# block 1

### Clock distribution, block 1

Bar = 50 um.
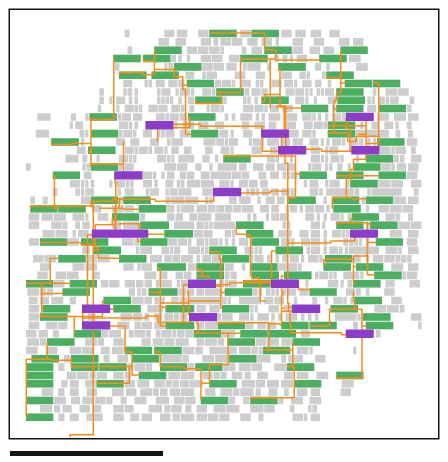

`src/rtl/mem_pkg.sv`:
```
// Shared definitions for the data-memory access unit: request op codes, FSM
// state encoding and the request legality check.
package mem_pkg;

  localparam logic [2:0] OP_B  = 3'b000;
  localparam logic [2:0] OP_H  = 3'b001;
  localparam logic [2:0] OP_W  = 3'b010;
  localparam logic [2:0] OP_BU = 3'b100;
  localparam logic [2:0] OP_HU = 3'b101;

  typedef enum logic [2:0] {
    ST_IDLE = 3'd0,
    ST_LOAD = 3'd1,
    ST_RMW  = 3'd2,
    ST_WR   = 3'd3,
    ST_ERR  = 3'd4,
    ST_DONE = 3'd5
  } state_e;

  // Unsigned-extend ops exist only for loads; a store using them is rejected.
  function automatic logic req_error(input logic        write,
                                     input logic [2:0]  op,
                                     input logic [31:0] addr,
                                     input logic [31:0] mem_bytes);
    logic bad;
    case (op)
      OP_B:    bad = 1'b0;
      OP_BU:   bad = write;
      OP_H:    bad = addr[0];
      OP_HU:   bad = write | addr[0];
      OP_W:    bad = |addr[1:0];
      default: bad = 1'b1;
    endcase
    return bad | (addr >= mem_bytes);
  endfunction

endpackage

```
`src/rtl/byte_lane_merge.sv`:
```
// Little-endian lane logic: extracts and extends sub-word loads, and merges a
// byte/halfword store into an existing word leaving the other lanes untouched.
module byte_lane_merge
  import mem_pkg::*;
(
  input  logic [2:0]  op_i,
  input  logic [1:0]  lane_i,
  input  logic [31:0] word_i,
  input  logic [31:0] store_i,
  output logic [31:0] load_o,
  output logic [31:0] merge_o
);

  logic [7:0]  byte_sel;
  logic [15:0] half_sel;

  always_comb begin
    byte_sel = word_i[{lane_i, 3'b000} +: 8];
    half_sel = lane_i[1] ? word_i[31:16] : word_i[15:0];
  end

  always_comb begin
    load_o = word_i;
    case (op_i)
      OP_B:    load_o = {{24{byte_sel[7]}}, byte_sel};
      OP_BU:   load_o = {24'h0, byte_sel};
      OP_H:    load_o = {{16{half_sel[15]}}, half_sel};
      OP_HU:   load_o = {16'h0, half_sel};
      default: load_o = word_i;
    endcase
  end

  always_comb begin
    merge_o = word_i;
    case (op_i)
      OP_B, OP_BU: merge_o[{lane_i, 3'b000} +: 8] = store_i[7:0];
      OP_H, OP_HU: begin
        if (lane_i[1]) merge_o[31:16] = store_i[15:0];
        else           merge_o[15:0]  = store_i[15:0];
      end
      default: merge_o = word_i;
    endcase
  end

endmodule

```
`src/rtl/mem_access_unit.sv`:
```
// CPU-side initiator for a word-addressed data memory with combinational read
// and posedge write. One request in flight; sub-word stores use read-modify-write.
module mem_access_unit
  import mem_pkg::*;
#(
  parameter int unsigned MEM_BYTES = 32
) (
  input  logic        clk,
  input  logic        rst_n,
  // Request handshake: a request is taken on a posedge where reqValid and
  // reqReady are both high; reqReady is high only in IDLE and there is no queue.
  input  logic        reqValid,
  output logic        reqReady,
  input  logic        reqWrite,
  input  logic [2:0]  reqOp,
  input  logic [31:0] reqAddr,
  input  logic [31:0] reqData,
  output logic        respValid,
  output logic        respError,
  output logic [31:0] loadData,
  output logic [31:0] memAddress,
  output logic [31:0] memWriteData,
  input  logic [31:0] memReadData,
  output logic        memRead,
  output logic        memWrite,
  output logic [2:0]  dbgState
);

  localparam logic [31:0] MEM_LIMIT = 32'(MEM_BYTES);

  state_e      state_q;
  logic        write_q;
  logic [2:0]  op_q;
  logic [31:0] addr_q;
  logic [31:0] data_q;
  logic [31:0] merge_q;
  logic [31:0] load_q;

  logic        req_bad;
  logic [31:0] lane_load;
  logic [31:0] lane_merge;

  assign req_bad = req_error(reqWrite, reqOp, reqAddr, MEM_LIMIT);

  byte_lane_merge u_lane (
    .op_i    (op_q),
    .lane_i  (addr_q[1:0]),
    .word_i  (memReadData),
    .store_i (data_q),
    .load_o  (lane_load),
    .merge_o (lane_merge)
  );

  always_ff @(posedge clk or negedge rst_n) begin
    if (!rst_n) begin
      state_q <= ST_IDLE;
      write_q <= 1'b0;
      op_q    <= 3'b000;
      addr_q  <= 32'h0;
      data_q  <= 32'h0;
      merge_q <= 32'h0;
      load_q  <= 32'h0;
    end else begin
      case (state_q)
        ST_IDLE: begin
          if (reqValid) begin
            write_q <= reqWrite;
            op_q    <= reqOp;
            addr_q  <= reqAddr;
            data_q  <= reqData;
            if (req_bad)           state_q <= ST_ERR;
            else if (!reqWrite)    state_q <= ST_LOAD;
            else if (reqOp == OP_W) state_q <= ST_WR;
            else                   state_q <= ST_RMW;
          end
        end
        ST_LOAD: begin
          load_q  <= lane_load;
          state_q <= ST_DONE;
        end
        ST_RMW: begin
          merge_q <= lane_merge;
          state_q <= ST_WR;
        end
        ST_WR:   state_q <= ST_DONE;
        ST_ERR:  state_q <= ST_IDLE;
        ST_DONE: state_q <= ST_IDLE;
        default: state_q <= ST_IDLE;
      endcase
    end
  end

  // Memory-side outputs decode straight from the state register so an async
  // reset drops memWrite immediately.
  always_comb begin
    reqReady     = (state_q == ST_IDLE);
    respValid    = (state_q == ST_DONE) || (state_q == ST_ERR);
    respError    = (state_q == ST_ERR);
    memRead      = (state_q == ST_LOAD) || (state_q == ST_RMW);
    memWrite     = (state_q == ST_WR);
    memAddress   = (memRead || memWrite) ? {addr_q[31:2], 2'b00} : 32'h0;
    memWriteData = 32'h0;
    if (memWrite) memWriteData = (op_q == OP_W) ? data_q : merge_q;
    loadData     = load_q;
    dbgState     = state_q;
  end

  // write_q is kept for debug visibility of the accepted request.
  logic unused_ok;
  assign unused_ok = write_q;

endmodule
```
`config.mk`:
```
export PLATFORM = sky130hd
export DESIGN_NAME = mem_access_unit
export DESIGN_NICKNAME = d
export VERILOG_FILES = /design/src/rtl/mem_pkg.sv /design/src/rtl/byte_lane_merge.sv /design/src/rtl/mem_access_unit.sv
export SDC_FILE = /design/constraint.sdc
export NUM_CORES = 1
export LEC_CHECK = 0
export ABC_AREA = 0
export CAP_MARGIN = 25
export CORE_MARGIN = 5
export CORE_UTILIZATION = 44
export CTS_CLUSTER_DIAMETER = 200
export DETAILED_ROUTE_END_ITERATION = 8
export HOLD_SLACK_MARGIN = 0.1
export PLACE_DENSITY = 0.77
export SLEW_MARGIN = 20
export SYNTH_ARGS = -nofsm -noshare
export SYNTH_HDL_FRONTEND = slang
export SYNTH_SLANG_ARGS = --single-unit
```
`constraint.sdc`:
```
create_clock -name clk -period 2.5 [get_ports clk]
set_clock_uncertainty 0.15 [all_clocks]
set_input_delay 0.5 -clock clk [delete_from_list [all_inputs] [get_ports clk]]
set_output_delay 0.5 -clock clk [all_outputs]
set_load 0.005 [all_outputs]
```
# block 2

## src/rtl/pipe_ctrl_pkg.sv

```systemverilog
// Shared definitions for the pipeline sequencer: state encoding and flush counter width.
package pipe_ctrl_pkg;

  localparam int FLUSH_CNT_W = 3;

  typedef enum logic [1:0] {
    PC_ST_IDLE  = 2'd0,
    PC_ST_RUN   = 2'd1,
    PC_ST_FLUSH = 2'd2,
    PC_ST_HALT  = 2'd3
  } pc_state_t;

endpackage

```

## src/rtl/pipe_ctrl_hazard_detect.sv

```systemverilog
// Combinational load-use comparator: an ID operand matches the GPR a load in EX is about to write.
module pipe_ctrl_hazard_detect #(
  parameter int GPR_W = 4
) (
  input  logic             id_valid,
  input  logic             id_src_used,
  input  logic [GPR_W-1:0] id_src_gp,
  input  logic             id_tgt_used,
  input  logic [GPR_W-1:0] id_tgt_gp,
  input  logic             ex_valid,
  input  logic             ex_is_load,
  input  logic             ex_wr_en,
  input  logic [GPR_W-1:0] ex_tgt_gp,
  output logic             hazard
);

  logic load_wr;
  logic src_hit;
  logic tgt_hit;

  assign load_wr = ex_valid & ex_is_load & ex_wr_en;
  assign src_hit = id_src_used & (id_src_gp == ex_tgt_gp);
  assign tgt_hit = id_tgt_used & (id_tgt_gp == ex_tgt_gp);
  assign hazard  = load_wr & id_valid & (src_hit | tgt_hit);

endmodule

```

## src/rtl/pipe_ctrl.sv

```systemverilog
// Pipeline sequencer around EX: start/halt, load-use interlock and taken-branch flush.
// Define PIPE_CTRL_STALL_CNT_EN to build the saturating load-use stall counter.
module pipe_ctrl
  import pipe_ctrl_pkg::*;
#(
  parameter int FLUSH_CYCLES = 2,
  parameter int GPR_W        = 4,
  parameter int STALL_CNT_W  = 16
) (
  input  logic                   clk,
  input  logic                   rst,
  input  logic                   run_req,
  input  logic                   halt_in,
  input  logic                   branch_taken_in,
  input  logic [23:0]            branch_tgt_in,
  input  logic                   id_valid,
  input  logic                   id_src_used,
  input  logic [GPR_W-1:0]       id_src_gp,
  input  logic                   id_tgt_used,
  input  logic [GPR_W-1:0]       id_tgt_gp,
  input  logic                   ex_valid,
  input  logic                   ex_is_load,
  input  logic                   ex_wr_en,
  input  logic [GPR_W-1:0]       ex_tgt_gp,
  output logic                   en_if,
  output logic                   en_id,
  output logic                   en_ex,
  output logic                   bubble_ex,
  output logic                   flush_fe,
  output logic                   pc_load,
  output logic [23:0]            pc_load_val,
  output logic                   halted,
  output logic [STALL_CNT_W-1:0] stall_cnt
);

  pc_state_t              state;
  pc_state_t              state_nxt;
  logic [FLUSH_CNT_W-1:0] flush_cnt;
  logic [FLUSH_CNT_W-1:0] flush_cnt_nxt;
  logic                   hazard;

  pipe_ctrl_hazard_detect #(
    .GPR_W(GPR_W)
  ) u_hazard (
    .id_valid   (id_valid),
    .id_src_used(id_src_used),
    .id_src_gp  (id_src_gp),
    .id_tgt_used(id_tgt_used),
    .id_tgt_gp  (id_tgt_gp),
    .ex_valid   (ex_valid),
    .ex_is_load (ex_is_load),
    .ex_wr_en   (ex_wr_en),
    .ex_tgt_gp  (ex_tgt_gp),
    .hazard     (hazard)
  );

  always_ff @(posedge clk or posedge rst) begin
    if (rst) begin
      state     <= PC_ST_IDLE;
      flush_cnt <= '0;
    end else begin
      state     <= state_nxt;
      flush_cnt <= flush_cnt_nxt;
    end
  end

  // Controls act in the cycle they are decided; halt wins over branch, branch over hazard.
  always_comb begin
    state_nxt     = state;
    flush_cnt_nxt = flush_cnt;
    en_if         = 1'b0;
    en_id         = 1'b0;
    en_ex         = 1'b0;
    bubble_ex     = 1'b0;
    flush_fe      = 1'b0;
    pc_load       = 1'b0;
    halted        = 1'b0;
    case (state)
      PC_ST_RUN: begin
        if (halt_in) begin
          state_nxt = PC_ST_HALT;
        end else if (branch_taken_in) begin
          {en_if, en_id, en_ex} = '1;
          bubble_ex     = 1'b1;
          flush_fe      = 1'b1;
          pc_load       = 1'b1;
          flush_cnt_nxt = FLUSH_CNT_W'(FLUSH_CYCLES - 1);
          state_nxt     = (FLUSH_CYCLES == 1) ? PC_ST_RUN : PC_ST_FLUSH;
        end else if (hazard) begin
          en_ex     = 1'b1;
          bubble_ex = 1'b1;
        end else begin
          {en_if, en_id, en_ex} = '1;
        end
      end
      PC_ST_FLUSH: begin
        // Wrong-path slots: hazards and branches seen here are not real.
        if (halt_in) begin
          state_nxt = PC_ST_HALT;
        end else begin
          {en_if, en_id, en_ex} = '1;
          bubble_ex     = 1'b1;
          flush_cnt_nxt = flush_cnt - FLUSH_CNT_W'(1);
          if (flush_cnt <= FLUSH_CNT_W'(1)) state_nxt = PC_ST_RUN;
        end
      end
      default: begin
        halted = 1'b1;
        if (run_req) state_nxt = PC_ST_RUN;
      end
    endcase
  end

  always_ff @(posedge clk or posedge rst) begin
    if (rst)          pc_load_val <= '0;
    else if (pc_load) pc_load_val <= branch_tgt_in;
  end

`ifdef PIPE_CTRL_STALL_CNT_EN
  logic                   stall_inc;
  logic [STALL_CNT_W-1:0] stall_q;

  function automatic logic [STALL_CNT_W-1:0] sat_inc(input logic [STALL_CNT_W-1:0] v);
    return (&v) ? v : v + STALL_CNT_W'(1);
  endfunction

  assign stall_inc = (state == PC_ST_RUN) & ~halt_in & ~branch_taken_in & hazard;

  always_ff @(posedge clk or posedge rst) begin
    if (rst)            stall_q <= '0;
    else if (stall_inc) stall_q <= sat_inc(stall_q);
  end

  assign stall_cnt = stall_q;
`else
  assign stall_cnt = '0;
`endif

endmodule

```

## config.mk

```make
export PLATFORM = sky130hd
export DESIGN_NAME = pipe_ctrl
export DESIGN_NICKNAME = d
export VERILOG_FILES = /design/src/rtl/pipe_ctrl_pkg.sv /design/src/rtl/pipe_ctrl_hazard_detect.sv /design/src/rtl/pipe_ctrl.sv
export SDC_FILE = /design/constraint.sdc
export NUM_CORES = 1
export LEC_CHECK = 0
export CAP_MARGIN = 10
export CORE_MARGIN = 1.5
export CORE_UTILIZATION = 35
export CTS_BUF_LIST = sky130_fd_sc_hd__clkbuf_4 sky130_fd_sc_hd__clkbuf_8
export DETAILED_ROUTE_END_ITERATION = 8
export GPL_TIMING_DRIVEN = 1
export PLACE_DENSITY = 0.77
export SLEW_MARGIN = 0
export SYNTH_ARGS = -nofsm -noshare
export SYNTH_HDL_FRONTEND = slang
export SYNTH_SLANG_ARGS = --single-unit
```

## constraint.sdc

```tcl
create_clock -name clk -period 4.81 [get_ports clk]
set_clock_uncertainty 0.1 [all_clocks]
set_input_delay 1.2025 -clock clk [delete_from_list [all_inputs] [get_ports clk]]
set_output_delay 1.2025 -clock clk [all_outputs]
set_load 0.05 [all_outputs]
```

# block 3

<file path="src/rtl/ifstage_pkg.sv">
// Shared definitions for the instruction-fetch stage.
//   if_state_e : fetch FSM state encoding
//   NopInsn    : instruction written into IF/ID on a redirect (all zeros)
//   PcInc      : sequential PC increment in bytes
package ifstage_pkg;

  typedef enum logic [1:0] {
    StIdle  = 2'd0,
    StFetch = 2'd1,
    StHold  = 2'd2,
    StKill  = 2'd3
  } if_state_e;

  localparam logic [31:0] NopInsn = 32'h0000_0000;
  localparam int unsigned PcInc   = 4;

endpackage

</file>
<file path="src/rtl/ifstage_pcreg.sv">
// Program counter register for the fetch stage.
//   clk, rstn     : clock, asynchronous active-low reset (pc -> RESETPC)
//   load          : update pc this cycle
//   sel_redirect  : 1 selects the word-aligned redirect target, 0 selects pc+4
//   redirectpc    : redirect target; low two bits are ignored
//   pc            : current program counter
//   pc_plus4      : pc + 4, modulo 2^AWIDTH
module ifstage_pcreg
  import ifstage_pkg::*;
#(
  parameter int unsigned       AWIDTH  = 32,
  parameter logic [AWIDTH-1:0] RESETPC = '0
) (
  input  logic              clk,
  input  logic              rstn,
  input  logic              load,
  input  logic              sel_redirect,
  input  logic [AWIDTH-1:0] redirectpc,
  output logic [AWIDTH-1:0] pc,
  output logic [AWIDTH-1:0] pc_plus4
);

  logic [AWIDTH-1:0] pc_q, pc_d, target;

  // Masking (rather than slicing) keeps every bit of redirectpc in use.
  assign target   = redirectpc & ~AWIDTH'(3);
  assign pc_plus4 = pc_q + AWIDTH'(PcInc);
  assign pc_d     = sel_redirect ? target : pc_plus4;
  assign pc       = pc_q;

  always_ff @(posedge clk or negedge rstn) begin
    if (!rstn) begin
      pc_q <= RESETPC;
    end else if (load) begin
      pc_q <= pc_d;
    end
  end

endmodule

</file>
<file path="src/rtl/ifstage.sv">
// Instruction-fetch stage: owns the PC, fetches from instruction memory over a
// request/ready handshake and writes {instruction, PC+4} into IF/ID.
//   clk, rstn            : clock, asynchronous active-low reset
//   imreq, imaddr        : memory request and address (held until imrdy)
//   imrdy, imdata        : memory completion and returned instruction
//   stall                : decode cannot accept; fetched word parks in holdbuf
//   redirect, redirectpc : taken branch/jump; writes a NOP and refetches
//   insout, pcnextout    : IF/ID data
//   ifidwr               : IF/ID write strobe
module ifstage
  import ifstage_pkg::*;
#(
  parameter int unsigned       INSWIDTH = 32,
  parameter int unsigned       AWIDTH   = 32,
  parameter logic [AWIDTH-1:0] RESETPC  = '0
) (
  input  logic                clk,
  input  logic                rstn,
  output logic                imreq,
  output logic [AWIDTH-1:0]   imaddr,
  input  logic                imrdy,
  input  logic [INSWIDTH-1:0] imdata,
  input  logic                stall,
  input  logic                redirect,
  input  logic [AWIDTH-1:0]   redirectpc,
  output logic [INSWIDTH-1:0] insout,
  output logic [AWIDTH-1:0]   pcnextout,
  output logic                ifidwr
);

  if_state_e           state_q, state_d;
  logic [INSWIDTH-1:0] hold_ins_q;
  logic [AWIDTH-1:0]   hold_pcn_q;
  logic [AWIDTH-1:0]   kill_addr_q;
  logic [AWIDTH-1:0]   pc, pc_plus4;
  logic                pc_load, pc_sel_redir;
  logic                hold_load, hold_clear, kill_load;

  ifstage_pcreg #(
    .AWIDTH  (AWIDTH),
    .RESETPC (RESETPC)
  ) u_pcreg (
    .clk          (clk),
    .rstn         (rstn),
    .load         (pc_load),
    .sel_redirect (pc_sel_redir),
    .redirectpc   (redirectpc),
    .pc           (pc),
    .pc_plus4     (pc_plus4)
  );

  always_ff @(posedge clk or negedge rstn) begin
    if (!rstn) begin
      state_q     <= StIdle;
      hold_ins_q  <= '0;
      hold_pcn_q  <= '0;
      kill_addr_q <= RESETPC;
    end else begin
      state_q <= state_d;
      if (hold_clear) begin
        hold_ins_q <= '0;
        hold_pcn_q <= '0;
      end else if (hold_load) begin
        hold_ins_q <= imdata;
        hold_pcn_q <= pc_plus4;
      end
      // The PC moves to the redirect target right away, so the address of
      // the request that cannot be retracted is kept here.
      if (kill_load) begin
        kill_addr_q <= pc;
      end
    end
  end

  always_comb begin
    state_d      = state_q;
    imreq        = 1'b0;
    imaddr       = pc;
    insout       = '0;
    pcnextout    = '0;
    ifidwr       = 1'b0;
    pc_load      = 1'b0;
    pc_sel_redir = 1'b0;
    hold_load    = 1'b0;
    hold_clear   = 1'b0;
    kill_load    = 1'b0;

    unique case (state_q)
      StIdle: begin
        state_d = StFetch;
        if (redirect) begin
          pc_load      = 1'b1;
          pc_sel_redir = 1'b1;
        end
      end

      StFetch: begin
        imreq = 1'b1;
        if (redirect) begin
          insout       = INSWIDTH'(NopInsn);
          ifidwr       = 1'b1;
          pc_load      = 1'b1;
          pc_sel_redir = 1'b1;
          if (!imrdy) begin
            kill_load = 1'b1;
            state_d   = StKill;
          end
        end else if (imrdy) begin
          if (!stall) begin
            insout    = imdata;
            pcnextout = pc_plus4;
            ifidwr    = 1'b1;
            pc_load   = 1'b1;
          end else begin
            hold_load = 1'b1;
            state_d   = StHold;
          end
        end
      end

      StHold: begin
        if (redirect) begin
          insout       = INSWIDTH'(NopInsn);
          ifidwr       = 1'b1;
          pc_load      = 1'b1;
          pc_sel_redir = 1'b1;
          hold_clear   = 1'b1;
          state_d      = StFetch;
        end else begin
          insout    = hold_ins_q;
          pcnextout = hold_pcn_q;
          ifidwr    = !stall;
          if (!stall) begin
            pc_load = 1'b1;
            state_d = StFetch;
          end
        end
      end

      StKill: begin
        imreq  = 1'b1;
        imaddr = kill_addr_q;
        if (redirect) begin
          insout       = INSWIDTH'(NopInsn);
          ifidwr       = 1'b1;
          pc_load      = 1'b1;
          pc_sel_redir = 1'b1;
        end else if (imrdy) begin
          state_d = StFetch;
        end
      end

      default: state_d = StIdle;
    endcase
  end

endmodule

</file>
<file path="config.mk">
export PLATFORM = sky130hd
export DESIGN_NAME = ifstage
export DESIGN_NICKNAME = d
export VERILOG_FILES = /design/src/rtl/ifstage_pkg.sv /design/src/rtl/ifstage_pcreg.sv /design/src/rtl/ifstage.sv
export SDC_FILE = /design/constraint.sdc
export NUM_CORES = 1
export LEC_CHECK = 0
export CAP_MARGIN = 20
export CELL_PAD_IN_SITES_DETAIL_PLACEMENT = 0
export CELL_PAD_IN_SITES_GLOBAL_PLACEMENT = 1
export CORE_MARGIN = 2
export CORE_UTILIZATION = 42
export CTS_CLUSTER_DIAMETER = 200
export CTS_CLUSTER_SIZE = 14
export DETAILED_ROUTE_END_ITERATION = 10
export GPL_TIMING_DRIVEN = 0
export PLACE_DENSITY_LB_ADDON = 0.2
export SLEW_MARGIN = 20
export SYNTH_ARGS = -nofsm -noshare
export SYNTH_HDL_FRONTEND = slang
export SYNTH_HIERARCHICAL = 1
export SYNTH_SLANG_ARGS = --single-unit
export TNS_END_PERCENT = 1
</file>
<file path="constraint.sdc">
create_clock -name clk -period 4.5 [get_ports clk]
set_input_delay 0.9 -clock clk [delete_from_list [all_inputs] [get_ports clk]]
set_output_delay 0.9 -clock clk [all_outputs]
set_load 0.05 [all_outputs]
</file>
# block 4

<file path="config.mk">
export PLATFORM = sky130hd
export DESIGN_NAME = sys_rst_seq_flat
export DESIGN_NICKNAME = d
export VERILOG_FILES = /design/src/rtl/sys_rst_seq_if.sv /design/src/rtl/sys_rst_seq.sv /design/src/flat_wrapper.sv
export SDC_FILE = /design/constraint.sdc
export NUM_CORES = 1
export LEC_CHECK = 0
export CAP_MARGIN = 20
export CORE_MARGIN = 2
export CORE_UTILIZATION = 36
export DETAILED_ROUTE_END_ITERATION = 12
export GPL_ROUTABILITY_DRIVEN = 0
export HOLD_SLACK_MARGIN = 0.08
export PLACE_DENSITY = 0.57
export SYNTH_ARGS = -nofsm -noshare
export SYNTH_HDL_FRONTEND = slang
export SYNTH_SLANG_ARGS = --single-unit
</file>
<file path="constraint.sdc">
create_clock -name clk_i -period 1.17 [get_ports clk_i]
set_input_delay 0.1755 -clock clk_i [delete_from_list [all_inputs] [get_ports clk_i]]
set_output_delay 0.1755 -clock clk_i [all_outputs]
set_load 0.05 [all_outputs]
</file>
<file path="src/rtl/sys_rst_seq_if.sv">
// Board-level reset/control bundle for sys_rst_seq.
// slave: sequencer side; master: board/testbench side.
interface sys_rst_seq_if;
  logic       pll_locked_i;
  logic       btn_i;
  logic       wdt_kick_i;
  logic       srst_o;
  logic       run_o;
  logic       irq_o;
  logic [1:0] state_o;
  logic       wdt_flag_o;

  modport slave (
    input  pll_locked_i, btn_i, wdt_kick_i,
    output srst_o, run_o, irq_o, state_o, wdt_flag_o
  );

  modport master (
    output pll_locked_i, btn_i, wdt_kick_i,
    input  srst_o, run_o, irq_o, state_o, wdt_flag_o
  );
endinterface

</file>
<file path="src/rtl/sys_rst_seq.sv">
// System reset sequencer: PLL-lock qualified core reset, button debounce/irq.
// Ports: clk_i, arstn_i (async low), bus (sys_rst_seq_if.slave).
// Optional watchdog enabled by defining RST_SEQ_WDT_EN.
module sys_rst_seq #(
  parameter int LOCK_CYCLES     = 1024,
  parameter int RST_CYCLES      = 16,
  parameter int DEBOUNCE_CYCLES = 100000,
  parameter int WDT_CYCLES      = 16777216
) (
  input  logic         clk_i,
  input  logic         arstn_i,
  sys_rst_seq_if.slave bus
);

  typedef enum logic [1:0] {
    WAIT_LOCK = 2'd0,
    STABLE    = 2'd1,
    HOLD      = 2'd2,
    RUN       = 2'd3
  } state_e;

  localparam int SEQ_MAX = (LOCK_CYCLES > RST_CYCLES) ?
                           LOCK_CYCLES : RST_CYCLES;
  localparam int SEQ_W = $clog2(SEQ_MAX + 1);
  localparam int DB_W  = $clog2(DEBOUNCE_CYCLES + 1);
  localparam int WDT_W = $clog2(WDT_CYCLES + 1);

  localparam logic [SEQ_W-1:0] LOCK_LAST = SEQ_W'(LOCK_CYCLES - 1);
  localparam logic [SEQ_W-1:0] RST_LAST  = SEQ_W'(RST_CYCLES - 1);
  localparam logic [DB_W-1:0]  DB_LAST   = DB_W'(DEBOUNCE_CYCLES - 1);

  // Async assert, sync deassert of the internal reset.
  logic [1:0] rst_sync_q;
  logic       rst_n;

  always_ff @(posedge clk_i or negedge arstn_i) begin
    if (!arstn_i) rst_sync_q <= '0;
    else          rst_sync_q <= {rst_sync_q[0], 1'b1};
  end

  assign rst_n = rst_sync_q[1];

  logic [1:0] lock_sync_q;
  logic [1:0] btn_sync_q;
  logic       lock;
  logic       btn;

  always_ff @(posedge clk_i or negedge rst_n) begin
    if (!rst_n) begin
      lock_sync_q <= '0;
      btn_sync_q  <= '0;
    end else begin
      lock_sync_q <= {lock_sync_q[0], bus.pll_locked_i};
      btn_sync_q  <= {btn_sync_q[0], bus.btn_i};
    end
  end

  assign lock = lock_sync_q[1];
  assign btn  = btn_sync_q[1];

  state_e           state_q, state_d;
  logic [SEQ_W-1:0] cnt_q, cnt_d;
  logic [SEQ_W-1:0] cnt_inc;
  logic             srst_q, srst_d;
  logic             db_q, db_d;
  logic [DB_W-1:0]  dbc_q, dbc_d;
  logic             irq_q, irq_d;
  logic             wdt_expire;
  logic             wdt_flag;

  assign cnt_inc = (cnt_q == '1) ? cnt_q : cnt_q + SEQ_W'(1);

  always_comb begin
    state_d = state_q;
    cnt_d   = cnt_q;
    unique case (state_q)
      WAIT_LOCK: begin
        cnt_d = '0;
        if (lock) state_d = STABLE;
      end
      STABLE: begin
        if (!lock) begin
          state_d = WAIT_LOCK;
          cnt_d   = '0;
        end else if (cnt_q == LOCK_LAST) begin
          state_d = HOLD;
          cnt_d   = '0;
        end else begin
          cnt_d = cnt_inc;
        end
      end
      HOLD: begin
        if (!lock) begin
          state_d = WAIT_LOCK;
          cnt_d   = '0;
        end else if (cnt_q == RST_LAST) begin
          state_d = RUN;
          cnt_d   = '0;
        end else begin
          cnt_d = cnt_inc;
        end
      end
      RUN: begin
        cnt_d = '0;
        if (!lock)           state_d = WAIT_LOCK;
        else if (wdt_expire) state_d = HOLD;
      end
      default: begin
        state_d = WAIT_LOCK;
        cnt_d   = '0;
      end
    endcase
    srst_d = (state_d != RUN);
  end

  // Outside RUN the debounced value shadows the synchronised button,
  // so a press begun before RUN can never surface as an edge later.
  always_comb begin
    db_d  = db_q;
    dbc_d = '0;
    if (state_q != RUN) begin
      db_d = btn;
    end else if (btn != db_q) begin
      if (dbc_q == DB_LAST) db_d = btn;
      else dbc_d = (dbc_q == '1) ? dbc_q : dbc_q + DB_W'(1);
    end
    irq_d = db_d & ~db_q & (state_q == RUN);
  end

  always_ff @(posedge clk_i or negedge rst_n) begin
    if (!rst_n) begin
      state_q <= WAIT_LOCK;
      cnt_q   <= '0;
      srst_q  <= 1'b1;
      db_q    <= 1'b0;
      dbc_q   <= '0;
      irq_q   <= 1'b0;
    end else begin
      state_q <= state_d;
      cnt_q   <= cnt_d;
      srst_q  <= srst_d;
      db_q    <= db_d;
      dbc_q   <= dbc_d;
      irq_q   <= irq_d;
    end
  end

`ifdef RST_SEQ_WDT_EN
  localparam logic [WDT_W-1:0] WDT_LAST = WDT_W'(WDT_CYCLES - 1);

  logic [WDT_W-1:0] wdt_q, wdt_d;
  logic             flag_q, flag_d;

  // A kick in the expiry cycle wins; lock loss still beats expiry.
  always_comb begin
    wdt_d      = '0;
    wdt_expire = 1'b0;
    flag_d     = flag_q;
    if (state_q == RUN) begin
      if (bus.wdt_kick_i) begin
        wdt_d = '0;
      end else if (wdt_q == WDT_LAST) begin
        wdt_expire = lock;
      end else begin
        wdt_d = (wdt_q == '1) ? wdt_q : wdt_q + WDT_W'(1);
      end
    end
    if (state_q == WAIT_LOCK) flag_d = 1'b0;
    else if (wdt_expire)      flag_d = 1'b1;
  end

  always_ff @(posedge clk_i or negedge rst_n) begin
    if (!rst_n) begin
      wdt_q  <= '0;
      flag_q <= 1'b0;
    end else begin
      wdt_q  <= wdt_d;
      flag_q <= flag_d;
    end
  end

  assign wdt_flag = flag_q;
`else
  logic [WDT_W-1:0] unused_wdt;

  assign unused_wdt = {WDT_W{bus.wdt_kick_i}};
  assign wdt_expire = 1'b0;
  assign wdt_flag   = 1'b0;
`endif

  assign bus.srst_o     = srst_q;
  assign bus.run_o      = (state_q == RUN);
  assign bus.irq_o      = irq_q;
  assign bus.state_o    = state_q;
  assign bus.wdt_flag_o = wdt_flag;

endmodule

</file>
<file path="src/flat_wrapper.sv">
// flat-port wrapper written by rule: the top's interface ports become plain ports
module sys_rst_seq_flat 
#(
  parameter int LOCK_CYCLES     = 1024,
  parameter int RST_CYCLES      = 16,
  parameter int DEBOUNCE_CYCLES = 100000,
  parameter int WDT_CYCLES      = 16777216
)
  (clk_i, arstn_i, bus_pll_locked_i, bus_btn_i, bus_wdt_kick_i, bus_srst_o, bus_run_o, bus_irq_o, bus_state_o, bus_wdt_flag_o);
  sys_rst_seq_if bus_i ();
  input  logic clk_i;
  input  logic arstn_i;
  input wire logic [$bits(bus_i.pll_locked_i)-1:0] bus_pll_locked_i;
  input wire logic [$bits(bus_i.btn_i)-1:0] bus_btn_i;
  input wire logic [$bits(bus_i.wdt_kick_i)-1:0] bus_wdt_kick_i;
  output wire logic [$bits(bus_i.srst_o)-1:0] bus_srst_o;
  output wire logic [$bits(bus_i.run_o)-1:0] bus_run_o;
  output wire logic [$bits(bus_i.irq_o)-1:0] bus_irq_o;
  output wire logic [$bits(bus_i.state_o)-1:0] bus_state_o;
  output wire logic [$bits(bus_i.wdt_flag_o)-1:0] bus_wdt_flag_o;
  assign bus_i.pll_locked_i = bus_pll_locked_i;
  assign bus_i.btn_i = bus_btn_i;
  assign bus_i.wdt_kick_i = bus_wdt_kick_i;
  assign bus_srst_o = bus_i.srst_o;
  assign bus_run_o = bus_i.run_o;
  assign bus_irq_o = bus_i.irq_o;
  assign bus_state_o = bus_i.state_o;
  assign bus_wdt_flag_o = bus_i.wdt_flag_o;
  sys_rst_seq #(.LOCK_CYCLES(LOCK_CYCLES), .RST_CYCLES(RST_CYCLES), .DEBOUNCE_CYCLES(DEBOUNCE_CYCLES), .WDT_CYCLES(WDT_CYCLES)) u_core (.clk_i(clk_i), .arstn_i(arstn_i), .bus(bus_i));
endmodule
</file>
### Selected gate families, block 1

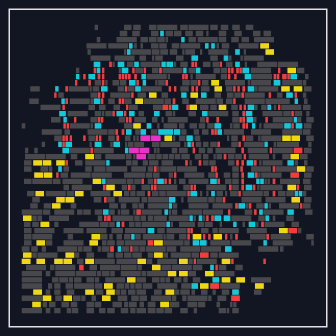
fa/ha/maj cells: shown in magenta, cells 5, most used ha_1, where middle. nand cells: shown in red, cells 180, most used nand2_1. aoi and oai cells: shown in cyan, cells 113, most used a21oi_1. mux cells: shown in yellow, cells 73, most used mux2_2, where widely spread.

Notes on 'Clock distribution' of block 1 above:
flip-flops: shown in green, count 134. clock wires: shown in orange, length 1820 um. clock-net drivers: shown in purple, count 17.
There are 18 routed clock nets. Position of the flops: widely spread.

==> run summary, block 1 <==
Notes from the flow run.

Finish:
- The most common logic cell in the final layout is nand2_1.
- The run puts the buffer count excluding the clock tree in the final layout at 276.
- Cells fill between 60% and 70% of the core in the end.

STA:
- The run gives the setup slack after layout as -12.84 ps.
- The run puts the final setup violation count at 1.

Setup path:
- The run gives the total number of cells along the worst setup path as 6.
- The required time at the worst endpoint is listed as 1850 ps.
- In this run the critical path is formed by nor3b_4 -> buf_6 -> buf_12 -> nand2_1 -> a21oi_2 -> dlygate4sd2_1.
- The run gives the classification of the worst setup path as reg2out.

Pwr:
- The run puts the cell internal power dissipation at between 4000 and 5000 uW.

Run status:
- The run finished, with violations left.
- The final reports fail on setup timing.

Synth:
- The run gives the distinct cell type count after synthesis as ~45.

Global routing:
- The run puts the met3 track demand over resource at under 10%.

Floorplan:
- The run puts the count of pins on the block boundary at roughly 210.
-- block 1: power groups by stage --
stage          logic [uW]  registers (uW)  clock network [uW]
6_report             1490            2490                2540
3_3_place_gp         1300            2500                   0
4_1_cts              1420            2470                2560
3_5_place_dp         1320            2510                   0
5_1_grt              1590            2510                2690
2_1_floorplan         817            2430                   0
-- block 1: metrics by stage --
stage | hold slack (ps) | TNS (ps) | cells | setup WS, ps
final | 345.8 | -12.84 | 1252 | -12.84
after global routing | 356.1 | -384.6 | 1252 | -44.00
after CTS | 348.4 | -1711 | 1245 | -237.5
after detailed placement | 334.6 | -619.5 | 1190 | -72.79
after global placement | 328.1 | 0 | 1190 | 52.12
after floorplan | 54.41 | 0 | 794 | 93.58
-- block 1: final timing paths --
kind	end	slack, ps
worst max register to register	loadData[11]$_DFFE_PN0P_	80
worst min-delay path	addr_q[18]$_DFFE_PN0P_	350
worst max-delay path	memWriteData[26]	-10
min in group asynchronous	addr_q[4]$_DFFE_PN0P_	460
max in group asynchronous	addr_q[21]$_DFFE_PN0P_	1020
worst min register to register	addr_q[18]$_DFFE_PN0P_	350
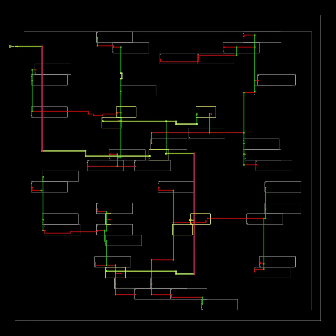
*The clock network, block 4*
TritonCTS Sinks: 39
clock group total power: 1010 uW

==> run summary, block 4 <==
Notes from the flow run.

Finish:
- According to the cell report, the number of logic gates is around 150.
- By instance count after routing, the leading logic cell types are 62 x buf_4, 36 x dfrtp_1, 34 x nor2_1, 18 x buf_6.
- The run puts the combinational cell area excluding buffers and inverters at roughly 1200 um2.
- The run gives the area growth from synthesis to final layout as 67.50%.

STA:
- The run puts the setup slack after layout at -828.7 ps.
- The run gives the normalized max-slew margin as between 60 and 70%.
- The run gives the final setup violation count as 36.

Setup path:
- Counting cells, the worst reg-to-reg path comes to 10.
- The run gives the required time of the critical path as between 1000 and 1500 ps.
- STA classifies the critical path endpoint as a flop.

Pwr:
- The flow reports that combinational logic draws between 5 and 6% of the design power.
- The flow reports that the clock network draws ~40% of the design power.
- The run gives the leakage power of the design as around 0.0014 uW.

Clocking:
- The run gives the number of hold buffers added after CTS as 1.
- The run puts the post-CTS repair timing setup buffer count at 13.

Floorplan:
- The run puts the die span in y at between 70 and 80 um.
- The run puts the placeable core region at roughly 5200 um2.
- The run gives the die span in x as ~78 um.

Routing:
- The run puts the total length of routed met2 wires at ~2600 um.
- Summed over all nets, wire length on met3 after detailed routing comes to between 150 and 200 um.

Run status:
- The final reports fail on setup timing.
- The flow ran to the end, but the final reports show violations.

Global routing:
- The run puts the wire length of the first global-routing pass at 8493 um.
- The run puts the number of antenna violations at the first check in global routing at 0.

Hold path:
- The run gives the worst min-delay path category as reg2async.
-- block 4: flip-flops by register name (all words and copies together) (netlist names) --
| register | count |
|---|---|
| u_core.db_q | 1 |
| u_core.lock_sync_q | 2 |
| u_core.rst_sync_q | 2 |
| u_core.btn_sync_q | 2 |
| u_core.dbc_q | 17 |
| u_core.bus.srst_o | 1 |
| u_core.bus.irq_o | 1 |
| u_core.bus.state_o | 2 |
| u_core.cnt_q | 11 |
-- block 4: final timing paths --
path,end,start,slack [ps]
min in group clk_i,u_core.lock_sync_q[0]$_DFF_PN0_,bus_pll_locked_i,310
min,u_core.cnt_q[3]$_DFF_PN0_,u_core.rst_sync_q[1]$_DFF_PN0_,210
min reg2reg,u_core.cnt_q[3]$_DFF_PN0_,u_core.rst_sync_q[1]$_DFF_PN0_,210
max,u_core.dbc_q[14]$_DFFE_PN0P_,u_core.dbc_q[1]$_DFFE_PN0P_,-830
max reg2reg,u_core.dbc_q[14]$_DFFE_PN0P_,u_core.dbc_q[1]$_DFFE_PN0P_,-830
max in group asynchronous,u_core.rst_sync_q[0]$_DFF_PN0_,arstn_i,470
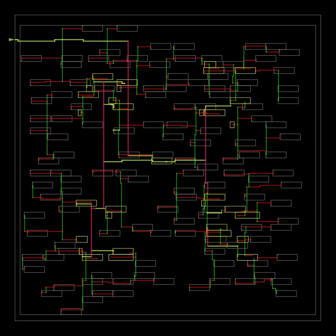
*The clock network, block 3*
TritonCTS Sinks: 128
flip-flop and latch count: 128
Inserted Clock Buffers: 17

==> run summary, block 3 <==
Notes from the flow run.

Pwr:
- The design draws approximately 7400 uW.
- The run gives the heaviest power group as combinational logic.
- The run gives the sequential share of power as between 20% and 30%.
- Power attributed to sequential cells is 2150 uW.

Global routing:
- The run puts the aggregate global-route resource usage at roughly a quarter.
- Global route summary, busiest routing layer listed as met2.
- The run puts the fraction of met1 tracks used by global routing at 35.17%.
- Global routing used 3.947% of the available met3 tracks.
- Entering global routing, the biggest net connects 69 pins.

Synth:
- After synthesis, the design contains approximately 800 cells according to Yosys.
- The run gives the post-synthesis share of cell area spent on xor and xnor gates as 3.254%.

Setup path:
- The run gives the capturing element type of the critical path as a primary output.
- The worst setup path is of the reg2out kind.
- The run puts the total number of cells along the worst setup path at 7.
- The cell sequence reported for the critical path is buf_2 -> nand4_2 -> or4_4 -> or4_1 -> xnor2_1 -> a22o_2 -> dlygate4sd2_1.
- In this run the critical register-to-register path is captured at u_pcreg/pc[20]$_DFFE_PN0P_.
- On the critical path, the stage with the largest delay is an instance of or4_4.

Routing:
- The run puts the mean routed wirelength per cell at 18.56 um.
- In the per-layer breakdown of the detailed-route log, met1 shows 10560 um.
- The run puts the total routed wirelength at roughly 23000 um.
- The run gives the total length of routed met2 wires as a little over 10000 um.

Placement:
- The run puts the final estimated routing congestion in global placement at between 0.9 and 1.

Finish:
- The run gives the buffer count excluding the clock tree in the final layout as between 200 and 250.
- The run gives the fraction of final layout cells sized beyond drive strength 1 as between 10% and 20%.
- The run gives the number of antenna diodes as 0.

Floorplan:
- The run puts the number of cell rows at around 48.
- From bottom edge to top edge, the die measures about 140 um.
- The run puts the chip area at ~19000 um2.

Run:
- Per the run summary, max-cap violations total 0.

STA:
- Setup repair after global routing left no endpoint under its margin.

Run status:
- The run finished with clean final reports.
==> block 3: what timing repair did <==
| item | CTS | global route |
|---|---|---|
| setup endpoints to repair | 62 | 54 |
| hold buffers | 0 | 0 |
| gates resized | 6 | 61 |
| setup buffers | 2 | 4 |
| pin swaps | 1 | 2 |
==> block 3: cell usage after synthesis (8+ instances only) <==
| library cell | instances |
|---|---|
| inv_1 | 18 |
| and3_1 | 15 |
| o21ai_0 | 80 |
| nor2_1 | 22 |
| mux2_2 | 64 |
| nand2_1 | 149 |
| a21oi_1 | 18 |
| nand3_1 | 21 |
| o211ai_1 | 8 |
| xnor2_1 | 23 |
| nand4_1 | 11 |
| clkbuf_1 | 31 |
| a22o_2 | 18 |
| dfrtp_1 | 128 |
| a22o_1 | 50 |
| o311ai_0 | 9 |
| buf_2 | 25 |
| a22oi_1 | 10 |
==> block 3: kinds of logic after synthesis <==
logic type,Yosys count
xor gates and xnor gates,28
DFF,128
muxes,65
adders and majority gates,5
buffers and inverters,90
other,1
and+or+nand+nor,268
AOI/OAI and AO/OA,218
==> block 3: sequential cells by signal, summed over array words and instances, names as in the netlist <==
name,flops
hold_ins_q,32
hold_pcn_q,32
kill_addr_q,32
u_pcreg/pc,30
state_q,2
### Clock distribution, block 2

Bar = 20 um.
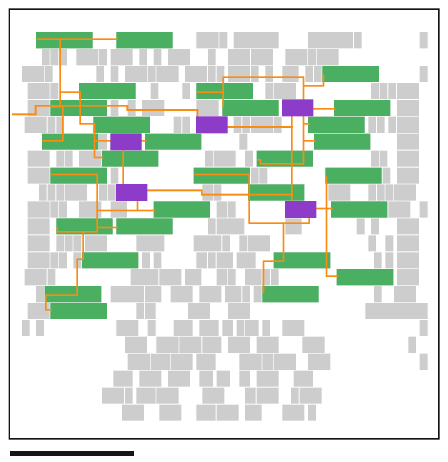
clock wires: shown in orange, length 340 um. flip-flops: shown in green, count 29. clock-net drivers: shown in purple, count 5.
There are 6 routed clock nets.

### The clock network, block 2

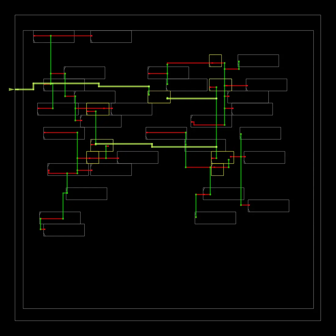
clock buffer count in the final layout: 8
clock group total power: 198 uW
latest clock arrival within the worst-skew pair: 270 ps

==> run summary, block 2 <==
Notes from the flow run.

Run:
- The run puts the reported max-cap violation count at 0.
- The run gives the total tool warning count as 28.

Finish:
- The run puts the core utilization of the finished layout at 58.24%.
- The run puts the number of antenna diodes at 0.
- The layout has 382 filler cells.

Floorplan:
- The run gives the chip area as about 4700 um2.

Setup path:
- The run gives the reg2reg setup slack as ~3200 ps.
- The run gives the length in cells of the worst reg-to-reg path as 5.
- The worst setup path is launched from an input pin.

Run status:
- The run finished with clean final reports.

Global routing:
- The via count of the first global-routing pass was ~1300.
- Global routing used between 20% and 30% of the available met2 tracks.

Synth:
- Post-synthesis, Yosys gives the total cell area as approximately 1500 um2.
- The run gives the top cell type's share of synthesized area as between 40% and 50%.
- The run puts the post-synthesis share of cell area spent on xor and xnor gates at ~4.6%.

Pwr:
- The run gives the switching power total as ~800 uW.

STA:
- The run puts the final cycle utilization of the critical path at 93.25%.

Routing:
- The detailed router reports a met2 wire length of roughly 1700 um.
block 2: Yosys cell counts:
master / count
conb_1: 1
ha_1: 4
mux2i_1: 2
nand2_1: 77
and4_1: 1
nor4_1: 1
a22o_1: 1
nand3b_1: 1
xnor2_1: 4
o21ai_0: 5
a21oi_1: 3
o32a_1: 1
or2_2: 1
nor2_1: 4
buf_4: 19
o21bai_1: 1
nand4_1: 1
xor2_1: 4
nand3_1: 1
inv_2: 1
inv_1: 6
o21ba_2: 1
dfrtp_1: 29
a211oi_1: 1
buf_2: 5
mux2_4: 1
a22oi_1: 1
block 2: worst max-delay path: cells and delay by family:
family,cells,cell delay [ps]
xor+xnor,1,180
compound gates,2,230
buf+inv,2,1170
simple gates,2,400
block 2: cell type report:
type                            count  area [um2]  share of cell area, %
Timing Repair Buffer               79       823.3                  34.60
Sequential cell                    29       725.7                  30.49
Multi-Input combinational cell    132       650.6                  27.34
Clock buffer                        8       91.34                  3.838
Tap cell                           50       62.56                  2.629
Inverter                            7       26.28                  1.104
block 2: state kept, by name, summed over array words and instances, names as in the netlist:
register	flops
pc_load_val	24
flush_cnt	3
state	2

# block 5

**src/rtl/blake2_pkg.sv**
```systemverilog
// Shared BLAKE2 message schedule (SIGMA), G step word indices and scheduler state type.
package blake2_pkg;

  typedef enum logic [1:0] {IDLE, MIX, DONE} state_t;

  // Row r holds SIGMA[r][0..15] as nibbles, entry j at bits [4*j +: 4].
  localparam logic [63:0] SIGMA [10] = '{
    64'hFEDC_BA98_7654_3210,
    64'h357B_20C1_6DF9_84AE,
    64'h4917_63EA_DF25_0C8B,
    64'h8F04_A562_EBCD_1397,
    64'hD386_CB1E_FA42_7509,
    64'h91EF_57D4_38B0_A6C2,
    64'hB829_3670_A4DE_F15C,
    64'h2A68_4F05_931C_E7BD,
    64'h5A41_7D2C_803B_9EF6,
    64'h0DC3_E9BF_5167_482A
  };

  // Step s packs {d, c, b, a} word indices, one nibble each.
  localparam logic [15:0] STEP_IDX [8] = '{
    16'hC840, 16'hD951, 16'hEA62, 16'hFB73,
    16'hFA50, 16'hCB61, 16'hD872, 16'hE943
  };

endpackage

```
**src/rtl/blake2_sigma.sv**
```systemverilog
// SIGMA lookup: message word indices for the two G inputs of (round, step).
module blake2_sigma
  import blake2_pkg::*;
(
  input  logic [3:0] round,
  input  logic [2:0] step,
  output logic [3:0] x_idx,
  output logic [3:0] y_idx
);

  logic [3:0]  rmod;
  logic [63:0] row;

  always_comb begin
    rmod  = (round >= 4'd10) ? round - 4'd10 : round;
    row   = SIGMA[rmod];
    x_idx = row[{step, 1'b0, 2'b00} +: 4];
    y_idx = row[{step, 1'b1, 2'b00} +: 4];
  end

endmodule

```
**src/rtl/blake2_round_sched.sv**
```systemverilog
// BLAKE2 round scheduler: one external G step per cycle over a registered working vector.
// Optional abort_i port enabled by defining BLAKE2_ROUND_SCHED_ABORT_EN.
module blake2_round_sched
  import blake2_pkg::*;
#(
  parameter int W      = 32,
  parameter int ROUNDS = 10
) (
  input  logic            clk,
  input  logic            nreset,
`ifdef BLAKE2_ROUND_SCHED_ABORT_EN
  input  logic            abort_i,
`endif
  input  logic            valid_i,
  output logic            ready_o,
  input  logic [16*W-1:0] v_i,
  input  logic [16*W-1:0] m_i,
  output logic [W-1:0]    g_a_o,
  output logic [W-1:0]    g_b_o,
  output logic [W-1:0]    g_c_o,
  output logic [W-1:0]    g_d_o,
  output logic [W-1:0]    g_x_o,
  output logic [W-1:0]    g_y_o,
  input  logic [W-1:0]    g_a_i,
  input  logic [W-1:0]    g_b_i,
  input  logic [W-1:0]    g_c_i,
  input  logic [W-1:0]    g_d_i,
  output logic            valid_o,
  input  logic            ready_i,
  output logic [16*W-1:0] v_o
);

  state_t       state, state_nxt;
  logic [3:0]   round;
  logic [2:0]   step;
  logic [W-1:0] v_q [16];
  logic [W-1:0] m_q [16];
  logic [3:0]   a_idx, b_idx, c_idx, d_idx, x_idx, y_idx;
  logic         accept, last_step, abort;

`ifdef BLAKE2_ROUND_SCHED_ABORT_EN
  assign abort = abort_i;
`else
  assign abort = 1'b0;
`endif

  assign accept    = (state == IDLE) && valid_i;
  assign last_step = (step == 3'd7) && (round == 4'(ROUNDS - 1));

  always_ff @(posedge clk or negedge nreset) begin
    if (!nreset) state <= IDLE;
    else         state <= state_nxt;
  end

  always_comb begin
    state_nxt = state;
    unique case (state)
      IDLE:    if (valid_i) state_nxt = MIX;
      MIX:     if (abort) state_nxt = IDLE;
               else if (last_step) state_nxt = DONE;
      DONE:    if (abort || ready_i) state_nxt = IDLE;
      default: state_nxt = IDLE;
    endcase
  end

  always_comb begin
    ready_o = (state == IDLE);
    valid_o = (state == DONE);
  end

  always_comb begin
    {d_idx, c_idx, b_idx, a_idx} = STEP_IDX[step];
  end

  blake2_sigma u_sigma (
    .round (round),
    .step  (step),
    .x_idx (x_idx),
    .y_idx (y_idx)
  );

  assign g_a_o = v_q[a_idx];
  assign g_b_o = v_q[b_idx];
  assign g_c_o = v_q[c_idx];
  assign g_d_o = v_q[d_idx];
  assign g_x_o = m_q[x_idx];
  assign g_y_o = m_q[y_idx];

  // An aborting edge clears the counters but skips the write-back of that step.
  always_ff @(posedge clk or negedge nreset) begin
    if (!nreset) begin
      round <= '0;
      step  <= '0;
      for (int unsigned k = 0; k < 16; k++) begin
        v_q[k] <= '0;
        m_q[k] <= '0;
      end
    end else if (accept) begin
      round <= '0;
      step  <= '0;
      for (int unsigned k = 0; k < 16; k++) begin
        v_q[k] <= v_i[k*W +: W];
        m_q[k] <= m_i[k*W +: W];
      end
    end else if (state == MIX) begin
      if (abort) begin
        round <= '0;
        step  <= '0;
      end else begin
        v_q[a_idx] <= g_a_i;
        v_q[b_idx] <= g_b_i;
        v_q[c_idx] <= g_c_i;
        v_q[d_idx] <= g_d_i;
        step       <= step + 3'd1;
        if (step == 3'd7) round <= last_step ? '0 : round + 4'd1;
      end
    end
  end

  always_comb begin
    v_o = '0;
    for (int unsigned k = 0; k < 16; k++) v_o[k*W +: W] = v_q[k];
  end

endmodule

```
**config.mk**
```make
export PLATFORM = sky130hd
export DESIGN_NAME = blake2_round_sched
export DESIGN_NICKNAME = d
export VERILOG_FILES = /design/src/rtl/blake2_pkg.sv /design/src/rtl/blake2_sigma.sv /design/src/rtl/blake2_round_sched.sv
export SDC_FILE = /design/constraint.sdc
export NUM_CORES = 2
export LEC_CHECK = 0
export ABC_CLOCK_PERIOD_IN_PS = 11400
export CAP_MARGIN = 20
export CORE_AREA = 2 2 725 727
export CTS_CLUSTER_DIAMETER = 80
export DETAILED_ROUTE_END_ITERATION = 10
export DIE_AREA = 0 0 727 729
export PLACE_DENSITY = 0.3
export SYNTH_ARGS = -nofsm -noshare
export SYNTH_HDL_FRONTEND = slang
export SYNTH_HIERARCHICAL = 1
export SYNTH_SLANG_ARGS = --single-unit
export TNS_END_PERCENT = 50
```
**constraint.sdc**
```tcl
create_clock -name clk -period 11.4 [get_ports clk]
set_clock_uncertainty 0.1 [all_clocks]
set_input_delay 2.28 -clock clk [delete_from_list [all_inputs] [get_ports clk]]
set_output_delay 2.28 -clock clk [all_outputs]
set_load 0.005 [all_outputs]
```
# block 6

==> src/rtl/alu_mdu_pkg.sv <==
// Instruction encodings with RISC-V M-extension ops, mul/div helper predicates
// and the alu_mdu FSM state type.
package instruction_utils;

  typedef enum logic [5:0] {
    INSTR_AUIPC = 6'd0, INSTR_LUI, INSTR_ADD, INSTR_ADDI, INSTR_SUB,
    INSTR_XOR, INSTR_XORI, INSTR_OR, INSTR_ORI, INSTR_AND, INSTR_ANDI,
    INSTR_SLL, INSTR_SLLI, INSTR_SRL, INSTR_SRLI, INSTR_SRA, INSTR_SRAI,
    INSTR_SLT, INSTR_SLTI, INSTR_SLTU, INSTR_SLTIU,
    INSTR_MUL, INSTR_MULH, INSTR_MULHSU, INSTR_MULHU,
    INSTR_DIV, INSTR_DIVU, INSTR_REM, INSTR_REMU,
    INSTR_ILLEGAL = 6'd63
  } rv32i_instr_e;

  typedef enum logic [1:0] {
    ST_IDLE,
    ST_BUSY,
    ST_DONE
  } alu_mdu_state_e;

  function automatic logic is_muldiv(input rv32i_instr_e instr);
    return instr inside {INSTR_MUL, INSTR_MULH, INSTR_MULHSU, INSTR_MULHU,
                         INSTR_DIV, INSTR_DIVU, INSTR_REM, INSTR_REMU};
  endfunction

  function automatic logic is_signed_muldiv(input rv32i_instr_e instr);
    return instr inside {INSTR_MULH, INSTR_MULHSU, INSTR_DIV, INSTR_REM};
  endfunction

endpackage

==> src/rtl/alu_mdu_muldiv_iter.sv <==
// Iterative magnitude datapath: shift-add multiply or restoring divide, one
// step per cycle, with optional negation applied to the final step's result.
module muldiv_iter #(
  parameter int unsigned XLEN = 32
) (
  input  logic            clk,
  input  logic            rst,
  input  logic            start_i,
  input  logic            step_i,
  input  logic            is_div_i,
  input  logic            sel_hi_i,
  input  logic            sign_fix_i,
  input  logic [XLEN-1:0] op_a_i,
  input  logic [XLEN-1:0] op_b_i,
  output logic            done_o,
  output logic [XLEN-1:0] result_o
);
  localparam int unsigned CW = $clog2(XLEN);
  localparam logic [CW-1:0] LAST = CW'(XLEN - 1);

  logic [2*XLEN-1:0] acc_q, acc_d, acc_step, prod_fix;
  logic [XLEN-1:0]   opnd_q, opnd_d, half;
  logic [CW-1:0]     cnt_q, cnt_d;
  logic              is_div_q, is_div_d, sel_hi_q, sel_hi_d, neg_q, neg_d;
  logic [XLEN:0]     sum, rem_sh;

  // acc holds {hi, lo}: product halves for multiply, {remainder, quotient} for divide
  always_comb begin
    sum      = {1'b0, acc_q[2*XLEN-1:XLEN]} + {1'b0, opnd_q};
    rem_sh   = {acc_q[2*XLEN-1:XLEN], acc_q[XLEN-1]};
    acc_step = '0;
    prod_fix = '0;
    half     = '0;
    if (is_div_q) begin
      if (rem_sh >= {1'b0, opnd_q}) begin
        acc_step = {XLEN'(rem_sh - {1'b0, opnd_q}), acc_q[XLEN-2:0], 1'b1};
      end else begin
        acc_step = {rem_sh[XLEN-1:0], acc_q[XLEN-2:0], 1'b0};
      end
      half     = sel_hi_q ? acc_step[2*XLEN-1:XLEN] : acc_step[XLEN-1:0];
      result_o = neg_q ? -half : half;
    end else begin
      if (acc_q[0]) begin
        acc_step = {sum, acc_q[XLEN-1:1]};
      end else begin
        acc_step = {1'b0, acc_q[2*XLEN-1:1]};
      end
      prod_fix = neg_q ? -acc_step : acc_step;
      result_o = sel_hi_q ? prod_fix[2*XLEN-1:XLEN] : prod_fix[XLEN-1:0];
    end
  end

  always_comb begin
    acc_d    = acc_q;
    opnd_d   = opnd_q;
    cnt_d    = cnt_q;
    is_div_d = is_div_q;
    sel_hi_d = sel_hi_q;
    neg_d    = neg_q;
    if (start_i) begin
      acc_d             = '0;
      acc_d[XLEN-1:0]   = op_a_i;
      opnd_d            = op_b_i;
      cnt_d             = '0;
      is_div_d          = is_div_i;
      sel_hi_d          = sel_hi_i;
      neg_d             = sign_fix_i;
    end else if (step_i) begin
      acc_d = acc_step;
      cnt_d = cnt_q + 1'b1;
    end
  end

  assign done_o = step_i && (cnt_q == LAST);

  always_ff @(posedge clk) begin
    if (rst) begin
      acc_q    <= '0;
      opnd_q   <= '0;
      cnt_q    <= '0;
      is_div_q <= 1'b0;
      sel_hi_q <= 1'b0;
      neg_q    <= 1'b0;
    end else begin
      acc_q    <= acc_d;
      opnd_q   <= opnd_d;
      cnt_q    <= cnt_d;
      is_div_q <= is_div_d;
      sel_hi_q <= sel_hi_d;
      neg_q    <= neg_d;
    end
  end

endmodule

==> src/rtl/alu_mdu.sv <==
// Handshaked ALU + RISC-V M execution unit. Define ALU_MDU_FAST_MUL_EN for a
// single-cycle multiplier; divides always use the iterative datapath.
module alu_mdu
  import instruction_utils::*;
#(
  parameter int unsigned XLEN = 32
) (
  input  logic            clk,
  input  logic            rst,
  input  logic            in_valid,
  output logic            in_ready,
  input  rv32i_instr_e    instr,
  input  logic [XLEN-1:0] operand1,
  input  logic [XLEN-1:0] operand2,
  input  logic [XLEN-1:0] imm,
  input  logic [XLEN-1:0] pc,
  output logic            out_valid,
  input  logic            out_ready,
  output logic [XLEN-1:0] result
);
  localparam int unsigned SW = $clog2(XLEN);
  localparam logic [XLEN-1:0] MOST_NEG = {1'b1, {(XLEN-1){1'b0}}};

  alu_mdu_state_e  state_q, state_d;
  logic [XLEN-1:0] result_q, result_d, base_res, mdu_res, mag_a, mag_b;
  logic [SW-1:0]   sh_reg, sh_imm;
  logic            accept, iterative, start, busy, mdu_done;
  logic            neg_a, neg_b, sign_fix, sel_hi;

`ifdef ALU_MDU_FAST_MUL_EN
  logic [2*XLEN-1:0] prod_a, prod_b, prod;

  always_comb begin
    prod_a = (instr inside {INSTR_MULH, INSTR_MULHSU}) ?
             {{XLEN{operand1[XLEN-1]}}, operand1} : {{XLEN{1'b0}}, operand1};
    prod_b = (instr == INSTR_MULH) ?
             {{XLEN{operand2[XLEN-1]}}, operand2} : {{XLEN{1'b0}}, operand2};
    prod   = prod_a * prod_b;
  end
`endif

  always_comb begin
    sh_reg    = operand2[SW-1:0];
    sh_imm    = imm[SW-1:0];
    neg_a     = is_signed_muldiv(instr) && operand1[XLEN-1];
    neg_b     = (instr inside {INSTR_MULH, INSTR_DIV, INSTR_REM}) && operand2[XLEN-1];
    mag_a     = neg_a ? -operand1 : operand1;
    mag_b     = neg_b ? -operand2 : operand2;
    sel_hi    = instr inside {INSTR_MULH, INSTR_MULHSU, INSTR_MULHU, INSTR_REM, INSTR_REMU};
    sign_fix  = (instr == INSTR_REM) ? neg_a : (neg_a ^ neg_b);
    iterative = is_muldiv(instr);
    base_res  = '0;
    case (instr)
      INSTR_AUIPC: base_res = pc + imm;
      INSTR_LUI:   base_res = imm;
      INSTR_ADD:   base_res = operand1 + operand2;
      INSTR_ADDI:  base_res = operand1 + imm;
      INSTR_SUB:   base_res = operand1 - operand2;
      INSTR_XOR:   base_res = operand1 ^ operand2;
      INSTR_XORI:  base_res = operand1 ^ imm;
      INSTR_OR:    base_res = operand1 | operand2;
      INSTR_ORI:   base_res = operand1 | imm;
      INSTR_AND:   base_res = operand1 & operand2;
      INSTR_ANDI:  base_res = operand1 & imm;
      INSTR_SLL:   base_res = operand1 << sh_reg;
      INSTR_SLLI:  base_res = operand1 << sh_imm;
      INSTR_SRL:   base_res = operand1 >> sh_reg;
      INSTR_SRLI:  base_res = operand1 >> sh_imm;
      INSTR_SRA:   base_res = XLEN'($signed(operand1) >>> sh_reg);
      INSTR_SRAI:  base_res = XLEN'($signed(operand1) >>> sh_imm);
      INSTR_SLT:   base_res = XLEN'($signed(operand1) < $signed(operand2));
      INSTR_SLTI:  base_res = XLEN'($signed(operand1) < $signed(imm));
      INSTR_SLTU:  base_res = XLEN'(operand1 < operand2);
      INSTR_SLTIU: base_res = XLEN'(operand1 < imm);
      INSTR_DIV, INSTR_DIVU, INSTR_REM, INSTR_REMU: begin
        if (operand2 == '0) begin
          base_res  = sel_hi ? operand1 : '1;
          iterative = 1'b0;
        end else if ((instr inside {INSTR_DIV, INSTR_REM}) &&
                     operand1 == MOST_NEG && operand2 == '1) begin
          base_res  = (instr == INSTR_DIV) ? operand1 : '0;
          iterative = 1'b0;
        end
      end
`ifdef ALU_MDU_FAST_MUL_EN
      INSTR_MUL, INSTR_MULH, INSTR_MULHSU, INSTR_MULHU: begin
        base_res  = sel_hi ? prod[2*XLEN-1:XLEN] : prod[XLEN-1:0];
        iterative = 1'b0;
      end
`endif
      default: base_res = '0;
    endcase
  end

  muldiv_iter #(.XLEN(XLEN)) u_muldiv_iter (
    .clk        (clk),
    .rst        (rst),
    .start_i    (start),
    .step_i     (busy),
    .is_div_i   (instr inside {INSTR_DIV, INSTR_DIVU, INSTR_REM, INSTR_REMU}),
    .sel_hi_i   (sel_hi),
    .sign_fix_i (sign_fix),
    .op_a_i     (mag_a),
    .op_b_i     (mag_b),
    .done_o     (mdu_done),
    .result_o   (mdu_res)
  );

  // A new accept in DONE overrides the drop-to-IDLE decision made above it
  always_comb begin
    state_d  = state_q;
    result_d = result_q;
    start    = 1'b0;
    busy     = (state_q == ST_BUSY);
    in_ready = (state_q == ST_IDLE) || (state_q == ST_DONE && out_ready);
    accept   = in_valid && in_ready;
    case (state_q)
      ST_BUSY: begin
        if (mdu_done) begin
          result_d = mdu_res;
          state_d  = ST_DONE;
        end
      end
      ST_DONE: if (out_ready && !in_valid) state_d = ST_IDLE;
      default: ;
    endcase
    if (accept) begin
      if (iterative) begin
        start   = 1'b1;
        state_d = ST_BUSY;
      end else begin
        result_d = base_res;
        state_d  = ST_DONE;
      end
    end
  end

  always_ff @(posedge clk) begin
    if (rst) begin
      state_q  <= ST_IDLE;
      result_q <= '0;
    end else begin
      state_q  <= state_d;
      result_q <= result_d;
    end
  end

  assign out_valid = (state_q == ST_DONE);
  assign result    = result_q;

endmodule

==> config.mk <==
export PLATFORM = sky130hd
export DESIGN_NAME = alu_mdu
export DESIGN_NICKNAME = d
export VERILOG_FILES = /design/src/rtl/alu_mdu_pkg.sv /design/src/rtl/alu_mdu_muldiv_iter.sv /design/src/rtl/alu_mdu.sv
export SDC_FILE = /design/constraint.sdc
export NUM_CORES = 2
export LEC_CHECK = 0
export CORE_MARGIN = 4
export CORE_UTILIZATION = 40
export DETAILED_ROUTE_END_ITERATION = 7
export GPL_TIMING_DRIVEN = 1
export PLACE_DENSITY = 0.6
export SLEW_MARGIN = 30
export SYNTH_ARGS = -nofsm -noshare
export SYNTH_HDL_FRONTEND = slang
export SYNTH_HIERARCHICAL = 1
export SYNTH_SLANG_ARGS = --single-unit
==> constraint.sdc <==
create_clock -name clk -period 6.3 [get_ports clk]
set_input_delay 1.26 -clock clk [delete_from_list [all_inputs] [get_ports clk]]
set_output_delay 1.26 -clock clk [all_outputs]
set_load 0.01 [all_outputs]
### Clock distribution, block 5

Bar = 200 um.
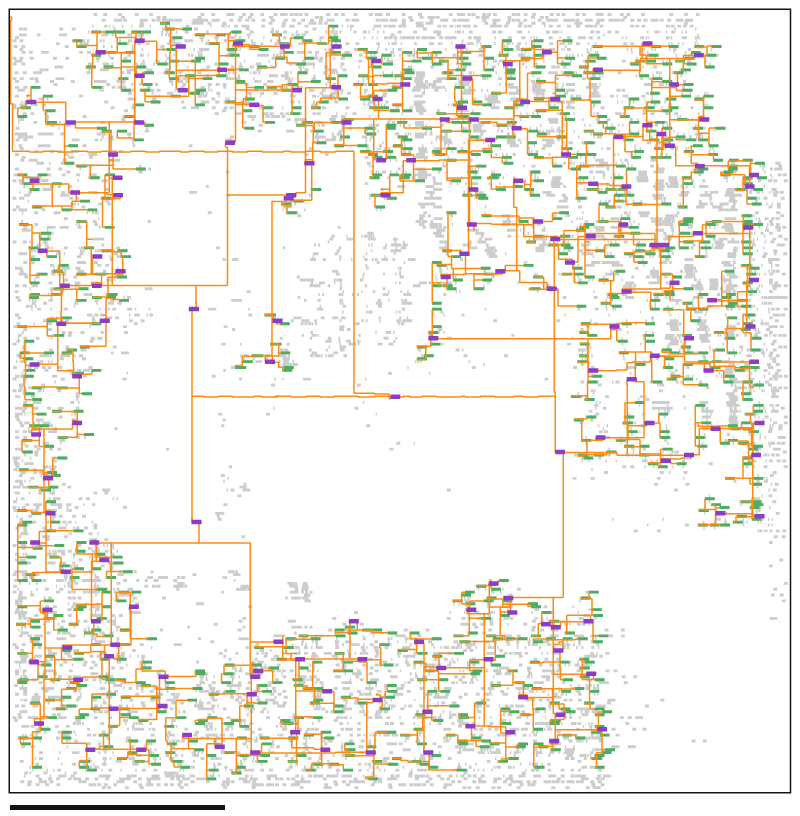
clock wires: shown in orange, length 24.2 mm. flip-flops: shown in green, count 1033. clock-net drivers: shown in purple, count 167.
There are 168 routed clock nets.

==> run summary, block 5 <==
Notes from the flow run.

Run status:
- The run finished with clean final reports.

Setup path:
- The run gives the maximum fanout along the worst path as approximately 85.
- The run gives the classification of the worst setup path as reg2out.

Clocking:
- The run puts the buffer levels on the longest clock path at 4.
- The run gives the CTS tree as yes.
- The run gives the post-CTS repair timing setup buffer count as 0.

Routing:
- The run gives the iteration count of the initial detailed-routing pass as 5.
- The run gives the via count normalized by instance count as 3.960.

Synth:
- The run gives the mux share of post-synthesis cell area as between 15 and 20%.
- The run puts the synthesized instance count at between 5000 and 6000.
- Ranked by instance count, the synthesized netlist is headed by 2269 x nand2_1, 1033 x dfrtp_1, 528 x o21ai_0, 339 x mux4_2, 251 x o211ai_1.
- Yosys attributes the largest share of cell area to dfrtp_1 45%, nand2_1 15%, mux4_2 13%.
- The run gives the post-synthesis share of cell area spent on xor and xnor gates as less than 1%.

Hold path:
- The run gives the worst min-delay path category as reg2reg.

Finish:
- The sequential cells in the finished layout cover a total of between 20000 and 30000 um2.
- According to the finish report, the design has a final net count of between 8000 and 9000.
- The clock buffers instantiated in the layout total 237.

Global routing:
- Entering global routing, the biggest net connects roughly 190 pins.

Pwr:
- The run puts the combinational gate power at ~22000 uW.

Floorplan:
- The run gives the tap cell count as 6968.

STA:
- For this run, the top clock speed supported by timing is slightly above 100 MHz.
-- block 5: flip-flops by register name, indices dropped and copies added (netlist names) --
name and count:
state 2, v_o 512, m_q 512, round 4
step 3
-- block 5: worst reg2reg max path, cell delays in order, from the launching register on --
cell and delay, ps:
dfrtp_4 590, buf_4 450, buf_4 550, buf_4 540
and3b_2 860, buf_4 770, o21ai_0 440, o211ai_1 170
-- block 5: layer usage --
metal  up-vias  GRT usage (%)  share of wire [%]
li1      24370              -                  -
met5         -              0               0.14
met4       112          7.195                3.9
met3       740          7.983                9.9
met1     30510          20.55                 36
met2      2701          34.17                 50
-- block 5: cells in the final DEF (no fill, tap or decap), drive strengths merged, types with 32 or more instances in the layout --
cell	n
o21ai	546
a31oi	139
nand2	2271
and3b	69
o211ai	261
diode	84
mux2i	131
a22oi	129
mux4	384
clkinv	32
clkbuf	238
nor2	154
dfrtp	1033
clkdlybuf4s50	1860
nand3	132
a21oi	37
buf	105
### Clock distribution, block 6

Bar = 100 um.
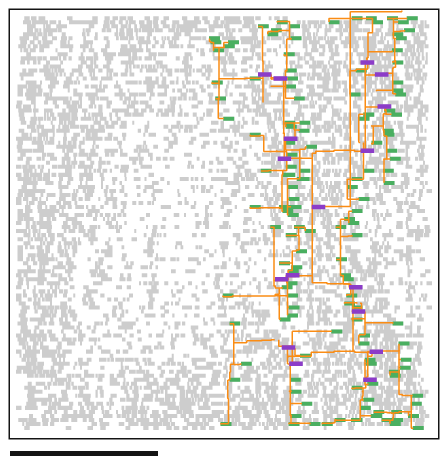
clock-net drivers: shown in purple, count 17. clock wires: shown in orange, length 2510 um. flip-flops: shown in green, count 138.
There are 18 routed clock nets.

==> run summary, block 6 <==
Notes from the flow run.

Synth:
- After synthesis, flip-flops and latches occupy 8.698% of the total area.
- The synth_stat.txt file lists the number of cells as around 4700.
- Looking at the cell usage after synthesis, the top flip-flop cell is dfxtp_1.

STA:
- Based on the critical path, the design can be clocked at up to 160.2 MHz.
- At the pin with the least slew margin, the transition time is 1202 ps.

Finish:
- The final layout contains roughly 5300 nets.
- Of the cells placed in the final design, the portion with a size suffix greater than 1 is between 10% and 20%.

Pwr:
- The run puts the power per standard cell area at ~140 nW/um2.
- Combinational logic is responsible for about 61% of the overall power.
- Sequential cells account for between 10% and 20% of the total power.

Placement:
- The run gives the post-place instance area as 36750 um2.
- The run puts the placed wire-length estimate after detailed placement at roughly 170000 um.

Clocking:
- Gates resized during post-CTS repair numbered 6.
- The run gives the TritonCTS buffer count as 17.

Run status:
- The run finished with clean final reports.

Setup path:
- The OpenROAD report gives the critical path a required time of around 6600 ps.

Routing:
- The run gives the remaining design rule violation count as 0.

Global routing:
- The run puts the aggregate global-route resource usage at about 47%.

Floorplan:
- The run gives the die span in y as approximately 290 um.
## block 6: logic make-up (layout without fill, tap and decap cells)
logic type / count (synthesis) / count (layout) / share of synthesized area (%)
compound gates: 1592 / 1592 / 32.94
xor+xnor: 231 / 231 / 6.370
fa+ha+maj: 208 / 208 / 8.312
buf+inv: 524 / 794 / 6.409
flops: 138 / 138 / 8.698
mux: 404 / 404 / 13.57
other cells: 0 / 8 / 0
simple gates: 1581 / 1581 / 23.70
## block 6: worst register-to-register path, delay by kind of cell, from the launching register on
kind            cells  cell delay, ps
mux                 2             340
compound gates      8            2200
xor+xnor            1             180
simple gates        6            1970
flops               1             320
buf+inv             4             500
fa+ha+maj           2             590
## block 6: layout make-up
type | count | area, um2 | share of cell area [%]
flip-flops and latches | 138 | 2774 | 7.393
multi-input cells | 4016 | 27140 | 72.34
clock buffers | 18 | 439.2 | 1.170
inverters | 165 | 619.3 | 1.651
diodes | 8 | 20.02 | 0.05335
repair buffers | 597 | 5005 | 13.34
clock inverters | 14 | 206.4 | 0.5502
well taps | 1050 | 1314 | 3.501

==> layout pictures side by side <==
The clock network.
(a)
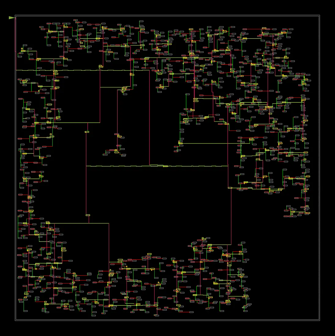
(b)
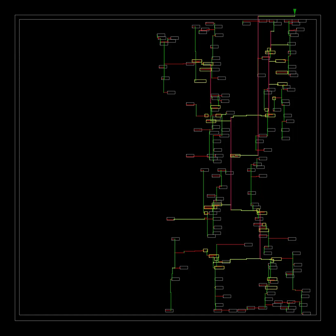
- (a) = block 5
- (b) = block 6
The one with the most clock buffers is (a).
The one with the most sequential cells is (a).


# block 7

--- src/rtl/ycc_mcu_sequencer.sv ---
// rtl/ycc_mcu_sequencer.sv - IDCT-to-colour-conversion MCU sequencer with two-bank pixel buffer
//
// Accepts one 4:4:4 MCU as 192 signed IDCT samples (64 Y, 64 Cb, 64 Cr, raster
// order), level-shifts by +128 and clamps to 0..255, stores them in one of two
// banks, then streams per-pixel {Y, Cb, Cr} triples zero-extended to DATA_W.
//
// Ports:
//   clk, rst_n      clock, asynchronous active-low reset
//   flush           synchronous clear of bank flags and all pointers
//   in_valid/in_ready/in_data     sample input handshake (signed sample)
//   out_valid/out_ready           pixel output handshake
//   out_y/out_cb/out_cr           component values 0..255, zero-extended
//   out_last        marks pixel 63 of the current MCU
//   mcu_count       MCUs fully emitted, wraps

module ycc_mcu_sequencer #(
  parameter int DATA_W    = 32,
  parameter int MCU_CNT_W = 16
) (
  input  logic                 clk,
  input  logic                 rst_n,
  input  logic                 flush,
  input  logic                 in_valid,
  output logic                 in_ready,
  input  logic [DATA_W-1:0]    in_data,
  output logic                 out_valid,
  input  logic                 out_ready,
  output logic [DATA_W-1:0]    out_y,
  output logic [DATA_W-1:0]    out_cb,
  output logic [DATA_W-1:0]    out_cr,
  output logic                 out_last,
  output logic [MCU_CNT_W-1:0] mcu_count
);

  typedef enum logic {
    S_IDLE   = 1'b0,
    S_STREAM = 1'b1
  } rd_state_t;

  localparam logic signed [DATA_W:0] LEVEL_BIAS = (DATA_W+1)'(128);

  rd_state_t            state_q, state_d;
  logic                 run_q;
  logic [1:0]           full_q, full_d, full_set, full_clr;
  logic                 wr_bank_q, wr_bank_d;
  logic                 rd_bank_q, rd_bank_d;
  logic [7:0]           wr_cnt_q, wr_cnt_d;
  logic [5:0]           rd_idx_q, rd_idx_d;
  logic [7:0]           y_q, y_d, cb_q, cb_d, cr_q, cr_d;
  logic                 valid_q, valid_d;
  logic                 last_q, last_d;
  logic [MCU_CNT_W-1:0] cnt_q, cnt_d;

  logic [7:0]           mem0 [0:191];
  logic [7:0]           mem1 [0:191];

  logic                 wr_fire;
  logic                 rd_fire;
  logic signed [DATA_W:0] biased;
  logic [7:0]           clamped;

  logic                 load;
  logic                 load_bank;
  logic [5:0]           load_idx;
  logic [7:0]           addr_y, addr_cb, addr_cr;

  // run_q keeps in_ready low during reset and lets it rise on the first edge
  // after release; flush leaves it set.
  assign in_ready  = run_q & ~full_q[wr_bank_q];
  assign wr_fire   = in_valid & in_ready & ~flush;
  assign rd_fire   = valid_q & out_ready;

  assign out_valid = valid_q;
  assign out_last  = last_q;
  assign out_y     = {{(DATA_W-8){1'b0}}, y_q};
  assign out_cb    = {{(DATA_W-8){1'b0}}, cb_q};
  assign out_cr    = {{(DATA_W-8){1'b0}}, cr_q};
  assign mcu_count = cnt_q;

  // Sign-extend by one bit before biasing so the most negative/positive
  // samples cannot wrap around into the 0..255 window.
  assign biased = $signed({in_data[DATA_W-1], in_data}) + LEVEL_BIAS;

  always_comb begin
    clamped = biased[7:0];
    if (biased[DATA_W]) begin
      clamped = 8'd0;
    end else if (|biased[DATA_W-1:8]) begin
      clamped = 8'd255;
    end
  end

  // Sample storage carries no reset: contents are only ever read from a bank
  // whose full flag was set by a complete write pass.
  always_ff @(posedge clk) begin
    if (wr_fire) begin
      if (wr_bank_q) begin
        mem1[wr_cnt_q] <= clamped;
      end else begin
        mem0[wr_cnt_q] <= clamped;
      end
    end
  end

  always_comb begin
    state_d   = state_q;
    wr_cnt_d  = wr_cnt_q;
    wr_bank_d = wr_bank_q;
    rd_bank_d = rd_bank_q;
    rd_idx_d  = rd_idx_q;
    y_d       = y_q;
    cb_d      = cb_q;
    cr_d      = cr_q;
    valid_d   = valid_q;
    last_d    = last_q;
    cnt_d     = cnt_q;
    full_set  = 2'b00;
    full_clr  = 2'b00;
    load      = 1'b0;
    load_bank = rd_bank_q;
    load_idx  = 6'd0;
    addr_y    = 8'd0;
    addr_cb   = 8'd0;
    addr_cr   = 8'd0;

    // Write side
    if (wr_fire) begin
      if (wr_cnt_q == 8'd191) begin
        full_set[wr_bank_q] = 1'b1;
        wr_cnt_d            = 8'd0;
        wr_bank_d           = ~wr_bank_q;
      end else begin
        wr_cnt_d = wr_cnt_q + 8'd1;
      end
    end

    // Read side
    case (state_q)
      S_IDLE: begin
        if (full_q[rd_bank_q]) begin
          load      = 1'b1;
          load_bank = rd_bank_q;
          load_idx  = 6'd0;
          state_d   = S_STREAM;
        end
      end
      S_STREAM: begin
        if (rd_fire) begin
          if (rd_idx_q == 6'd63) begin
            full_clr[rd_bank_q] = 1'b1;
            rd_bank_d           = ~rd_bank_q;
            cnt_d               = cnt_q + {{(MCU_CNT_W-1){1'b0}}, 1'b1};
            // Chain straight into the other bank when it is already full so
            // consecutive MCUs stream without a bubble.
            if (full_q[~rd_bank_q]) begin
              load      = 1'b1;
              load_bank = ~rd_bank_q;
              load_idx  = 6'd0;
            end else begin
              valid_d = 1'b0;
              last_d  = 1'b0;
              state_d = S_IDLE;
            end
          end else begin
            load      = 1'b1;
            load_bank = rd_bank_q;
            load_idx  = rd_idx_q + 6'd1;
          end
        end
      end
      default: state_d = S_IDLE;
    endcase

    if (load) begin
      addr_y   = {2'b00, load_idx};
      addr_cb  = 8'd64 + {2'b00, load_idx};
      addr_cr  = 8'd128 + {2'b00, load_idx};
      y_d      = load_bank ? mem1[addr_y]  : mem0[addr_y];
      cb_d     = load_bank ? mem1[addr_cb] : mem0[addr_cb];
      cr_d     = load_bank ? mem1[addr_cr] : mem0[addr_cr];
      valid_d  = 1'b1;
      last_d   = (load_idx == 6'd63);
      rd_idx_d = load_idx;
    end

    // A bank being set by the writer is never the one the reader clears.
    full_d = (full_q & ~full_clr) | full_set;
  end

  always_ff @(posedge clk or negedge rst_n) begin
    if (!rst_n) begin
      state_q   <= S_IDLE;
      run_q     <= 1'b0;
      full_q    <= 2'b00;
      wr_bank_q <= 1'b0;
      rd_bank_q <= 1'b0;
      wr_cnt_q  <= 8'd0;
      rd_idx_q  <= 6'd0;
      y_q       <= 8'd0;
      cb_q      <= 8'd0;
      cr_q      <= 8'd0;
      valid_q   <= 1'b0;
      last_q    <= 1'b0;
      cnt_q     <= '0;
    end else if (flush) begin
      state_q   <= S_IDLE;
      run_q     <= 1'b1;
      full_q    <= 2'b00;
      wr_bank_q <= 1'b0;
      rd_bank_q <= 1'b0;
      wr_cnt_q  <= 8'd0;
      rd_idx_q  <= 6'd0;
      y_q       <= 8'd0;
      cb_q      <= 8'd0;
      cr_q      <= 8'd0;
      valid_q   <= 1'b0;
      last_q    <= 1'b0;
      cnt_q     <= '0;
    end else begin
      state_q   <= state_d;
      run_q     <= 1'b1;
      full_q    <= full_d;
      wr_bank_q <= wr_bank_d;
      rd_bank_q <= rd_bank_d;
      wr_cnt_q  <= wr_cnt_d;
      rd_idx_q  <= rd_idx_d;
      y_q       <= y_d;
      cb_q      <= cb_d;
      cr_q      <= cr_d;
      valid_q   <= valid_d;
      last_q    <= last_d;
      cnt_q     <= cnt_d;
    end
  end

endmodule

--- config.mk ---
export PLATFORM = sky130hd
export DESIGN_NAME = ycc_mcu_sequencer
export DESIGN_NICKNAME = d
export VERILOG_FILES = /design/src/rtl/ycc_mcu_sequencer.sv
export SDC_FILE = /design/constraint.sdc
export NUM_CORES = 2
export LEC_CHECK = 0
export ABC_AREA = 1
export CAP_MARGIN = 10
export CORE_AREA = 2 2 421 631
export DETAILED_ROUTE_END_ITERATION = 7
export DIE_AREA = 0 0 423 633
export DONT_BUFFER_PORTS = 1
export PLACE_DENSITY = 0.75
export SYNTH_ARGS = -nofsm -noshare
export SYNTH_HDL_FRONTEND = slang
export SYNTH_SLANG_ARGS = --single-unit
--- constraint.sdc ---
create_clock -name clk -period 2.81 [get_ports clk]
set_input_delay 0.4215 -clock clk [delete_from_list [all_inputs] [get_ports clk]]
set_output_delay 0.4215 -clock clk [all_outputs]
set_load 0.02 [all_outputs]
# block 8

--- config.mk ---
export PLATFORM = sky130hd
export DESIGN_NAME = flit_reassembler
export DESIGN_NICKNAME = d
export VERILOG_FILES = /design/src/rtl/flit_pkg.sv /design/src/rtl/sync_fifo.sv /design/src/rtl/flit_reassembler.sv
export SDC_FILE = /design/constraint.sdc
export NUM_CORES = 1
export LEC_CHECK = 0
export CAP_MARGIN = 20
export CORE_MARGIN = 1.5
export CORE_UTILIZATION = 30
export CTS_BUF_LIST = sky130_fd_sc_hd__clkbuf_4
export CTS_CLUSTER_DIAMETER = 30
export DETAILED_ROUTE_END_ITERATION = 7
export SLEW_MARGIN = 0
export SYNTH_ARGS = -nofsm -noshare
export SYNTH_HDL_FRONTEND = slang
export SYNTH_HIERARCHICAL = 1
export SYNTH_SLANG_ARGS = --single-unit
--- constraint.sdc ---
create_clock -name clk -period 9.7 [get_ports clk]
set_input_delay 1.94 -clock clk [delete_from_list [all_inputs] [get_ports clk]]
set_output_delay 1.94 -clock clk [all_outputs]
set_load 0.005 [all_outputs]
--- src/rtl/flit_pkg.sv ---
// Shared definitions for the flit reassembler: default field widths,
// FSM states, FIFO entry layout and a saturating counter helper.
package flit_pkg;

    localparam int DEF_HDR_W      = 16;
    localparam int DEF_DATA_W     = 16;
    localparam int DEF_TAG_W      = 16;
    localparam int DEF_MAX_LEN    = 64;
    localparam int DEF_FIFO_DEPTH = 4;
    localparam int DEF_FLIT_W     = DEF_HDR_W + DEF_DATA_W + DEF_TAG_W;
    localparam int DEF_LEN_W      = $clog2(DEF_MAX_LEN + 1);

    // Packet-tracking states: waiting for a header flit, inside a packet,
    // or throwing away the tail of an over-long packet.
    typedef enum logic [1:0] {
        IDLE    = 2'd0,
        BODY    = 2'd1,
        DISCARD = 2'd2
    } state_t;

    // Output FIFO entry layout for the default widths. The top level packs
    // the same field order {data, last, err, len} at its own parameter widths.
    typedef struct packed {
        logic [DEF_DATA_W-1:0] data;
        logic                  last;
        logic                  err;
        logic [DEF_LEN_W-1:0]  len;
    } fifo_entry_t;

    // Increment a 16-bit status counter, holding at all-ones.
    function automatic logic [15:0] sat_inc16(input logic [15:0] value);
        return (value == 16'hFFFF) ? 16'hFFFF : value + 16'd1;
    endfunction

endpackage

--- src/rtl/sync_fifo.sv ---
// Single-clock FIFO with synchronous reset. Storage is held in registers and
// the head entry is presented directly from the storage array.
module sync_fifo #(
    parameter int WIDTH = 8,
    parameter int DEPTH = 4
) (
    input  logic             clk,
    input  logic             reset,
    input  logic             push,
    input  logic [WIDTH-1:0] push_data,
    input  logic             pop,
    output logic [WIDTH-1:0] pop_data,
    output logic             full,
    output logic             empty
);

    localparam int AW = $clog2(DEPTH);

    logic [WIDTH-1:0] mem_r [DEPTH];
    logic [AW-1:0]    wr_ptr_r;
    logic [AW-1:0]    rd_ptr_r;
    logic [AW:0]      count_r;
    logic             do_push_s;
    logic             do_pop_s;

    assign full      = (count_r == (AW+1)'(DEPTH));
    assign empty     = (count_r == '0);
    assign do_push_s = push & ~full;
    assign do_pop_s  = pop & ~empty;
    assign pop_data  = mem_r[rd_ptr_r];

    // Storage, pointers and occupancy; reset flushes every entry.
    always_ff @(posedge clk) begin
        if (reset) begin
            wr_ptr_r <= '0;
            rd_ptr_r <= '0;
            count_r  <= '0;
            for (int i = 0; i < DEPTH; i++) begin
                mem_r[i] <= '0;
            end
        end else begin
            if (do_push_s) begin
                mem_r[wr_ptr_r] <= push_data;
                wr_ptr_r        <= wr_ptr_r + AW'(1);
            end
            if (do_pop_s) begin
                rd_ptr_r <= rd_ptr_r + AW'(1);
            end
            case ({do_push_s, do_pop_s})
                2'b10:   count_r <= count_r + (AW+1)'(1);
                2'b01:   count_r <= count_r - (AW+1)'(1);
                default: count_r <= count_r;
            endcase
        end
    end

endmodule

--- src/rtl/flit_reassembler.sv ---
// Multi-flit depacketizer: tracks packet boundaries from the NoC ejection
// port, checks the declared length, and queues payload words with
// end-of-packet / error / length side information for the core.
module flit_reassembler
    import flit_pkg::*;
#(
    parameter int                 HDR_W      = DEF_HDR_W,
    parameter int                 DATA_W     = DEF_DATA_W,
    parameter int                 TAG_W      = DEF_TAG_W,
    parameter logic [TAG_W-1:0]   END_TAG    = {TAG_W{1'b1}},
    parameter int                 MAX_LEN    = DEF_MAX_LEN,
    parameter int                 FIFO_DEPTH = DEF_FIFO_DEPTH
) (
    input  logic                            clk,
    input  logic                            reset,
    input  logic [HDR_W+DATA_W+TAG_W-1:0]   flit_in,
    input  logic                            flit_valid,
    output logic                            flit_ready,
    output logic [DATA_W-1:0]               data_out,
    output logic                            data_valid,
    input  logic                            data_ready,
    output logic                            packet_end,
    output logic [$clog2(MAX_LEN+1)-1:0]    pkt_len,
    output logic                            pkt_err,
    output logic [15:0]                     pkt_count,
    output logic [15:0]                     err_count
);

    localparam int LEN_W = $clog2(MAX_LEN + 1);
    localparam int ENT_W = DATA_W + 2 + LEN_W;

    state_t             state_r;
    logic [LEN_W-1:0]   cnt_r;
    logic [HDR_W-1:0]   exp_r;
    logic [15:0]        pkt_count_r;
    logic [15:0]        err_count_r;

    logic [HDR_W-1:0]   hdr_s;
    logic [DATA_W-1:0]  data_s;
    logic [TAG_W-1:0]   tag_s;
    logic               is_end_s;
    logic [LEN_W-1:0]   cnt_next_s;
    logic               accept_s;
    logic               push_s;
    logic               ent_last_s;
    logic               ent_err_s;
    logic [LEN_W-1:0]   ent_len_s;
    logic [ENT_W-1:0]   push_data_s;
    logic [ENT_W-1:0]   head_s;
    logic               fifo_full_s;
    logic               fifo_empty_s;

    assign hdr_s      = flit_in[HDR_W+DATA_W+TAG_W-1:DATA_W+TAG_W];
    assign data_s     = flit_in[DATA_W+TAG_W-1:TAG_W];
    assign tag_s      = flit_in[TAG_W-1:0];
    assign is_end_s   = (tag_s == END_TAG);
    assign cnt_next_s = cnt_r + LEN_W'(1);

    // Tail flits of an over-long packet are swallowed even when the FIFO is full.
    assign flit_ready = ~reset & ((state_r == DISCARD) | ~fifo_full_s);
    assign accept_s   = flit_valid & flit_ready;

    // Decide whether the accepted flit produces a FIFO entry and what it carries.
    always_comb begin
        push_s     = 1'b0;
        ent_last_s = 1'b0;
        ent_err_s  = 1'b0;
        ent_len_s  = '0;
        case (state_r)
            IDLE: begin
                push_s = accept_s;
                if (is_end_s) begin
                    ent_last_s = 1'b1;
                    ent_len_s  = LEN_W'(1);
                    ent_err_s  = (hdr_s != HDR_W'(1));
                end else begin
                    ent_last_s = 1'b0;
                end
            end
            BODY: begin
                push_s = accept_s;
                if (is_end_s) begin
                    ent_last_s = 1'b1;
                    ent_len_s  = cnt_next_s;
                    ent_err_s  = (HDR_W'(cnt_next_s) != exp_r);
                end else if (cnt_next_s == LEN_W'(MAX_LEN)) begin
                    ent_last_s = 1'b1;
                    ent_len_s  = cnt_next_s;
                    ent_err_s  = 1'b1;
                end else begin
                    ent_last_s = 1'b0;
                end
            end
            default: begin
                push_s = 1'b0;
            end
        endcase
    end

    assign push_data_s = {data_s, ent_last_s, ent_err_s, ent_len_s};

    sync_fifo #(
        .WIDTH (ENT_W),
        .DEPTH (FIFO_DEPTH)
    ) u_fifo (
        .clk       (clk),
        .reset     (reset),
        .push      (push_s),
        .push_data (push_data_s),
        .pop       (data_ready),
        .pop_data  (head_s),
        .full      (fifo_full_s),
        .empty     (fifo_empty_s)
    );

    // Packet FSM, length tracking and saturating status counters.
    always_ff @(posedge clk) begin
        if (reset) begin
            state_r     <= IDLE;
            cnt_r       <= '0;
            exp_r       <= '0;
            pkt_count_r <= 16'd0;
            err_count_r <= 16'd0;
        end else begin
            if (accept_s) begin
                case (state_r)
                    IDLE: begin
                        exp_r <= hdr_s;
                        cnt_r <= LEN_W'(1);
                        if (!is_end_s) begin
                            state_r <= BODY;
                        end
                    end
                    BODY: begin
                        if (is_end_s) begin
                            state_r <= IDLE;
                        end else if (cnt_next_s == LEN_W'(MAX_LEN)) begin
                            state_r <= DISCARD;
                        end else begin
                            cnt_r <= cnt_next_s;
                        end
                    end
                    DISCARD: begin
                        if (is_end_s) begin
                            state_r <= IDLE;
                        end
                    end
                    default: begin
                        state_r <= IDLE;
                    end
                endcase
            end
            if (push_s && ent_last_s) begin
                pkt_count_r <= sat_inc16(pkt_count_r);
                if (ent_err_s) begin
                    err_count_r <= sat_inc16(err_count_r);
                end
            end
        end
    end

    assign data_valid = ~fifo_empty_s;
    assign data_out   = data_valid ? head_s[ENT_W-1 -: DATA_W] : '0;
    assign packet_end = data_valid & head_s[LEN_W+1];
    assign pkt_err    = packet_end & head_s[LEN_W];
    assign pkt_len    = packet_end ? head_s[LEN_W-1:0] : '0;
    assign pkt_count  = pkt_count_r;
    assign err_count  = err_count_r;

endmodule

# block 9

===== config.mk =====
export PLATFORM = sky130hd
export DESIGN_NAME = inst_fetch
export DESIGN_NICKNAME = d
export VERILOG_FILES = /design/src/rtl/inst_fetch_pkg.sv /design/src/rtl/inst_fetch_mem.sv /design/src/rtl/inst_fetch.sv
export SDC_FILE = /design/constraint.sdc
export NUM_CORES = 1
export LEC_CHECK = 0
export ABC_AREA = 1
export CAP_MARGIN = 20
export CORE_UTILIZATION = 37
export CTS_BUF_LIST = sky130_fd_sc_hd__clkbuf_8 sky130_fd_sc_hd__clkbuf_16
export DETAILED_ROUTE_END_ITERATION = 10
export GPL_TIMING_DRIVEN = 0
export PLACE_DENSITY = 0.84
export SKIP_LAST_GASP = 1
export SLEW_MARGIN = 5
export SYNTH_ARGS = -nofsm -noshare
export SYNTH_HDL_FRONTEND = slang
export SYNTH_SLANG_ARGS = --single-unit

===== constraint.sdc =====
create_clock -name clk -period 1.6 [get_ports clk]
set_input_delay 0.32 -clock clk [delete_from_list [all_inputs] [get_ports clk]]
set_output_delay 0.32 -clock clk [all_outputs]
set_load 0.1 [all_outputs]

===== src/rtl/inst_fetch_pkg.sv =====
// -----------------------------------------------------------------------------
// inst_fetch_pkg
//   Shared constants for the instruction-fetch stage of the 8-bit processor.
//   ADDR_W      : program-counter / instruction-memory address width
//   INSTR_W     : instruction word width
//   INSTR_DEPTH : number of instruction words (2**ADDR_W)
// -----------------------------------------------------------------------------
package inst_fetch_pkg;

  localparam int ADDR_W      = 6;
  localparam int INSTR_W     = 16;
  localparam int INSTR_DEPTH = 64;

  // Next sequential address; the natural ADDR_W-bit overflow gives 63 -> 0.
  function automatic logic [ADDR_W-1:0] pc_plus_one(input logic [ADDR_W-1:0] pc);
    return pc + ADDR_W'(1);
  endfunction

endpackage : inst_fetch_pkg


===== src/rtl/inst_fetch_mem.sv =====
// -----------------------------------------------------------------------------
// inst_mem
//   64 x 16 ROM-like instruction store with asynchronous (combinational) read.
//   There is no write port; contents are preloaded by simulation or synthesis
//   initialisation into the array 'instrmem', and are never touched by reset.
// Ports
//   addr  : in  ADDR_W   read address
//   rdata : out INSTR_W  word stored at addr (zero-latency)
// -----------------------------------------------------------------------------
module inst_mem
  import inst_fetch_pkg::*;
(
  input  logic [ADDR_W-1:0]  addr,
  output logic [INSTR_W-1:0] rdata
);

  logic [INSTR_W-1:0] instrmem [INSTR_DEPTH];

  assign rdata = instrmem[addr];

endmodule : inst_mem


===== src/rtl/inst_fetch.sv =====
// -----------------------------------------------------------------------------
// inst_fetch
//   Instruction-fetch stage: holds the program counter and presents the
//   instruction word stored at PC.
// Ports
//   clk         : in  1        system clock, PC updates on rising edge
//   reset       : in  1        asynchronous active-low reset (PC -> 0)
//   enable      : in  1        gates PC updates and the instruction output
//   loadPC      : in  1        load PC from address (wins over incPC)
//   incPC       : in  1        increment PC (modulo 64)
//   address     : in  ADDR_W   jump/branch target
//   instruction : out INSTR_W  mem[PC] when enabled, else 0
//   pc          : out ADDR_W   current PC
// -----------------------------------------------------------------------------
module inst_fetch
  import inst_fetch_pkg::*;
(
  input  logic               clk,
  input  logic               reset,
  input  logic               enable,
  input  logic               loadPC,
  input  logic               incPC,
  input  logic [ADDR_W-1:0]  address,
  output logic [INSTR_W-1:0] instruction,
  output logic [ADDR_W-1:0]  pc
);

  logic [ADDR_W-1:0]  pc_q;
  logic [ADDR_W-1:0]  pc_d;
  logic [INSTR_W-1:0] mem_rdata;

  // Next-PC mux: enable gates everything, load beats increment.
  always_comb begin
    pc_d = pc_q;
    if (enable) begin
      if (loadPC) begin
        pc_d = address;
      end else if (incPC) begin
        pc_d = pc_plus_one(pc_q);
      end
    end
  end

  always_ff @(posedge clk or negedge reset) begin
    if (!reset) begin
      pc_q <= '0;
    end else begin
      pc_q <= pc_d;
    end
  end

  inst_mem instmem_inst (
    .addr  (pc_q),
    .rdata (mem_rdata)
  );

  assign pc          = pc_q;
  assign instruction = enable ? mem_rdata : '0;

endmodule : inst_fetch


# block 10

[src/rtl/btb_pkg.sv]
// btb_pkg: shared BTB widths, entry format and controller states
package btb_pkg;
  localparam int IDX_W = 7;
  localparam int TAG_W = 7;
  localparam int TGT_W = 12;
  localparam int BTB_DEPTH = 128;
  typedef struct packed {
    logic             valid;
    logic [TAG_W-1:0] tag;
    logic [TGT_W-1:0] tgt;
  } btb_entry_t;
  typedef enum logic {INIT, RUN} btb_state_t;
endpackage

[src/rtl/btb_ctrl.sv]
// btb_ctrl: clears the BTB array after reset, then turns lookups into reads and updates into writes
module btb_ctrl #(
  parameter int PC_W  = 32,
  parameter int IDX_W = 7,
  parameter int TAG_W = 7,
  parameter int TGT_W = 12
) (
  input  logic                   clk,
  input  logic                   rst,
  input  logic                   lk_valid,
  output logic                   lk_ready,
  input  logic [PC_W-1:0]        lk_pc,
  output logic                   rsp_valid,
  output logic                   rsp_hit,
  output logic [PC_W-1:0]        rsp_target,
  input  logic                   upd_valid,
  output logic                   upd_ready,
  input  logic [PC_W-1:0]        upd_pc,
  input  logic [PC_W-1:0]        upd_target,
  input  logic                   upd_taken,
  output logic                   arr_csb0,
  output logic [IDX_W-1:0]       arr_addr0,
  output logic [TAG_W+TGT_W:0]   arr_din0,
  output logic                   arr_csb1,
  output logic [IDX_W-1:0]       arr_addr1,
  input  logic [TAG_W+TGT_W:0]   arr_dout1
);
  import btb_pkg::*;
  btb_state_t state, state_nxt;
  logic [IDX_W-1:0] cnt;
  logic lk_acc, upd_acc, rsp_byp;
  logic [TAG_W-1:0] rsp_tag;
  logic [PC_W-TGT_W-3:0] rsp_hi;
  btb_entry_t byp_ent, ent;
  logic unused;
  assign unused = ^{lk_pc[1:0], upd_pc[1:0], upd_pc[PC_W-1:IDX_W+TAG_W+2], upd_target[1:0], upd_target[PC_W-1:TGT_W+2]};
  // state register and init sweep counter
  always_ff @(posedge clk) begin
    if (rst) begin
      state <= INIT;
      cnt   <= '0;
    end else begin
      state <= state_nxt;
      cnt   <= (state == INIT) ? cnt + 1'b1 : '0;
    end
  end
  // next state, handshakes, array port drive and response selection with same-cycle bypass
  always_comb begin
    state_nxt  = (state == INIT && &cnt) ? RUN : state;
    lk_ready   = state == RUN && !rst;
    upd_ready  = state == RUN && !rst;
    lk_acc     = lk_valid && lk_ready;
    upd_acc    = upd_valid && upd_ready;
    arr_csb0   = !(state == INIT || upd_acc);
    arr_addr0  = (state == INIT) ? cnt : upd_acc ? upd_pc[IDX_W+1:2] : '0;
    arr_din0   = upd_acc ? {upd_taken, upd_pc[IDX_W+TAG_W+1:IDX_W+2], upd_target[TGT_W+1:2]} : '0;
    arr_csb1   = !lk_acc;
    arr_addr1  = lk_acc ? lk_pc[IDX_W+1:2] : '0;
    ent        = rsp_byp ? byp_ent : arr_dout1;
    rsp_hit    = rsp_valid && ent.valid && ent.tag == rsp_tag;
    rsp_target = rsp_hit ? {rsp_hi, ent.tgt, 2'b00} : '0;
  end
  // capture lookup context; a same-index update in the same cycle is remembered for bypass
  always_ff @(posedge clk) begin
    if (rst) begin
      rsp_valid <= 1'b0;
    end else begin
      rsp_valid <= lk_acc;
      if (lk_acc) begin
        rsp_tag <= lk_pc[IDX_W+TAG_W+1:IDX_W+2];
        rsp_hi  <= lk_pc[PC_W-1:TGT_W+2];
        rsp_byp <= upd_acc && upd_pc[IDX_W+1:2] == lk_pc[IDX_W+1:2];
        byp_ent <= arr_din0;
      end
    end
  end
endmodule

[config.mk]
export PLATFORM = sky130hd
export DESIGN_NAME = btb_ctrl
export DESIGN_NICKNAME = d
export VERILOG_FILES = /design/src/rtl/btb_pkg.sv /design/src/rtl/btb_ctrl.sv
export SDC_FILE = /design/constraint.sdc
export NUM_CORES = 1
export LEC_CHECK = 0
export CORE_ASPECT_RATIO = 0.8
export CORE_MARGIN = 3
export CORE_UTILIZATION = 35
export CTS_BUF_LIST = sky130_fd_sc_hd__clkbuf_16
export CTS_CLUSTER_SIZE = 8
export DETAILED_ROUTE_END_ITERATION = 7
export PLACE_DENSITY = 0.81
export SLEW_MARGIN = 20
export SYNTH_ARGS = -nofsm -noshare
export SYNTH_HDL_FRONTEND = slang
export SYNTH_SLANG_ARGS = --single-unit
[constraint.sdc]
create_clock -name clk -period 3.4 [get_ports clk]
set_clock_uncertainty 0.2 [all_clocks]
set_input_delay 0.68 -clock clk [delete_from_list [all_inputs] [get_ports clk]]
set_output_delay 0.68 -clock clk [all_outputs]
set_load 0.02 [all_outputs]

==> notes/layouts.md <==
Pictures saved along the way, in no particular order.

Where the registers sit.
Other sequential cells in the stronger gray, the rest of the logic in the fainter gray.
image #1
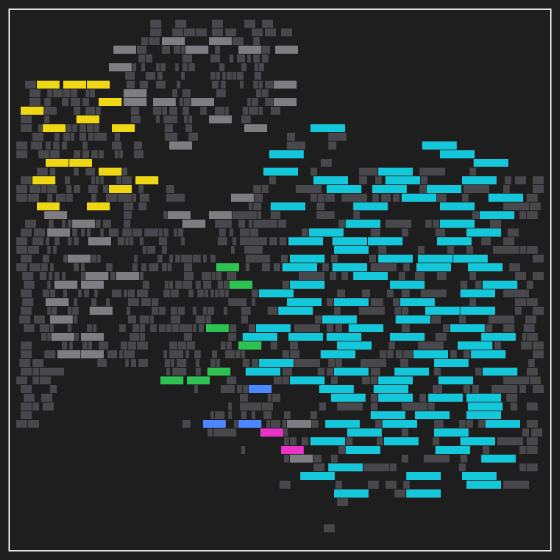
image #2
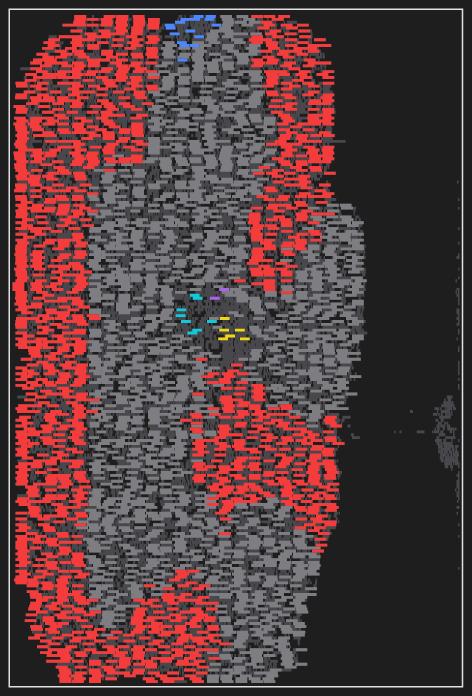
image #3
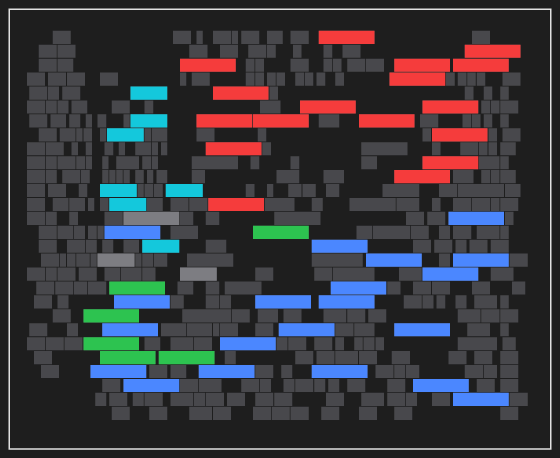
The one with the fewest sequential cells is image #3.
The one with the fewest cells is image #3.
For block 10, see image #3.
For block 7, see image #2.
For block 8, see image #1.

Key to image #2:
mem0: shown in red, placed flops 1536. rd_idx_q: shown in yellow, placed flops 6, where middle. wr_cnt_q: shown in cyan, placed flops 8, where middle. full_q: shown in purple, placed flops 2. mcu_count: shown in blue, placed flops 16, where top middle.
Another 1566 sequential cells are not colored.

### The clock network, block 8

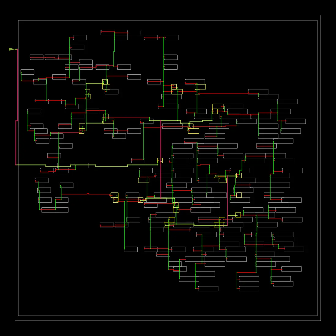
TritonCTS Sinks: 166
Inserted Clock Buffers: 17
flip-flop and latch count: 166
clock group total power: 423 uW

### Placed cells, one color a class, block 8

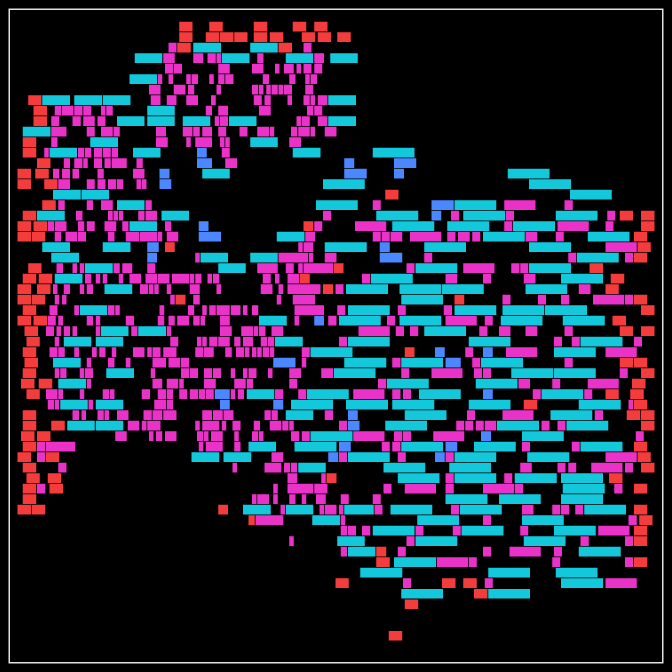
registers: shown in cyan, cells 166. remaining logic cells: shown in magenta, cells 528. clock drivers and dummy loads: shown in blue, cells 32. remaining buffers and delay cells: shown in red, cells 121.

==> run summary, block 8 <==
Notes from the flow run.

Run status:
- The run finished with clean final reports.

STA:
- The run puts the worst clock skew on the final layout at about 32 ps.
- The run gives the number of max-slew violations in the final report as 0.

Clocking:
- The run puts the number of hold buffers added after CTS at 0.

Run:
- In this run the tools logged warnings totalling 27.

Hold path:
- In this run the most critical hold path is launched from exp_r[7]$_SDFFE_PP0P_.

Floorplan:
- The run puts the initial core utilization at between 30% and 40%.
- The floorplan step set the die width to 168.8 um.
- ~110 I/O pins were placed.

Setup path:
- The largest single stage delay on the critical path is roughly 1000 ps.
- The run gives the worst flop-to-flop path endpoint as u_fifo/count_r[2]$_SDFFE_PP0P_.

Routing:
- The run puts the detailed-routing wirelength on met1 at around 9400 um.
- Summing over every cut layer, the via total after detailed routing is about 6000.
- The run gives the antenna violation net count after detailed routing as 0.
- Per the log, the first TritonRoute iteration ended with a DRC count of 366.

Pwr:
- The run puts the flip-flop and latch power at 842 uW.
- Internal power comes to 1115 uW.

Synth:
- Looking at the cell usage after synthesis, the top flip-flop cell is edfxtp_1.
- Sorting the Yosys area breakdown by cell type puts at the top edfxtp_1.
==> block 8: kinds of logic after synthesis <==
| family | after synthesis | share of synthesized area, % |
|---|---|---|
| buffers and inverters | 64 | 4.003 |
| AND/OR/NAND/NOR | 335 | 23.85 |
| XOR/XNOR | 21 | 2.229 |
| adder cells (fa/ha/maj) | 6 | 1.001 |
| AND-OR/OR-AND | 118 | 9.128 |
| multiplexers | 29 | 7.384 |
| flip-flops | 166 | 52.40 |
==> block 8: final cells by class <==
type	count	area (um2)	area share, %
Sequential cell	166	4325	43.54
Antenna cell	1	2.502	0.02519
Multi-Input combinational cell	509	3620	36.44
Timing Repair Buffer	121	1179	11.86
Tap cell	341	426.7	4.295
Inverter	19	71.32	0.7179
Clock inverter	15	182.7	1.839
Clock buffer	17	127.6	1.285
==> block 8: critical path: cells and delay by family (launching register included) <==
family | cells | cell delay, ps
muxes | 1 | 360
buffers and inverters | 1 | 520
DFF | 1 | 1000
and+or+nand+nor | 2 | 880
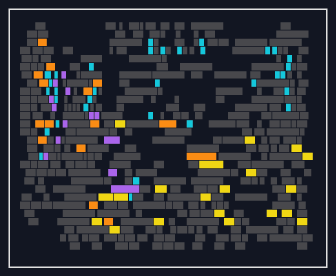
*Selected gate families, block 10*
xor and xnor cells: shown in orange, cells 15, most used xnor2_1. mux cells: shown in yellow, cells 20, most used mux2i_1. nand cells: shown in cyan, cells 33, most used nand3_1. aoi and oai cells: shown in purple, cells 13, most used o21ai_0.

==> run summary, block 10 <==
Notes from the flow run.

Synth:
- Yosys mapped a number of flops with a built-in enable equal to roughly 44.
- The run puts the share of synthesized cell area in and, or, nand and nor gates at between 20% and 30%.
- The cell count after synthesis came out at around 240.
- Sorting the synthesized cells by how often they occur yields 44 x edfxtp_1, 27 x and3_1, 21 x nand3_1, 19 x nor3_1, 18 x mux2i_1.

Global routing:
- For this run, global-route usage on met2 was measured as between 30% and 40%.
- The run puts the via count of the first global-routing pass at approximately 2400.
- The run gives the fraction of met1 tracks used by global routing as 20.14%.

Setup path:
- OpenSTA lists the critical path startpoint as arr_dout1[13].
- The run gives the reg2reg setup slack as around 1300 ps.
- The run gives the maximum fanout along the worst path as 9.
- The run puts the total number of cells along the worst setup path at 6.
- The run gives the required time of the critical path as about 2500 ps.
- The run puts the length in cells of the worst reg-to-reg path at 4.
- The run gives the category of the worst setup path launch point as an input pin.
- The kind of cell with the highest combined delay along the critical path is buffers and inverters.
- The critical path ends at rsp_target[27].

Pwr:
- The run gives the switching power total as approximately 300 uW.
- The run puts the power per standard cell area at between 300 and 400 nW/um2.
- The analysis reports a worst IR drop on VDD of roughly 220 uV.

Clocking:
- Per the skew report, the later register of the worst-skew pair sees a clock latency of roughly 290 ps.
- The tree is rooted in a clkbuf_16.
- CTS saw ~53 sinks.
- The run gives the TritonCTS buffer count as 5.

Finish:
- After the flow finishes, the layout carries non-filler instances totaling between 500 and 600.

Run:
- The run puts the total tool warning count at 67.

Routing:
- The detailed router used layers up to and including met4.

Run status:
- The run finished with clean final reports.

Floorplan:
- The die is 85.59 um tall.

STA:
- The run gives the minimum hold slack as around 270 ps.
## block 10: logic make-up after synthesis
kind of cell               after synthesis
AOI/OAI and AO/OA                       13
xor gates and xnor gates                15
adders and majority gates                1
buffers and inverters                   32
DFF                                     53
muxes                                   20
other                                    1
and+or+nand+nor                        107
## block 10: cell type report
cell class | count | area (um2)
tap | 105 | 131.4
clock buffer | 5 | 125.1
timing repair buffer | 171 | 1644
multi-input combinational | 158 | 1170
clock inverter | 3 | 25.02
fill | 635 | 2898
sequential | 53 | 1501
inverter | 10 | 37.54
## block 10: metrics by stage
| step | setup WS, ps | instance area, um2 | total power [uW] |
|---|---|---|---|
| 2_1_floorplan | 512.4 | 2776 | 771.1 |
| 3_3_place_gp | -390.7 | 4463 | 887.5 |
| 3_5_place_dp | -442.8 | 4463 | 890.4 |
| 4_1_cts | -25.61 | 4606 | 1407 |
| 5_1_grt | -18.06 | 4634 | 1447 |
| 6_report | 112.4 | 4634 | 1395 |
## block 10: sequential cells by signal, indices dropped and copies added (netlist names)
register   cells
cnt            7
byp_ent       20
rsp_hi        17
rsp_valid      1
rsp_tag        6
state          1
rsp_byp        1
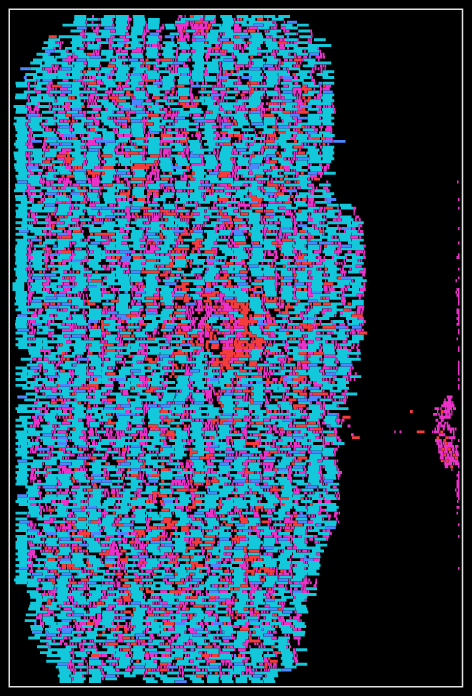
*Placed cells, one color a class, block 7*
clock drivers and dummy loads: shown in blue, cells 479. registers: shown in cyan, cells 3134. remaining logic cells: shown in magenta, cells 7088. remaining buffers and delay cells: shown in red, cells 1158.

### The clock network, block 7

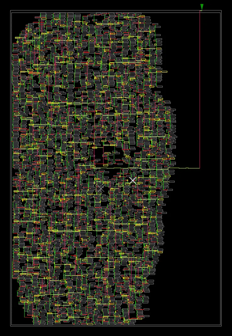
post-route clock skew: 33.27 ps
latest clock arrival within the worst-skew pair: 870 ps
clock group total power: 38000 uW
clock buffer count in the final layout: 337

==> run summary, block 7 <==
Notes from the flow run.

Run status:
- The run finished, with violations left.
- The final reports fail on DRC, setup timing.

Routing:
- The run puts the antenna violation net count after detailed routing at 0.
- After detailed routing, the number of remaining DRC violations is 6.
- For this block, wires on met1 add up to between 100000 and 150000 um.
- The run gives the via count normalized by instance count as ~6.5.
- The run gives the violation count after the first detailed-route iteration as 15020.
- The run puts the iteration count of the initial detailed-routing pass at 8.

Placement:
- The run puts the count of placed standard cells including taps at 14750.
- The run puts the final estimated routing congestion in global placement at around 0.95.
- The run puts the total of buffers placed on input and output ports at 0.

Global routing:
- Per the GRT congestion report, total overflow comes to 0.

Setup path:
- For the worst reg-to-reg path, the endpoint reported by OpenROAD is cr_q[2]$_DFFE_PN0P_.
- The run gives the capturing element type of the critical path as a flop.
- STA lists the startpoint of the worst register-to-register path as rd_idx_q[0]$_DFFE_PN0P_.
- The run puts the arrival time at the worst endpoint at 3710 ps.

Clocking:
- CTS built an H-tree with a depth of 5.
- The number of gates resized after CTS was 134.
- The run gives the CTS tree as yes.
- The run puts the buffer levels on the longest clock path at 4.

STA:
- The run gives the timing-limited maximum frequency as around 340 MHz.
- Per the finish-stage timing summary, setup violations number 25.
- Once routing completed, OpenROAD measured the worst setup slack at -149.6 ps.

Pwr:
- The run gives the sequential share of power as roughly 56%.
- The run gives the switching power total as roughly 18000 uW.
- Looking at the VDD voltage map, the peak drop is 541.1 uV.
- The run gives the power per standard cell area as roughly 600 nW/um2.

Floorplan:
- The die is 633 um tall.

Finish:
- In the layout the commonest cells are 3807 x nand3_1, 3072 x edfxtp_1, 2303 x nand2_1, 801 x buf_4, 383 x nor3_1.
- The run gives the post-layout instance count excluding filler cells as 15360.

Synth:
- After synthesis, the largest area contributor takes up 70.66% of total cell area.
- The portion of synthesized area spent on multiplexers is 0%.
- The warning tally printed by Yosys for this design is 0.
- The run puts the async set-reset flop share out of synthesis at under 10%.
block 7: worst max-delay path by stage:
stage / startpoint / cells after the start / endpoint / slack (ps)
4_1_cts: rd_idx_q[0]$_DFFE_PN0P_ / 19 / cr_q[7]$_DFFE_PN0P_ / -60
6_report: rd_idx_q[0]$_DFFE_PN0P_ / 19 / cr_q[2]$_DFFE_PN0P_ / -150
3_3_place_gp: in_data[15] / 15 / mem0[92][7]$_DFFE_PP_ / -430
5_1_grt: rd_idx_q[0]$_DFFE_PN0P_ / 20 / cb_q[5]$_DFFE_PN0P_ / -140
2_1_floorplan: in_data[7] / 14 / mem0[0][0]$_DFFE_PP_ / -2450
3_5_place_dp: rd_idx_q[0]$_DFFE_PN0P_ / 18 / cr_q[7]$_DFFE_PN0P_ / -320
block 7: cell type report:
class,count,area [um2]
Sequential cell,3134,93800
Inverter,74,384.1
Antenna cell,17,42.54
Clock inverter,142,1388
Tap cell,3480,4354
Timing Repair Buffer,1158,13430
Fill cell,19320,107200
Clock buffer,337,7410
Timing Repair inverter,1,11.26
Multi-Input combinational cell,7013,33860
### Placed cells, one color a class, block 9

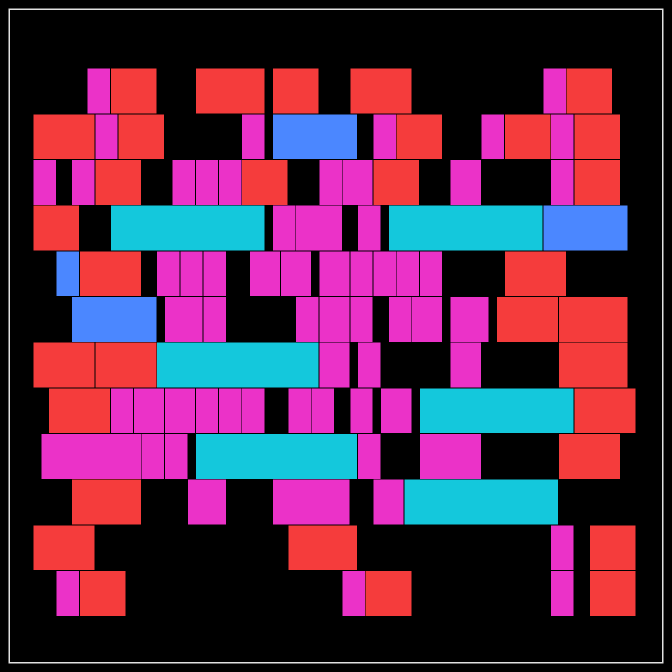
registers: shown in cyan, cells 6. remaining buffers and delay cells: shown in red, cells 32. clock drivers and dummy loads: shown in blue, cells 4. remaining logic cells: shown in magenta, cells 62.

### Port wiring, block 9

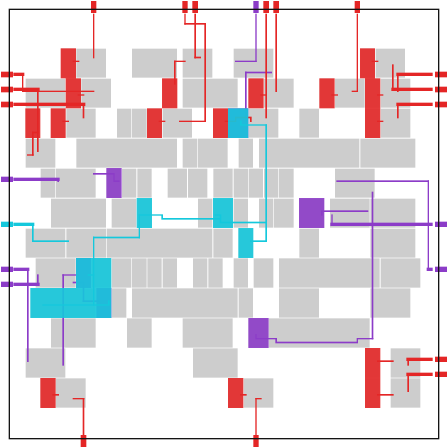
instruction: shown in red, bits 16, direction output, end cells 16, buffers 16, wire 115 um. loadPC: shown in cyan, bits 1, direction input, end cells 8, buffers 1, wire 53.0 um. address: shown in purple, bits 6, direction input, end cells 6, buffers 6, wire 102 um.

==> run summary, block 9 <==
Notes from the flow run.

Placement:
- The detailed placer reported the number of placed instances as 114.
- The run gives the post-place instance area as approximately 740 um2.
- According to the dpl log, the detail-placed design has an HPWL of 843.6 um.

Setup path:
- Max fanout on the critical path was recorded as 6.
- For flop-to-flop paths, the worst setup slack is 430 ps.

STA:
- The final timing report derives a shortest allowable period of between 1500 and 2000 ps.
- The run gives the number of max-slew violations in the final report as 0.
- The final timing summary puts the cycle share of the worst path at between 90% and 100%.

Global routing:
- The run gives the wire length of the first global-routing pass as 1662 um.
- Routing resource usage on met2 recorded by global route was between 20 and 30%.

Synth:
- The run gives the distinct cell type count after synthesis as 18.
- The run puts the top cell type's share of synthesized area at about 30%.

Routing:
- The detailed router put a total of 439 um of wire on met1.
- The run gives the via count normalized by instance count as 4.398.
- The run gives the total length of routed met2 wires as 527 um.
- The run gives the antenna violation net count after detailed routing as 0.

Finish:
- The run puts the net total in the final layout at between 100 and 150.
- The run puts the number of antenna diodes at 0.
- The run gives the core utilization of the finished layout as 66.56%.

Clocking:
- The run gives the clock network latency to the later pin of the worst-skew pair as about 230 ps.
- The run gives the clock tree root buffer cell as clkbuf_8.
- The run puts the buffer levels on the longest clock path at 2.

Pwr:
- The leakage component of the power was reported as ~0.00042 uW.
- The run puts the power per standard cell area at between 1000 and 1500 nW/um2.
- The run gives the fraction of power spent switching nets as 54.62%.

Run status:
- The run finished with clean final reports.

Run:
- The logs give a warning total of 26.
## block 9: metrics by stage
stage,total power (uW),setup TNS (ps),hold WS [ps]
finish,1054,0,343.5
global route,1102,0,361.7
CTS,1059,0,345.2
detailed placement,822.9,-1513,496.9
global placement,813.4,-1411,497.4
floorplan,707.5,0,24.41
## block 9: cells by family after synthesis
family          after synthesis  share of synthesized area, %
other cells                   1                        0.7474
buf+inv                      23                         29.68
compound gates               13                         16.21
flops                         6                         29.92
fa+ha+maj                     1                         2.493
simple gates                 25                         20.95
## block 9: power by group through the flow
| stage | logic, uW | clock network, uW | registers (uW) |
|---|---|---|---|
| after floorplan | 281 | 0 | 427 |
| after CTS | 596 | 245 | 218 |
| after global routing | 627 | 253 | 222 |
| after detailed placement | 604 | 0 | 219 |
| after global placement | 596 | 0 | 217 |
| final | 597 | 239 | 217 |
## block 9: cells in the final DEF, fill, tap and decap left out, types with 2 or more instances in the layout
master,n
dfrtp_1,4
o21ai_0,3
nand2_1,13
clkdlybuf4s15_2,5
clkbuf_8,3
a21oi_1,4
inv_1,6
buf_4,16
nor2_1,7
nand3_1,4
o21ai_1,2
dfrtp_2,2
clkdlybuf4s50_1,10
conb_1,16

# block 11

### Placed cells, one color a class, block 11

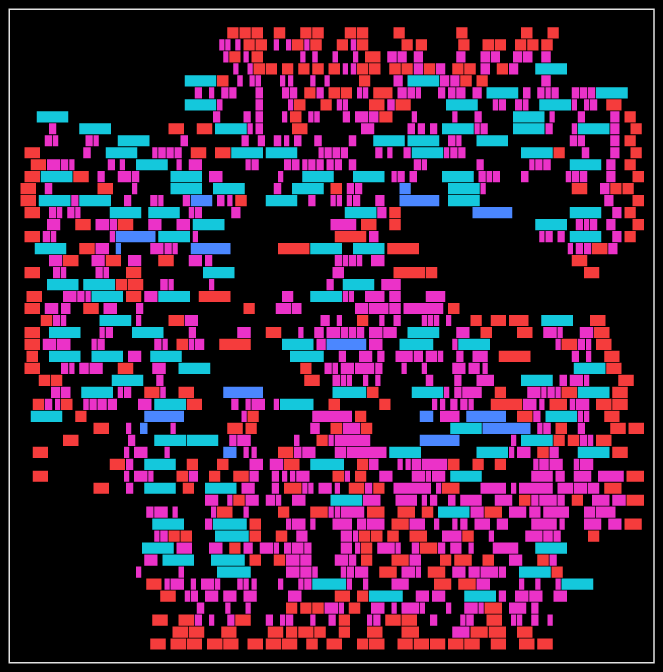

[src/rtl/mem_access_arbiter_if.sv]
`default_nettype none
// ============================================================================
//  Module   : mem_access_arbiter_if
//  Purpose  : Bundles the fetch requester, MEM-stage requester and byte-RAM
//             signals of mem_access_arbiter. The slave modport is the arbiter
//             view; the master modport is the requester/RAM side.
//  Revision : 1.0  initial release
// ============================================================================
interface mem_access_arbiter_if #(
    parameter int ADDR_W = 32
);
    // MEM-stage requester
    logic              d_req;
    logic              d_we;
    logic [1:0]        d_load_mode;
    logic [ADDR_W-1:0] d_addr;
    logic [31:0]       d_wdata;
    logic [31:0]       d_rdata;
    logic              d_ack;
    logic              d_err;
    // instruction-fetch requester
    logic              i_req;
    logic [ADDR_W-1:0] i_addr;
    logic [31:0]       i_rdata;
    logic              i_ack;
    // byte-wide synchronous-read RAM
    logic              m_en;
    logic              m_we;
    logic [ADDR_W-1:0] m_addr;
    logic [7:0]        m_wdata;
    logic [7:0]        m_rdata;
    // status
    logic              busy;

    modport slave (
        input  d_req, d_we, d_load_mode, d_addr, d_wdata,
        output d_rdata, d_ack, d_err,
        input  i_req, i_addr,
        output i_rdata, i_ack,
        output m_en, m_we, m_addr, m_wdata,
        input  m_rdata,
        output busy
    );

    modport master (
        output d_req, d_we, d_load_mode, d_addr, d_wdata,
        input  d_rdata, d_ack, d_err,
        output i_req, i_addr,
        input  i_rdata, i_ack,
        input  m_en, m_we, m_addr, m_wdata,
        output m_rdata,
        input  busy
    );
endinterface
`default_nettype wire

[src/rtl/mem_access_arbiter.sv]
`default_nettype none
// ============================================================================
//  Module   : mem_access_arbiter
//  Purpose  : Shares one byte-wide synchronous-read RAM between instruction
//             fetch (i_*) and the MEM stage (d_*). Each access is serialised
//             into big-endian byte beats; loads are assembled as word, signed
//             half or unsigned half. One ack pulse per completed access.
//  Options  : ALIGN_CHECK_EN - when defined, misaligned accesses are rejected
//             with no RAM beats (d_err for the data side, zero i_rdata for
//             fetch).
//  Revision : 1.0  initial release
// ============================================================================
module mem_access_arbiter #(
    parameter int STARVE_LIMIT = 4,
    parameter int ADDR_W       = 32
) (
    input  wire logic            clk,
    input  wire logic            reset,
    mem_access_arbiter_if.slave  bus
);

    localparam int c_starve_w = (STARVE_LIMIT > 0) ? $clog2(STARVE_LIMIT + 1) : 1;
    localparam logic [c_starve_w-1:0] c_starve_max = c_starve_w'(STARVE_LIMIT);

    typedef enum logic [1:0] {
        ST_IDLE  = 2'd0,
        ST_XFER  = 2'd1,
        ST_DRAIN = 2'd2,
        ST_ACK   = 2'd3
    } state_t;

    state_t                r_state;
    state_t                w_state_nxt;
    logic                  r_owner_i;
    logic [ADDR_W-1:0]     r_addr;
    logic [31:0]           r_wdata;
    logic [1:0]            r_mode;
    logic                  r_we;
    logic                  r_err;
    logic [1:0]            r_beat;
    logic [31:0]           r_asm;
    logic [c_starve_w-1:0] r_starve;

    logic                  w_req_any;
    logic                  w_i_win;
    logic                  w_d_illegal;
    logic                  w_d_misalign;
    logic                  w_i_misalign;
    logic                  w_sel_err;
    logic                  w_last_beat;
    logic                  w_xfer;
    logic                  w_ack;
    logic [31:0]           w_result;

    assign w_req_any   = bus.d_req | bus.i_req;
    assign w_d_illegal = !bus.d_we && (bus.d_load_mode == 2'b11);

`ifdef ALIGN_CHECK_EN
    // Writes and word loads need 4-byte alignment, half loads 2-byte.
    assign w_d_misalign = (bus.d_we || bus.d_load_mode == 2'b00) ? (bus.d_addr[1:0] != 2'b00)
                                                                 : bus.d_addr[0];
    assign w_i_misalign = (bus.i_addr[1:0] != 2'b00);
`else
    assign w_d_misalign = 1'b0;
    assign w_i_misalign = 1'b0;
`endif

    // Data side wins unless fetch has waited through STARVE_LIMIT data grants.
    assign w_i_win   = bus.i_req &&
                       (!bus.d_req || ((STARVE_LIMIT != 0) && (r_starve == c_starve_max)));
    assign w_sel_err = w_i_win ? w_i_misalign : (w_d_illegal | w_d_misalign);

    // Writes are latched with mode 00, so only half loads stop after two beats.
    assign w_last_beat = (r_we || r_mode == 2'b00) ? (r_beat == 2'd3) : (r_beat == 2'd1);

    // Next-state logic for the access sequencer.
    always_comb begin
        w_state_nxt = r_state;
        case (r_state)
            ST_IDLE:  if (w_req_any) w_state_nxt = w_sel_err ? ST_ACK : ST_XFER;
            ST_XFER:  if (w_last_beat) w_state_nxt = r_we ? ST_ACK : ST_DRAIN;
            ST_DRAIN: w_state_nxt = ST_ACK;
            ST_ACK:   w_state_nxt = ST_IDLE;
            default:  w_state_nxt = ST_IDLE;
        endcase
    end

    // State register.
    always_ff @(posedge clk) begin
        if (reset) begin
            r_state <= ST_IDLE;
        end else begin
            r_state <= w_state_nxt;
        end
    end

    // Request latch, beat counter, write-byte shifter and load assembly.
    always_ff @(posedge clk) begin
        if (reset) begin
            r_owner_i <= 1'b0;
            r_addr    <= '0;
            r_wdata   <= '0;
            r_mode    <= 2'b00;
            r_we      <= 1'b0;
            r_err     <= 1'b0;
            r_beat    <= 2'd0;
            r_asm     <= '0;
        end else begin
            case (r_state)
                ST_IDLE: begin
                    if (w_req_any) begin
                        r_owner_i <= w_i_win;
                        r_addr    <= w_i_win ? bus.i_addr : bus.d_addr;
                        r_wdata   <= w_i_win ? 32'h0 : bus.d_wdata;
                        r_mode    <= (w_i_win || bus.d_we) ? 2'b00 : bus.d_load_mode;
                        r_we      <= !w_i_win && bus.d_we;
                        r_err     <= w_sel_err;
                        r_beat    <= 2'd0;
                        r_asm     <= '0;
                    end
                end
                ST_XFER: begin
                    r_beat <= r_beat + 2'd1;
                    if (r_we) begin
                        r_wdata <= {r_wdata[23:0], 8'h00};
                    end else if (r_beat != 2'd0) begin
                        // RAM returns the previous beat's byte this cycle.
                        r_asm <= {r_asm[23:0], bus.m_rdata};
                    end
                end
                ST_DRAIN: begin
                    r_asm <= {r_asm[23:0], bus.m_rdata};
                end
                default: begin
                end
            endcase
        end
    end

    // Fetch starvation counter: counts data grants while fetch is waiting.
    always_ff @(posedge clk) begin
        if (reset || !bus.i_req) begin
            r_starve <= '0;
        end else if (r_state == ST_IDLE) begin
            if (w_i_win) begin
                r_starve <= '0;
            end else if (bus.d_req && (r_starve != c_starve_max)) begin
                r_starve <= r_starve + 1'b1;
            end
        end
    end

    assign w_xfer = (r_state == ST_XFER);
    assign w_ack  = (r_state == ST_ACK);

    // Assembled bytes sit right-justified; halves are extended per mode.
    assign w_result = (r_mode == 2'b01) ? {{16{r_asm[15]}}, r_asm[15:0]} :
                      (r_mode == 2'b10) ? {16'h0000, r_asm[15:0]} :
                      r_asm;

    assign bus.m_en    = w_xfer;
    assign bus.m_we    = w_xfer && r_we;
    assign bus.m_addr  = w_xfer ? (r_addr + {{(ADDR_W-2){1'b0}}, r_beat}) : '0;
    assign bus.m_wdata = (w_xfer && r_we) ? r_wdata[31:24] : 8'h00;

    assign bus.d_ack   = w_ack && !r_owner_i;
    assign bus.d_err   = w_ack && !r_owner_i && r_err;
    assign bus.d_rdata = (w_ack && !r_owner_i && !r_err) ? w_result : 32'h0;
    assign bus.i_ack   = w_ack && r_owner_i;
    assign bus.i_rdata = (w_ack && r_owner_i && !r_err) ? w_result : 32'h0;
    assign bus.busy    = (r_state != ST_IDLE);

endmodule
`default_nettype wire
[src/flat_wrapper.sv]
// flat-port wrapper written by rule: the top's interface ports become plain ports
module mem_access_arbiter_flat 
#(
    parameter int STARVE_LIMIT = 4,
    parameter int ADDR_W       = 32
)
  (clk, reset, bus_d_req, bus_d_we, bus_d_load_mode, bus_d_addr, bus_d_wdata, bus_d_rdata, bus_d_ack, bus_d_err, bus_i_req, bus_i_addr, bus_i_rdata, bus_i_ack, bus_m_en, bus_m_we, bus_m_addr, bus_m_wdata, bus_m_rdata, bus_busy);
  mem_access_arbiter_if #(.ADDR_W(ADDR_W)) bus_i ();
  input  wire logic clk;
  input  wire logic reset;
  input wire logic [$bits(bus_i.d_req)-1:0] bus_d_req;
  input wire logic [$bits(bus_i.d_we)-1:0] bus_d_we;
  input wire logic [$bits(bus_i.d_load_mode)-1:0] bus_d_load_mode;
  input wire logic [$bits(bus_i.d_addr)-1:0] bus_d_addr;
  input wire logic [$bits(bus_i.d_wdata)-1:0] bus_d_wdata;
  output wire logic [$bits(bus_i.d_rdata)-1:0] bus_d_rdata;
  output wire logic [$bits(bus_i.d_ack)-1:0] bus_d_ack;
  output wire logic [$bits(bus_i.d_err)-1:0] bus_d_err;
  input wire logic [$bits(bus_i.i_req)-1:0] bus_i_req;
  input wire logic [$bits(bus_i.i_addr)-1:0] bus_i_addr;
  output wire logic [$bits(bus_i.i_rdata)-1:0] bus_i_rdata;
  output wire logic [$bits(bus_i.i_ack)-1:0] bus_i_ack;
  output wire logic [$bits(bus_i.m_en)-1:0] bus_m_en;
  output wire logic [$bits(bus_i.m_we)-1:0] bus_m_we;
  output wire logic [$bits(bus_i.m_addr)-1:0] bus_m_addr;
  output wire logic [$bits(bus_i.m_wdata)-1:0] bus_m_wdata;
  input wire logic [$bits(bus_i.m_rdata)-1:0] bus_m_rdata;
  output wire logic [$bits(bus_i.busy)-1:0] bus_busy;
  assign bus_i.d_req = bus_d_req;
  assign bus_i.d_we = bus_d_we;
  assign bus_i.d_load_mode = bus_d_load_mode;
  assign bus_i.d_addr = bus_d_addr;
  assign bus_i.d_wdata = bus_d_wdata;
  assign bus_d_rdata = bus_i.d_rdata;
  assign bus_d_ack = bus_i.d_ack;
  assign bus_d_err = bus_i.d_err;
  assign bus_i.i_req = bus_i_req;
  assign bus_i.i_addr = bus_i_addr;
  assign bus_i_rdata = bus_i.i_rdata;
  assign bus_i_ack = bus_i.i_ack;
  assign bus_m_en = bus_i.m_en;
  assign bus_m_we = bus_i.m_we;
  assign bus_m_addr = bus_i.m_addr;
  assign bus_m_wdata = bus_i.m_wdata;
  assign bus_i.m_rdata = bus_m_rdata;
  assign bus_busy = bus_i.busy;
  mem_access_arbiter #(.STARVE_LIMIT(STARVE_LIMIT), .ADDR_W(ADDR_W)) u_core (.clk(clk), .reset(reset), .bus(bus_i));
endmodule
[config.mk]
export PLATFORM = sky130hd
export DESIGN_NAME = mem_access_arbiter_flat
export DESIGN_NICKNAME = d
export VERILOG_FILES = /design/src/rtl/mem_access_arbiter_if.sv /design/src/rtl/mem_access_arbiter.sv /design/src/flat_wrapper.sv
export SDC_FILE = /design/constraint.sdc
export NUM_CORES = 1
export LEC_CHECK = 0
export CORE_AREA = 2 2 144 146
export DETAILED_ROUTE_END_ITERATION = 8
export DIE_AREA = 0 0 146 148
export SLEW_MARGIN = 15
export SYNTH_ARGS = -nofsm -noshare
export SYNTH_HDL_FRONTEND = slang
export SYNTH_SLANG_ARGS = --single-unit
[constraint.sdc]
create_clock -name clk -period 3 [get_ports clk]
set_input_delay 0.9 -clock clk [delete_from_list [all_inputs] [get_ports clk]]
set_output_delay 0.9 -clock clk [all_outputs]
set_load 0.03 [all_outputs]
# block 12

## config.mk

```make
export PLATFORM = sky130hd
export DESIGN_NAME = mem_arbiter
export DESIGN_NICKNAME = d
export VERILOG_FILES = /design/src/rtl/cpu_types_pkg.sv /design/src/rtl/mem_arb_pkg.sv /design/src/rtl/arb_watchdog.sv /design/src/rtl/mem_arbiter.sv
export SDC_FILE = /design/constraint.sdc
export NUM_CORES = 1
export LEC_CHECK = 0
export ABC_CLOCK_PERIOD_IN_PS = 3440
export CAP_MARGIN = 20
export CORE_AREA = 2 2 103 105
export DETAILED_ROUTE_END_ITERATION = 10
export DIE_AREA = 0 0 105 107
export SKIP_LAST_GASP = 1
export SLEW_MARGIN = 20
export SYNTH_ARGS = -nofsm -noshare
export SYNTH_HDL_FRONTEND = slang
export SYNTH_SLANG_ARGS = --single-unit
```

## constraint.sdc

```tcl
create_clock -name CLK -period 3.44 [get_ports CLK]
set_input_delay 0.344 -clock CLK [delete_from_list [all_inputs] [get_ports CLK]]
set_output_delay 0.344 -clock CLK [all_outputs]
set_load 0.05 [all_outputs]
```

## src/rtl/cpu_types_pkg.sv

```systemverilog
// Shared CPU-side memory types: the RAM handshake state and the native word.
package cpu_types_pkg;

  localparam int WORD_W = 32;

  typedef logic [WORD_W-1:0] word_t;

  typedef enum logic [1:0] {
    FREE   = 2'd0,
    BUSY   = 2'd1,
    ACCESS = 2'd2,
    ERROR  = 2'd3
  } ramstate_t;

endpackage

```

## src/rtl/mem_arb_pkg.sv

```systemverilog
// Grant FSM states for the unified-RAM arbiter.
package mem_arb_pkg;

  typedef enum logic [1:0] {
    IDLE   = 2'd0,
    DGRANT = 2'd1,
    IGRANT = 2'd2,
    FAULT  = 2'd3
  } arb_state_t;

endpackage

```

## src/rtl/arb_watchdog.sv

```systemverilog
// Grant-duration watchdog: counts enabled cycles, flags expiry on the LIMIT-th one.
module arb_watchdog #(
  parameter int LIMIT = 64
) (
  input  logic clk,
  input  logic rst,
  input  logic clear,
  input  logic enable,
  output logic expire
);

  localparam int CW = $clog2(LIMIT) + 1;

  logic [CW-1:0] count_reg;

  always_ff @(posedge clk or posedge rst) begin
    if (rst) begin
      count_reg <= '0;
    end else if (clear) begin
      count_reg <= '0;
    end else if (enable) begin
      count_reg <= count_reg + 1'b1;
    end
  end

  assign expire = enable && (count_reg == CW'(LIMIT - 1));

endmodule

```

## src/rtl/mem_arbiter.sv

```systemverilog
// Instruction/data arbiter for the single-ported unified RAM.
// Define MEM_ARB_TIMEOUT_EN to add a grant watchdog that faults after TIMEOUT_CYCLES.
module mem_arbiter
  import cpu_types_pkg::*;
  import mem_arb_pkg::*;
#(
  parameter int ADDR_W         = 32,
  parameter int DATA_W         = 32,
  parameter int TIMEOUT_CYCLES = 64
) (
  input  logic              CLK,
  input  logic              RST,
  input  logic              iREN,
  input  logic [ADDR_W-1:0] iaddr,
  output logic              iwait,
  output logic [DATA_W-1:0] iload,
  input  logic              dREN,
  input  logic              dWEN,
  input  logic [ADDR_W-1:0] daddr,
  input  logic [DATA_W-1:0] dstore,
  output logic              dwait,
  output logic [DATA_W-1:0] dload,
  output logic              ramREN,
  output logic              ramWEN,
  output logic [ADDR_W-1:0] ramaddr,
  output logic [DATA_W-1:0] ramstore,
  input  logic [DATA_W-1:0] ramload,
  input  logic [1:0]        ramstate,
  output logic              err
);

  arb_state_t state_reg, state_next;
  logic       last_was_d_reg, last_was_d_next;
  logic       err_reg;
  logic       expire;
  logic       d_req, d_done, i_done;

  assign d_req  = dREN | dWEN;
  assign d_done = (state_reg == DGRANT) && (ramstate == ACCESS);
  assign i_done = (state_reg == IGRANT) && (ramstate == ACCESS);

  // ERROR beats everything; a dropped request abandons the grant before ACCESS counts.
  always_comb begin
    state_next      = state_reg;
    last_was_d_next = last_was_d_reg;
    case (state_reg)
      IDLE: begin
        if (d_req && !(last_was_d_reg && iREN)) begin
          state_next = DGRANT;
        end else if (iREN) begin
          state_next      = IGRANT;
          last_was_d_next = 1'b0;
        end
      end
      DGRANT: begin
        if (ramstate == ERROR)       state_next = FAULT;
        else if (!d_req)             state_next = IDLE;
        else if (ramstate == ACCESS) begin
          state_next      = IDLE;
          last_was_d_next = 1'b1;
        end else if (expire)         state_next = FAULT;
      end
      IGRANT: begin
        if (ramstate == ERROR)       state_next = FAULT;
        else if (!iREN)              state_next = IDLE;
        else if (ramstate == ACCESS) state_next = IDLE;
        else if (expire)             state_next = FAULT;
      end
      FAULT:   state_next = FAULT;
      default: state_next = IDLE;
    endcase
  end

  always_ff @(posedge CLK or posedge RST) begin
    if (RST) begin
      state_reg      <= IDLE;
      last_was_d_reg <= 1'b0;
      err_reg        <= 1'b0;
    end else begin
      state_reg      <= state_next;
      last_was_d_reg <= last_was_d_next;
      if (state_next == FAULT) err_reg <= 1'b1;
    end
  end

  always_comb begin
    ramREN   = 1'b0;
    ramWEN   = 1'b0;
    ramaddr  = '0;
    ramstore = '0;
    case (state_reg)
      DGRANT: begin
        ramaddr  = daddr;
        ramWEN   = dWEN;
        ramREN   = dREN & ~dWEN;
        ramstore = dstore;
      end
      IGRANT: begin
        ramaddr = iaddr;
        ramREN  = iREN;
      end
      default: ;
    endcase
  end

  assign iwait = iREN & ~i_done;
  assign dwait = d_req & ~d_done;
  assign iload = (i_done && iREN) ? ramload : '0;
  assign dload = (d_done && d_req) ? ramload : '0;
  assign err   = err_reg;

`ifdef MEM_ARB_TIMEOUT_EN
  logic in_grant;
  assign in_grant = (state_reg == DGRANT) || (state_reg == IGRANT);

  arb_watchdog #(
    .LIMIT(TIMEOUT_CYCLES)
  ) u_watchdog (
    .clk   (CLK),
    .rst   (RST),
    .clear (state_next != state_reg),
    .enable(in_grant),
    .expire(expire)
  );
`else
  logic unused_timeout;
  assign expire         = 1'b0;
  assign unused_timeout = (TIMEOUT_CYCLES != 0);
`endif

endmodule

```

# block 13

$ cat config.mk
export PLATFORM = sky130hd
export DESIGN_NAME = softmax_max_subtract
export DESIGN_NICKNAME = d
export VERILOG_FILES = /design/src/rtl/softmax_max_subtract.sv
export SDC_FILE = /design/constraint.sdc
export NUM_CORES = 1
export LEC_CHECK = 0
export CORE_UTILIZATION = 61
export DETAILED_ROUTE_END_ITERATION = 10
export GPL_TIMING_DRIVEN = 0
export HOLD_SLACK_MARGIN = 0.06
export PLACE_DENSITY = 0.8
export SLEW_MARGIN = 20
export SYNTH_ARGS = -nofsm -noshare
export SYNTH_HDL_FRONTEND = slang
export SYNTH_SLANG_ARGS = --single-unit
$ cat constraint.sdc
create_clock -name clk -period 4.7 [get_ports clk]
set_input_delay 0.47 -clock clk [delete_from_list [all_inputs] [get_ports clk]]
set_output_delay 0.47 -clock clk [all_outputs]
set_load 0.01 [all_outputs]
$ cat src/rtl/softmax_max_subtract.sv
`default_nettype none
// ============================================================================
// softmax_max_subtract : buffers one score vector, then streams x[i] - max(x)
// Revision 1.0 - initial release
// ============================================================================
module softmax_max_subtract #(
  parameter int VEC_LEN = 16,
  parameter int DATA_W  = 16
) (
  input  logic              clk,
  input  logic              rst_n,
  input  logic              in_valid,
  output logic              in_ready,
  input  logic [DATA_W-1:0] in_data,
  output logic              out_valid,
  output logic [DATA_W-1:0] out_data,
  output logic              out_last,
  output logic [DATA_W-1:0] vec_max
);

  localparam int                 C_IDX_W    = ($clog2(VEC_LEN) < 1) ? 1 : $clog2(VEC_LEN);
  localparam logic [C_IDX_W-1:0] C_LAST_IDX = C_IDX_W'(VEC_LEN - 1);
  localparam logic [DATA_W-1:0]  C_NEG_FS   = {1'b1, {(DATA_W-1){1'b0}}};

  localparam logic [0:0] S_LOAD = 1'b0;
  localparam logic [0:0] S_EMIT = 1'b1;

  logic [0:0]         r_state;
  logic [0:0]         w_next_state;
  logic [C_IDX_W-1:0] r_idx;
  logic [DATA_W-1:0]  r_max;
  logic [DATA_W-1:0]  r_buf [VEC_LEN];
  logic               w_accept;
  logic               w_idx_last;
  logic [DATA_W-1:0]  w_new_max;
  logic [DATA_W:0]    w_diff;
  logic [DATA_W-1:0]  w_sat;

  // State register
  always_ff @(posedge clk or negedge rst_n) begin
    if (!rst_n) begin
      r_state <= S_LOAD;
    end else begin
      r_state <= w_next_state;
    end
  end

  // Next-state logic
  always_comb begin
    w_next_state = r_state;
    case (r_state)
      S_LOAD: if (w_accept && w_idx_last) w_next_state = S_EMIT;
      S_EMIT: if (w_idx_last) w_next_state = S_LOAD;
      default: w_next_state = S_LOAD;
    endcase
  end

  // FSM outputs
  always_comb begin
    in_ready = (r_state == S_LOAD);
  end

  assign w_accept   = in_valid && in_ready;
  assign w_idx_last = (r_idx == C_LAST_IDX);

  // First element of a vector seeds the running max; ties keep the old value.
  assign w_new_max = ((r_idx == '0) || ($signed(in_data) > $signed(r_max))) ? in_data : r_max;

  // The difference is never positive, so only negative overflow needs clamping.
  assign w_diff = {r_buf[r_idx][DATA_W-1], r_buf[r_idx]} - {vec_max[DATA_W-1], vec_max};
  assign w_sat  = (w_diff[DATA_W] && !w_diff[DATA_W-1]) ? C_NEG_FS : w_diff[DATA_W-1:0];

  always_ff @(posedge clk or negedge rst_n) begin
    if (!rst_n) begin
      r_idx <= '0;
    end else if (w_accept || (r_state == S_EMIT)) begin
      r_idx <= w_idx_last ? '0 : r_idx + 1'b1;
    end
  end

  always_ff @(posedge clk or negedge rst_n) begin
    if (!rst_n) begin
      r_max   <= '0;
      vec_max <= '0;
    end else if (w_accept) begin
      r_max <= w_new_max;
      if (w_idx_last) begin
        vec_max <= w_new_max;
      end
    end
  end

  always_ff @(posedge clk) begin
    if (w_accept) begin
      r_buf[r_idx] <= in_data;
    end
  end

  always_ff @(posedge clk or negedge rst_n) begin
    if (!rst_n) begin
      out_valid <= 1'b0;
      out_last  <= 1'b0;
      out_data  <= '0;
    end else if (r_state == S_EMIT) begin
      out_valid <= 1'b1;
      out_last  <= w_idx_last;
      out_data  <= w_sat;
    end else begin
      out_valid <= 1'b0;
      out_last  <= 1'b0;
    end
  end

endmodule
`default_nettype wire
### Clock distribution, block 13

Bar = 50 um.
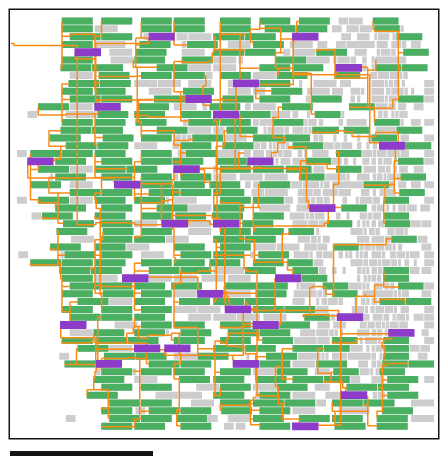
clock-net drivers: shown in purple, count 30. clock wires: shown in orange, length 3320 um. flip-flops: shown in green, count 311.
Position of the flops: widely spread. There are 31 routed clock nets.

==> run summary, block 13 <==
Notes from the flow run.

Global routing:
- The run puts the met2 demand-to-capacity share in global routing at around 49%.
- On met1, the global router reports a usage of 39.31%.
- The run puts the aggregate global-route resource usage at about 30%.

Setup path:
- The worst setup path is launched from a flop.
- The run gives the delay of the slowest cell on the worst path as 520 ps.
- The run gives the reg2reg setup slack as roughly 140 ps.
- Per the timing report, the biggest fanout along the worst path comes to 10.

Placement:
- Summing all placed instances gives a cell area of 14150 um2.

STA:
- The run gives the count of endpoints failing hold in the final timing report as 0.

Run status:
- The flow ran to the end, and the final reports show no timing, DRC or antenna violations.

Synth:
- The run gives the distinct cell type count after synthesis as 55.
- The run gives the most used flip-flop cell after synthesis as edfxtp_1.
- In this run the cell area of the synthesized design comes to about 13000 um2.
- The run gives the post-synthesis share of cell area spent on xor and xnor gates as less than 1%.
- The run puts the floorplan net count at about 790.

Finish:
- The run gives the number of logic inverters in the finished layout as 37.
- The run gives the post-layout instance count excluding filler cells as between 1000 and 1500.
- The run gives the net total in the final layout as about 900.
- The library cells used most frequently in the layout, excluding fill and tap cells, are 256 x edfxtp_1, 80 x mux4_2, 54 x dfrtp_1, 52 x clkdlybuf4s50_1.

Hold path:
- The run gives the end point of the worst hold path as out_valid$_DFF_PN0_.
- For the worst min-delay path, the startpoint reported by OpenROAD is r_state$_DFF_PN0_.
- The run puts the number of instances on the worst hold path at 0.

Floorplan:
- The run gives the count of pins on the block boundary as between 50 and 60.
- The run gives the number of cell rows as 53.
- The run gives the die span in y as 149.4 um.

Routing:
- The run puts the via count at 7424.
- The run puts the antenna violation net count after detailed routing at 0.
==> block 13: cells in the mapped netlist, types with 3 or more instances <==
master	number	area, um2
mux2i_1	17	170.2
nand4_1	5	31.28
o2bb2ai_1	10	87.58
o21ai_0	12	60.06
a21o_1	8	60.06
and3_1	5	31.28
mux2_2	7	78.83
xnor2_1	8	70.07
edfxtp_1	256	7687
dfrtp_1	55	1376
nand2_1	25	93.84
buf_2	4	20.02
mux2_4	10	150.1
xor2_1	3	26.28
and4_1	3	26.28
nand3_1	9	45.04
buf_1	3	11.26
ha_1	37	462.9
mux4_2	80	1802
clkbuf_1	22	82.58
a21oi_1	33	165.2
nand2b_1	3	18.77
inv_1	37	138.9
nor2b_1	6	37.54
o31ai_1	3	22.52
and2_1	8	50.05
nor2_1	34	127.6
==> block 13: state kept, by name, indices dropped and copies added (netlist names) <==
signal / count
out_last: 1
r_buf: 256
out_data: 16
r_idx: 4
vec_max: 16
r_max: 16
out_valid: 1
r_state: 1
==> block 13: power groups by stage <==
stage                     combinational, uW  sequential, uW  clock [uW]
after floorplan                        3350            3670           0
after global placement                 4590            3640           0
after detailed placement               4760            3670           0
after CTS                              4890            3630        2670
after global routing                   5300            3700        2780
final                                  4940            3660        2660
### The clock network, block 12

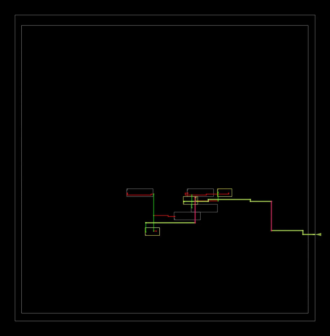
clock group total power: 103 uW
TritonCTS Sinks: 4
flip-flop and latch count: 4
post-route clock skew: 2.852 ps

### Selected gate families, block 12

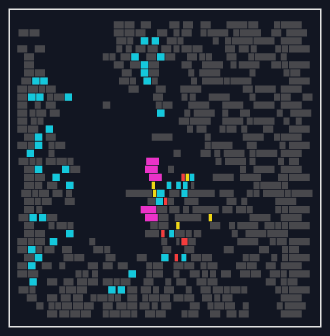
inv cells: shown in yellow, cells 5, most used inv_1, where middle. nand cells: shown in red, cells 5, most used nand2_1. aoi and oai cells: shown in cyan, cells 42, most used a22oi_1. fa/ha/maj cells: shown in magenta, cells 5, most used ha_1, where middle.

==> run summary, block 12 <==
Notes from the flow run.

Run status:
- The flow ran to the end, and the final reports show no timing, DRC or antenna violations.

Setup path:
- The run gives the source of the critical timing path as state_reg[1]$_DFF_PP0_.
- The worst setup path is of the reg2out kind.

Synth:
- For reference, the top cells by area after synthesis are and2_1 42%, a22oi_1 16%, nor2b_1 13%.
- The run puts the synthesized instance count at around 230.
- The run puts the arithmetic-cell share of the synthesized area counting full adders, half adders and majority gates at 4.174%.
- The run gives the area of the mapped netlist as approximately 1500 um2.

Placement:
- The run puts the placed wire-length estimate after detailed placement at between 8000 and 9000 um.
- The congestion estimate from routability-driven global placement came to 0.8345.
- The run gives the count of placed standard cells including taps as ~610.

Finish:
- The run gives the number of flip-flops in the largest register as 2.
- The run puts the post-layout instance count excluding filler cells at just over 600.
- The run gives the fraction of final layout cells sized beyond drive strength 1 as about 17%.

Clocking:
- The run gives the buffer levels on the longest clock path as 2.
- The run puts the post-CTS repair timing setup buffer count at 0.
- The run puts the TritonCTS buffer count at 3.

Global routing:
- The run puts the aggregate global-route resource usage at between 10% and 20%.
- Entering global routing, the biggest net connects ~46 pins.

Run:
- The report counts max-capacitance violations totalling 0.
- The run puts the total tool warning count at 30.

STA:
- Setup repair after global routing left no endpoint under its margin.

Routing:
- The run puts the iteration count of the initial detailed-routing pass at 3.
- For this block, wires on met1 add up to 3418 um.

Floorplan:
- The run gives the initial core utilization as between 10% and 20%.

Pwr:
- The run gives the cell internal power dissipation as roughly 1300 uW.
- The run puts the switching power total at 1946 uW.
-- block 12: worst max-delay path: cells and delay by family, from the launching register on --
| kind | cells | cell delay (ps) |
|---|---|---|
| flops | 1 | 430 |
| fa+ha+maj | 1 | 440 |
| buf+inv | 3 | 1230 |
| simple gates | 1 | 170 |
-- block 12: placed cells by master, fill, tap and decap left out, types with 3 or more instances in the layout --
cell and instances:
inv_1 5, a22oi_1 32, nand2_1 4, clkbuf_8 3, dfrtp_1 4, and2_1 100, nor2b_1 32, clkdlybuf4s50_1 200
o21ai_0 3, buf_4 8, a21oi_1 3, buf_12 65, ha_1 4
-- block 12: cell type report --
| type | count | area, um2 |
|---|---|---|
| Timing Repair Buffer | 273 | 3363 |
| Tap cell | 136 | 170.2 |
| Inverter | 5 | 18.77 |
| Sequential cell | 4 | 100.1 |
| Clock buffer | 3 | 41.29 |
| Fill cell | 996 | 5099 |
| Multi-Input combinational cell | 195 | 1300 |
-- block 12: power by group through the flow --
stage | clock network, uW | logic [uW] | registers (uW)
finish | 103 | 3070 | 85.6
global route | 110 | 3240 | 90.9
CTS | 106 | 3100 | 85.9
detailed placement | 0 | 3080 | 85.4
global placement | 0 | 3070 | 84.3
floorplan | 0 | 1980 | 79.9
### The clock network, block 11

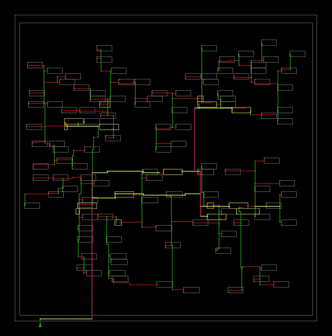
post-route clock skew: 8.738 ps
clock buffer count in the final layout: 11

### Selected gate families, block 11

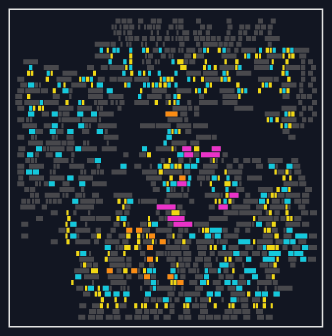
fa/ha/maj cells: shown in magenta, cells 10, most used ha_1, where middle. xor and xnor cells: shown in orange, cells 13, where bottom middle. nand cells: shown in yellow, cells 202, most used nand2_1, where widely spread. aoi and oai cells: shown in cyan, cells 169, most used a21oi_1, where widely spread.

## Picture notes: 'Placed cells, one color a class' of block 11
remaining logic cells: shown in magenta, cells 630. remaining buffers and delay cells: shown in red, cells 292. clock drivers and dummy loads: shown in blue, cells 16. registers: shown in cyan, cells 108.

==> run summary, block 11 <==
Notes from the flow run.

Finish:
- Per the cell usage report, the commonest logic cell in the layout is buf_4.
- The repair_antennas step left the layout with diodes totalling 2.
- In the final layout, flip-flops and latches occupy ~2200 um2.
- The run gives the total of fill cells in the finished design as ~2000.
- The run gives the cell class ranked first by area as logic gates.
- The run puts the multi-input combinational cell count at a little over 600.
- The run puts the combinational cell area excluding buffers and inverters at between 3000 and 4000 um2.
- After layout the clock buffers and inverters come to around 3.3% of cell area.
- Per the final layout report, the fraction of cells sized above drive strength 1 comes to between 20% and 30%.

Synth:
- The run puts the distinct cell type count after synthesis at between 40 and 50.
- The run gives the synthesized instance count as 810.

STA:
- Of the available clock period, the critical path in the final layout requires 109.3%.
- The run puts the final setup violation count at 19.
- The run puts the number of max-slew violations in the final report at 0.
- The run puts the setup slack after layout at -277.7 ps.

Routing:
- Per the detail_route report, the via count comes to 6768.

Global routing:
- The run puts the met3 track demand over resource at under 10%.

Run status:
- The checks that failed: setup timing.
- The run finished, with violations left.

Setup path:
- The run gives the length in cells of the worst reg-to-reg path as 8.
- Per STA, the library cell used most along the worst path is buf_6.
- The critical path in this run is classified as reg2out.
[block 11: how the worst max path moves through the flow]
stage                              startpoint             end  slack [ps]
2_1_floorplan  u_core.r_state[0]$_SDFFE_PP0P_  bus_m_addr[21]        -110
3_3_place_gp    u_core.r_addr[0]$_SDFFE_PP0P_  bus_m_addr[24]           7
3_5_place_dp    u_core.r_addr[0]$_SDFFE_PP0P_  bus_m_addr[24]         -30
4_1_cts        u_core.r_addr[10]$_SDFFE_PP0P_  bus_m_addr[23]        -270
5_1_grt         u_core.r_beat[0]$_SDFFE_PP0P_  bus_m_addr[16]        -340
6_report       u_core.r_addr[10]$_SDFFE_PP0P_  bus_m_addr[21]        -280
[block 11: registers in the layout (all words and copies together) (netlist names)]
name	cells
u_core.r_state	2
u_core.r_owner_i	1
u_core.r_asm	32
u_core.r_we	1
u_core.r_addr	32
u_core.r_mode	2
u_core.r_wdata	32
u_core.r_beat	2
u_core.r_err	1
u_core.r_starve	3
[block 11: cells by family after synthesis]
kind of cell	after synthesis	synth area share (%)
xor gates and xnor gates	13	1.912
DFF	108	36.31
buffers and inverters	90	5.968
adders and majority gates	10	2.227
muxes	2	0.3362
AOI/OAI and AO/OA	174	19.65
and+or+nand+nor	413	33.60

# block 14

### The clock network, block 14

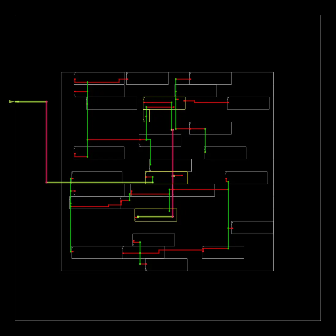

**src/rtl/seq_serializer_if.sv**
```systemverilog
// Word-in / bit-out bundle between a word producer, the serializer and the
// downstream sequence detector. WIDTH must match the serializer's WIDTH.
interface seq_serializer_if #(
  parameter int unsigned WIDTH = 8
) ();

  logic [WIDTH-1:0] din;
  logic             din_valid;
  logic             din_ready;
  logic             seq_out;
  logic             seq_valid;
  logic             busy;
  logic             word_done;

  // Producer / observer side: drives words in, watches the serial stream.
  modport master (
    output din,
    output din_valid,
    input  din_ready,
    input  seq_out,
    input  seq_valid,
    input  busy,
    input  word_done
  );

  // Serializer side.
  modport slave (
    input  din,
    input  din_valid,
    output din_ready,
    output seq_out,
    output seq_valid,
    output busy,
    output word_done
  );

endinterface

```
**src/rtl/seq_serializer.sv**
```systemverilog
// Parallel-to-serial front end for the sequence detector. Words enter a
// one-word holding buffer over valid/ready, move into a shift register and
// leave one bit per enabled clock. A word waiting in the holding buffer is
// reloaded on the last-bit clock, so back-to-back words stream without a gap.
module seq_serializer #(
  parameter int unsigned WIDTH     = 8,     // 2..32
  parameter bit          MSB_FIRST = 1'b1,  // 1: bit WIDTH-1 leaves first
  parameter bit          IDLE_BIT  = 1'b0   // fill value when no word is sent
) (
  input  logic             clk,
  input  logic             rst_n,
  input  logic             clr,
  input  logic             en,
  seq_serializer_if.slave  bus
);

  localparam int unsigned CNT_W = $clog2(WIDTH + 1);

  typedef enum logic {
    ST_IDLE  = 1'b0,
    ST_SHIFT = 1'b1
  } state_t;

  state_t           r_state;
  state_t           w_state_nxt;

  logic [WIDTH-1:0] r_hold;
  logic             r_hold_full;
  logic [WIDTH-1:0] r_shreg;
  logic [CNT_W-1:0] r_bit_cnt;
  logic             r_seq_out;
  logic             r_seq_valid;
  logic             r_word_done;

  logic             w_accept;     // word taken into the holding buffer
  logic             w_load;       // holding buffer moves into shreg
  logic             w_shift;      // one bit leaves shreg this clock
  logic             w_last;       // the bit leaving is the word's last
  logic             w_head;       // bit at the outgoing end of shreg
  logic [WIDTH-1:0] w_shreg_adv;  // shreg after moving one bit out

  // The accept decision depends only on registered state, so din_ready
  // never combinationally follows a drain in the same cycle.
  assign w_accept = bus.din_valid && !r_hold_full && !clr;

  // Select the outgoing end of the shift register by bit order.
  generate
    if (MSB_FIRST) begin : g_msb_first
      assign w_head      = r_shreg[WIDTH-1];
      assign w_shreg_adv = {r_shreg[WIDTH-2:0], 1'b0};
    end else begin : g_lsb_first
      assign w_head      = r_shreg[0];
      assign w_shreg_adv = {1'b0, r_shreg[WIDTH-1:1]};
    end
  endgenerate

  // State register.
  // NOTE: clocked blocks use <= so every register samples pre-edge values,
  // independent of the order the blocks are evaluated in.
  always_ff @(posedge clk or negedge rst_n) begin
    if (!rst_n) begin
      r_state <= ST_IDLE;
    end else begin
      r_state <= w_state_nxt;
    end
  end

  // Next state and per-clock datapath controls; clr overrides everything.
  // NOTE: every output gets a default before the case so no path leaves one
  // unassigned; a missing default here would infer a latch.
  always_comb begin
    w_state_nxt = r_state;
    w_load      = 1'b0;
    w_shift     = 1'b0;
    w_last      = 1'b0;

    case (r_state)
      ST_IDLE: begin
        // Transfer ignores en and emits no data bit this clock.
        if (r_hold_full) begin
          w_load      = 1'b1;
          w_state_nxt = ST_SHIFT;
        end
      end
      ST_SHIFT: begin
        if (en) begin
          w_shift = 1'b1;
          if (r_bit_cnt == CNT_W'(1)) begin
            w_last = 1'b1;
            if (r_hold_full) begin
              w_load = 1'b1;          // chain the next word, zero gap
            end else begin
              w_state_nxt = ST_IDLE;
            end
          end
        end
      end
      default: begin
        w_state_nxt = ST_IDLE;
      end
    endcase

    if (clr) begin
      w_state_nxt = ST_IDLE;
      w_load      = 1'b0;
      w_shift     = 1'b0;
      w_last      = 1'b0;
    end
  end

  // Holding-buffer payload; only meaningful while r_hold_full is set.
  // NOTE: pure data storage qualified by a valid flag needs no reset; only
  // the flag is reset, which keeps the data flops cheap.
  always_ff @(posedge clk) begin
    if (w_accept) begin
      r_hold <= bus.din;
    end
  end

  // Holding-buffer occupancy, shift register, bit counter and serial outputs.
  always_ff @(posedge clk or negedge rst_n) begin
    if (!rst_n) begin
      r_hold_full <= 1'b0;
      r_shreg     <= '0;
      r_bit_cnt   <= '0;
      r_seq_out   <= IDLE_BIT;
      r_seq_valid <= 1'b0;
      r_word_done <= 1'b0;
    end else if (clr) begin
      r_hold_full <= 1'b0;
      r_shreg     <= '0;
      r_bit_cnt   <= '0;
      r_seq_out   <= IDLE_BIT;
      r_seq_valid <= 1'b0;
      r_word_done <= 1'b0;
    end else begin
      r_word_done <= w_last;

      if (w_load) begin
        r_hold_full <= 1'b0;
      end else if (w_accept) begin
        r_hold_full <= 1'b1;
      end

      if (w_shift) begin
        r_seq_out   <= w_head;
        r_seq_valid <= 1'b1;
        r_shreg     <= w_shreg_adv;
        r_bit_cnt   <= r_bit_cnt - CNT_W'(1);
      end else if ((r_state == ST_IDLE) && en) begin
        r_seq_out   <= IDLE_BIT;
        r_seq_valid <= 1'b0;
      end

      // A load replaces the word just emptied (or the empty idle register).
      if (w_load) begin
        r_shreg   <= r_hold;
        r_bit_cnt <= CNT_W'(WIDTH);
      end
    end
  end

  assign bus.din_ready = !r_hold_full;
  assign bus.seq_out   = r_seq_out;
  assign bus.seq_valid = r_seq_valid;
  assign bus.word_done = r_word_done;
  assign bus.busy      = r_hold_full || (r_state == ST_SHIFT);

endmodule
```
**src/flat_wrapper.sv**
```systemverilog
// flat-port wrapper written by rule: the top's interface ports become plain ports
module seq_serializer_flat 
#(
  parameter int unsigned WIDTH     = 8,             
  parameter bit          MSB_FIRST = 1'b1,                                
  parameter bit          IDLE_BIT  = 1'b0                                     
)
  (clk, rst_n, clr, en, bus_din, bus_din_valid, bus_din_ready, bus_seq_out, bus_seq_valid, bus_busy, bus_word_done);
  seq_serializer_if #(.WIDTH(WIDTH)) bus_i ();
  input  logic clk;
  input  logic rst_n;
  input  logic clr;
  input  logic en;
  input wire logic [$bits(bus_i.din)-1:0] bus_din;
  input wire logic [$bits(bus_i.din_valid)-1:0] bus_din_valid;
  output wire logic [$bits(bus_i.din_ready)-1:0] bus_din_ready;
  output wire logic [$bits(bus_i.seq_out)-1:0] bus_seq_out;
  output wire logic [$bits(bus_i.seq_valid)-1:0] bus_seq_valid;
  output wire logic [$bits(bus_i.busy)-1:0] bus_busy;
  output wire logic [$bits(bus_i.word_done)-1:0] bus_word_done;
  assign bus_i.din = bus_din;
  assign bus_i.din_valid = bus_din_valid;
  assign bus_din_ready = bus_i.din_ready;
  assign bus_seq_out = bus_i.seq_out;
  assign bus_seq_valid = bus_i.seq_valid;
  assign bus_busy = bus_i.busy;
  assign bus_word_done = bus_i.word_done;
  seq_serializer #(.WIDTH(WIDTH), .MSB_FIRST(MSB_FIRST), .IDLE_BIT(IDLE_BIT)) u_core (.clk(clk), .rst_n(rst_n), .clr(clr), .en(en), .bus(bus_i));
endmodule
```
**config.mk**
```make
export PLATFORM = sky130hd
export DESIGN_NAME = seq_serializer_flat
export DESIGN_NICKNAME = d
export VERILOG_FILES = /design/src/rtl/seq_serializer_if.sv /design/src/rtl/seq_serializer.sv /design/src/flat_wrapper.sv
export SDC_FILE = /design/constraint.sdc
export NUM_CORES = 1
export LEC_CHECK = 0
export CORE_MARGIN = 10
export CORE_UTILIZATION = 51
export CTS_BUF_LIST = sky130_fd_sc_hd__clkbuf_16
export DETAILED_ROUTE_END_ITERATION = 8
export PLACE_DENSITY = 0.77
export SKIP_CTS_REPAIR_TIMING = 1
export SLEW_MARGIN = 0
export SYNTH_ARGS = -nofsm -noshare
export SYNTH_HDL_FRONTEND = slang
export SYNTH_SLANG_ARGS = --single-unit
```
**constraint.sdc**
```tcl
create_clock -name clk -period 1.74 [get_ports clk]
set_input_delay 0.348 -clock clk [delete_from_list [all_inputs] [get_ports clk]]
set_output_delay 0.348 -clock clk [all_outputs]
set_load 0.005 [all_outputs]
```
# block 15

===== config.mk =====
export PLATFORM = sky130hd
export DESIGN_NAME = inst_fetch
export DESIGN_NICKNAME = d
export VERILOG_FILES = /design/src/rtl/inst_fetch.sv
export SDC_FILE = /design/constraint.sdc
export NUM_CORES = 1
export LEC_CHECK = 0
export ABC_AREA = 1
export CORE_ASPECT_RATIO = 0.7
export CORE_MARGIN = 2
export CORE_UTILIZATION = 39
export DETAILED_ROUTE_END_ITERATION = 10
export PLACE_DENSITY = 0.66
export SLEW_MARGIN = 20
export SYNTH_ARGS = -nofsm -noshare
export SYNTH_HDL_FRONTEND = slang
export SYNTH_SLANG_ARGS = --single-unit

===== constraint.sdc =====
create_clock -name clk -period 1.5 [get_ports clk]
set_clock_uncertainty 0.1 [all_clocks]
set_input_delay 0.15 -clock clk [delete_from_list [all_inputs] [get_ports clk]]
set_output_delay 0.15 -clock clk [all_outputs]
set_load 0.02 [all_outputs]

===== src/rtl/inst_fetch.sv =====
// Instruction fetch: PC drives a combinational ROM and each word is buffered with its PC in a
// DEPTH-entry FIFO. A word is visible one cycle after fetch; fetch stalls when the FIFO is full.
module inst_fetch #(
  parameter int                 ADDR_W   = 32,
  parameter int                 INST_W   = 32,
  parameter logic [ADDR_W-1:0]  RESET_PC = '0,
  parameter int                 DEPTH    = 2
) (
  input  logic              clk,
  input  logic              rst_n,
  input  logic              run,
  output logic [ADDR_W-1:0] imem_addr,
  input  logic [INST_W-1:0] imem_inst,
  output logic              out_valid,
  input  logic              out_ready,
  output logic [INST_W-1:0] out_inst,
  output logic [ADDR_W-1:0] out_pc,
  input  logic              redirect_valid,
  input  logic [ADDR_W-1:0] redirect_pc,
  output logic              busy
);

  localparam int PTR_W = $clog2(DEPTH);
  localparam int CNT_W = PTR_W + 1;
  localparam logic [CNT_W-1:0] DEPTH_C = CNT_W'(DEPTH);

  typedef enum logic {IDLE, FETCH} state_t;

  typedef struct packed {
    logic [ADDR_W-1:0] pc;
    logic [INST_W-1:0] inst;
  } entry_t;

  state_t            state_q, state_d;
  logic [ADDR_W-1:0] pc_q, pc_d;
  logic [CNT_W-1:0]  cnt_q, cnt_d;
  logic [PTR_W-1:0]  rd_ptr_q, rd_ptr_d;
  logic [PTR_W-1:0]  wr_ptr_q, wr_ptr_d;
  entry_t            mem_q [DEPTH];
  entry_t            mem_d [DEPTH];

  logic   push;
  logic   pop;
  entry_t head;

  always_comb begin
    pop  = (cnt_q != '0) & out_ready;
    push = (state_q == FETCH) & run & ~redirect_valid & ((cnt_q < DEPTH_C) | pop);

    state_d  = run ? FETCH : IDLE;
    pc_d     = pc_q;
    cnt_d    = cnt_q;
    rd_ptr_d = rd_ptr_q;
    wr_ptr_d = wr_ptr_q;
    mem_d    = mem_q;

    // A redirect flushes everything; a pop in the same cycle is simply absorbed by the flush.
    if (redirect_valid) begin
      pc_d     = redirect_pc;
      cnt_d    = '0;
      rd_ptr_d = '0;
      wr_ptr_d = '0;
    end else begin
      if (push) begin
        mem_d[wr_ptr_q] = '{pc: pc_q, inst: imem_inst};
        wr_ptr_d        = wr_ptr_q + PTR_W'(1);
        pc_d            = pc_q + ADDR_W'(1);
      end
      if (pop) begin
        rd_ptr_d = rd_ptr_q + PTR_W'(1);
      end
      cnt_d = cnt_q + CNT_W'(push) - CNT_W'(pop);
    end
  end

  always_ff @(posedge clk or negedge rst_n) begin
    if (!rst_n) begin
      state_q  <= IDLE;
      pc_q     <= RESET_PC;
      cnt_q    <= '0;
      rd_ptr_q <= '0;
      wr_ptr_q <= '0;
      for (int i = 0; i < DEPTH; i++) begin
        mem_q[i] <= '0;
      end
    end else begin
      state_q  <= state_d;
      pc_q     <= pc_d;
      cnt_q    <= cnt_d;
      rd_ptr_q <= rd_ptr_d;
      wr_ptr_q <= wr_ptr_d;
      mem_q    <= mem_d;
    end
  end

  assign head      = mem_q[rd_ptr_q];
  assign imem_addr = pc_q;
  assign out_valid = (cnt_q != '0);
  assign out_inst  = out_valid ? head.inst : '0;
  assign out_pc    = out_valid ? head.pc : '0;
  assign busy      = (state_q == FETCH) | out_valid;

endmodule

# block 16

<file path="src/rtl/ro_puf_sequencer.sv">
// ro_puf_sequencer: walks every RO pair (a<b), times reset/measure/hold
// phases, compares the two edge counters and streams one bit per pair.
module ro_puf_sequencer #(
    parameter int NUM_RO = 16,
    parameter int SEL_W  = 4,
    parameter int CNT_W  = 12,
    parameter int IDX_W  = 7,
    parameter int SETTLE = 3,
    parameter int WINDOW = 4095,
    parameter int HOLD   = 2
) (
    input  logic             clock,
    input  logic             reset,
    input  logic             start_i,
    input  logic             abort_i,
    output logic [SEL_W-1:0] sel_a_o,
    output logic [SEL_W-1:0] sel_b_o,
    output logic             ro_enable_o,
    output logic             ro_reset_o,
    input  logic [CNT_W-1:0] cnt_a_i,
    input  logic [CNT_W-1:0] cnt_b_i,
    output logic             bit_valid_o,
    input  logic             bit_ready_i,
    output logic             bit_data_o,
    output logic [IDX_W-1:0] bit_index_o,
    output logic [7:0]       ties_o,
    output logic             busy_o,
    output logic             done_o
);

    typedef enum logic [2:0] {
        S_IDLE,
        S_RST,
        S_MEAS,
        S_HLD,
        S_CMP,
        S_EMIT,
        S_DONE
    } state_t;

    localparam logic [SEL_W-1:0] LAST_A = SEL_W'(NUM_RO - 2);
    localparam logic [SEL_W-1:0] LAST_B = SEL_W'(NUM_RO - 1);
    // RST spends one cycle letting the new selects settle through the
    // muxes, then SETTLE cycles of counter/RO reset.
    localparam logic [CNT_W-1:0] T_RST  = CNT_W'(SETTLE);
    localparam logic [CNT_W-1:0] T_MEAS = CNT_W'(WINDOW - 1);
    localparam logic [CNT_W-1:0] T_HLD  = CNT_W'(HOLD - 1);

    state_t           state_q, state_d;
    logic [CNT_W-1:0] tmr_q, tmr_d;
    logic [SEL_W-1:0] sel_a_q, sel_a_d;
    logic [SEL_W-1:0] sel_b_q, sel_b_d;
    logic [IDX_W-1:0] idx_q, idx_d;
    logic             bit_q, bit_d;
    logic [7:0]       ties_q, ties_d;
    logic             en_q, rst_q, valid_q, busy_q, done_q;

    // Next-state, phase timer, pair walk and comparison
    always_comb begin
        state_d = state_q;
        tmr_d   = (tmr_q != '0) ? tmr_q - CNT_W'(1) : tmr_q;
        sel_a_d = sel_a_q;
        sel_b_d = sel_b_q;
        idx_d   = idx_q;
        bit_d   = bit_q;
        ties_d  = ties_q;
        if (abort_i) begin
            state_d = S_IDLE;
        end else begin
            unique case (state_q)
                S_IDLE: begin
                    if (start_i) begin
                        state_d = S_RST;
                        tmr_d   = T_RST;
                        sel_a_d = '0;
                        sel_b_d = SEL_W'(1);
                        idx_d   = '0;
                        ties_d  = '0;
                    end
                end
                S_RST: begin
                    if (tmr_q == '0) begin
                        state_d = S_MEAS;
                        tmr_d   = T_MEAS;
                    end
                end
                S_MEAS: begin
                    if (tmr_q == '0) begin
                        state_d = S_HLD;
                        tmr_d   = T_HLD;
                    end
                end
                S_HLD: begin
                    if (tmr_q == '0) begin
                        state_d = S_CMP;
                    end
                end
                S_CMP: begin
                    state_d = S_EMIT;
                    bit_d   = (cnt_a_i > cnt_b_i);
                    if (cnt_a_i == cnt_b_i && ties_q != 8'hFF) begin
                        ties_d = ties_q + 8'd1;
                    end
                end
                S_EMIT: begin
                    if (valid_q && bit_ready_i) begin
                        if (sel_a_q == LAST_A && sel_b_q == LAST_B) begin
                            state_d = S_DONE;
                        end else begin
                            state_d = S_RST;
                            tmr_d   = T_RST;
                            idx_d   = idx_q + IDX_W'(1);
                            if (sel_b_q == LAST_B) begin
                                sel_a_d = sel_a_q + SEL_W'(1);
                                sel_b_d = sel_a_q + SEL_W'(2);
                            end else begin
                                sel_b_d = sel_b_q + SEL_W'(1);
                            end
                        end
                    end
                end
                S_DONE: begin
                    state_d = S_IDLE;
                end
                default: begin
                    state_d = S_IDLE;
                end
            endcase
        end
    end

    // State, datapath and registered outputs decoded from the next state
    always_ff @(posedge clock or posedge reset) begin
        if (reset) begin
            state_q <= S_IDLE;
            tmr_q   <= '0;
            sel_a_q <= '0;
            sel_b_q <= SEL_W'(1);
            idx_q   <= '0;
            bit_q   <= 1'b0;
            ties_q  <= '0;
            en_q    <= 1'b0;
            rst_q   <= 1'b1;
            valid_q <= 1'b0;
            busy_q  <= 1'b0;
            done_q  <= 1'b0;
        end else begin
            state_q <= state_d;
            tmr_q   <= tmr_d;
            sel_a_q <= sel_a_d;
            sel_b_q <= sel_b_d;
            idx_q   <= idx_d;
            bit_q   <= bit_d;
            ties_q  <= ties_d;
            en_q    <= (state_d == S_MEAS);
            rst_q   <= (state_d == S_IDLE) || (state_d == S_RST) ||
                       (state_d == S_DONE);
            valid_q <= (state_d == S_EMIT);
            busy_q  <= (state_d != S_IDLE);
            done_q  <= (state_d == S_DONE);
        end
    end

    assign sel_a_o     = sel_a_q;
    assign sel_b_o     = sel_b_q;
    assign ro_enable_o = en_q;
    assign ro_reset_o  = rst_q;
    assign bit_valid_o = valid_q;
    assign bit_data_o  = bit_q;
    assign bit_index_o = idx_q;
    assign ties_o      = ties_q;
    assign busy_o      = busy_q;
    assign done_o      = done_q;

endmodule

</file>
<file path="config.mk">
export PLATFORM = sky130hd
export DESIGN_NAME = ro_puf_sequencer
export DESIGN_NICKNAME = d
export VERILOG_FILES = /design/src/rtl/ro_puf_sequencer.sv
export SDC_FILE = /design/constraint.sdc
export NUM_CORES = 1
export LEC_CHECK = 0
export CORE_MARGIN = 2
export CORE_UTILIZATION = 40
export CTS_BUF_LIST = sky130_fd_sc_hd__clkbuf_16
export DETAILED_ROUTE_END_ITERATION = 7
export GPL_TIMING_DRIVEN = 0
export PLACE_DENSITY = 0.67
export SLEW_MARGIN = 20
export SYNTH_ARGS = -nofsm -noshare
export SYNTH_HDL_FRONTEND = slang
export SYNTH_SLANG_ARGS = --single-unit
</file>
<file path="constraint.sdc">
create_clock -name clock -period 2.36 [get_ports clock]
set_clock_uncertainty 0.15 [all_clocks]
set_input_delay 0.354 -clock clock [delete_from_list [all_inputs] [get_ports clock]]
set_output_delay 0.354 -clock clock [all_outputs]
set_load 0.02 [all_outputs]
</file>
### Selected gate families, block 16

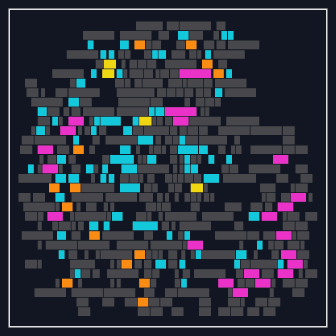
mux cells: shown in yellow, cells 4, most used mux2i_1. xor and xnor cells: shown in orange, cells 14, most used xor2_1. aoi and oai cells: shown in cyan, cells 69, most used a21oi_1. fa/ha/maj cells: shown in magenta, cells 21, most used ha_1.

==> run summary, block 16 <==
Notes from the flow run.

Global routing:
- The run gives the fraction of met1 tracks used by global routing as between 20 and 30%.
- Summed over all layers, the global routing overflow is 0.

Setup path:
- The worst register-to-register path begins at tmr_q[5]$_DFF_PP0_.
- On the critical path, the stage with the largest delay is an instance of or4_4.
- For the worst flop-to-flop path, the logic depth is 8.
- The run gives the arrival time at the worst endpoint as between 2000 and 2500 ps.

Pwr:
- The leakage power in the latest report is 0.001851 uW.

Run status:
- The run finished, with violations left.
- The checks that failed: setup timing.

Floorplan:
- The run gives the count of pins on the block boundary as a little under 60.
- The die is 90.23 um tall.

Clocking:
- TritonCTS built the clock tree.
- The run gives the TritonCTS buffer count as 5.
- At the later pin of the worst-skew pair, clock insertion delay measures 280 ps.

STA:
- The run puts the final setup violation count at 1.
- At the pin with the least slew margin, the transition time is roughly 560 ps.
- Final hold analysis gives a worst-case slack of ~210 ps.
- The run puts the setup slack after layout at -12.87 ps.

Synth:
- The run gives the share of synthesized cell area in and, or, nand and nor gates as about a quarter.
- The run puts the synthesized instance count at ~340.
- The run gives the most repeated cell in the gate-level netlist after synthesis as dfrtp_1.

Run:
- The run gives the reported max-cap violation count as 0.

Finish:
- The run gives the number of logic inverters in the finished layout as 22.
- The top cell types in the final layout, fill and taps aside, are 55 x clkdlybuf4s50_1, 39 x dfrtp_1, 30 x nand2_1, 26 x buf_4, 22 x nor2_1.
- The run gives the buffer count excluding the clock tree in the final layout as slightly above 90.

Routing:
- The run puts the iteration count of the initial detailed-routing pass at 4.
## block 16: worst max-delay path by stage
stage | startpoint | endpoint | slack (ps) | cells after the start
floorplan | tmr_q[3]$_DFF_PP0_ | tmr_q[0]$_DFF_PP0_ | 5 | 8
global placement | start_i | sel_b_o[3]$_DFFE_PP0P_ | -600 | 6
detailed placement | start_i | sel_b_o[3]$_DFFE_PP0P_ | -600 | 6
CTS | tmr_q[5]$_DFF_PP0_ | tmr_q[0]$_DFF_PP0_ | -20 | 10
global route | tmr_q[0]$_DFF_PP0_ | tmr_q[0]$_DFF_PP0_ | -120 | 9
finish | tmr_q[5]$_DFF_PP0_ | tmr_q[0]$_DFF_PP0_ | -10 | 8
## block 16: through the flow
stage	cells	setup TNS, ps	total power [uW]
after CTS	514	-15.08	2739
final	525	-12.87	2900
after detailed placement	492	-13060	1792
after floorplan	335	0	1575
after global placement	491	-16230	1766
after global routing	525	-809.7	3074
## block 16: registers in the layout, indices dropped and copies added, names as in the netlist
register / cells
bit_data_o: 1
bit_index_o: 7
bit_valid_o: 1
busy_o: 1
done_o: 1
ro_enable_o: 1
ro_reset_o: 1
sel_a_o: 4
sel_b_o: 4
state_q: 3
ties_o: 8
tmr_q: 12
### Clock distribution, block 14

Bar = 20 um.
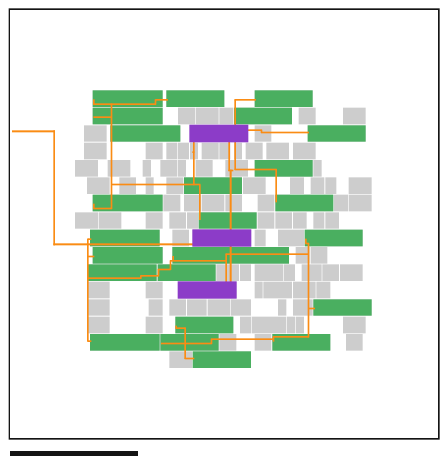
clock-net drivers: shown in purple, count 3. flip-flops: shown in green, count 25. clock wires: shown in orange, length 305 um.
There are 4 routed clock nets.

## Picture notes: 'The clock network' of block 14
clock group total power: 499 uW
clock buffer count in the final layout: 3
Inserted Clock Buffers: 3
post-route clock skew: 1.248 ps
latest clock arrival within the worst-skew pair: 260 ps

==> run summary, block 14 <==
Notes from the flow run.

Run status:
- The run finished with clean final reports.

STA:
- The run gives the final cycle utilization of the critical path as between 90% and 100%.
- The run gives the normalized max-slew margin as 64.55%.

Pwr:
- The run gives the sequential share of power as ~50%.
- The run puts the worst supply voltage drop on vdd at 638.7 uV.
- The run gives the power per standard cell area as around 910 nW/um2.
- The run gives the cell internal power dissipation as 1036 uW.
- The run gives the part of the power in combinational logic as roughly an eighth.

Setup path:
- Along the critical path, the tally of buffer and inverter instances is 1.
- Per the timing report, the most critical flop-to-flop path finishes at u_core.r_shreg[2]$_DFFE_PN0P_.
- The startpoint identified for the worst register-to-register timing path is u_core.r_bit_cnt[1]$_DFFE_PN0P_.

Clocking:
- Per the CTS log, the root buffer master is clkbuf_16.
- The run gives the number of H-tree branching levels as 1.
- TritonCTS built the clock tree.
- The run puts the buffer levels on the longest clock path at 2.

Routing:
- The routed design has roughly 2200 um of wire.
- The run gives the via count normalized by instance count as about 5.6.

Placement:
- Summing all placed instances gives a cell area of ~1400 um2.
- The run gives the total of buffers placed on input and output ports as 17.
- Per the gpl log, the routability congestion estimate is between 0.7 and 0.8.

Finish:
- The run puts the fraction of final layout cells sized beyond drive strength 1 at roughly 15%.
- The run gives the net total in the final layout as roughly 130.
- Summing all multi-input logic gate instances after layout gives between 400 and 500 um2.
- Summing all non-filler instances in the final layout gives an area of ~1500 um2.
- The run gives the post-layout instance count excluding filler cells as approximately 140.

Global routing:
- Entering global routing, the biggest net connects 18 pins.
- The run gives the met3 track demand over resource as about 4.2%.
- The run gives the via count of the first global-routing pass as about 840.

Floorplan:
- 18 I/O pins were placed.
- The vertical die dimension reported for this design is between 60 and 70 um.

Synth:
- The run puts the share of synthesized cell area in and, or, nand and nor gates at between 10% and 20%.
- After synthesis, the design contains 91 cells according to Yosys.
block 14: synthesized netlist by cell type (2+ instances only):
library cell / n / share of area [%]
a211oi_1: 14 / 9.4
a21oi_1: 5 / 2.2
clkbuf_1: 4 / 1.3
dfrtp_1: 17 / 38
edfxtp_1: 8 / 21
ha_1: 2 / 2.2
inv_1: 2 / 0.67
mux2i_1: 7 / 6.2
nand2_1: 2 / 0.67
nand2b_1: 4 / 2.2
nand3_1: 2 / 0.89
nor2_1: 4 / 1.3
nor3_1: 2 / 0.89
block 14: area by class of cell:
class | count | share of cell area (%)
inverter | 3 | 0.7725
clock inverter | 1 | 0.2575
sequential | 25 | 45.67
multi-input combinational | 56 | 27.98
timing repair buffer | 29 | 17.85
clock buffer | 3 | 5.150
tap | 27 | 2.318
block 14: power groups by stage:
stage | Sequential [uW] | Clock [uW] | Combinational (uW)
after floorplan | 668 | 0 | 84.0
after global placement | 673 | 0 | 158
after detailed placement | 673 | 0 | 161
after CTS | 662 | 506 | 164
after global routing | 664 | 537 | 182
final | 661 | 499 | 166
block 14: metal layers:
layer,wire [um],up-vias
li1,-,392
met1,1011,382
met2,1011,27
met3,155,7
met4,53,0
met5,0,-
### The clock network, block 15

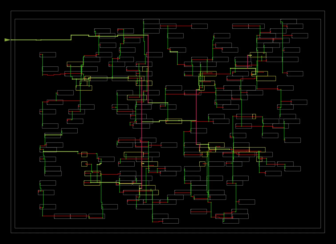
flip-flop and latch count: 165
TritonCTS Sinks: 165
clock buffer count in the final layout: 17
latest clock arrival within the worst-skew pair: 430 ps

==> run summary, block 15 <==
Notes from the flow run.

Floorplan:
- The run gives the tap cell count as 276.
- Per the OpenROAD floorplan log, the width of the die is roughly 180 um.

Setup path:
- The run puts the count of buffer and inverter cells on the critical path at 3.
- The run puts the required time of the critical path at around 1300 ps.
- For the worst setup path, the data arrival time is about 1700 ps.

Finish:
- The run gives the net total in the final layout as about 1500.
- Counting the fill cells in the layout gives 1404.
- The run puts the number of logic inverters in the finished layout at 103.
- The layout contains a multi-input combinational cell count of roughly 750.
- Per the area breakdown, the dominant cell category is logic gates.
- Measured on the finished design, the core utilization comes to between 70 and 80%.

Global routing:
- For this run the aggregate overflow at the end of global routing stands at 0.
- The via count of the first global-routing pass is between 8000 and 9000.
- On met3, the global router reports a usage of 7.583%.
- The run puts the number of antenna violations at the first check in global routing at 0.

STA:
- The run gives the normalized max-slew margin as 74.16%.
- The run puts the count of endpoints failing hold in the final timing report at 0.
- The run puts the setup slack after layout at -450.4 ps.
- The run gives the final cycle utilization of the critical path as 130.0%.
- In the final report, the number of endpoints failing setup comes to ~230.

Synth:
- The run gives the share of synthesized cell area in and, or, nand and nor gates as a little under a quarter.
- Of the combinational cells, the family taking the most area is simple AND/OR/NAND/NOR gates.
- Among all flip-flop cells after synthesis, the most frequent one is dfrtp_1.
- The run gives the top cell type's share of synthesized area as 48.91%.
- The run puts the number of enable-type register cells in the synthesized netlist at 0.

Run status:
- The flow ran to the end, but the final reports show violations.
- The checks that failed: setup timing.

Pwr:
- The run puts the flip-flop and latch power at 7220 uW.
- The run gives the part of the power in the clock network as between 20% and 30%.

Routing:
- The run puts the antenna violation net count after detailed routing at 0.
- In the post-route report, total wirelength is listed as roughly 36000 um.

Clocking:
- The run puts the number of H-tree branching levels at 4.
- The cell sitting at the root of the clock tree is a clkbuf_16.

Hold path:
- Checking hold timing, the worst path is listed with class in2async.
==> block 15: path summary, 6_finish.rpt <==
kind	depth (start not counted)	start	slack, ps	endpoint
setup / recovery	5	rd_ptr_q$_DFFE_PN0P_	-450	out_pc[9]
hold / removal	2	rst_n	100	mem_q[63]$_DFFE_PN0P_
setup reg to reg	10	cnt_q[1]$_DFF_PN0_	-300	mem_q[32]$_DFFE_PN0P_
hold reg to reg	2	mem_q[102]$_DFFE_PN0P_	390	mem_q[102]$_DFFE_PN0P_
max in group asynchronous	3	rst_n	570	mem_q[17]$_DFFE_PN0P_
min in group clk	3	redirect_pc[16]	200	imem_addr[16]$_DFFE_PN0P_
==> block 15: what timing repair did <==
item	4_1_cts	5_1_grt
setup endpoints to repair	244	244
buffers inserted	20	29
pin swaps	10	59
cloned	21	36
resized	582	442
hold buffers	1	0
endpoints found under the hold margin	165	0
==> block 15: registers in the layout, indices dropped and copies added, names as in the netlist <==
register / cells
imem_addr: 32
rd_ptr_q: 1
cnt_q: 2
wr_ptr_q: 1
mem_q: 128
state_q: 1

==> gallery <==
Where the registers sit.
Other sequential cells in the stronger gray, the rest of the logic in the fainter gray.
picture 1
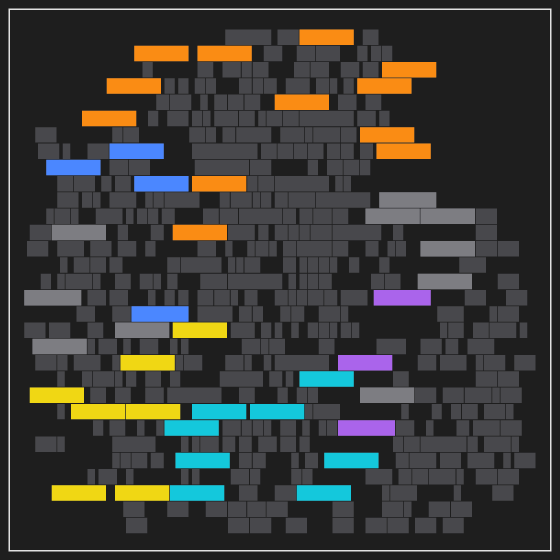
picture 2
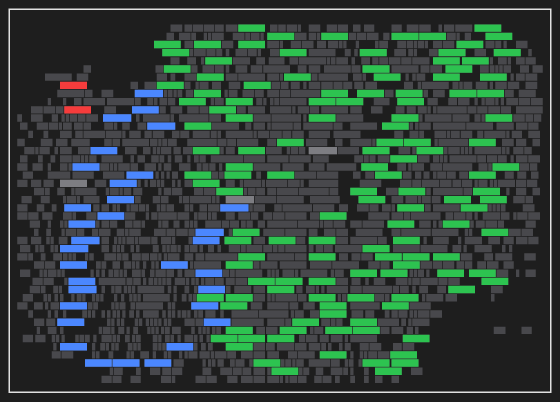
picture 3
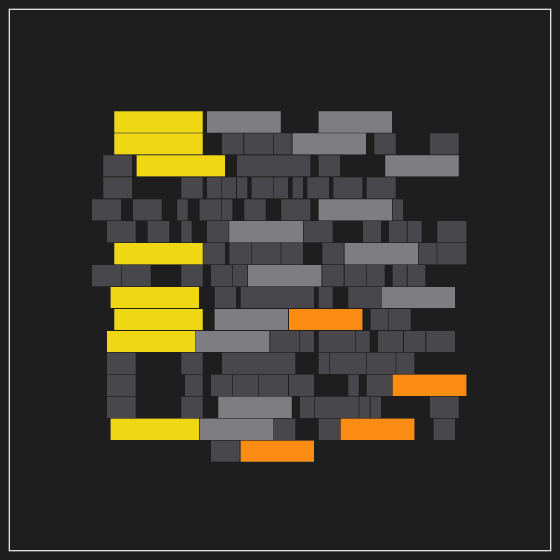
| from | picture |
|---|---|
| block 16 | picture 1 |
| block 14 | picture 3 |
| block 15 | picture 2 |
- most sequential cells: picture 2


# block 17

### Clock distribution, block 17

Bar = 50 um.
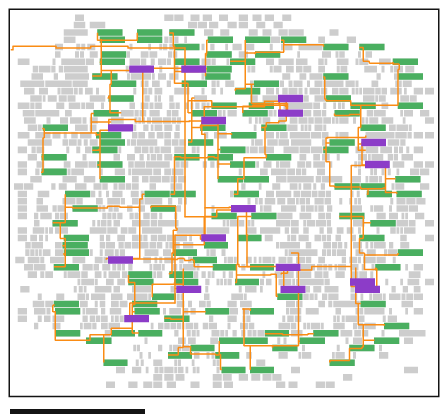

## config.mk

```make
export PLATFORM = sky130hd
export DESIGN_NAME = normalizer_cal_ctrl_flat
export DESIGN_NICKNAME = d
export VERILOG_FILES = /design/src/rtl/normalizer_cal_ctrl_pkg.sv /design/src/rtl/normalizer_cal_ctrl_if.sv /design/src/rtl/normalizer_cal_ctrl_min_tracker.sv /design/src/rtl/normalizer_cal_ctrl.sv /design/src/flat_wrapper.sv
export SDC_FILE = /design/constraint.sdc
export NUM_CORES = 1
export LEC_CHECK = 0
export CORE_ASPECT_RATIO = 0.9
export CORE_MARGIN = 1
export CORE_UTILIZATION = 40
export CTS_CLUSTER_SIZE = 40
export DETAILED_ROUTE_END_ITERATION = 8
export GPL_TIMING_DRIVEN = 0
export PLACE_DENSITY = 0.59
export SLEW_MARGIN = 20
export SYNTH_ARGS = -nofsm -noshare
export SYNTH_HDL_FRONTEND = slang
export SYNTH_SLANG_ARGS = --single-unit
```

## constraint.sdc

```tcl
create_clock -name clk -period 3.16 [get_ports clk]
set_input_delay 0.79 -clock clk [delete_from_list [all_inputs] [get_ports clk]]
set_output_delay 0.79 -clock clk [all_outputs]
set_load 0.005 [all_outputs]
```

## src/rtl/normalizer_cal_ctrl_pkg.sv

```systemverilog
// ---------------------------------------------------------------------------
// normalizer_cal_ctrl_pkg
//   Shared widths, reset constants, FSM state encodings and the offset
//   saturation helper used by the normalizer calibration controller.
//
//   IN_W        width of each signed accumulated channel
//   OFS_W       width of each signed offset output
//   CAL_CNT_W   width of the calibration length / sample counter
//   OFS_DEFAULT offset value after reset (largest positive OFS_W value)
// ---------------------------------------------------------------------------
package normalizer_cal_ctrl_pkg;

  localparam int IN_W      = 32;
  localparam int OFS_W     = 19;
  localparam int CAL_CNT_W = 8;

  localparam logic [OFS_W-1:0] OFS_DEFAULT = OFS_W'((2 ** (OFS_W - 1)) - 1);

  // Minimum trackers start at the largest positive value so the first
  // sample of a window always replaces it.
  localparam logic signed [IN_W-1:0] MIN_INIT = {1'b0, {(IN_W - 1){1'b1}}};

  // FSM encodings kept as plain constants for compatibility with older tools.
  localparam logic [1:0] ST_IDLE = 2'd0;
  localparam logic [1:0] ST_CAL  = 2'd1;
  localparam logic [1:0] ST_LOAD = 2'd2;

  // Clamp limits expressed in the IN_W+1 bit negation domain.
  // ~MAX == -MAX-1, i.e. the most negative OFS_W value.
  localparam logic signed [IN_W:0] OFS_MAX_EXT = {{(IN_W + 1 - OFS_W){1'b0}}, OFS_DEFAULT};
  localparam logic signed [IN_W:0] OFS_MIN_EXT = ~OFS_MAX_EXT;

  typedef struct packed {
    logic [OFS_W-1:0] ofs;
    logic             sat;
  } sat_t;

  // Returns -min_val clamped to the OFS_W signed range plus a clamp flag.
  // The negation is done one bit wider, so -2^(IN_W-1) cannot overflow and
  // simply clamps to the positive limit.
  function automatic sat_t sat_neg(input logic signed [IN_W-1:0] min_val);
    logic signed [IN_W:0] neg;
    sat_t                 res;
    neg = -{min_val[IN_W-1], min_val};
    if (neg > OFS_MAX_EXT) begin
      res.ofs = OFS_MAX_EXT[OFS_W-1:0];
      res.sat = 1'b1;
    end else if (neg < OFS_MIN_EXT) begin
      res.ofs = OFS_MIN_EXT[OFS_W-1:0];
      res.sat = 1'b1;
    end else begin
      res.ofs = neg[OFS_W-1:0];
      res.sat = 1'b0;
    end
    return res;
  endfunction

endpackage

```

## src/rtl/normalizer_cal_ctrl_if.sv

```systemverilog
// ---------------------------------------------------------------------------
// normalizer_cal_ctrl_if
//   Bundle of the calibration request, sample strobe/data and the normalizer
//   configuration outputs.
//
//   master : drives cal_start, cal_len, stb_start, accumulated_input;
//            observes stb_start_out, offset_I/Q, cal_busy, cal_done, sat_flag
//   slave  : the controller side (directions mirrored)
// ---------------------------------------------------------------------------
interface normalizer_cal_ctrl_if;
  import normalizer_cal_ctrl_pkg::*;

  logic                   cal_start;
  logic [CAL_CNT_W-1:0]   cal_len;
  logic                   stb_start;
  logic [2*IN_W-1:0]      accumulated_input;
  logic                   stb_start_out;
  logic [OFS_W-1:0]       offset_I;
  logic [OFS_W-1:0]       offset_Q;
  logic                   cal_busy;
  logic                   cal_done;
  logic                   sat_flag;

  modport master (
    output cal_start, cal_len, stb_start, accumulated_input,
    input  stb_start_out, offset_I, offset_Q, cal_busy, cal_done, sat_flag
  );

  modport slave (
    input  cal_start, cal_len, stb_start, accumulated_input,
    output stb_start_out, offset_I, offset_Q, cal_busy, cal_done, sat_flag
  );

endinterface

```

## src/rtl/normalizer_cal_ctrl_min_tracker.sv

```systemverilog
// ---------------------------------------------------------------------------
// normalizer_cal_ctrl_min_tracker
//   Running signed minimum of one channel.
//
//   clk      system clock
//   resetn   asynchronous active-low reset (min returns to max positive)
//   clr      restart tracking (min <= max positive); wins over en
//   en       fold din into the running minimum
//   din      signed sample
//   min_val  current running minimum
// ---------------------------------------------------------------------------
module normalizer_cal_ctrl_min_tracker #(
  parameter int W = 32
) (
  input  logic                clk,
  input  logic                resetn,
  input  logic                clr,
  input  logic                en,
  input  logic signed [W-1:0] din,
  output logic signed [W-1:0] min_val
);

  localparam logic signed [W-1:0] MAX_POS = {1'b0, {(W - 1){1'b1}}};

  logic signed [W-1:0] min_reg;

  always_ff @(posedge clk or negedge resetn) begin
    if (!resetn) begin
      min_reg <= MAX_POS;
    end else if (clr) begin
      min_reg <= MAX_POS;
    end else if (en && (din < min_reg)) begin
      min_reg <= din;
    end
  end

  assign min_val = min_reg;

endmodule

```

## src/rtl/normalizer_cal_ctrl.sv

```systemverilog
// ---------------------------------------------------------------------------
// normalizer_cal_ctrl
//   Calibration controller for the I/Q normalizer. A cal_start request opens
//   a window of cal_len strobed samples (0 means 1); the per-channel minimum
//   of that window is negated, clamped to the offset width and loaded into
//   offset_I/offset_Q so the smallest observed sample maps to 0. Outside a
//   window the sample strobe is forwarded with one cycle of latency.
//
//   clk     system clock, rising edge
//   resetn  asynchronous active-low reset; aborts any calibration
//   bus     slave side of normalizer_cal_ctrl_if:
//             cal_start/cal_len      calibration request and window length
//             stb_start/accum. input sample strobe and {I,Q} data
//             stb_start_out          registered forwarded strobe
//             offset_I/offset_Q      signed offsets, change only at LOAD exit
//             cal_busy               high in CAL and LOAD
//             cal_done               one-cycle pulse with the offset update
//             sat_flag               last calibration clamped I or Q
// ---------------------------------------------------------------------------
module normalizer_cal_ctrl
  import normalizer_cal_ctrl_pkg::*;
(
  input  logic                  clk,
  input  logic                  resetn,
  normalizer_cal_ctrl_if.slave  bus
);

  logic [1:0]           state_reg;
  logic [CAL_CNT_W-1:0] len_reg;
  logic [CAL_CNT_W-1:0] cnt_reg;
  logic                 stb_out_reg;
  logic [OFS_W-1:0]     ofs_i_reg;
  logic [OFS_W-1:0]     ofs_q_reg;
  logic                 done_reg;
  logic                 sat_reg;

  logic                 trk_clr;
  logic                 trk_en;
  logic [CAL_CNT_W-1:0] cnt_next;
  logic [CAL_CNT_W-1:0] len_next;
  logic signed [IN_W-1:0] min_val [2];
  sat_t                 sat_i;
  sat_t                 sat_q;

  always_comb begin
    trk_clr  = (state_reg == ST_IDLE) && bus.cal_start;
    trk_en   = (state_reg == ST_CAL) && bus.stb_start;
    cnt_next = cnt_reg + CAL_CNT_W'(1);
    len_next = (bus.cal_len == '0) ? CAL_CNT_W'(1) : bus.cal_len;
    sat_i    = sat_neg(min_val[1]);
    sat_q    = sat_neg(min_val[0]);
  end

  // Channel gi = 0 is Q (low half), gi = 1 is I (high half).
  generate
    for (genvar gi = 0; gi < 2; gi++) begin : g_trk
      normalizer_cal_ctrl_min_tracker #(
        .W (IN_W)
      ) u_trk (
        .clk     (clk),
        .resetn  (resetn),
        .clr     (trk_clr),
        .en      (trk_en),
        .din     (bus.accumulated_input[gi*IN_W +: IN_W]),
        .min_val (min_val[gi])
      );
    end
  endgenerate

  always_ff @(posedge clk or negedge resetn) begin
    if (!resetn) begin
      state_reg   <= ST_IDLE;
      len_reg     <= CAL_CNT_W'(1);
      cnt_reg     <= '0;
      stb_out_reg <= 1'b0;
      ofs_i_reg   <= OFS_DEFAULT;
      ofs_q_reg   <= OFS_DEFAULT;
      done_reg    <= 1'b0;
      sat_reg     <= 1'b0;
    end else begin
      done_reg <= 1'b0;
      case (state_reg)
        ST_IDLE: begin
          // A strobe coincident with cal_start is still forwarded; the
          // trackers are being cleared on this edge so it is not counted.
          stb_out_reg <= bus.stb_start;
          if (bus.cal_start) begin
            len_reg   <= len_next;
            cnt_reg   <= '0;
            sat_reg   <= 1'b0;
            state_reg <= ST_CAL;
          end
        end
        ST_CAL: begin
          // Window samples are withheld from the NN path.
          stb_out_reg <= 1'b0;
          if (bus.stb_start) begin
            cnt_reg <= cnt_next;
            if (cnt_next == len_reg) begin
              state_reg <= ST_LOAD;
            end
          end
        end
        ST_LOAD: begin
          // The last window sample has been folded into the trackers on the
          // previous edge, so the minima are final here.
          stb_out_reg <= 1'b0;
          ofs_i_reg   <= sat_i.ofs;
          ofs_q_reg   <= sat_q.ofs;
          sat_reg     <= sat_i.sat | sat_q.sat;
          done_reg    <= 1'b1;
          state_reg   <= ST_IDLE;
        end
        default: begin
          stb_out_reg <= 1'b0;
          state_reg   <= ST_IDLE;
        end
      endcase
    end
  end

  assign bus.stb_start_out = stb_out_reg;
  assign bus.offset_I      = ofs_i_reg;
  assign bus.offset_Q      = ofs_q_reg;
  assign bus.cal_busy      = (state_reg == ST_CAL) || (state_reg == ST_LOAD);
  assign bus.cal_done      = done_reg;
  assign bus.sat_flag      = sat_reg;

endmodule

```

## src/flat_wrapper.sv

```systemverilog
// flat-port wrapper written by rule: the top's interface ports become plain ports
module normalizer_cal_ctrl_flat import normalizer_cal_ctrl_pkg::*;
  (clk, resetn, bus_cal_start, bus_cal_len, bus_stb_start, bus_accumulated_input, bus_stb_start_out, bus_offset_I, bus_offset_Q, bus_cal_busy, bus_cal_done, bus_sat_flag);
  normalizer_cal_ctrl_if bus_i ();
  input  logic clk;
  input  logic resetn;
  input wire logic [$bits(bus_i.cal_start)-1:0] bus_cal_start;
  input wire logic [$bits(bus_i.cal_len)-1:0] bus_cal_len;
  input wire logic [$bits(bus_i.stb_start)-1:0] bus_stb_start;
  input wire logic [$bits(bus_i.accumulated_input)-1:0] bus_accumulated_input;
  output wire logic [$bits(bus_i.stb_start_out)-1:0] bus_stb_start_out;
  output wire logic [$bits(bus_i.offset_I)-1:0] bus_offset_I;
  output wire logic [$bits(bus_i.offset_Q)-1:0] bus_offset_Q;
  output wire logic [$bits(bus_i.cal_busy)-1:0] bus_cal_busy;
  output wire logic [$bits(bus_i.cal_done)-1:0] bus_cal_done;
  output wire logic [$bits(bus_i.sat_flag)-1:0] bus_sat_flag;
  assign bus_i.cal_start = bus_cal_start;
  assign bus_i.cal_len = bus_cal_len;
  assign bus_i.stb_start = bus_stb_start;
  assign bus_i.accumulated_input = bus_accumulated_input;
  assign bus_stb_start_out = bus_i.stb_start_out;
  assign bus_offset_I = bus_i.offset_I;
  assign bus_offset_Q = bus_i.offset_Q;
  assign bus_cal_busy = bus_i.cal_busy;
  assign bus_cal_done = bus_i.cal_done;
  assign bus_sat_flag = bus_i.sat_flag;
  normalizer_cal_ctrl u_core (.clk(clk), .resetn(resetn), .bus(bus_i));
endmodule
```

# block 18

### src/rtl/ros2_rx_msg_reader_if.sv
// Bundle of the subscriber write port, buffer-ownership handshake and output byte
// stream around ros2_rx_msg_reader.
interface ros2_rx_msg_reader_if #(
  parameter int AW = 6
);
  logic [AW-1:0] wr_addr;
  logic          wr_ce;
  logic          wr_we;
  logic [7:0]    wr_wdata;
  logic [7:0]    rx_len;
  logic          cpu_req;
  logic          cpu_grant;
  logic          cpu_rel;
  logic          m_valid;
  logic          m_ready;
  logic [7:0]    m_data;
  logic          m_last;
  logic [15:0]   msg_count;
  logic          protocol_err;

  // slave: the reader block itself
  modport slave (
    input  wr_addr, wr_ce, wr_we, wr_wdata, rx_len, cpu_grant, m_ready,
    output cpu_req, cpu_rel, m_valid, m_data, m_last, msg_count, protocol_err
  );

  // master: subscriber core plus downstream consumer
  modport master (
    output wr_addr, wr_ce, wr_we, wr_wdata, rx_len, cpu_grant, m_ready,
    input  cpu_req, cpu_rel, m_valid, m_data, m_last, msg_count, protocol_err
  );
endinterface

### src/rtl/ros2_rx_msg_reader.sv
// Owns the ROS2 subscriber message RAM and drains each new message as a byte
// stream under the cpu_req/grant/rel buffer-ownership handshake.
//
// state  | meaning
// IDLE   | waiting for a write to mark the buffer dirty
// REQ    | cpu_req high, waiting for cpu_grant
// READ   | streaming bytes 0..len-1 on the valid/ready port
// REL    | issuing the one-cycle cpu_rel pulse and bumping msg_count
module ros2_rx_msg_reader #(
  parameter int MAX_LEN = 64,
  parameter int AW      = $clog2(MAX_LEN)
) (
  input logic                 clk,
  input logic                 rst,
  ros2_rx_msg_reader_if.slave bus
);

  localparam int         IW        = $clog2(MAX_LEN);
  localparam logic [8:0] MAX_LEN_W = 9'(MAX_LEN);

  localparam logic [1:0] S_IDLE = 2'd0;
  localparam logic [1:0] S_REQ  = 2'd1;
  localparam logic [1:0] S_READ = 2'd2;
  localparam logic [1:0] S_REL  = 2'd3;

  logic [7:0]  mem [MAX_LEN];
  logic [1:0]  state;
  logic        dirty;
  logic        prime;
  logic [8:0]  len;
  logic [8:0]  rd_ptr;
  logic [8:0]  rx_len_clip;
  logic        wr_hit;
  logic        addr_ok;
  logic        grant_take;
  logic        hs;

  logic        cpu_req;
  logic        cpu_rel;
  logic        m_valid;
  logic [7:0]  m_data;
  logic        m_last;
  logic [15:0] msg_count;
  logic        protocol_err;

  assign wr_hit      = bus.wr_ce & bus.wr_we;
  assign grant_take  = (state == S_REQ) & bus.cpu_grant;
  assign hs          = m_valid & bus.m_ready;
  assign rx_len_clip = ({1'b0, bus.rx_len} > MAX_LEN_W) ? MAX_LEN_W : {1'b0, bus.rx_len};

  // Out-of-range addresses can only exist when the address bus is wider than the RAM.
  if ((2 ** AW) > MAX_LEN) begin : g_addr_chk
    assign addr_ok = (32'(bus.wr_addr) < MAX_LEN);
  end else begin : g_addr_full
    assign addr_ok = 1'b1;
  end

  always_ff @(posedge clk) begin
    if (wr_hit && addr_ok) mem[bus.wr_addr[IW-1:0]] <= bus.wr_wdata;
  end

  always_ff @(posedge clk or posedge rst) begin
    if (rst) begin
      state        <= S_IDLE;
      dirty        <= 1'b0;
      prime        <= 1'b0;
      len          <= '0;
      rd_ptr       <= '0;
      cpu_req      <= 1'b0;
      cpu_rel      <= 1'b0;
      m_valid      <= 1'b0;
      m_data       <= '0;
      m_last       <= 1'b0;
      msg_count    <= '0;
      protocol_err <= 1'b0;
    end else begin
      // A write racing the grant keeps dirty set so the message is re-read.
      dirty <= wr_hit | (dirty & ~grant_take);
      if (wr_hit && (state == S_READ || state == S_REL)) protocol_err <= 1'b1;

      case (state)
        S_IDLE: begin
          if (dirty) begin
            cpu_req <= 1'b1;
            state   <= S_REQ;
          end
        end
        S_REQ: begin
          if (bus.cpu_grant) begin
            len    <= rx_len_clip;
            rd_ptr <= '0;
            prime  <= 1'b1;
            state  <= (rx_len_clip == 9'd0) ? S_REL : S_READ;
          end
        end
        S_READ: begin
          // prime spends one cycle so m_valid rises two edges after the grant edge
          if (prime) begin
            prime <= 1'b0;
          end else if (hs && m_last) begin
            m_valid   <= 1'b0;
            m_last    <= 1'b0;
            cpu_rel   <= 1'b1;
            cpu_req   <= 1'b0;
            msg_count <= msg_count + 16'd1;
            state     <= S_REL;
          end else if ((!m_valid || bus.m_ready) && (rd_ptr < len)) begin
            m_data  <= mem[rd_ptr[IW-1:0]];
            m_valid <= 1'b1;
            m_last  <= (rd_ptr == len - 9'd1);
            rd_ptr  <= rd_ptr + 9'd1;
          end
        end
        S_REL: begin
          // Arriving from READ the pulse is already out; the empty-message path raises it here.
          if (cpu_rel) begin
            cpu_rel <= 1'b0;
            state   <= S_IDLE;
          end else begin
            cpu_rel   <= 1'b1;
            cpu_req   <= 1'b0;
            msg_count <= msg_count + 16'd1;
          end
        end
        default: state <= S_IDLE;
      endcase
    end
  end

  assign bus.cpu_req      = cpu_req;
  assign bus.cpu_rel      = cpu_rel;
  assign bus.m_valid      = m_valid;
  assign bus.m_data       = m_data;
  assign bus.m_last       = m_last;
  assign bus.msg_count    = msg_count;
  assign bus.protocol_err = protocol_err;

endmodule

### src/flat_wrapper.sv
// flat-port wrapper written by rule: the top's interface ports become plain ports
module ros2_rx_msg_reader_flat 
#(
  parameter int MAX_LEN = 64,
  parameter int AW      = $clog2(MAX_LEN)
)
  (clk, rst, bus_wr_addr, bus_wr_ce, bus_wr_we, bus_wr_wdata, bus_rx_len, bus_cpu_grant, bus_m_ready, bus_cpu_req, bus_cpu_rel, bus_m_valid, bus_m_data, bus_m_last, bus_msg_count, bus_protocol_err);
  ros2_rx_msg_reader_if #(.AW(AW)) bus_i ();
  input logic clk;
  input logic rst;
  input wire logic [$bits(bus_i.wr_addr)-1:0] bus_wr_addr;
  input wire logic [$bits(bus_i.wr_ce)-1:0] bus_wr_ce;
  input wire logic [$bits(bus_i.wr_we)-1:0] bus_wr_we;
  input wire logic [$bits(bus_i.wr_wdata)-1:0] bus_wr_wdata;
  input wire logic [$bits(bus_i.rx_len)-1:0] bus_rx_len;
  input wire logic [$bits(bus_i.cpu_grant)-1:0] bus_cpu_grant;
  input wire logic [$bits(bus_i.m_ready)-1:0] bus_m_ready;
  output wire logic [$bits(bus_i.cpu_req)-1:0] bus_cpu_req;
  output wire logic [$bits(bus_i.cpu_rel)-1:0] bus_cpu_rel;
  output wire logic [$bits(bus_i.m_valid)-1:0] bus_m_valid;
  output wire logic [$bits(bus_i.m_data)-1:0] bus_m_data;
  output wire logic [$bits(bus_i.m_last)-1:0] bus_m_last;
  output wire logic [$bits(bus_i.msg_count)-1:0] bus_msg_count;
  output wire logic [$bits(bus_i.protocol_err)-1:0] bus_protocol_err;
  assign bus_i.wr_addr = bus_wr_addr;
  assign bus_i.wr_ce = bus_wr_ce;
  assign bus_i.wr_we = bus_wr_we;
  assign bus_i.wr_wdata = bus_wr_wdata;
  assign bus_i.rx_len = bus_rx_len;
  assign bus_i.cpu_grant = bus_cpu_grant;
  assign bus_i.m_ready = bus_m_ready;
  assign bus_cpu_req = bus_i.cpu_req;
  assign bus_cpu_rel = bus_i.cpu_rel;
  assign bus_m_valid = bus_i.m_valid;
  assign bus_m_data = bus_i.m_data;
  assign bus_m_last = bus_i.m_last;
  assign bus_msg_count = bus_i.msg_count;
  assign bus_protocol_err = bus_i.protocol_err;
  ros2_rx_msg_reader #(.MAX_LEN(MAX_LEN), .AW(AW)) u_core (.clk(clk), .rst(rst), .bus(bus_i));
endmodule
### config.mk
export PLATFORM = sky130hd
export DESIGN_NAME = ros2_rx_msg_reader_flat
export DESIGN_NICKNAME = d
export VERILOG_FILES = /design/src/rtl/ros2_rx_msg_reader_if.sv /design/src/rtl/ros2_rx_msg_reader.sv /design/src/flat_wrapper.sv
export SDC_FILE = /design/constraint.sdc
export NUM_CORES = 1
export LEC_CHECK = 0
export ABC_AREA = 1
export CORE_UTILIZATION = 55
export DETAILED_ROUTE_END_ITERATION = 10
export PLACE_DENSITY = 0.73
export SYNTH_ARGS = -nofsm -noshare
export SYNTH_HDL_FRONTEND = slang
export SYNTH_SLANG_ARGS = --single-unit
### constraint.sdc
create_clock -name clk -period 2.95 [get_ports clk]
set_input_delay 0.59 -clock clk [delete_from_list [all_inputs] [get_ports clk]]
set_output_delay 0.59 -clock clk [all_outputs]
set_load 0.02 [all_outputs]
# block 19

--- src/rtl/gray_ci_pkg.sv ---
// Shared definitions for the grayscale-to-RGB565 custom instruction.
package gray_ci_pkg;

  localparam int GRAY_W = 8;
  localparam int RGB_W  = 16;

  localparam logic [1:0] OP_LOAD   = 2'd0;
  localparam logic [1:0] OP_NEXT   = 2'd1;
  localparam logic [1:0] OP_STATUS = 2'd2;
  localparam logic [1:0] OP_RSVD   = 2'd3;

  typedef enum logic [1:0] {
    IDLE = 2'd0,
    EXEC = 2'd1,
    DONE = 2'd2
  } state_t;

endpackage

--- src/rtl/gray_rgb565_expand_if.sv ---
// Custom-instruction bus between the CPU (master) and a CI block (slave).
interface gray_rgb565_expand_if;

  logic        start;
  logic [31:0] valueA;
  logic [31:0] valueB;
  logic [7:0]  iseld;
  logic        done;
  logic [31:0] result;

  modport master (
    output start, valueA, valueB, iseld,
    input  done, result
  );

  modport slave (
    input  start, valueA, valueB, iseld,
    output done, result
  );

endinterface

--- src/rtl/gray_to_rgb565.sv ---
// Combinational 8-bit gray to RGB565 expander: replicate the top gray bits
// into each colour field, truncating (no rounding).
module gray_to_rgb565
  import gray_ci_pkg::*;
(
  input  logic [GRAY_W-1:0] gray,
  output logic [RGB_W-1:0]  rgb
);

  assign rgb = {gray[7:3], gray[7:2], gray[7:3]};

endmodule

--- src/rtl/gray_rgb565_expand.sv ---
// Multi-cycle CI block: LOAD latches four gray pixels and returns the lower
// two as RGB565; NEXT returns the buffered upper two. Fixed 2-cycle latency.
module gray_rgb565_expand
  import gray_ci_pkg::*;
#(
  parameter logic [7:0] customInstructionId = 8'd0
) (
  input  logic                 clock,
  input  logic                 reset,
  gray_rgb565_expand_if.slave  bus
);

  state_t      state_q, state_d;
  logic [1:0]  op_q;
  logic [31:0] arg_q;
  logic [31:0] buf_q;
  logic        valid_q;
  logic [31:0] result_q;
  logic [31:0] exec_result;
  logic [GRAY_W-1:0] lo_px, hi_px;
  logic [RGB_W-1:0]  lo_rgb, hi_rgb;
  logic        accept;

  // Only operation bits [1:0] of valueB carry meaning.
  logic unused_bits;
  assign unused_bits = ^bus.valueB[31:2];

  assign accept = bus.start && (bus.iseld == customInstructionId) && (state_q == IDLE);

  // State register; reset aborts any in-flight call before done.
  always_ff @(posedge clock) begin
    // NOTE: sequential state uses non-blocking (<=) so all registers update
    // together from pre-edge values.
    if (!reset) state_q <= IDLE;
    else        state_q <= state_d;
  end

  // Next-state logic; starts outside IDLE are ignored, not queued.
  always_comb begin
    // NOTE: default assigned first so no path leaves state_d unassigned,
    // which would otherwise infer a latch.
    state_d = state_q;
    unique case (state_q)
      IDLE:    if (accept) state_d = EXEC;
      EXEC:    state_d = DONE;
      DONE:    state_d = IDLE;
      default: state_d = IDLE;
    endcase
  end

  // Capture operands only at acceptance; later bus changes have no effect.
  always_ff @(posedge clock) begin
    if (!reset) begin
      op_q  <= OP_LOAD;
      arg_q <= '0;
    end else if (accept) begin
      op_q  <= bus.valueB[1:0];
      arg_q <= bus.valueA;
    end
  end

  // LOAD expands the freshly captured low pair; NEXT expands the buffered high pair.
  assign lo_px = (op_q == OP_LOAD) ? arg_q[7:0]  : buf_q[23:16];
  assign hi_px = (op_q == OP_LOAD) ? arg_q[15:8] : buf_q[31:24];

  gray_to_rgb565 u_lo (.gray(lo_px), .rgb(lo_rgb));
  gray_to_rgb565 u_hi (.gray(hi_px), .rgb(hi_rgb));

  // Result selection for the operation being executed.
  always_comb begin
    exec_result = '0;
    unique case (op_q)
      OP_LOAD:   exec_result = {hi_rgb, lo_rgb};
      OP_NEXT:   exec_result = valid_q ? {hi_rgb, lo_rgb} : 32'd0;
      OP_STATUS: exec_result = {31'd0, valid_q};
      OP_RSVD:   exec_result = '0;
      default:   exec_result = '0;
    endcase
  end

  // Buffer, valid flag and result register all update on the edge leaving EXEC.
  always_ff @(posedge clock) begin
    // NOTE: the pixel buffer is cleared on reset so a STATUS/NEXT after reset
    // never exposes stale pixels.
    if (!reset) begin
      buf_q    <= '0;
      valid_q  <= 1'b0;
      result_q <= '0;
    end else if (state_q == EXEC) begin
      result_q <= exec_result;
      if (op_q == OP_LOAD) begin
        buf_q   <= arg_q;
        valid_q <= 1'b1;
      end else if (op_q == OP_NEXT) begin
        valid_q <= 1'b0;
      end
    end
  end

  // Result is zero outside done so several CI blocks can be OR-ed together.
  assign bus.done   = (state_q == DONE);
  assign bus.result = bus.done ? result_q : 32'd0;

endmodule

--- src/flat_wrapper.sv ---
// flat-port wrapper written by rule: the top's interface ports become plain ports
module gray_rgb565_expand_flat import gray_ci_pkg::*;
#(
  parameter logic [7:0] customInstructionId = 8'd0
)
  (clock, reset, bus_start, bus_valueA, bus_valueB, bus_iseld, bus_done, bus_result);
  gray_rgb565_expand_if bus_i ();
  input  logic clock;
  input  logic reset;
  input wire logic [$bits(bus_i.start)-1:0] bus_start;
  input wire logic [$bits(bus_i.valueA)-1:0] bus_valueA;
  input wire logic [$bits(bus_i.valueB)-1:0] bus_valueB;
  input wire logic [$bits(bus_i.iseld)-1:0] bus_iseld;
  output wire logic [$bits(bus_i.done)-1:0] bus_done;
  output wire logic [$bits(bus_i.result)-1:0] bus_result;
  assign bus_i.start = bus_start;
  assign bus_i.valueA = bus_valueA;
  assign bus_i.valueB = bus_valueB;
  assign bus_i.iseld = bus_iseld;
  assign bus_done = bus_i.done;
  assign bus_result = bus_i.result;
  gray_rgb565_expand #(.customInstructionId(customInstructionId)) u_core (.clock(clock), .reset(reset), .bus(bus_i));
endmodule
--- config.mk ---
export PLATFORM = sky130hd
export DESIGN_NAME = gray_rgb565_expand_flat
export DESIGN_NICKNAME = d
export VERILOG_FILES = /design/src/rtl/gray_ci_pkg.sv /design/src/rtl/gray_rgb565_expand_if.sv /design/src/rtl/gray_to_rgb565.sv /design/src/rtl/gray_rgb565_expand.sv /design/src/flat_wrapper.sv
export SDC_FILE = /design/constraint.sdc
export NUM_CORES = 1
export LEC_CHECK = 0
export ABC_AREA = 1
export CORE_MARGIN = 1.5
export CORE_UTILIZATION = 40
export DETAILED_ROUTE_END_ITERATION = 6
export PLACE_DENSITY = 0.67
export SLEW_MARGIN = 15
export SYNTH_ARGS = -nofsm -noshare
export SYNTH_HDL_FRONTEND = slang
export SYNTH_HIERARCHICAL = 1
export SYNTH_SLANG_ARGS = --single-unit
--- constraint.sdc ---
create_clock -name clock -period 1.3 [get_ports clock]
set_input_delay 0.26 -clock clock [delete_from_list [all_inputs] [get_ports clock]]
set_output_delay 0.26 -clock clock [all_outputs]
set_load 0.01 [all_outputs]

==> screenshots <==
Selected gate families.
shot_01.png
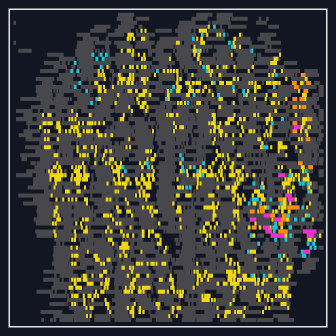
shot_02.png
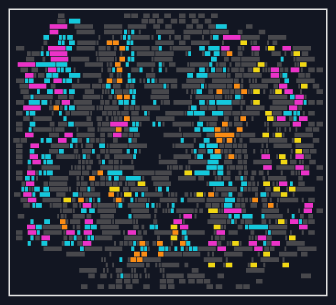
shot_03.png
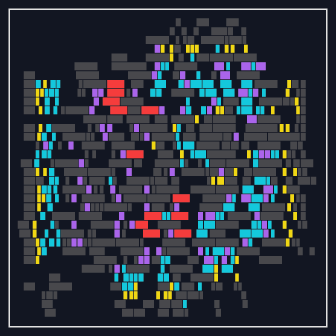
shot_01.png: block 18
shot_03.png: block 19
shot_02.png: block 17
- most cells: shot_01.png

### Placed cells, one color a class, block 19

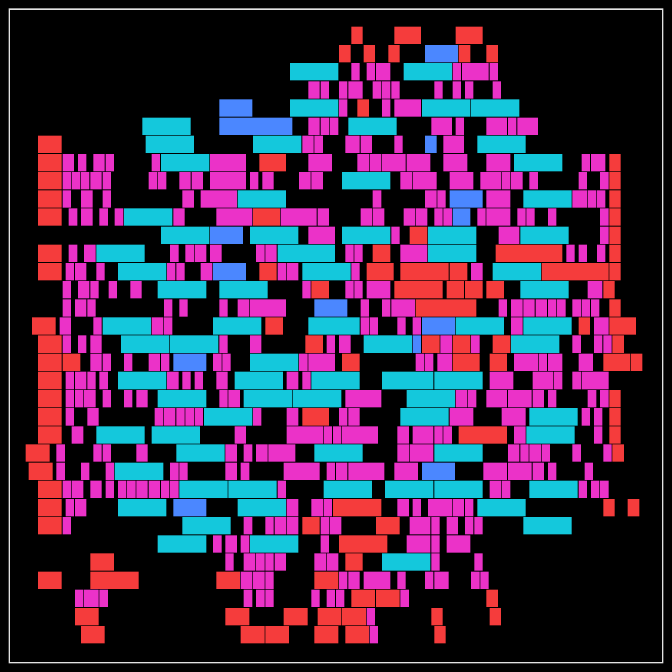
remaining logic cells: shown in magenta, cells 369. remaining buffers and delay cells: shown in red, cells 101. registers: shown in cyan, cells 73. clock drivers and dummy loads: shown in blue, cells 14.

==> run summary, block 19 <==
Notes from the flow run.

Run status:
- The flow ran to the end, but the final reports show violations.
- The final reports fail on setup timing.

Setup path:
- In this design, the largest share of critical-path delay is due to buffers and inverters.
- The run gives the classification of the worst setup path as reg2out.
- The worst setup path is launched from a flop.
- The timing report notes that buffer and inverter cells on the critical path total 4.

STA:
- The run gives the final setup violation count as about 61.
- The run puts the final cycle utilization of the critical path at 119.6%.
- The run puts the setup slack after layout at -255.0 ps.
- The run puts the transition at the pin with the smallest max-transition slack at about 230 ps.
- The run gives the count of endpoints failing hold in the final timing report as 0.
- The run puts the timing-limited maximum frequency at 643.1 MHz.

Finish:
- The run gives the combinational cell area excluding buffers and inverters as around 1700 um2.
- The run puts the flip-flop and latch count at ~73.
- Per the cell usage report, the commonest logic cells after layout are 77 x nor2_1, 70 x dfxtp_1, 65 x nand2_1, 60 x inv_1, 49 x a21oi_1.

Synth:
- The run puts the area of the mapped netlist at between 3000 and 4000 um2.
- Synthesis produced a netlist with a net count of a little under 600.

Global routing:
- The number of antenna violations at the first check in global routing came to 0.
- The global route stage reports its total congestion overflow as 0.

Clocking:
- The run gives the clock transition at the register clock pins on the worst setup and hold paths after CTS as approximately 70 ps.
- The run gives the number of hold buffers added after CTS as 0.

Floorplan:
- The run puts the die span in y at about 100 um.

Pwr:
- In the power breakdown, the internal column shows ~3300 uW.
- Looking at the VDD voltage map, the peak drop is a little under 500 uV.

Routing:
- The run puts the detailed-routing wirelength on met1 at about 3500 um.
- The run puts the routed length on met3 at approximately 400 um.
==> block 19: worst paths after layout <==
kind | start | to | slack (ps) | depth (start not counted)
worst max-delay path | u_core/state_q[1]$_SDFFE_PN0P_ | bus_result[17] | -260 | 6
worst min-delay path | u_core/result_q[28]$_SDFFE_PN0N_ | u_core/result_q[28]$_SDFFE_PN0N_ | 460 | 2
worst max register to register | u_core/state_q[0]$_SDFFE_PN0P_ | u_core/op_q[0]$_SDFFE_PN0P_ | -90 | 8
worst min register to register | u_core/result_q[28]$_SDFFE_PN0N_ | u_core/result_q[28]$_SDFFE_PN0N_ | 460 | 2
==> block 19: power groups by stage <==
| stage | clock [uW] | combinational [uW] | sequential (uW) |
|---|---|---|---|
| after detailed placement | 0 | 235 | 2290 |
| after global placement | 0 | 233 | 2290 |
| after CTS | 1720 | 235 | 2240 |
| after floorplan | 0 | 107 | 2290 |
| final | 1690 | 238 | 2240 |
| after global routing | 1830 | 260 | 2240 |
==> block 19: what timing repair did <==
item                                    4_1_cts  5_1_grt
pin swaps                                     2       27
resized                                     159       18
cloned                                        2        1
endpoints found under the setup margin       79       93
hold endpoints to repair                      0        0
setup buffers                                 2        0
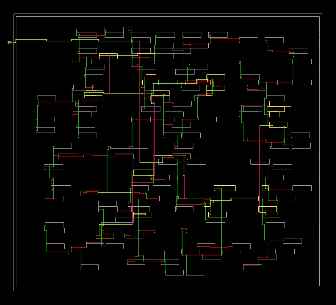
*The clock network, block 17*
post-route clock skew: 9.212 ps
clock group total power: 2180 uW
Inserted Clock Buffers: 17
latest clock arrival within the worst-skew pair: 430 ps
clock buffer count in the final layout: 23

Notes on 'Clock distribution' of block 17 above:
clock wires: shown in orange, length 1950 um. clock-net drivers: shown in purple, count 17. flip-flops: shown in green, count 123.
Position of the flops: widely spread.

==> run summary, block 17 <==
Notes from the flow run.

Floorplan:
- The run puts the placeable core region at around 22000 um2.
- The run puts the die span in y at ~140 um.

STA:
- The run gives the final setup violation count as 8.
- Once routing completed, OpenROAD measured the worst setup slack at -32.67 ps.
- Setup repair after global routing could not meet its margin everywhere.

Setup path:
- The run gives the count of buffer and inverter cells on the critical path as 3.
- Per STA, the library cell used most along the worst path is nor4_4.
- The launch point of the critical path was reported as u_core.g_trk[1].u_trk.min_val[0]$_DFFE_PN1P_.
- Data on the critical path arrives at its endpoint at between 3000 and 4000 ps.

Finish:
- The run gives the most frequent logic cell in the layout as nor2_1.
- The run gives the number of flip-flops in the largest register as 64.

Synth:
- The run gives the largest family of logic cells by area as simple AND/OR/NAND/NOR gates.
- The run gives the mux share of post-synthesis cell area as around 4.6%.
- Per the synthesis report, the number of distinct cell types is 65.

Run status:
- The run finished, with violations left.
- The checks that failed: setup timing.

Run:
- OpenROAD emitted warnings numbering 33.

Placement:
- The run puts the post-place instance area at 10410 um2.

Clocking:
- The run puts the post-CTS repair timing setup buffer count at 21.
- The run puts the post-cts gate resize count at 121.
## block 17: per-stage QoR
step / hold WS, ps / TNS [ps] / setup WS (ps)
finish: 426.8 / -121.6 / -32.67
floorplan: 451.2 / -646.9 / -21.80
global placement: 473.6 / -393900 / -3655
global route: 442.0 / -1513 / -123.2
CTS: 439.6 / -699.9 / -82.85
detailed placement: 477.4 / -102010 / -1494
## block 17: area by class of cell
cell class	count	area [um2]	area share, %
multi-input cells	778	5919	47.57
flip-flops and latches	123	3202	25.73
repair buffers	177	1705	13.71
clock buffers	23	498.0	4.002
well taps	291	364.1	2.926
plain buffers	43	331.6	2.665
inverters	69	264.0	2.122
clock inverters	9	158.9	1.277
## block 17: metal layers
layer	global-route usage, %	wire, um	vias up	part of all wire, %
met5	0	0	-	0
met4	8.451	612	0	2.2
met3	4.158	1235	51	4.5
met2	39.64	13300	261	48
met1	31.94	12370	4077	45
li1	-	-	4118	-
## block 17: power groups by stage
stage          clock network (uW)  registers (uW)  logic, uW
4_1_cts                      2200            3690       5170
3_5_place_dp                    0            3690       4720
3_3_place_gp                    0            3680       4670
6_report                     2180            3760       5950
5_1_grt                      2270            3870       6570
2_1_floorplan                   0            3400       3120
### Where the registers sit, block 18

Other sequential cells in the stronger gray, the rest of the logic in the fainter gray.
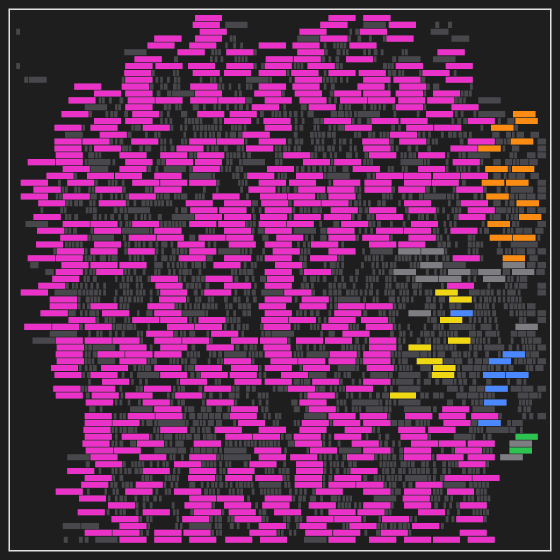
u_core.mem: shown in magenta, placed flops 512. u_core.len: shown in blue, placed flops 8. u_core.rd_ptr: shown in yellow, placed flops 9. u_core.bus.msg_count: shown in orange, placed flops 16. u_core.state: shown in green, placed flops 2.
Another 15 sequential cells are not colored.

==> run summary, block 18 <==
Notes from the flow run.

Global routing:
- The run puts the met3 track demand over resource at 4.904%.
- The run puts the aggregate global-route resource usage at 26.85%.

Hold path:
- The most critical min-delay path falls under in2async.

Finish:
- The run gives the cell class ranked first by area as sequential cells.
- The run puts the total of clock buffers placed in the layout at 73.
- The run gives the flop share of the area as 58.78%.
- Relative to the synthesized area, the layout overhead comes to 14.51%.
- The run gives the number of antenna diodes as 0.
- The run gives the fraction of final layout cells sized beyond drive strength 1 as 8.127%.
- The run gives the number of flip-flops in the largest register as 512.
- Cells fill 63.99% of the core in the end.
- Summing all multi-input logic gate instances after layout gives about 6400 um2.
- The run gives the fraction of cell area in non-clock buffers as under 10%.

Routing:
- The script parses the final routing iteration and logs DRC violations as 0.
- The script logs the mean routed wire length per placed instance as 18.92 um.

Pwr:
- The run puts the worst supply voltage drop on vdd at 634.3 uV.

Clocking:
- The run gives the post-cts gate resize count as 0.
- The run puts the clock network latency to the later pin of the worst-skew pair at ~600 ps.

Run status:
- The run finished with clean final reports.

Setup path:
- By startpoint and endpoint, the worst setup path is classified as reg2reg.
- The run gives the reg2reg setup slack as 460 ps.
- The run gives the category of the worst setup path launch point as a flop.

Synth:
- The run puts the mux share of post-synthesis cell area at 0%.
- The run gives the top cell type's share of synthesized area as between 60% and 70%.

Placement:
- Prior to clock tree synthesis, the placed netlist has a worst setup slack of between 200 and 250 ps.
block 18: Yosys cell counts:
| cell | n |
|---|---|
| a211oi_1 | 1 |
| a21oi_1 | 13 |
| a31oi_1 | 1 |
| and2_1 | 1 |
| and3_1 | 1 |
| buf_1 | 21 |
| buf_2 | 40 |
| buf_4 | 9 |
| buf_6 | 7 |
| buf_8 | 1 |
| clkbuf_1 | 29 |
| clkinv_1 | 2 |
| dfrtp_1 | 50 |
| edfxtp_1 | 512 |
| ha_1 | 15 |
| inv_1 | 293 |
| inv_2 | 5 |
| nand2_1 | 781 |
| nand3_1 | 270 |
| nand3b_1 | 1 |
| nand4_1 | 13 |
| nor2_1 | 270 |
| nor2_2 | 2 |
| nor3_1 | 7 |
| nor3_2 | 1 |
| nor3b_1 | 1 |
| nor4_1 | 1 |
| o21ai_0 | 57 |
| o21ai_1 | 19 |
| o21bai_1 | 1 |
| o22ai_1 | 4 |
| or2_2 | 2 |
| xnor2_1 | 10 |
| xnor3_1 | 1 |
| xor2_1 | 16 |
block 18: power breakdown:
part           switching [uW]  internal, uW  total, uW
registers                 248          8940       9190
clock network            2920          4240       7150
logic                    3870          1810       5680
total                    7040         15000      22000

# block 20

### Selected gate families, block 20

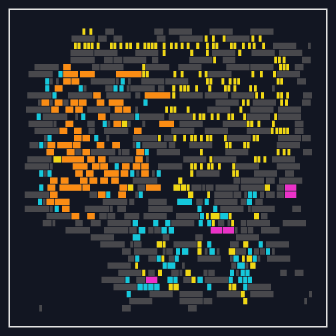

**src/rtl/gmii_rx_pkg.sv**
```systemverilog
`default_nettype none
// ============================================================================
//  Module      : gmii_rx_pkg
//  Description : Shared types and constants for the GMII receive deframer:
//                FSM state encoding, Ethernet preamble/SFD bytes and the
//                CRC-32 polynomial, seed and good-frame residue.
//  Revision    : 1.0  initial release
// ============================================================================
package gmii_rx_pkg;

    // Deframer states; 2-bit encoding is fixed so the register width is explicit
    typedef enum logic [1:0] {
        ST_IDLE     = 2'd0,
        ST_PREAMBLE = 2'd1,
        ST_PAYLOAD  = 2'd2,
        ST_DROP     = 2'd3
    } rx_state_t;

    localparam logic [7:0]  ETH_PREAMBLE  = 8'h55;
    localparam logic [7:0]  ETH_SFD       = 8'hD5;
    localparam logic [31:0] CRC32_POLY    = 32'hEDB88320;
    localparam logic [31:0] CRC32_INIT    = 32'hFFFFFFFF;
    // Register value left behind after running data plus a correct FCS
    // through the CRC without the final inversion
    localparam logic [31:0] CRC32_RESIDUE = 32'hDEBB20E3;

endpackage : gmii_rx_pkg
`default_nettype wire

```
**src/rtl/eth_crc32_d8.sv**
```systemverilog
`default_nettype none
// ============================================================================
//  Module      : eth_crc32_d8
//  Description : Combinational next-state function of the reflected Ethernet
//                CRC-32 for one 8-bit data byte (LSB first). No inversion is
//                applied; the caller owns seeding and residue checking.
//  Revision    : 1.0  initial release
// ============================================================================
module eth_crc32_d8
    import gmii_rx_pkg::*;
(
    input  logic [31:0] i_crc,
    input  logic [7:0]  i_data,
    output logic [31:0] o_crc
);

    logic [31:0] w_crc;

    // Eight serial shift steps unrolled into a single combinational cone
    always_comb begin
        w_crc = i_crc ^ {24'h000000, i_data};
        for (int b = 0; b < 8; b++) begin
            w_crc = w_crc[0] ? ((w_crc >> 1) ^ CRC32_POLY) : (w_crc >> 1);
        end
        o_crc = w_crc;
    end

endmodule : eth_crc32_d8
`default_nettype wire

```
**src/rtl/gmii_rx_deframer.sv**
```systemverilog
`default_nettype none
// ============================================================================
//  Module      : gmii_rx_deframer
//  Description : Strips preamble/SFD from a GMII receive stream, removes the
//                FCS through a 5-byte delay line, checks CRC-32 and length,
//                and emits an AXI-Stream style byte stream (no back-pressure)
//                with tuser marking bad frames on the tlast beat.
//  Options     : define GMII_RX_DEFRAMER_STATS_EN to build the per-frame
//                status pulse outputs; otherwise those ports read 0.
//  Revision    : 1.0  initial release
// ============================================================================
module gmii_rx_deframer
    import gmii_rx_pkg::*;
#(
    parameter int p_MIN_FRAME_LEN = 64,
    parameter int p_MAX_FRAME_LEN = 1518
) (
    input  logic       i_clock,
    input  logic       i_reset,
    input  logic       i_clk_en,
    input  logic [7:0] i_gmii_rxd,
    input  logic       i_gmii_rx_dv,
    input  logic       i_gmii_rx_er,
    output logic [7:0] o_m_axis_tdata,
    output logic       o_m_axis_tvalid,
    output logic       o_m_axis_tlast,
    output logic       o_m_axis_tuser,
    output logic       o_stat_frame_good,
    output logic       o_stat_bad_fcs,
    output logic       o_stat_bad_len,
    output logic       o_stat_rx_err
);

    localparam logic [15:0] c_MIN_LEN  = 16'(p_MIN_FRAME_LEN);
    localparam logic [15:0] c_MAX_LEN  = 16'(p_MAX_FRAME_LEN);
    localparam logic [15:0] c_OVR_LEN  = 16'(p_MAX_FRAME_LEN + 1);
    localparam logic [2:0]  c_DLY_FULL = 3'd5;
    localparam logic [2:0]  c_PRE_MAX  = 3'd7;

    rx_state_t       r_state_q,   w_state_d;
    logic [2:0]      r_pre_cnt_q, w_pre_cnt_d;
    logic [15:0]     r_cnt_q,     w_cnt_d;
    logic [31:0]     r_crc_q,     w_crc_d;
    logic [4:0][7:0] r_dly_q,     w_dly_d;
    logic [2:0]      r_fill_q,    w_fill_d;
    logic            r_err_q,     w_err_d;
    logic            r_armed_q,   w_armed_d;
    logic [7:0]      r_tdata_q,   w_tdata_d;
    logic            r_tvalid_q,  w_tvalid_d;
    logic            r_tlast_q,   w_tlast_d;
    logic            r_tuser_q,   w_tuser_d;

    logic [31:0]     w_crc_next;
    logic            w_len_bad;
    logic            w_fcs_bad;

    eth_crc32_d8 u_crc (
        .i_crc  (r_crc_q),
        .i_data (i_gmii_rxd),
        .o_crc  (w_crc_next)
    );

    // Frame verdict components, evaluated when rx_dv falls in PAYLOAD; the
    // upper bound catches a frame exactly one byte too long
    assign w_len_bad = (r_cnt_q < c_MIN_LEN) || (r_cnt_q > c_MAX_LEN);
    assign w_fcs_bad = (r_crc_q != CRC32_RESIDUE);

    // Next-state, datapath and stream-beat decode; nothing moves without i_clk_en
    always_comb begin
        w_state_d   = r_state_q;
        w_pre_cnt_d = r_pre_cnt_q;
        w_cnt_d     = r_cnt_q;
        w_crc_d     = r_crc_q;
        w_dly_d     = r_dly_q;
        w_fill_d    = r_fill_q;
        w_err_d     = r_err_q;
        w_armed_d   = r_armed_q;
        w_tdata_d   = r_tdata_q;
        w_tvalid_d  = 1'b0;
        w_tlast_d   = 1'b0;
        w_tuser_d   = 1'b0;

        if (i_clk_en) begin
            // First enabled cycle after reset may land mid-frame; refuse to
            // start a frame until rx_dv has been seen in that cycle
            w_armed_d = 1'b1;
            case (r_state_q)
                ST_IDLE: begin
                    if (i_gmii_rx_dv) begin
                        if (r_armed_q && (i_gmii_rxd == ETH_PREAMBLE)) begin
                            w_state_d   = ST_PREAMBLE;
                            w_pre_cnt_d = 3'd1;
                        end else begin
                            w_state_d = ST_DROP;
                        end
                    end
                end
                ST_PREAMBLE: begin
                    if (!i_gmii_rx_dv) begin
                        w_state_d = ST_IDLE;
                    end else if (i_gmii_rxd == ETH_PREAMBLE) begin
                        if (r_pre_cnt_q == c_PRE_MAX) begin
                            w_state_d = ST_DROP;
                        end else begin
                            w_pre_cnt_d = r_pre_cnt_q + 3'd1;
                        end
                    end else if (i_gmii_rxd == ETH_SFD) begin
                        w_state_d = ST_PAYLOAD;
                        w_crc_d   = CRC32_INIT;
                        w_cnt_d   = 16'd0;
                        w_fill_d  = 3'd0;
                        w_err_d   = 1'b0;
                    end else begin
                        w_state_d = ST_DROP;
                    end
                end
                ST_PAYLOAD: begin
                    if (i_gmii_rx_dv) begin
                        w_crc_d = w_crc_next;
                        w_dly_d = {r_dly_q[3:0], i_gmii_rxd};
                        w_cnt_d = (r_cnt_q == 16'hFFFF) ? r_cnt_q : r_cnt_q + 16'd1;
                        w_err_d = r_err_q | i_gmii_rx_er;
                        if (r_fill_q != c_DLY_FULL) begin
                            w_fill_d = r_fill_q + 3'd1;
                        end else begin
                            w_tvalid_d = 1'b1;
                            w_tdata_d  = r_dly_q[4];
                            // Over-length: close the stream now, flag it bad
                            if (r_cnt_q == c_OVR_LEN) begin
                                w_tlast_d = 1'b1;
                                w_tuser_d = 1'b1;
                                w_state_d = ST_DROP;
                            end
                        end
                    end else begin
                        // Oldest delay byte is the last data byte; the four
                        // younger ones are the FCS and are discarded
                        w_state_d = ST_IDLE;
                        if (r_fill_q == c_DLY_FULL) begin
                            w_tvalid_d = 1'b1;
                            w_tdata_d  = r_dly_q[4];
                            w_tlast_d  = 1'b1;
                            w_tuser_d  = r_err_q | w_len_bad | w_fcs_bad;
                        end
                    end
                end
                ST_DROP: begin
                    if (!i_gmii_rx_dv) begin
                        w_state_d = ST_IDLE;
                    end
                end
                default: begin
                    w_state_d = ST_IDLE;
                end
            endcase
        end
    end

    // State and output registers
    always_ff @(posedge i_clock or posedge i_reset) begin
        if (i_reset) begin
            r_state_q   <= ST_IDLE;
            r_pre_cnt_q <= 3'd0;
            r_cnt_q     <= 16'd0;
            r_crc_q     <= CRC32_INIT;
            r_dly_q     <= '0;
            r_fill_q    <= 3'd0;
            r_err_q     <= 1'b0;
            r_armed_q   <= 1'b0;
            r_tdata_q   <= 8'h00;
            r_tvalid_q  <= 1'b0;
            r_tlast_q   <= 1'b0;
            r_tuser_q   <= 1'b0;
        end else begin
            r_state_q   <= w_state_d;
            r_pre_cnt_q <= w_pre_cnt_d;
            r_cnt_q     <= w_cnt_d;
            r_crc_q     <= w_crc_d;
            r_dly_q     <= w_dly_d;
            r_fill_q    <= w_fill_d;
            r_err_q     <= w_err_d;
            r_armed_q   <= w_armed_d;
            r_tdata_q   <= w_tdata_d;
            r_tvalid_q  <= w_tvalid_d;
            r_tlast_q   <= w_tlast_d;
            r_tuser_q   <= w_tuser_d;
        end
    end

    assign o_m_axis_tdata  = r_tdata_q;
    assign o_m_axis_tvalid = r_tvalid_q;
    assign o_m_axis_tlast  = r_tlast_q;
    assign o_m_axis_tuser  = r_tuser_q;

`ifdef GMII_RX_DEFRAMER_STATS_EN
    logic w_good_d, w_bad_fcs_d, w_bad_len_d, w_rx_err_d;
    logic r_good_q, r_bad_fcs_q, r_bad_len_q, r_rx_err_q;

    // One status event per frame end; rx_err outranks length outranks FCS
    always_comb begin
        w_good_d    = 1'b0;
        w_bad_fcs_d = 1'b0;
        w_bad_len_d = 1'b0;
        w_rx_err_d  = 1'b0;
        if (i_clk_en && (r_state_q == ST_PAYLOAD)) begin
            if (i_gmii_rx_dv) begin
                w_bad_len_d = (r_fill_q == c_DLY_FULL) && (r_cnt_q == c_OVR_LEN);
            end else if (r_fill_q != c_DLY_FULL) begin
                w_bad_len_d = 1'b1;
            end else if (r_err_q) begin
                w_rx_err_d = 1'b1;
            end else if (w_len_bad) begin
                w_bad_len_d = 1'b1;
            end else if (w_fcs_bad) begin
                w_bad_fcs_d = 1'b1;
            end else begin
                w_good_d = 1'b1;
            end
        end
    end

    // Status pulse registers
    always_ff @(posedge i_clock or posedge i_reset) begin
        if (i_reset) begin
            r_good_q    <= 1'b0;
            r_bad_fcs_q <= 1'b0;
            r_bad_len_q <= 1'b0;
            r_rx_err_q  <= 1'b0;
        end else begin
            r_good_q    <= w_good_d;
            r_bad_fcs_q <= w_bad_fcs_d;
            r_bad_len_q <= w_bad_len_d;
            r_rx_err_q  <= w_rx_err_d;
        end
    end

    assign o_stat_frame_good = r_good_q;
    assign o_stat_bad_fcs    = r_bad_fcs_q;
    assign o_stat_bad_len    = r_bad_len_q;
    assign o_stat_rx_err     = r_rx_err_q;
`else
    assign o_stat_frame_good = 1'b0;
    assign o_stat_bad_fcs    = 1'b0;
    assign o_stat_bad_len    = 1'b0;
    assign o_stat_rx_err     = 1'b0;
`endif

endmodule : gmii_rx_deframer
`default_nettype wire
```
**config.mk**
```make
export PLATFORM = sky130hd
export DESIGN_NAME = gmii_rx_deframer
export DESIGN_NICKNAME = d
export VERILOG_FILES = /design/src/rtl/gmii_rx_pkg.sv /design/src/rtl/eth_crc32_d8.sv /design/src/rtl/gmii_rx_deframer.sv
export SDC_FILE = /design/constraint.sdc
export NUM_CORES = 1
export LEC_CHECK = 0
export CORE_MARGIN = 5
export CORE_UTILIZATION = 44
export DETAILED_ROUTE_END_ITERATION = 16
export PLACE_DENSITY_LB_ADDON = 0.15
export SLEW_MARGIN = 20
export SYNTH_ARGS = -nofsm -noshare
export SYNTH_HDL_FRONTEND = slang
export SYNTH_SLANG_ARGS = --single-unit
```
**constraint.sdc**
```tcl
create_clock -name i_clock -period 3.4 [get_ports i_clock]
set_input_delay 0.68 -clock i_clock [delete_from_list [all_inputs] [get_ports i_clock]]
set_output_delay 0.68 -clock i_clock [all_outputs]
set_load 0.01 [all_outputs]
```
# block 21

`src/rtl/ram_port_arbiter.sv`:
```
`default_nettype none
// ============================================================================
// Module      : ram_port_arbiter
// Description : Round-robin arbiter sharing one RAM port between two
//               requesters (m0 = core LSU, m1 = boot loader / debug DMA).
//               Each requester has a valid/ready request channel and a
//               valid/ready response channel with one outstanding response.
//               RAM read is combinational and is captured on the fire edge.
// Revision    : 1.0 - initial release
// ============================================================================
module ram_port_arbiter #(
    parameter int ADDR_WIDTH = 16,
    parameter int DATA_WIDTH = 32
) (
    input  logic                    clk,
    input  logic                    rst,

    input  logic                    m0_req_valid,
    output logic                    m0_req_ready,
    input  logic                    m0_wr_en,
    input  logic [DATA_WIDTH/8-1:0] m0_wr_strobe,
    input  logic [ADDR_WIDTH-1:0]   m0_addr,
    input  logic [DATA_WIDTH-1:0]   m0_wdata,
    output logic                    m0_rsp_valid,
    input  logic                    m0_rsp_ready,
    output logic [DATA_WIDTH-1:0]   m0_rdata,

    input  logic                    m1_req_valid,
    output logic                    m1_req_ready,
    input  logic                    m1_wr_en,
    input  logic [DATA_WIDTH/8-1:0] m1_wr_strobe,
    input  logic [ADDR_WIDTH-1:0]   m1_addr,
    input  logic [DATA_WIDTH-1:0]   m1_wdata,
    output logic                    m1_rsp_valid,
    input  logic                    m1_rsp_ready,
    output logic [DATA_WIDTH-1:0]   m1_rdata,

    output logic                    ram_wr_en,
    output logic [DATA_WIDTH/8-1:0] ram_wr_strobe,
    output logic [ADDR_WIDTH-1:0]   ram_addr,
    output logic [DATA_WIDTH-1:0]   ram_data_in,
    input  logic [DATA_WIDTH-1:0]   ram_data_out
);

    localparam int STRB_WIDTH = DATA_WIDTH / 8;

    // Which requester was granted most recently (0 = m0, 1 = m1).
    logic                  last_grant_q, last_grant_d;
    logic                  m0_rsp_valid_q, m0_rsp_valid_d;
    logic                  m1_rsp_valid_q, m1_rsp_valid_d;
    logic [DATA_WIDTH-1:0] m0_rdata_q, m0_rdata_d;
    logic [DATA_WIDTH-1:0] m1_rdata_q, m1_rdata_d;

    logic                  w_elig0, w_elig1;
    logic                  w_gnt0, w_gnt1;
    logic                  w_fire0, w_fire1;

    // Eligibility and round-robin winner; a requester whose response is not
    // drained this cycle has nowhere to put a new response, so it waits.
    always_comb begin
        w_elig0 = m0_req_valid && (!m0_rsp_valid_q || m0_rsp_ready);
        w_elig1 = m1_req_valid && (!m1_rsp_valid_q || m1_rsp_ready);
        w_gnt0  = w_elig0 && (!w_elig1 ||  last_grant_q);
        w_gnt1  = w_elig1 && (!w_elig0 || !last_grant_q);
        w_fire0 = m0_req_valid && w_gnt0;
        w_fire1 = m1_req_valid && w_gnt1;
    end

    assign m0_req_ready = w_gnt0;
    assign m1_req_ready = w_gnt1;
    assign m0_rsp_valid = m0_rsp_valid_q;
    assign m1_rsp_valid = m1_rsp_valid_q;
    assign m0_rdata     = m0_rdata_q;
    assign m1_rdata     = m1_rdata_q;

    // Steer the winner onto the RAM port; idle port is driven to zero and
    // writes are blocked while reset is asserted.
    always_comb begin
        ram_wr_en     = 1'b0;
        ram_wr_strobe = '0;
        ram_addr      = '0;
        ram_data_in   = '0;
        if (w_fire0) begin
            ram_wr_en     = m0_wr_en;
            ram_wr_strobe = m0_wr_en ? m0_wr_strobe : {STRB_WIDTH{1'b0}};
            ram_addr      = m0_addr;
            ram_data_in   = m0_wdata;
        end else if (w_fire1) begin
            ram_wr_en     = m1_wr_en;
            ram_wr_strobe = m1_wr_en ? m1_wr_strobe : {STRB_WIDTH{1'b0}};
            ram_addr      = m1_addr;
            ram_data_in   = m1_wdata;
        end
        if (rst) begin
            ram_wr_en     = 1'b0;
            ram_wr_strobe = '0;
        end
    end

    // Next-state for responses and grant history; a fire in the same cycle
    // as a drain keeps the response valid with the freshly sampled word.
    always_comb begin
        last_grant_d   = last_grant_q;
        m0_rsp_valid_d = m0_rsp_valid_q;
        m1_rsp_valid_d = m1_rsp_valid_q;
        m0_rdata_d     = m0_rdata_q;
        m1_rdata_d     = m1_rdata_q;

        if (w_fire0) begin
            m0_rsp_valid_d = 1'b1;
            m0_rdata_d     = ram_data_out;
            last_grant_d   = 1'b0;
        end else if (m0_rsp_valid_q && m0_rsp_ready) begin
            m0_rsp_valid_d = 1'b0;
        end

        if (w_fire1) begin
            m1_rsp_valid_d = 1'b1;
            m1_rdata_d     = ram_data_out;
            last_grant_d   = 1'b1;
        end else if (m1_rsp_valid_q && m1_rsp_ready) begin
            m1_rsp_valid_d = 1'b0;
        end
    end

    // State registers; reset drops outstanding responses and makes m0 win
    // the first tie.
    always_ff @(posedge clk or posedge rst) begin
        if (rst) begin
            last_grant_q   <= 1'b1;
            m0_rsp_valid_q <= 1'b0;
            m1_rsp_valid_q <= 1'b0;
            m0_rdata_q     <= '0;
            m1_rdata_q     <= '0;
        end else begin
            last_grant_q   <= last_grant_d;
            m0_rsp_valid_q <= m0_rsp_valid_d;
            m1_rsp_valid_q <= m1_rsp_valid_d;
            m0_rdata_q     <= m0_rdata_d;
            m1_rdata_q     <= m1_rdata_d;
        end
    end

endmodule
`default_nettype wire

```
`config.mk`:
```
export PLATFORM = sky130hd
export DESIGN_NAME = ram_port_arbiter
export DESIGN_NICKNAME = d
export VERILOG_FILES = /design/src/rtl/ram_port_arbiter.sv
export SDC_FILE = /design/constraint.sdc
export NUM_CORES = 1
export LEC_CHECK = 0
export CAP_MARGIN = 10
export CORE_ASPECT_RATIO = 0.6
export CORE_MARGIN = 3
export CORE_UTILIZATION = 32
export DETAILED_ROUTE_END_ITERATION = 8
export PLACE_DENSITY = 0.8
export SLEW_MARGIN = 15
export SYNTH_ARGS = -nofsm -noshare
export SYNTH_HDL_FRONTEND = slang
export SYNTH_SLANG_ARGS = --single-unit
```
`constraint.sdc`:
```
create_clock -name clk -period 2.4 [get_ports clk]
set_input_delay 0.48 -clock clk [delete_from_list [all_inputs] [get_ports clk]]
set_output_delay 0.48 -clock clk [all_outputs]
set_load 0.02 [all_outputs]
```
# block 22

### config.mk
export PLATFORM = sky130hd
export DESIGN_NAME = lcd_fb_writer
export DESIGN_NICKNAME = d
export VERILOG_FILES = /design/src/rtl/lcd_fb_writer.sv
export SDC_FILE = /design/constraint.sdc
export NUM_CORES = 1
export LEC_CHECK = 0
export CAP_MARGIN = 10
export CELL_PAD_IN_SITES_DETAIL_PLACEMENT = 1
export CELL_PAD_IN_SITES_GLOBAL_PLACEMENT = 2
export CORE_MARGIN = 8
export CORE_UTILIZATION = 41
export DETAILED_ROUTE_END_ITERATION = 8
export PLACE_DENSITY_LB_ADDON = 0.3
export SETUP_SLACK_MARGIN = 0.3
export SLEW_MARGIN = 10
export SYNTH_ARGS = -nofsm -noshare
export SYNTH_HDL_FRONTEND = slang
export SYNTH_SLANG_ARGS = --single-unit
### constraint.sdc
create_clock -name clk -period 8.06 [get_ports clk]
set_input_delay 2.015 -clock clk [delete_from_list [all_inputs] [get_ports clk]]
set_output_delay 2.015 -clock clk [all_outputs]
set_load 0.02 [all_outputs]
### src/rtl/lcd_fb_writer.sv
// LCD pixel-stream receiver: tracks raster position, packs 4 x 2-bit pixels per byte, writes a linear framebuffer.
// Optional ping-pong buffering is enabled by defining LCD_FB_DOUBLE_BUF_EN.
module lcd_fb_writer #(
  parameter int H_PIXELS = 160,
  parameter int V_LINES  = 144,
  parameter int ADDR_W   = 13
) (
  input  logic              clk,
  input  logic              rst,
  input  logic              lcd_vsync,
  input  logic              lcd_hsync,
  input  logic              lcd_pixel,
  input  logic [1:0]        lcd_color,
  output logic              fb_we,
  output logic [ADDR_W-1:0] fb_addr,
  output logic [7:0]        fb_data,
  output logic              fb_bank,
  output logic              front_bank,
  output logic              frame_done,
  output logic              err_short_line,
  output logic              err_stray_pixel,
  output logic              err_short_frame
);

  localparam int XW  = $clog2(H_PIXELS + 1);
  localparam int YW  = $clog2(V_LINES + 1);
  localparam int BPL = H_PIXELS / 4;

  typedef enum logic [1:0] {SYNC_WAIT, LINE_WAIT, ACTIVE} state_t;

  state_t              state_q, state_d;
  logic [XW-1:0]       x_q, x_d;
  logic [YW-1:0]       y_q, y_d;
  logic [ADDR_W-1:0]   addr_q, addr_d;
  logic [ADDR_W-1:0]   line_q, line_d;
  logic [5:0]          pack_q, pack_d;
  logic                vs_q, hs_q, vs_dly_q, hs_dly_q, pix_q;
  logic [1:0]          col_q;
  logic                we_q, we_d, done_q, done_d;
  logic                esl_q, esl_d, esp_q, esp_d, esf_q, esf_d;
  logic [ADDR_W-1:0]   waddr_q, waddr_d;
  logic [7:0]          wdata_q, wdata_d;
  logic                vs_edge, hs_edge;

  assign vs_edge = vs_q & ~vs_dly_q;
  assign hs_edge = hs_q & ~hs_dly_q;

  // Events are applied in order vsync, hsync, pixel so a coincident pixel lands in the new line.
  always_comb begin
    state_d = state_q;
    x_d     = x_q;
    y_d     = y_q;
    addr_d  = addr_q;
    line_d  = line_q;
    pack_d  = pack_q;
    we_d    = 1'b0;
    waddr_d = waddr_q;
    wdata_d = wdata_q;
    done_d  = 1'b0;
    esl_d   = 1'b0;
    esp_d   = 1'b0;
    esf_d   = 1'b0;

    if (vs_edge) begin
      if (state_d != SYNC_WAIT && (y_d != '0 || x_d != '0)) esf_d = 1'b1;
      state_d = LINE_WAIT;
      x_d     = '0;
      y_d     = '0;
      addr_d  = '0;
      line_d  = '0;
    end

    if (hs_edge) begin
      if (state_d == LINE_WAIT) begin
        state_d = ACTIVE;
        x_d     = '0;
      end else if (state_d == ACTIVE) begin
        esl_d  = 1'b1;
        line_d = line_d + ADDR_W'(BPL);
        addr_d = line_d;
        y_d    = y_d + YW'(1);
        x_d    = '0;
        if (y_d == YW'(V_LINES)) begin
          done_d  = 1'b1;
          state_d = SYNC_WAIT;
        end
      end
    end

    if (pix_q) begin
      if (state_d == ACTIVE) begin
        pack_d = {pack_d[3:0], col_q};
        if (x_d[1:0] == 2'd3) begin
          we_d    = 1'b1;
          waddr_d = addr_d;
          wdata_d = {pack_q, col_q};
          addr_d  = addr_d + ADDR_W'(1);
        end
        x_d = x_d + XW'(1);
        if (x_d == XW'(H_PIXELS)) begin
          x_d     = '0;
          y_d     = y_d + YW'(1);
          line_d  = addr_d;
          state_d = LINE_WAIT;
          if (y_d == YW'(V_LINES)) begin
            done_d  = 1'b1;
            state_d = SYNC_WAIT;
          end
        end
      end else begin
        esp_d = 1'b1;
      end
    end
  end

  always_ff @(posedge clk or negedge rst) begin
    if (!rst) begin
      vs_q     <= 1'b0;
      hs_q     <= 1'b0;
      vs_dly_q <= 1'b0;
      hs_dly_q <= 1'b0;
      pix_q    <= 1'b0;
      col_q    <= 2'd0;
      state_q  <= SYNC_WAIT;
      x_q      <= '0;
      y_q      <= '0;
      addr_q   <= '0;
      line_q   <= '0;
      we_q     <= 1'b0;
      waddr_q  <= '0;
      wdata_q  <= '0;
      done_q   <= 1'b0;
      esl_q    <= 1'b0;
      esp_q    <= 1'b0;
      esf_q    <= 1'b0;
    end else begin
      vs_q     <= lcd_vsync;
      hs_q     <= lcd_hsync;
      vs_dly_q <= vs_q;
      hs_dly_q <= hs_q;
      pix_q    <= lcd_pixel;
      col_q    <= lcd_color;
      state_q  <= state_d;
      x_q      <= x_d;
      y_q      <= y_d;
      addr_q   <= addr_d;
      line_q   <= line_d;
      we_q     <= we_d;
      waddr_q  <= waddr_d;
      wdata_q  <= wdata_d;
      done_q   <= done_d;
      esl_q    <= esl_d;
      esp_q    <= esp_d;
      esf_q    <= esf_d;
    end
  end

  // Partial pixels need no reset: a byte is only written after four fresh shifts.
  always_ff @(posedge clk) begin
    pack_q <= pack_d;
  end

  assign fb_we           = we_q;
  assign fb_addr         = waddr_q;
  assign fb_data         = wdata_q;
  assign frame_done      = done_q;
  assign err_short_line  = esl_q;
  assign err_stray_pixel = esp_q;
  assign err_short_frame = esf_q;

`ifdef LCD_FB_DOUBLE_BUF_EN
  logic front_q, bank_q;

  // front flips the cycle after frame_done, so the final write of a frame still targets the back bank.
  always_ff @(posedge clk or negedge rst) begin
    if (!rst) begin
      front_q <= 1'b0;
      bank_q  <= 1'b0;
    end else begin
      if (done_q) front_q <= ~front_q;
      bank_q <= we_d & ~front_q;
    end
  end

  assign fb_bank    = bank_q;
  assign front_bank = front_q;
`else
  assign fb_bank    = 1'b0;
  assign front_bank = 1'b0;
`endif

endmodule

### Placed cells, one color a class, block 20

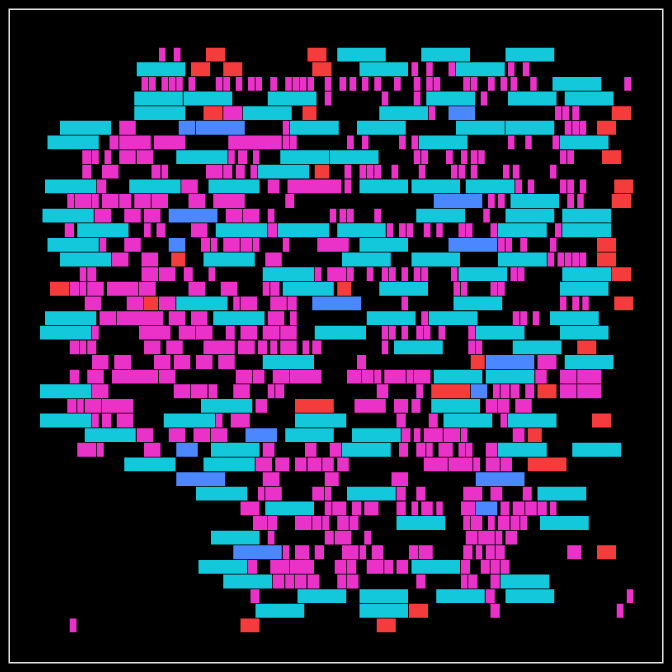
remaining buffers and delay cells: shown in red, cells 33. remaining logic cells: shown in magenta, cells 436. registers: shown in cyan, cells 109. clock drivers and dummy loads: shown in blue, cells 16.

### The clock network, block 20

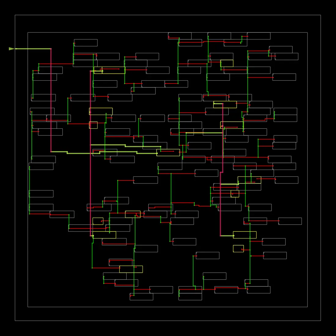
post-route clock skew: 10.58 ps
latest clock arrival within the worst-skew pair: 350 ps
TritonCTS Sinks: 109

Notes on 'Selected gate families' of block 20 above:
aoi and oai cells: shown in cyan, cells 79, most used a21oi_1. nand cells: shown in yellow, cells 181, most used nand2_1. fa/ha/maj cells: shown in magenta, cells 5, most used ha_1. xor and xnor cells: shown in orange, cells 72, most used xnor2_1, where left middle.

==> run summary, block 20 <==
Notes from the flow run.

Setup path:
- The run gives the classification of the worst setup path as in2reg.
- The run puts the length in cells of the worst reg-to-reg path at 4.

Finish:
- The run puts the number of antenna diodes at 0.
- The run gives the flip-flop and latch count as 109.
- The run puts the proportion of cell area occupied by multi-input gates at between 40% and 50%.
- The run gives the register cell area after layout as 2768 um2.
- The run puts the flop share of the area at approximately 45%.

Run status:
- The run finished with clean final reports.

Global routing:
- The run gives the largest net degree at the start of global routing as 69.
- The number of antenna violations at the first check in global routing was 0.

Routing:
- The detailed router placed between 3000 and 4000 vias in this run.
- The run puts the mean routed wirelength per cell at approximately 15 um.
- The run puts the remaining design rule violation count at 0.

Synth:
- The share of the Yosys chip area taken by registers is a little over 50%.
- The run puts the area fraction in compound gates at between 10% and 20%.

Pwr:
- The run gives the part of the power in combinational logic as roughly 45%.
- The run puts the part of the power in the clock network at 17.7%.
- Per the OpenROAD power report, leakage power amounts to 0.002761 uW.

Clocking:
- The H-tree generated during clock tree synthesis spans 3 levels.

STA:
- The run gives the minimum clock period after layout as roughly 2600 ps.
- The tightest hold path in the finished design has a slack of roughly 470 ps.

Placement:
- The run puts the total of buffers placed on input and output ports at 23.

Floorplan:
- The run gives the chip area as approximately 15000 um2.
==> block 20: worst paths after layout <==
| check | start | endpoint | slack [ps] |
|---|---|---|---|
| worst max-delay path | i_gmii_rxd[1] | r_fill_q[0]$_DFFE_PP0P_ | 770 |
| worst min-delay path | r_dly_q[18]$_DFFE_PP0P_ | r_dly_q[26]$_DFFE_PP0P_ | 470 |
| worst max register to register | r_state_q[0]$_DFFE_PP0P_ | o_m_axis_tuser$_DFF_PP0_ | 1090 |
| worst min register to register | r_dly_q[18]$_DFFE_PP0P_ | r_dly_q[26]$_DFFE_PP0P_ | 470 |
| max in group asynchronous | i_reset | r_crc_q[0]$_DFFE_PP1P_ | 1770 |
| min in group asynchronous | i_reset | r_cnt_q[15]$_DFFE_PP0P_ | 860 |
==> block 20: per-layer routing <==
metal | global-route usage, % | wire length, um | vias up
met5 | 0 | 0 | -
met1 | 23.76 | 5609 | 1921
met3 | 3.403 | 435 | 17
met4 | 6.303 | 208 | 0
li1 | - | - | 1948
met2 | 25.25 | 5327 | 70
==> block 20: worst max-delay path, cell delays in order <==
cell and delay, ps:
clkdlybuf4s50_1 520, nor4bb_1 520, nand4_1 260, a21oi_4 450, o21ai_0 220, a21o_1 230
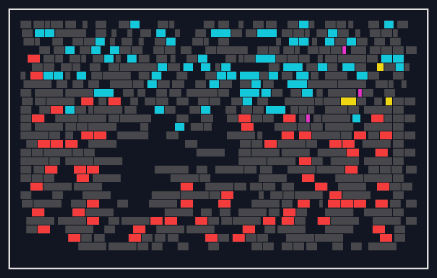
*Selected gate families, block 21*
inv cells: shown in magenta, cells 3, most used inv_2. non-inverting ao/oa cells: shown in cyan, cells 57, most used a22o_1. mux cells: shown in red, cells 64, most used mux2_2. nor cells: shown in yellow, cells 3, most used nor2b_1.

### Placed cells, one color a class, block 21

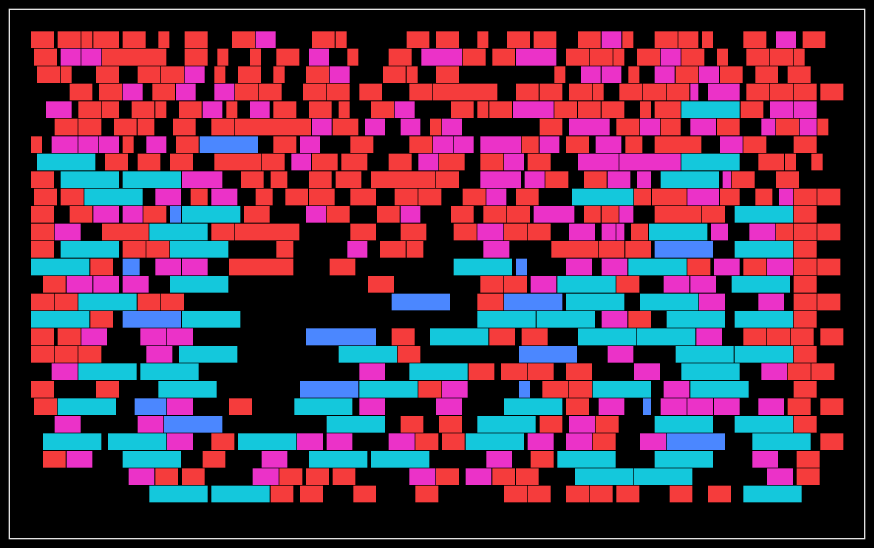
registers: shown in cyan, cells 67. clock drivers and dummy loads: shown in blue, cells 16. remaining logic cells: shown in magenta, cells 132. remaining buffers and delay cells: shown in red, cells 293.

==> run summary, block 21 <==
Notes from the flow run.

Run status:
- The run finished, with violations left.
- The final reports fail on setup timing.

STA:
- The run puts the final setup violation count at 1.
- The critical path in the final layout is reported with a setup slack of -9.188 ps.
- The run gives the count of endpoints failing hold in the final timing report as 0.

Run:
- The tool flagged a number of max-cap violations equal to 0.

Synth:
- The run gives the area figure in the yosys stat output as approximately 3100 um2.
- The run puts the share of synthesized area occupied by flip-flops and latches at 54.27%.
- The run puts the number of warnings printed during yosys synthesis at 0.
- The run gives the most repeated cell in the gate-level netlist after synthesis as dfrtp_1.
- The run puts the area of the mapped netlist at 3092 um2.

Routing:
- Signal routing reaches up to met5.

Floorplan:
- For this design the top-level I/O count stands at approximately 270.
- The run gives the chip area as approximately 11000 um2.
- The run gives the placeable core region as just over 9000 um2.

Setup path:
- STA classifies the critical path startpoint as a flop.
- The run gives the arrival time at the worst endpoint as about 1900 ps.
- The run gives the reg2reg setup slack as approximately 340 ps.

Clocking:
- The run gives the clock tree root buffer cell as clkbuf_16.

Global routing:
- The run puts the largest net degree at the start of global routing at roughly 64.
[block 21: cells by family after synthesis]
| kind of cell | after synthesis | synth area share, % |
|---|---|---|
| compound gates | 59 | 17.08 |
| mux | 64 | 23.31 |
| simple gates | 6 | 1.538 |
| flops | 67 | 54.27 |
| buf+inv | 21 | 3.804 |
[block 21: through the flow]
stage	setup TNS [ps]	cell area, um2	setup WS, ps	std cells
after floorplan	0	3092	238.5	217
after global placement	-26810	5919	-497.4	609
after detailed placement	-31130	5919	-550.9	609
after CTS	-19.00	6528	-12.35	638
after global routing	-178.8	6477	-43.48	638
final	-9.188	6477	-9.188	638
[block 21: area by class of cell]
cell class                 instances  share of cell area [%]
clock buffer                      11                   3.747
clock inverter                     5                  0.8113
multi-input combinational        129                   21.48
timing repair buffer             293                   45.37
sequential                        67                   25.90
inverter                           3                  0.1738
tap                              130                   2.511
[block 21: power breakdown]
group          switching (uW)  internal (uW)  total [uW]  leakage [uW]
registers                 172           1440        1610      0.000780
logic                    1200           1400        2600       0.00188
clock network             467            826        1290      0.000145
[block 21: timing repair]
action,CTS,global route
cloned,7,0
resized,176,20
endpoints found under the hold margin,0,0
pin swaps,10,5
endpoints found under the setup margin,55,54
buffers inserted,6,2
### Placed cells, one color a class, block 22

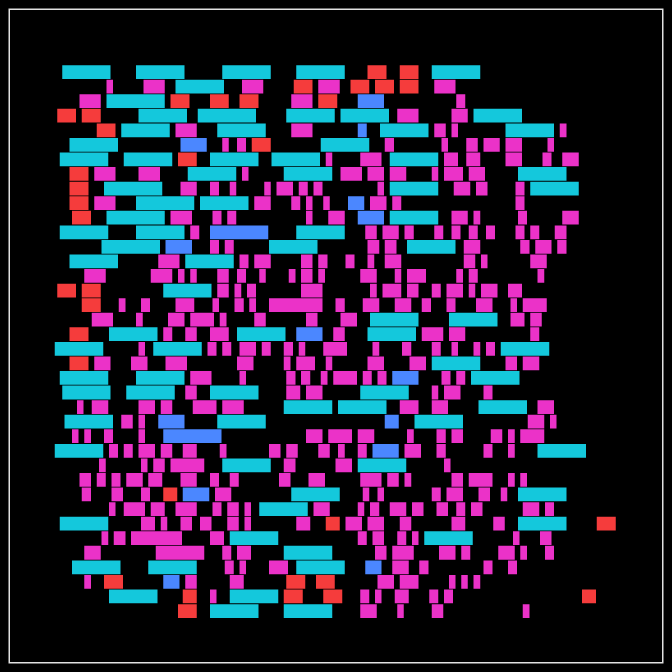
registers: shown in cyan, cells 83. remaining logic cells: shown in magenta, cells 348. remaining buffers and delay cells: shown in red, cells 35. clock drivers and dummy loads: shown in blue, cells 16.

==> run summary, block 22 <==
Notes from the flow run.

Run status:
- The run finished with clean final reports.

Setup path:
- The run gives the cell with the largest stage delay on the worst path as or2b_2.
- The data arrival time reported for the critical path is between 3000 and 4000 ps.
- Max fanout on the critical path was recorded as 30.
- The timing report gives the worst reg2reg path a setup slack of approximately 4400 ps.
- The run gives the count of buffer and inverter cells on the critical path as 1.
- The worst setup path is captured at a flop.

Placement:
- The run gives the count of placed standard cells including taps as 606.

Synth:
- The synthesis stat section lists a flop and latch total of between 80 and 90.
- The run gives the most repeated cell in the gate-level netlist after synthesis as dfrtp_1.
- The run puts the mux share of post-synthesis cell area at roughly 5.8%.

Routing:
- Summed over all layers, the routed wires come to between 10000 and 15000 um.
- In this run the top signal layer used is met4.

Global routing:
- The run puts the met3 track demand over resource at 3.008%.
- The run gives the aggregate global-route resource usage as 16.77%.
- The run gives the fraction of met1 tracks used by global routing as 21.82%.
- Routing resource usage on met2 recorded by global route was ~27%.

STA:
- The run gives the number of max-slew violations in the final report as 0.
- Counting I/O delays and the setup requirement, the final critical path takes about 3600 ps.
- Final hold analysis gives a worst-case slack of between 300 and 400 ps.
- The run puts the worst clock skew on the final layout at 9.808 ps.

Finish:
- The layout has about 1200 filler cells.
- The run puts the area growth from synthesis to final layout at 13.18%.
- The repair_antennas step left the layout with diodes totalling 0.

Pwr:
- The net switching power in the latest report is approximately 260 uW.
- In this run, the combinational gates consume approximately an eighth of the power.

Hold path:
- The run gives the launch point of the worst hold path as vs_q$_DFF_PN0_.
block 22: power groups by stage:
stage / sequential, uW / combinational (uW) / clock, uW
after global routing: 466 / 134 / 361
final: 462 / 120 / 340
after global placement: 470 / 119 / 0
after detailed placement: 471 / 122 / 0
after floorplan: 469 / 75.0 / 0
after CTS: 463 / 122 / 350
block 22: worst max-delay path by stage:
| stage | to | cells after the start |
|---|---|---|
| 2_1_floorplan | addr_q[12]$_DFF_PN0_ | 13 |
| 3_3_place_gp | y_q[4]$_DFF_PN0_ | 11 |
| 3_5_place_dp | y_q[4]$_DFF_PN0_ | 11 |
| 4_1_cts | y_q[4]$_DFF_PN0_ | 11 |
| 5_1_grt | y_q[3]$_DFF_PN0_ | 11 |
| 6_report | y_q[4]$_DFF_PN0_ | 11 |
block 22: layout make-up:
type	instances	area, um2	area share, %
clock inverters	7	98.84	1.905
clock buffers	9	123.9	2.387
repair buffers	35	340.3	6.559
multi-input cells	341	2317	44.66
flip-flops and latches	83	2107	40.61
inverters	7	26.28	0.5064
well taps	140	175.2	3.376


==> notes/layouts.md <==
Pictures saved along the way, in no particular order.

The clock network.
Plate I
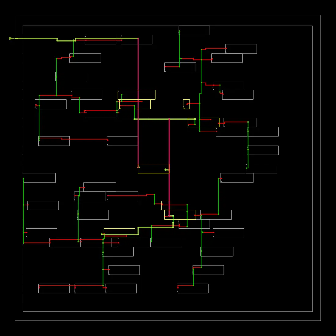
Plate II
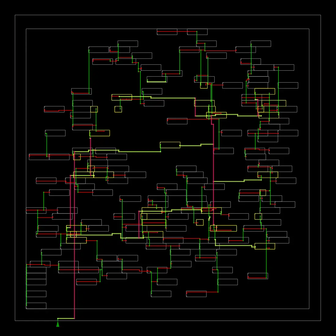
Plate III
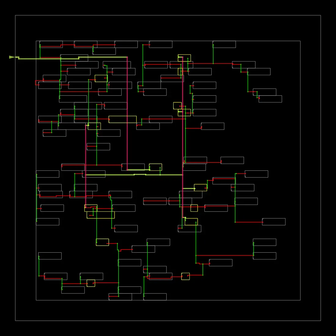
Plate IV
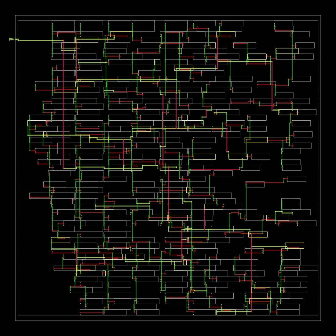
Plate V
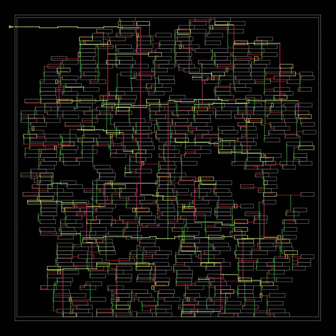
Plate VI
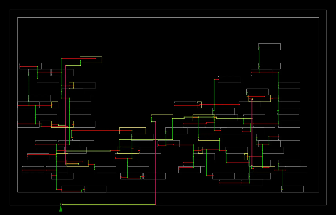
Plate II is block 1.
Plate V is block 18.
Plate I is block 16.
Plate IV is block 13.
Plate III is block 22.
Plate VI is block 21.


==> layout pictures side by side <==
Where the registers sit.
Other sequential cells in the stronger gray, the rest of the logic in the fainter gray.
panel A
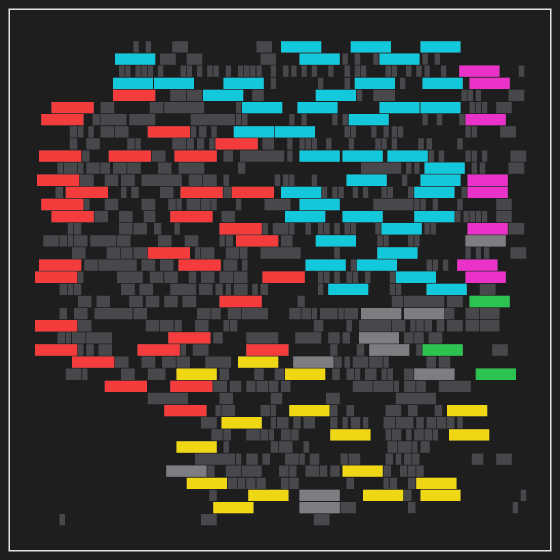
panel B
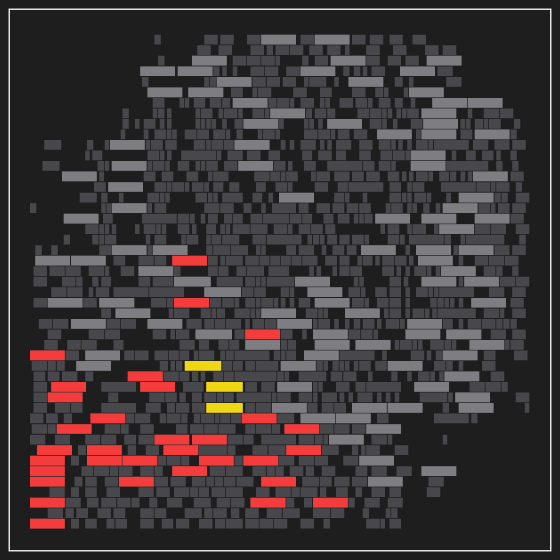
panel C
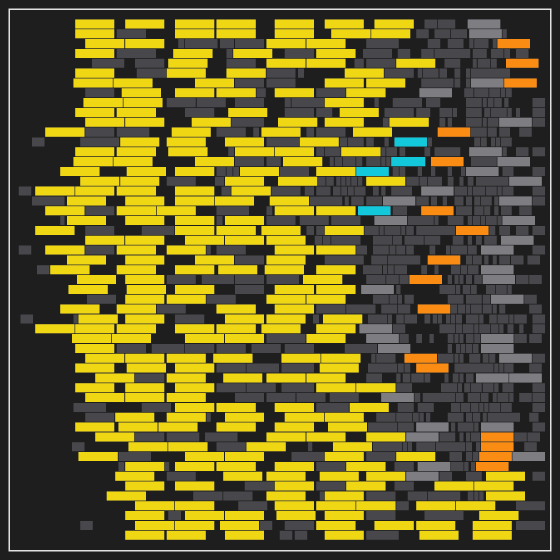
panel D
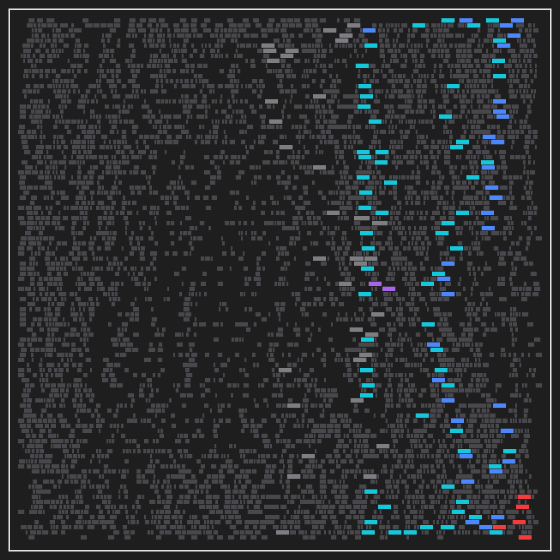
panel E
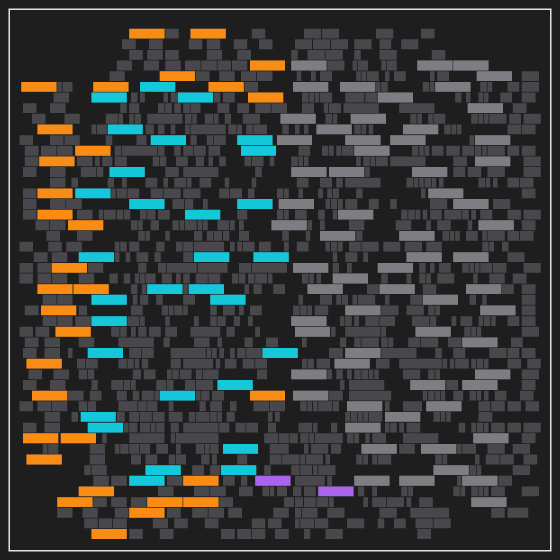
panel F
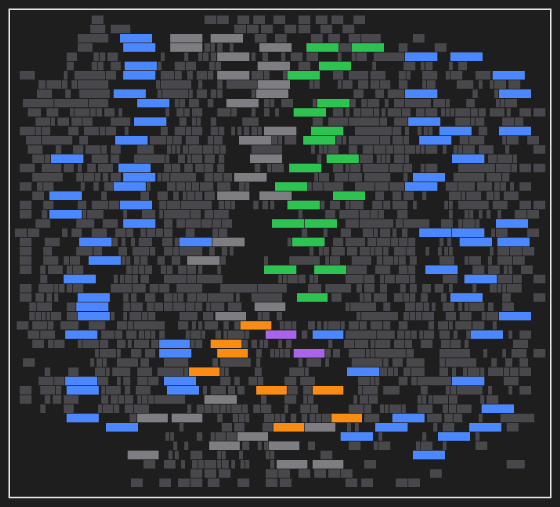
panel E: block 3
panel B: block 1
panel D: block 6
panel A: block 20
panel C: block 13
panel F: block 17
The one with the most cells is panel D.
The one with the fewest cells is panel A.

Key to panel E:
kill_addr_q: shown in orange, placed flops 32. u_pcreg/pc: shown in cyan, placed flops 30. state_q: shown in purple, placed flops 2.
Another 64 sequential cells are not colored.

No activity file was given, so power comes from the tool's default toggle rates.
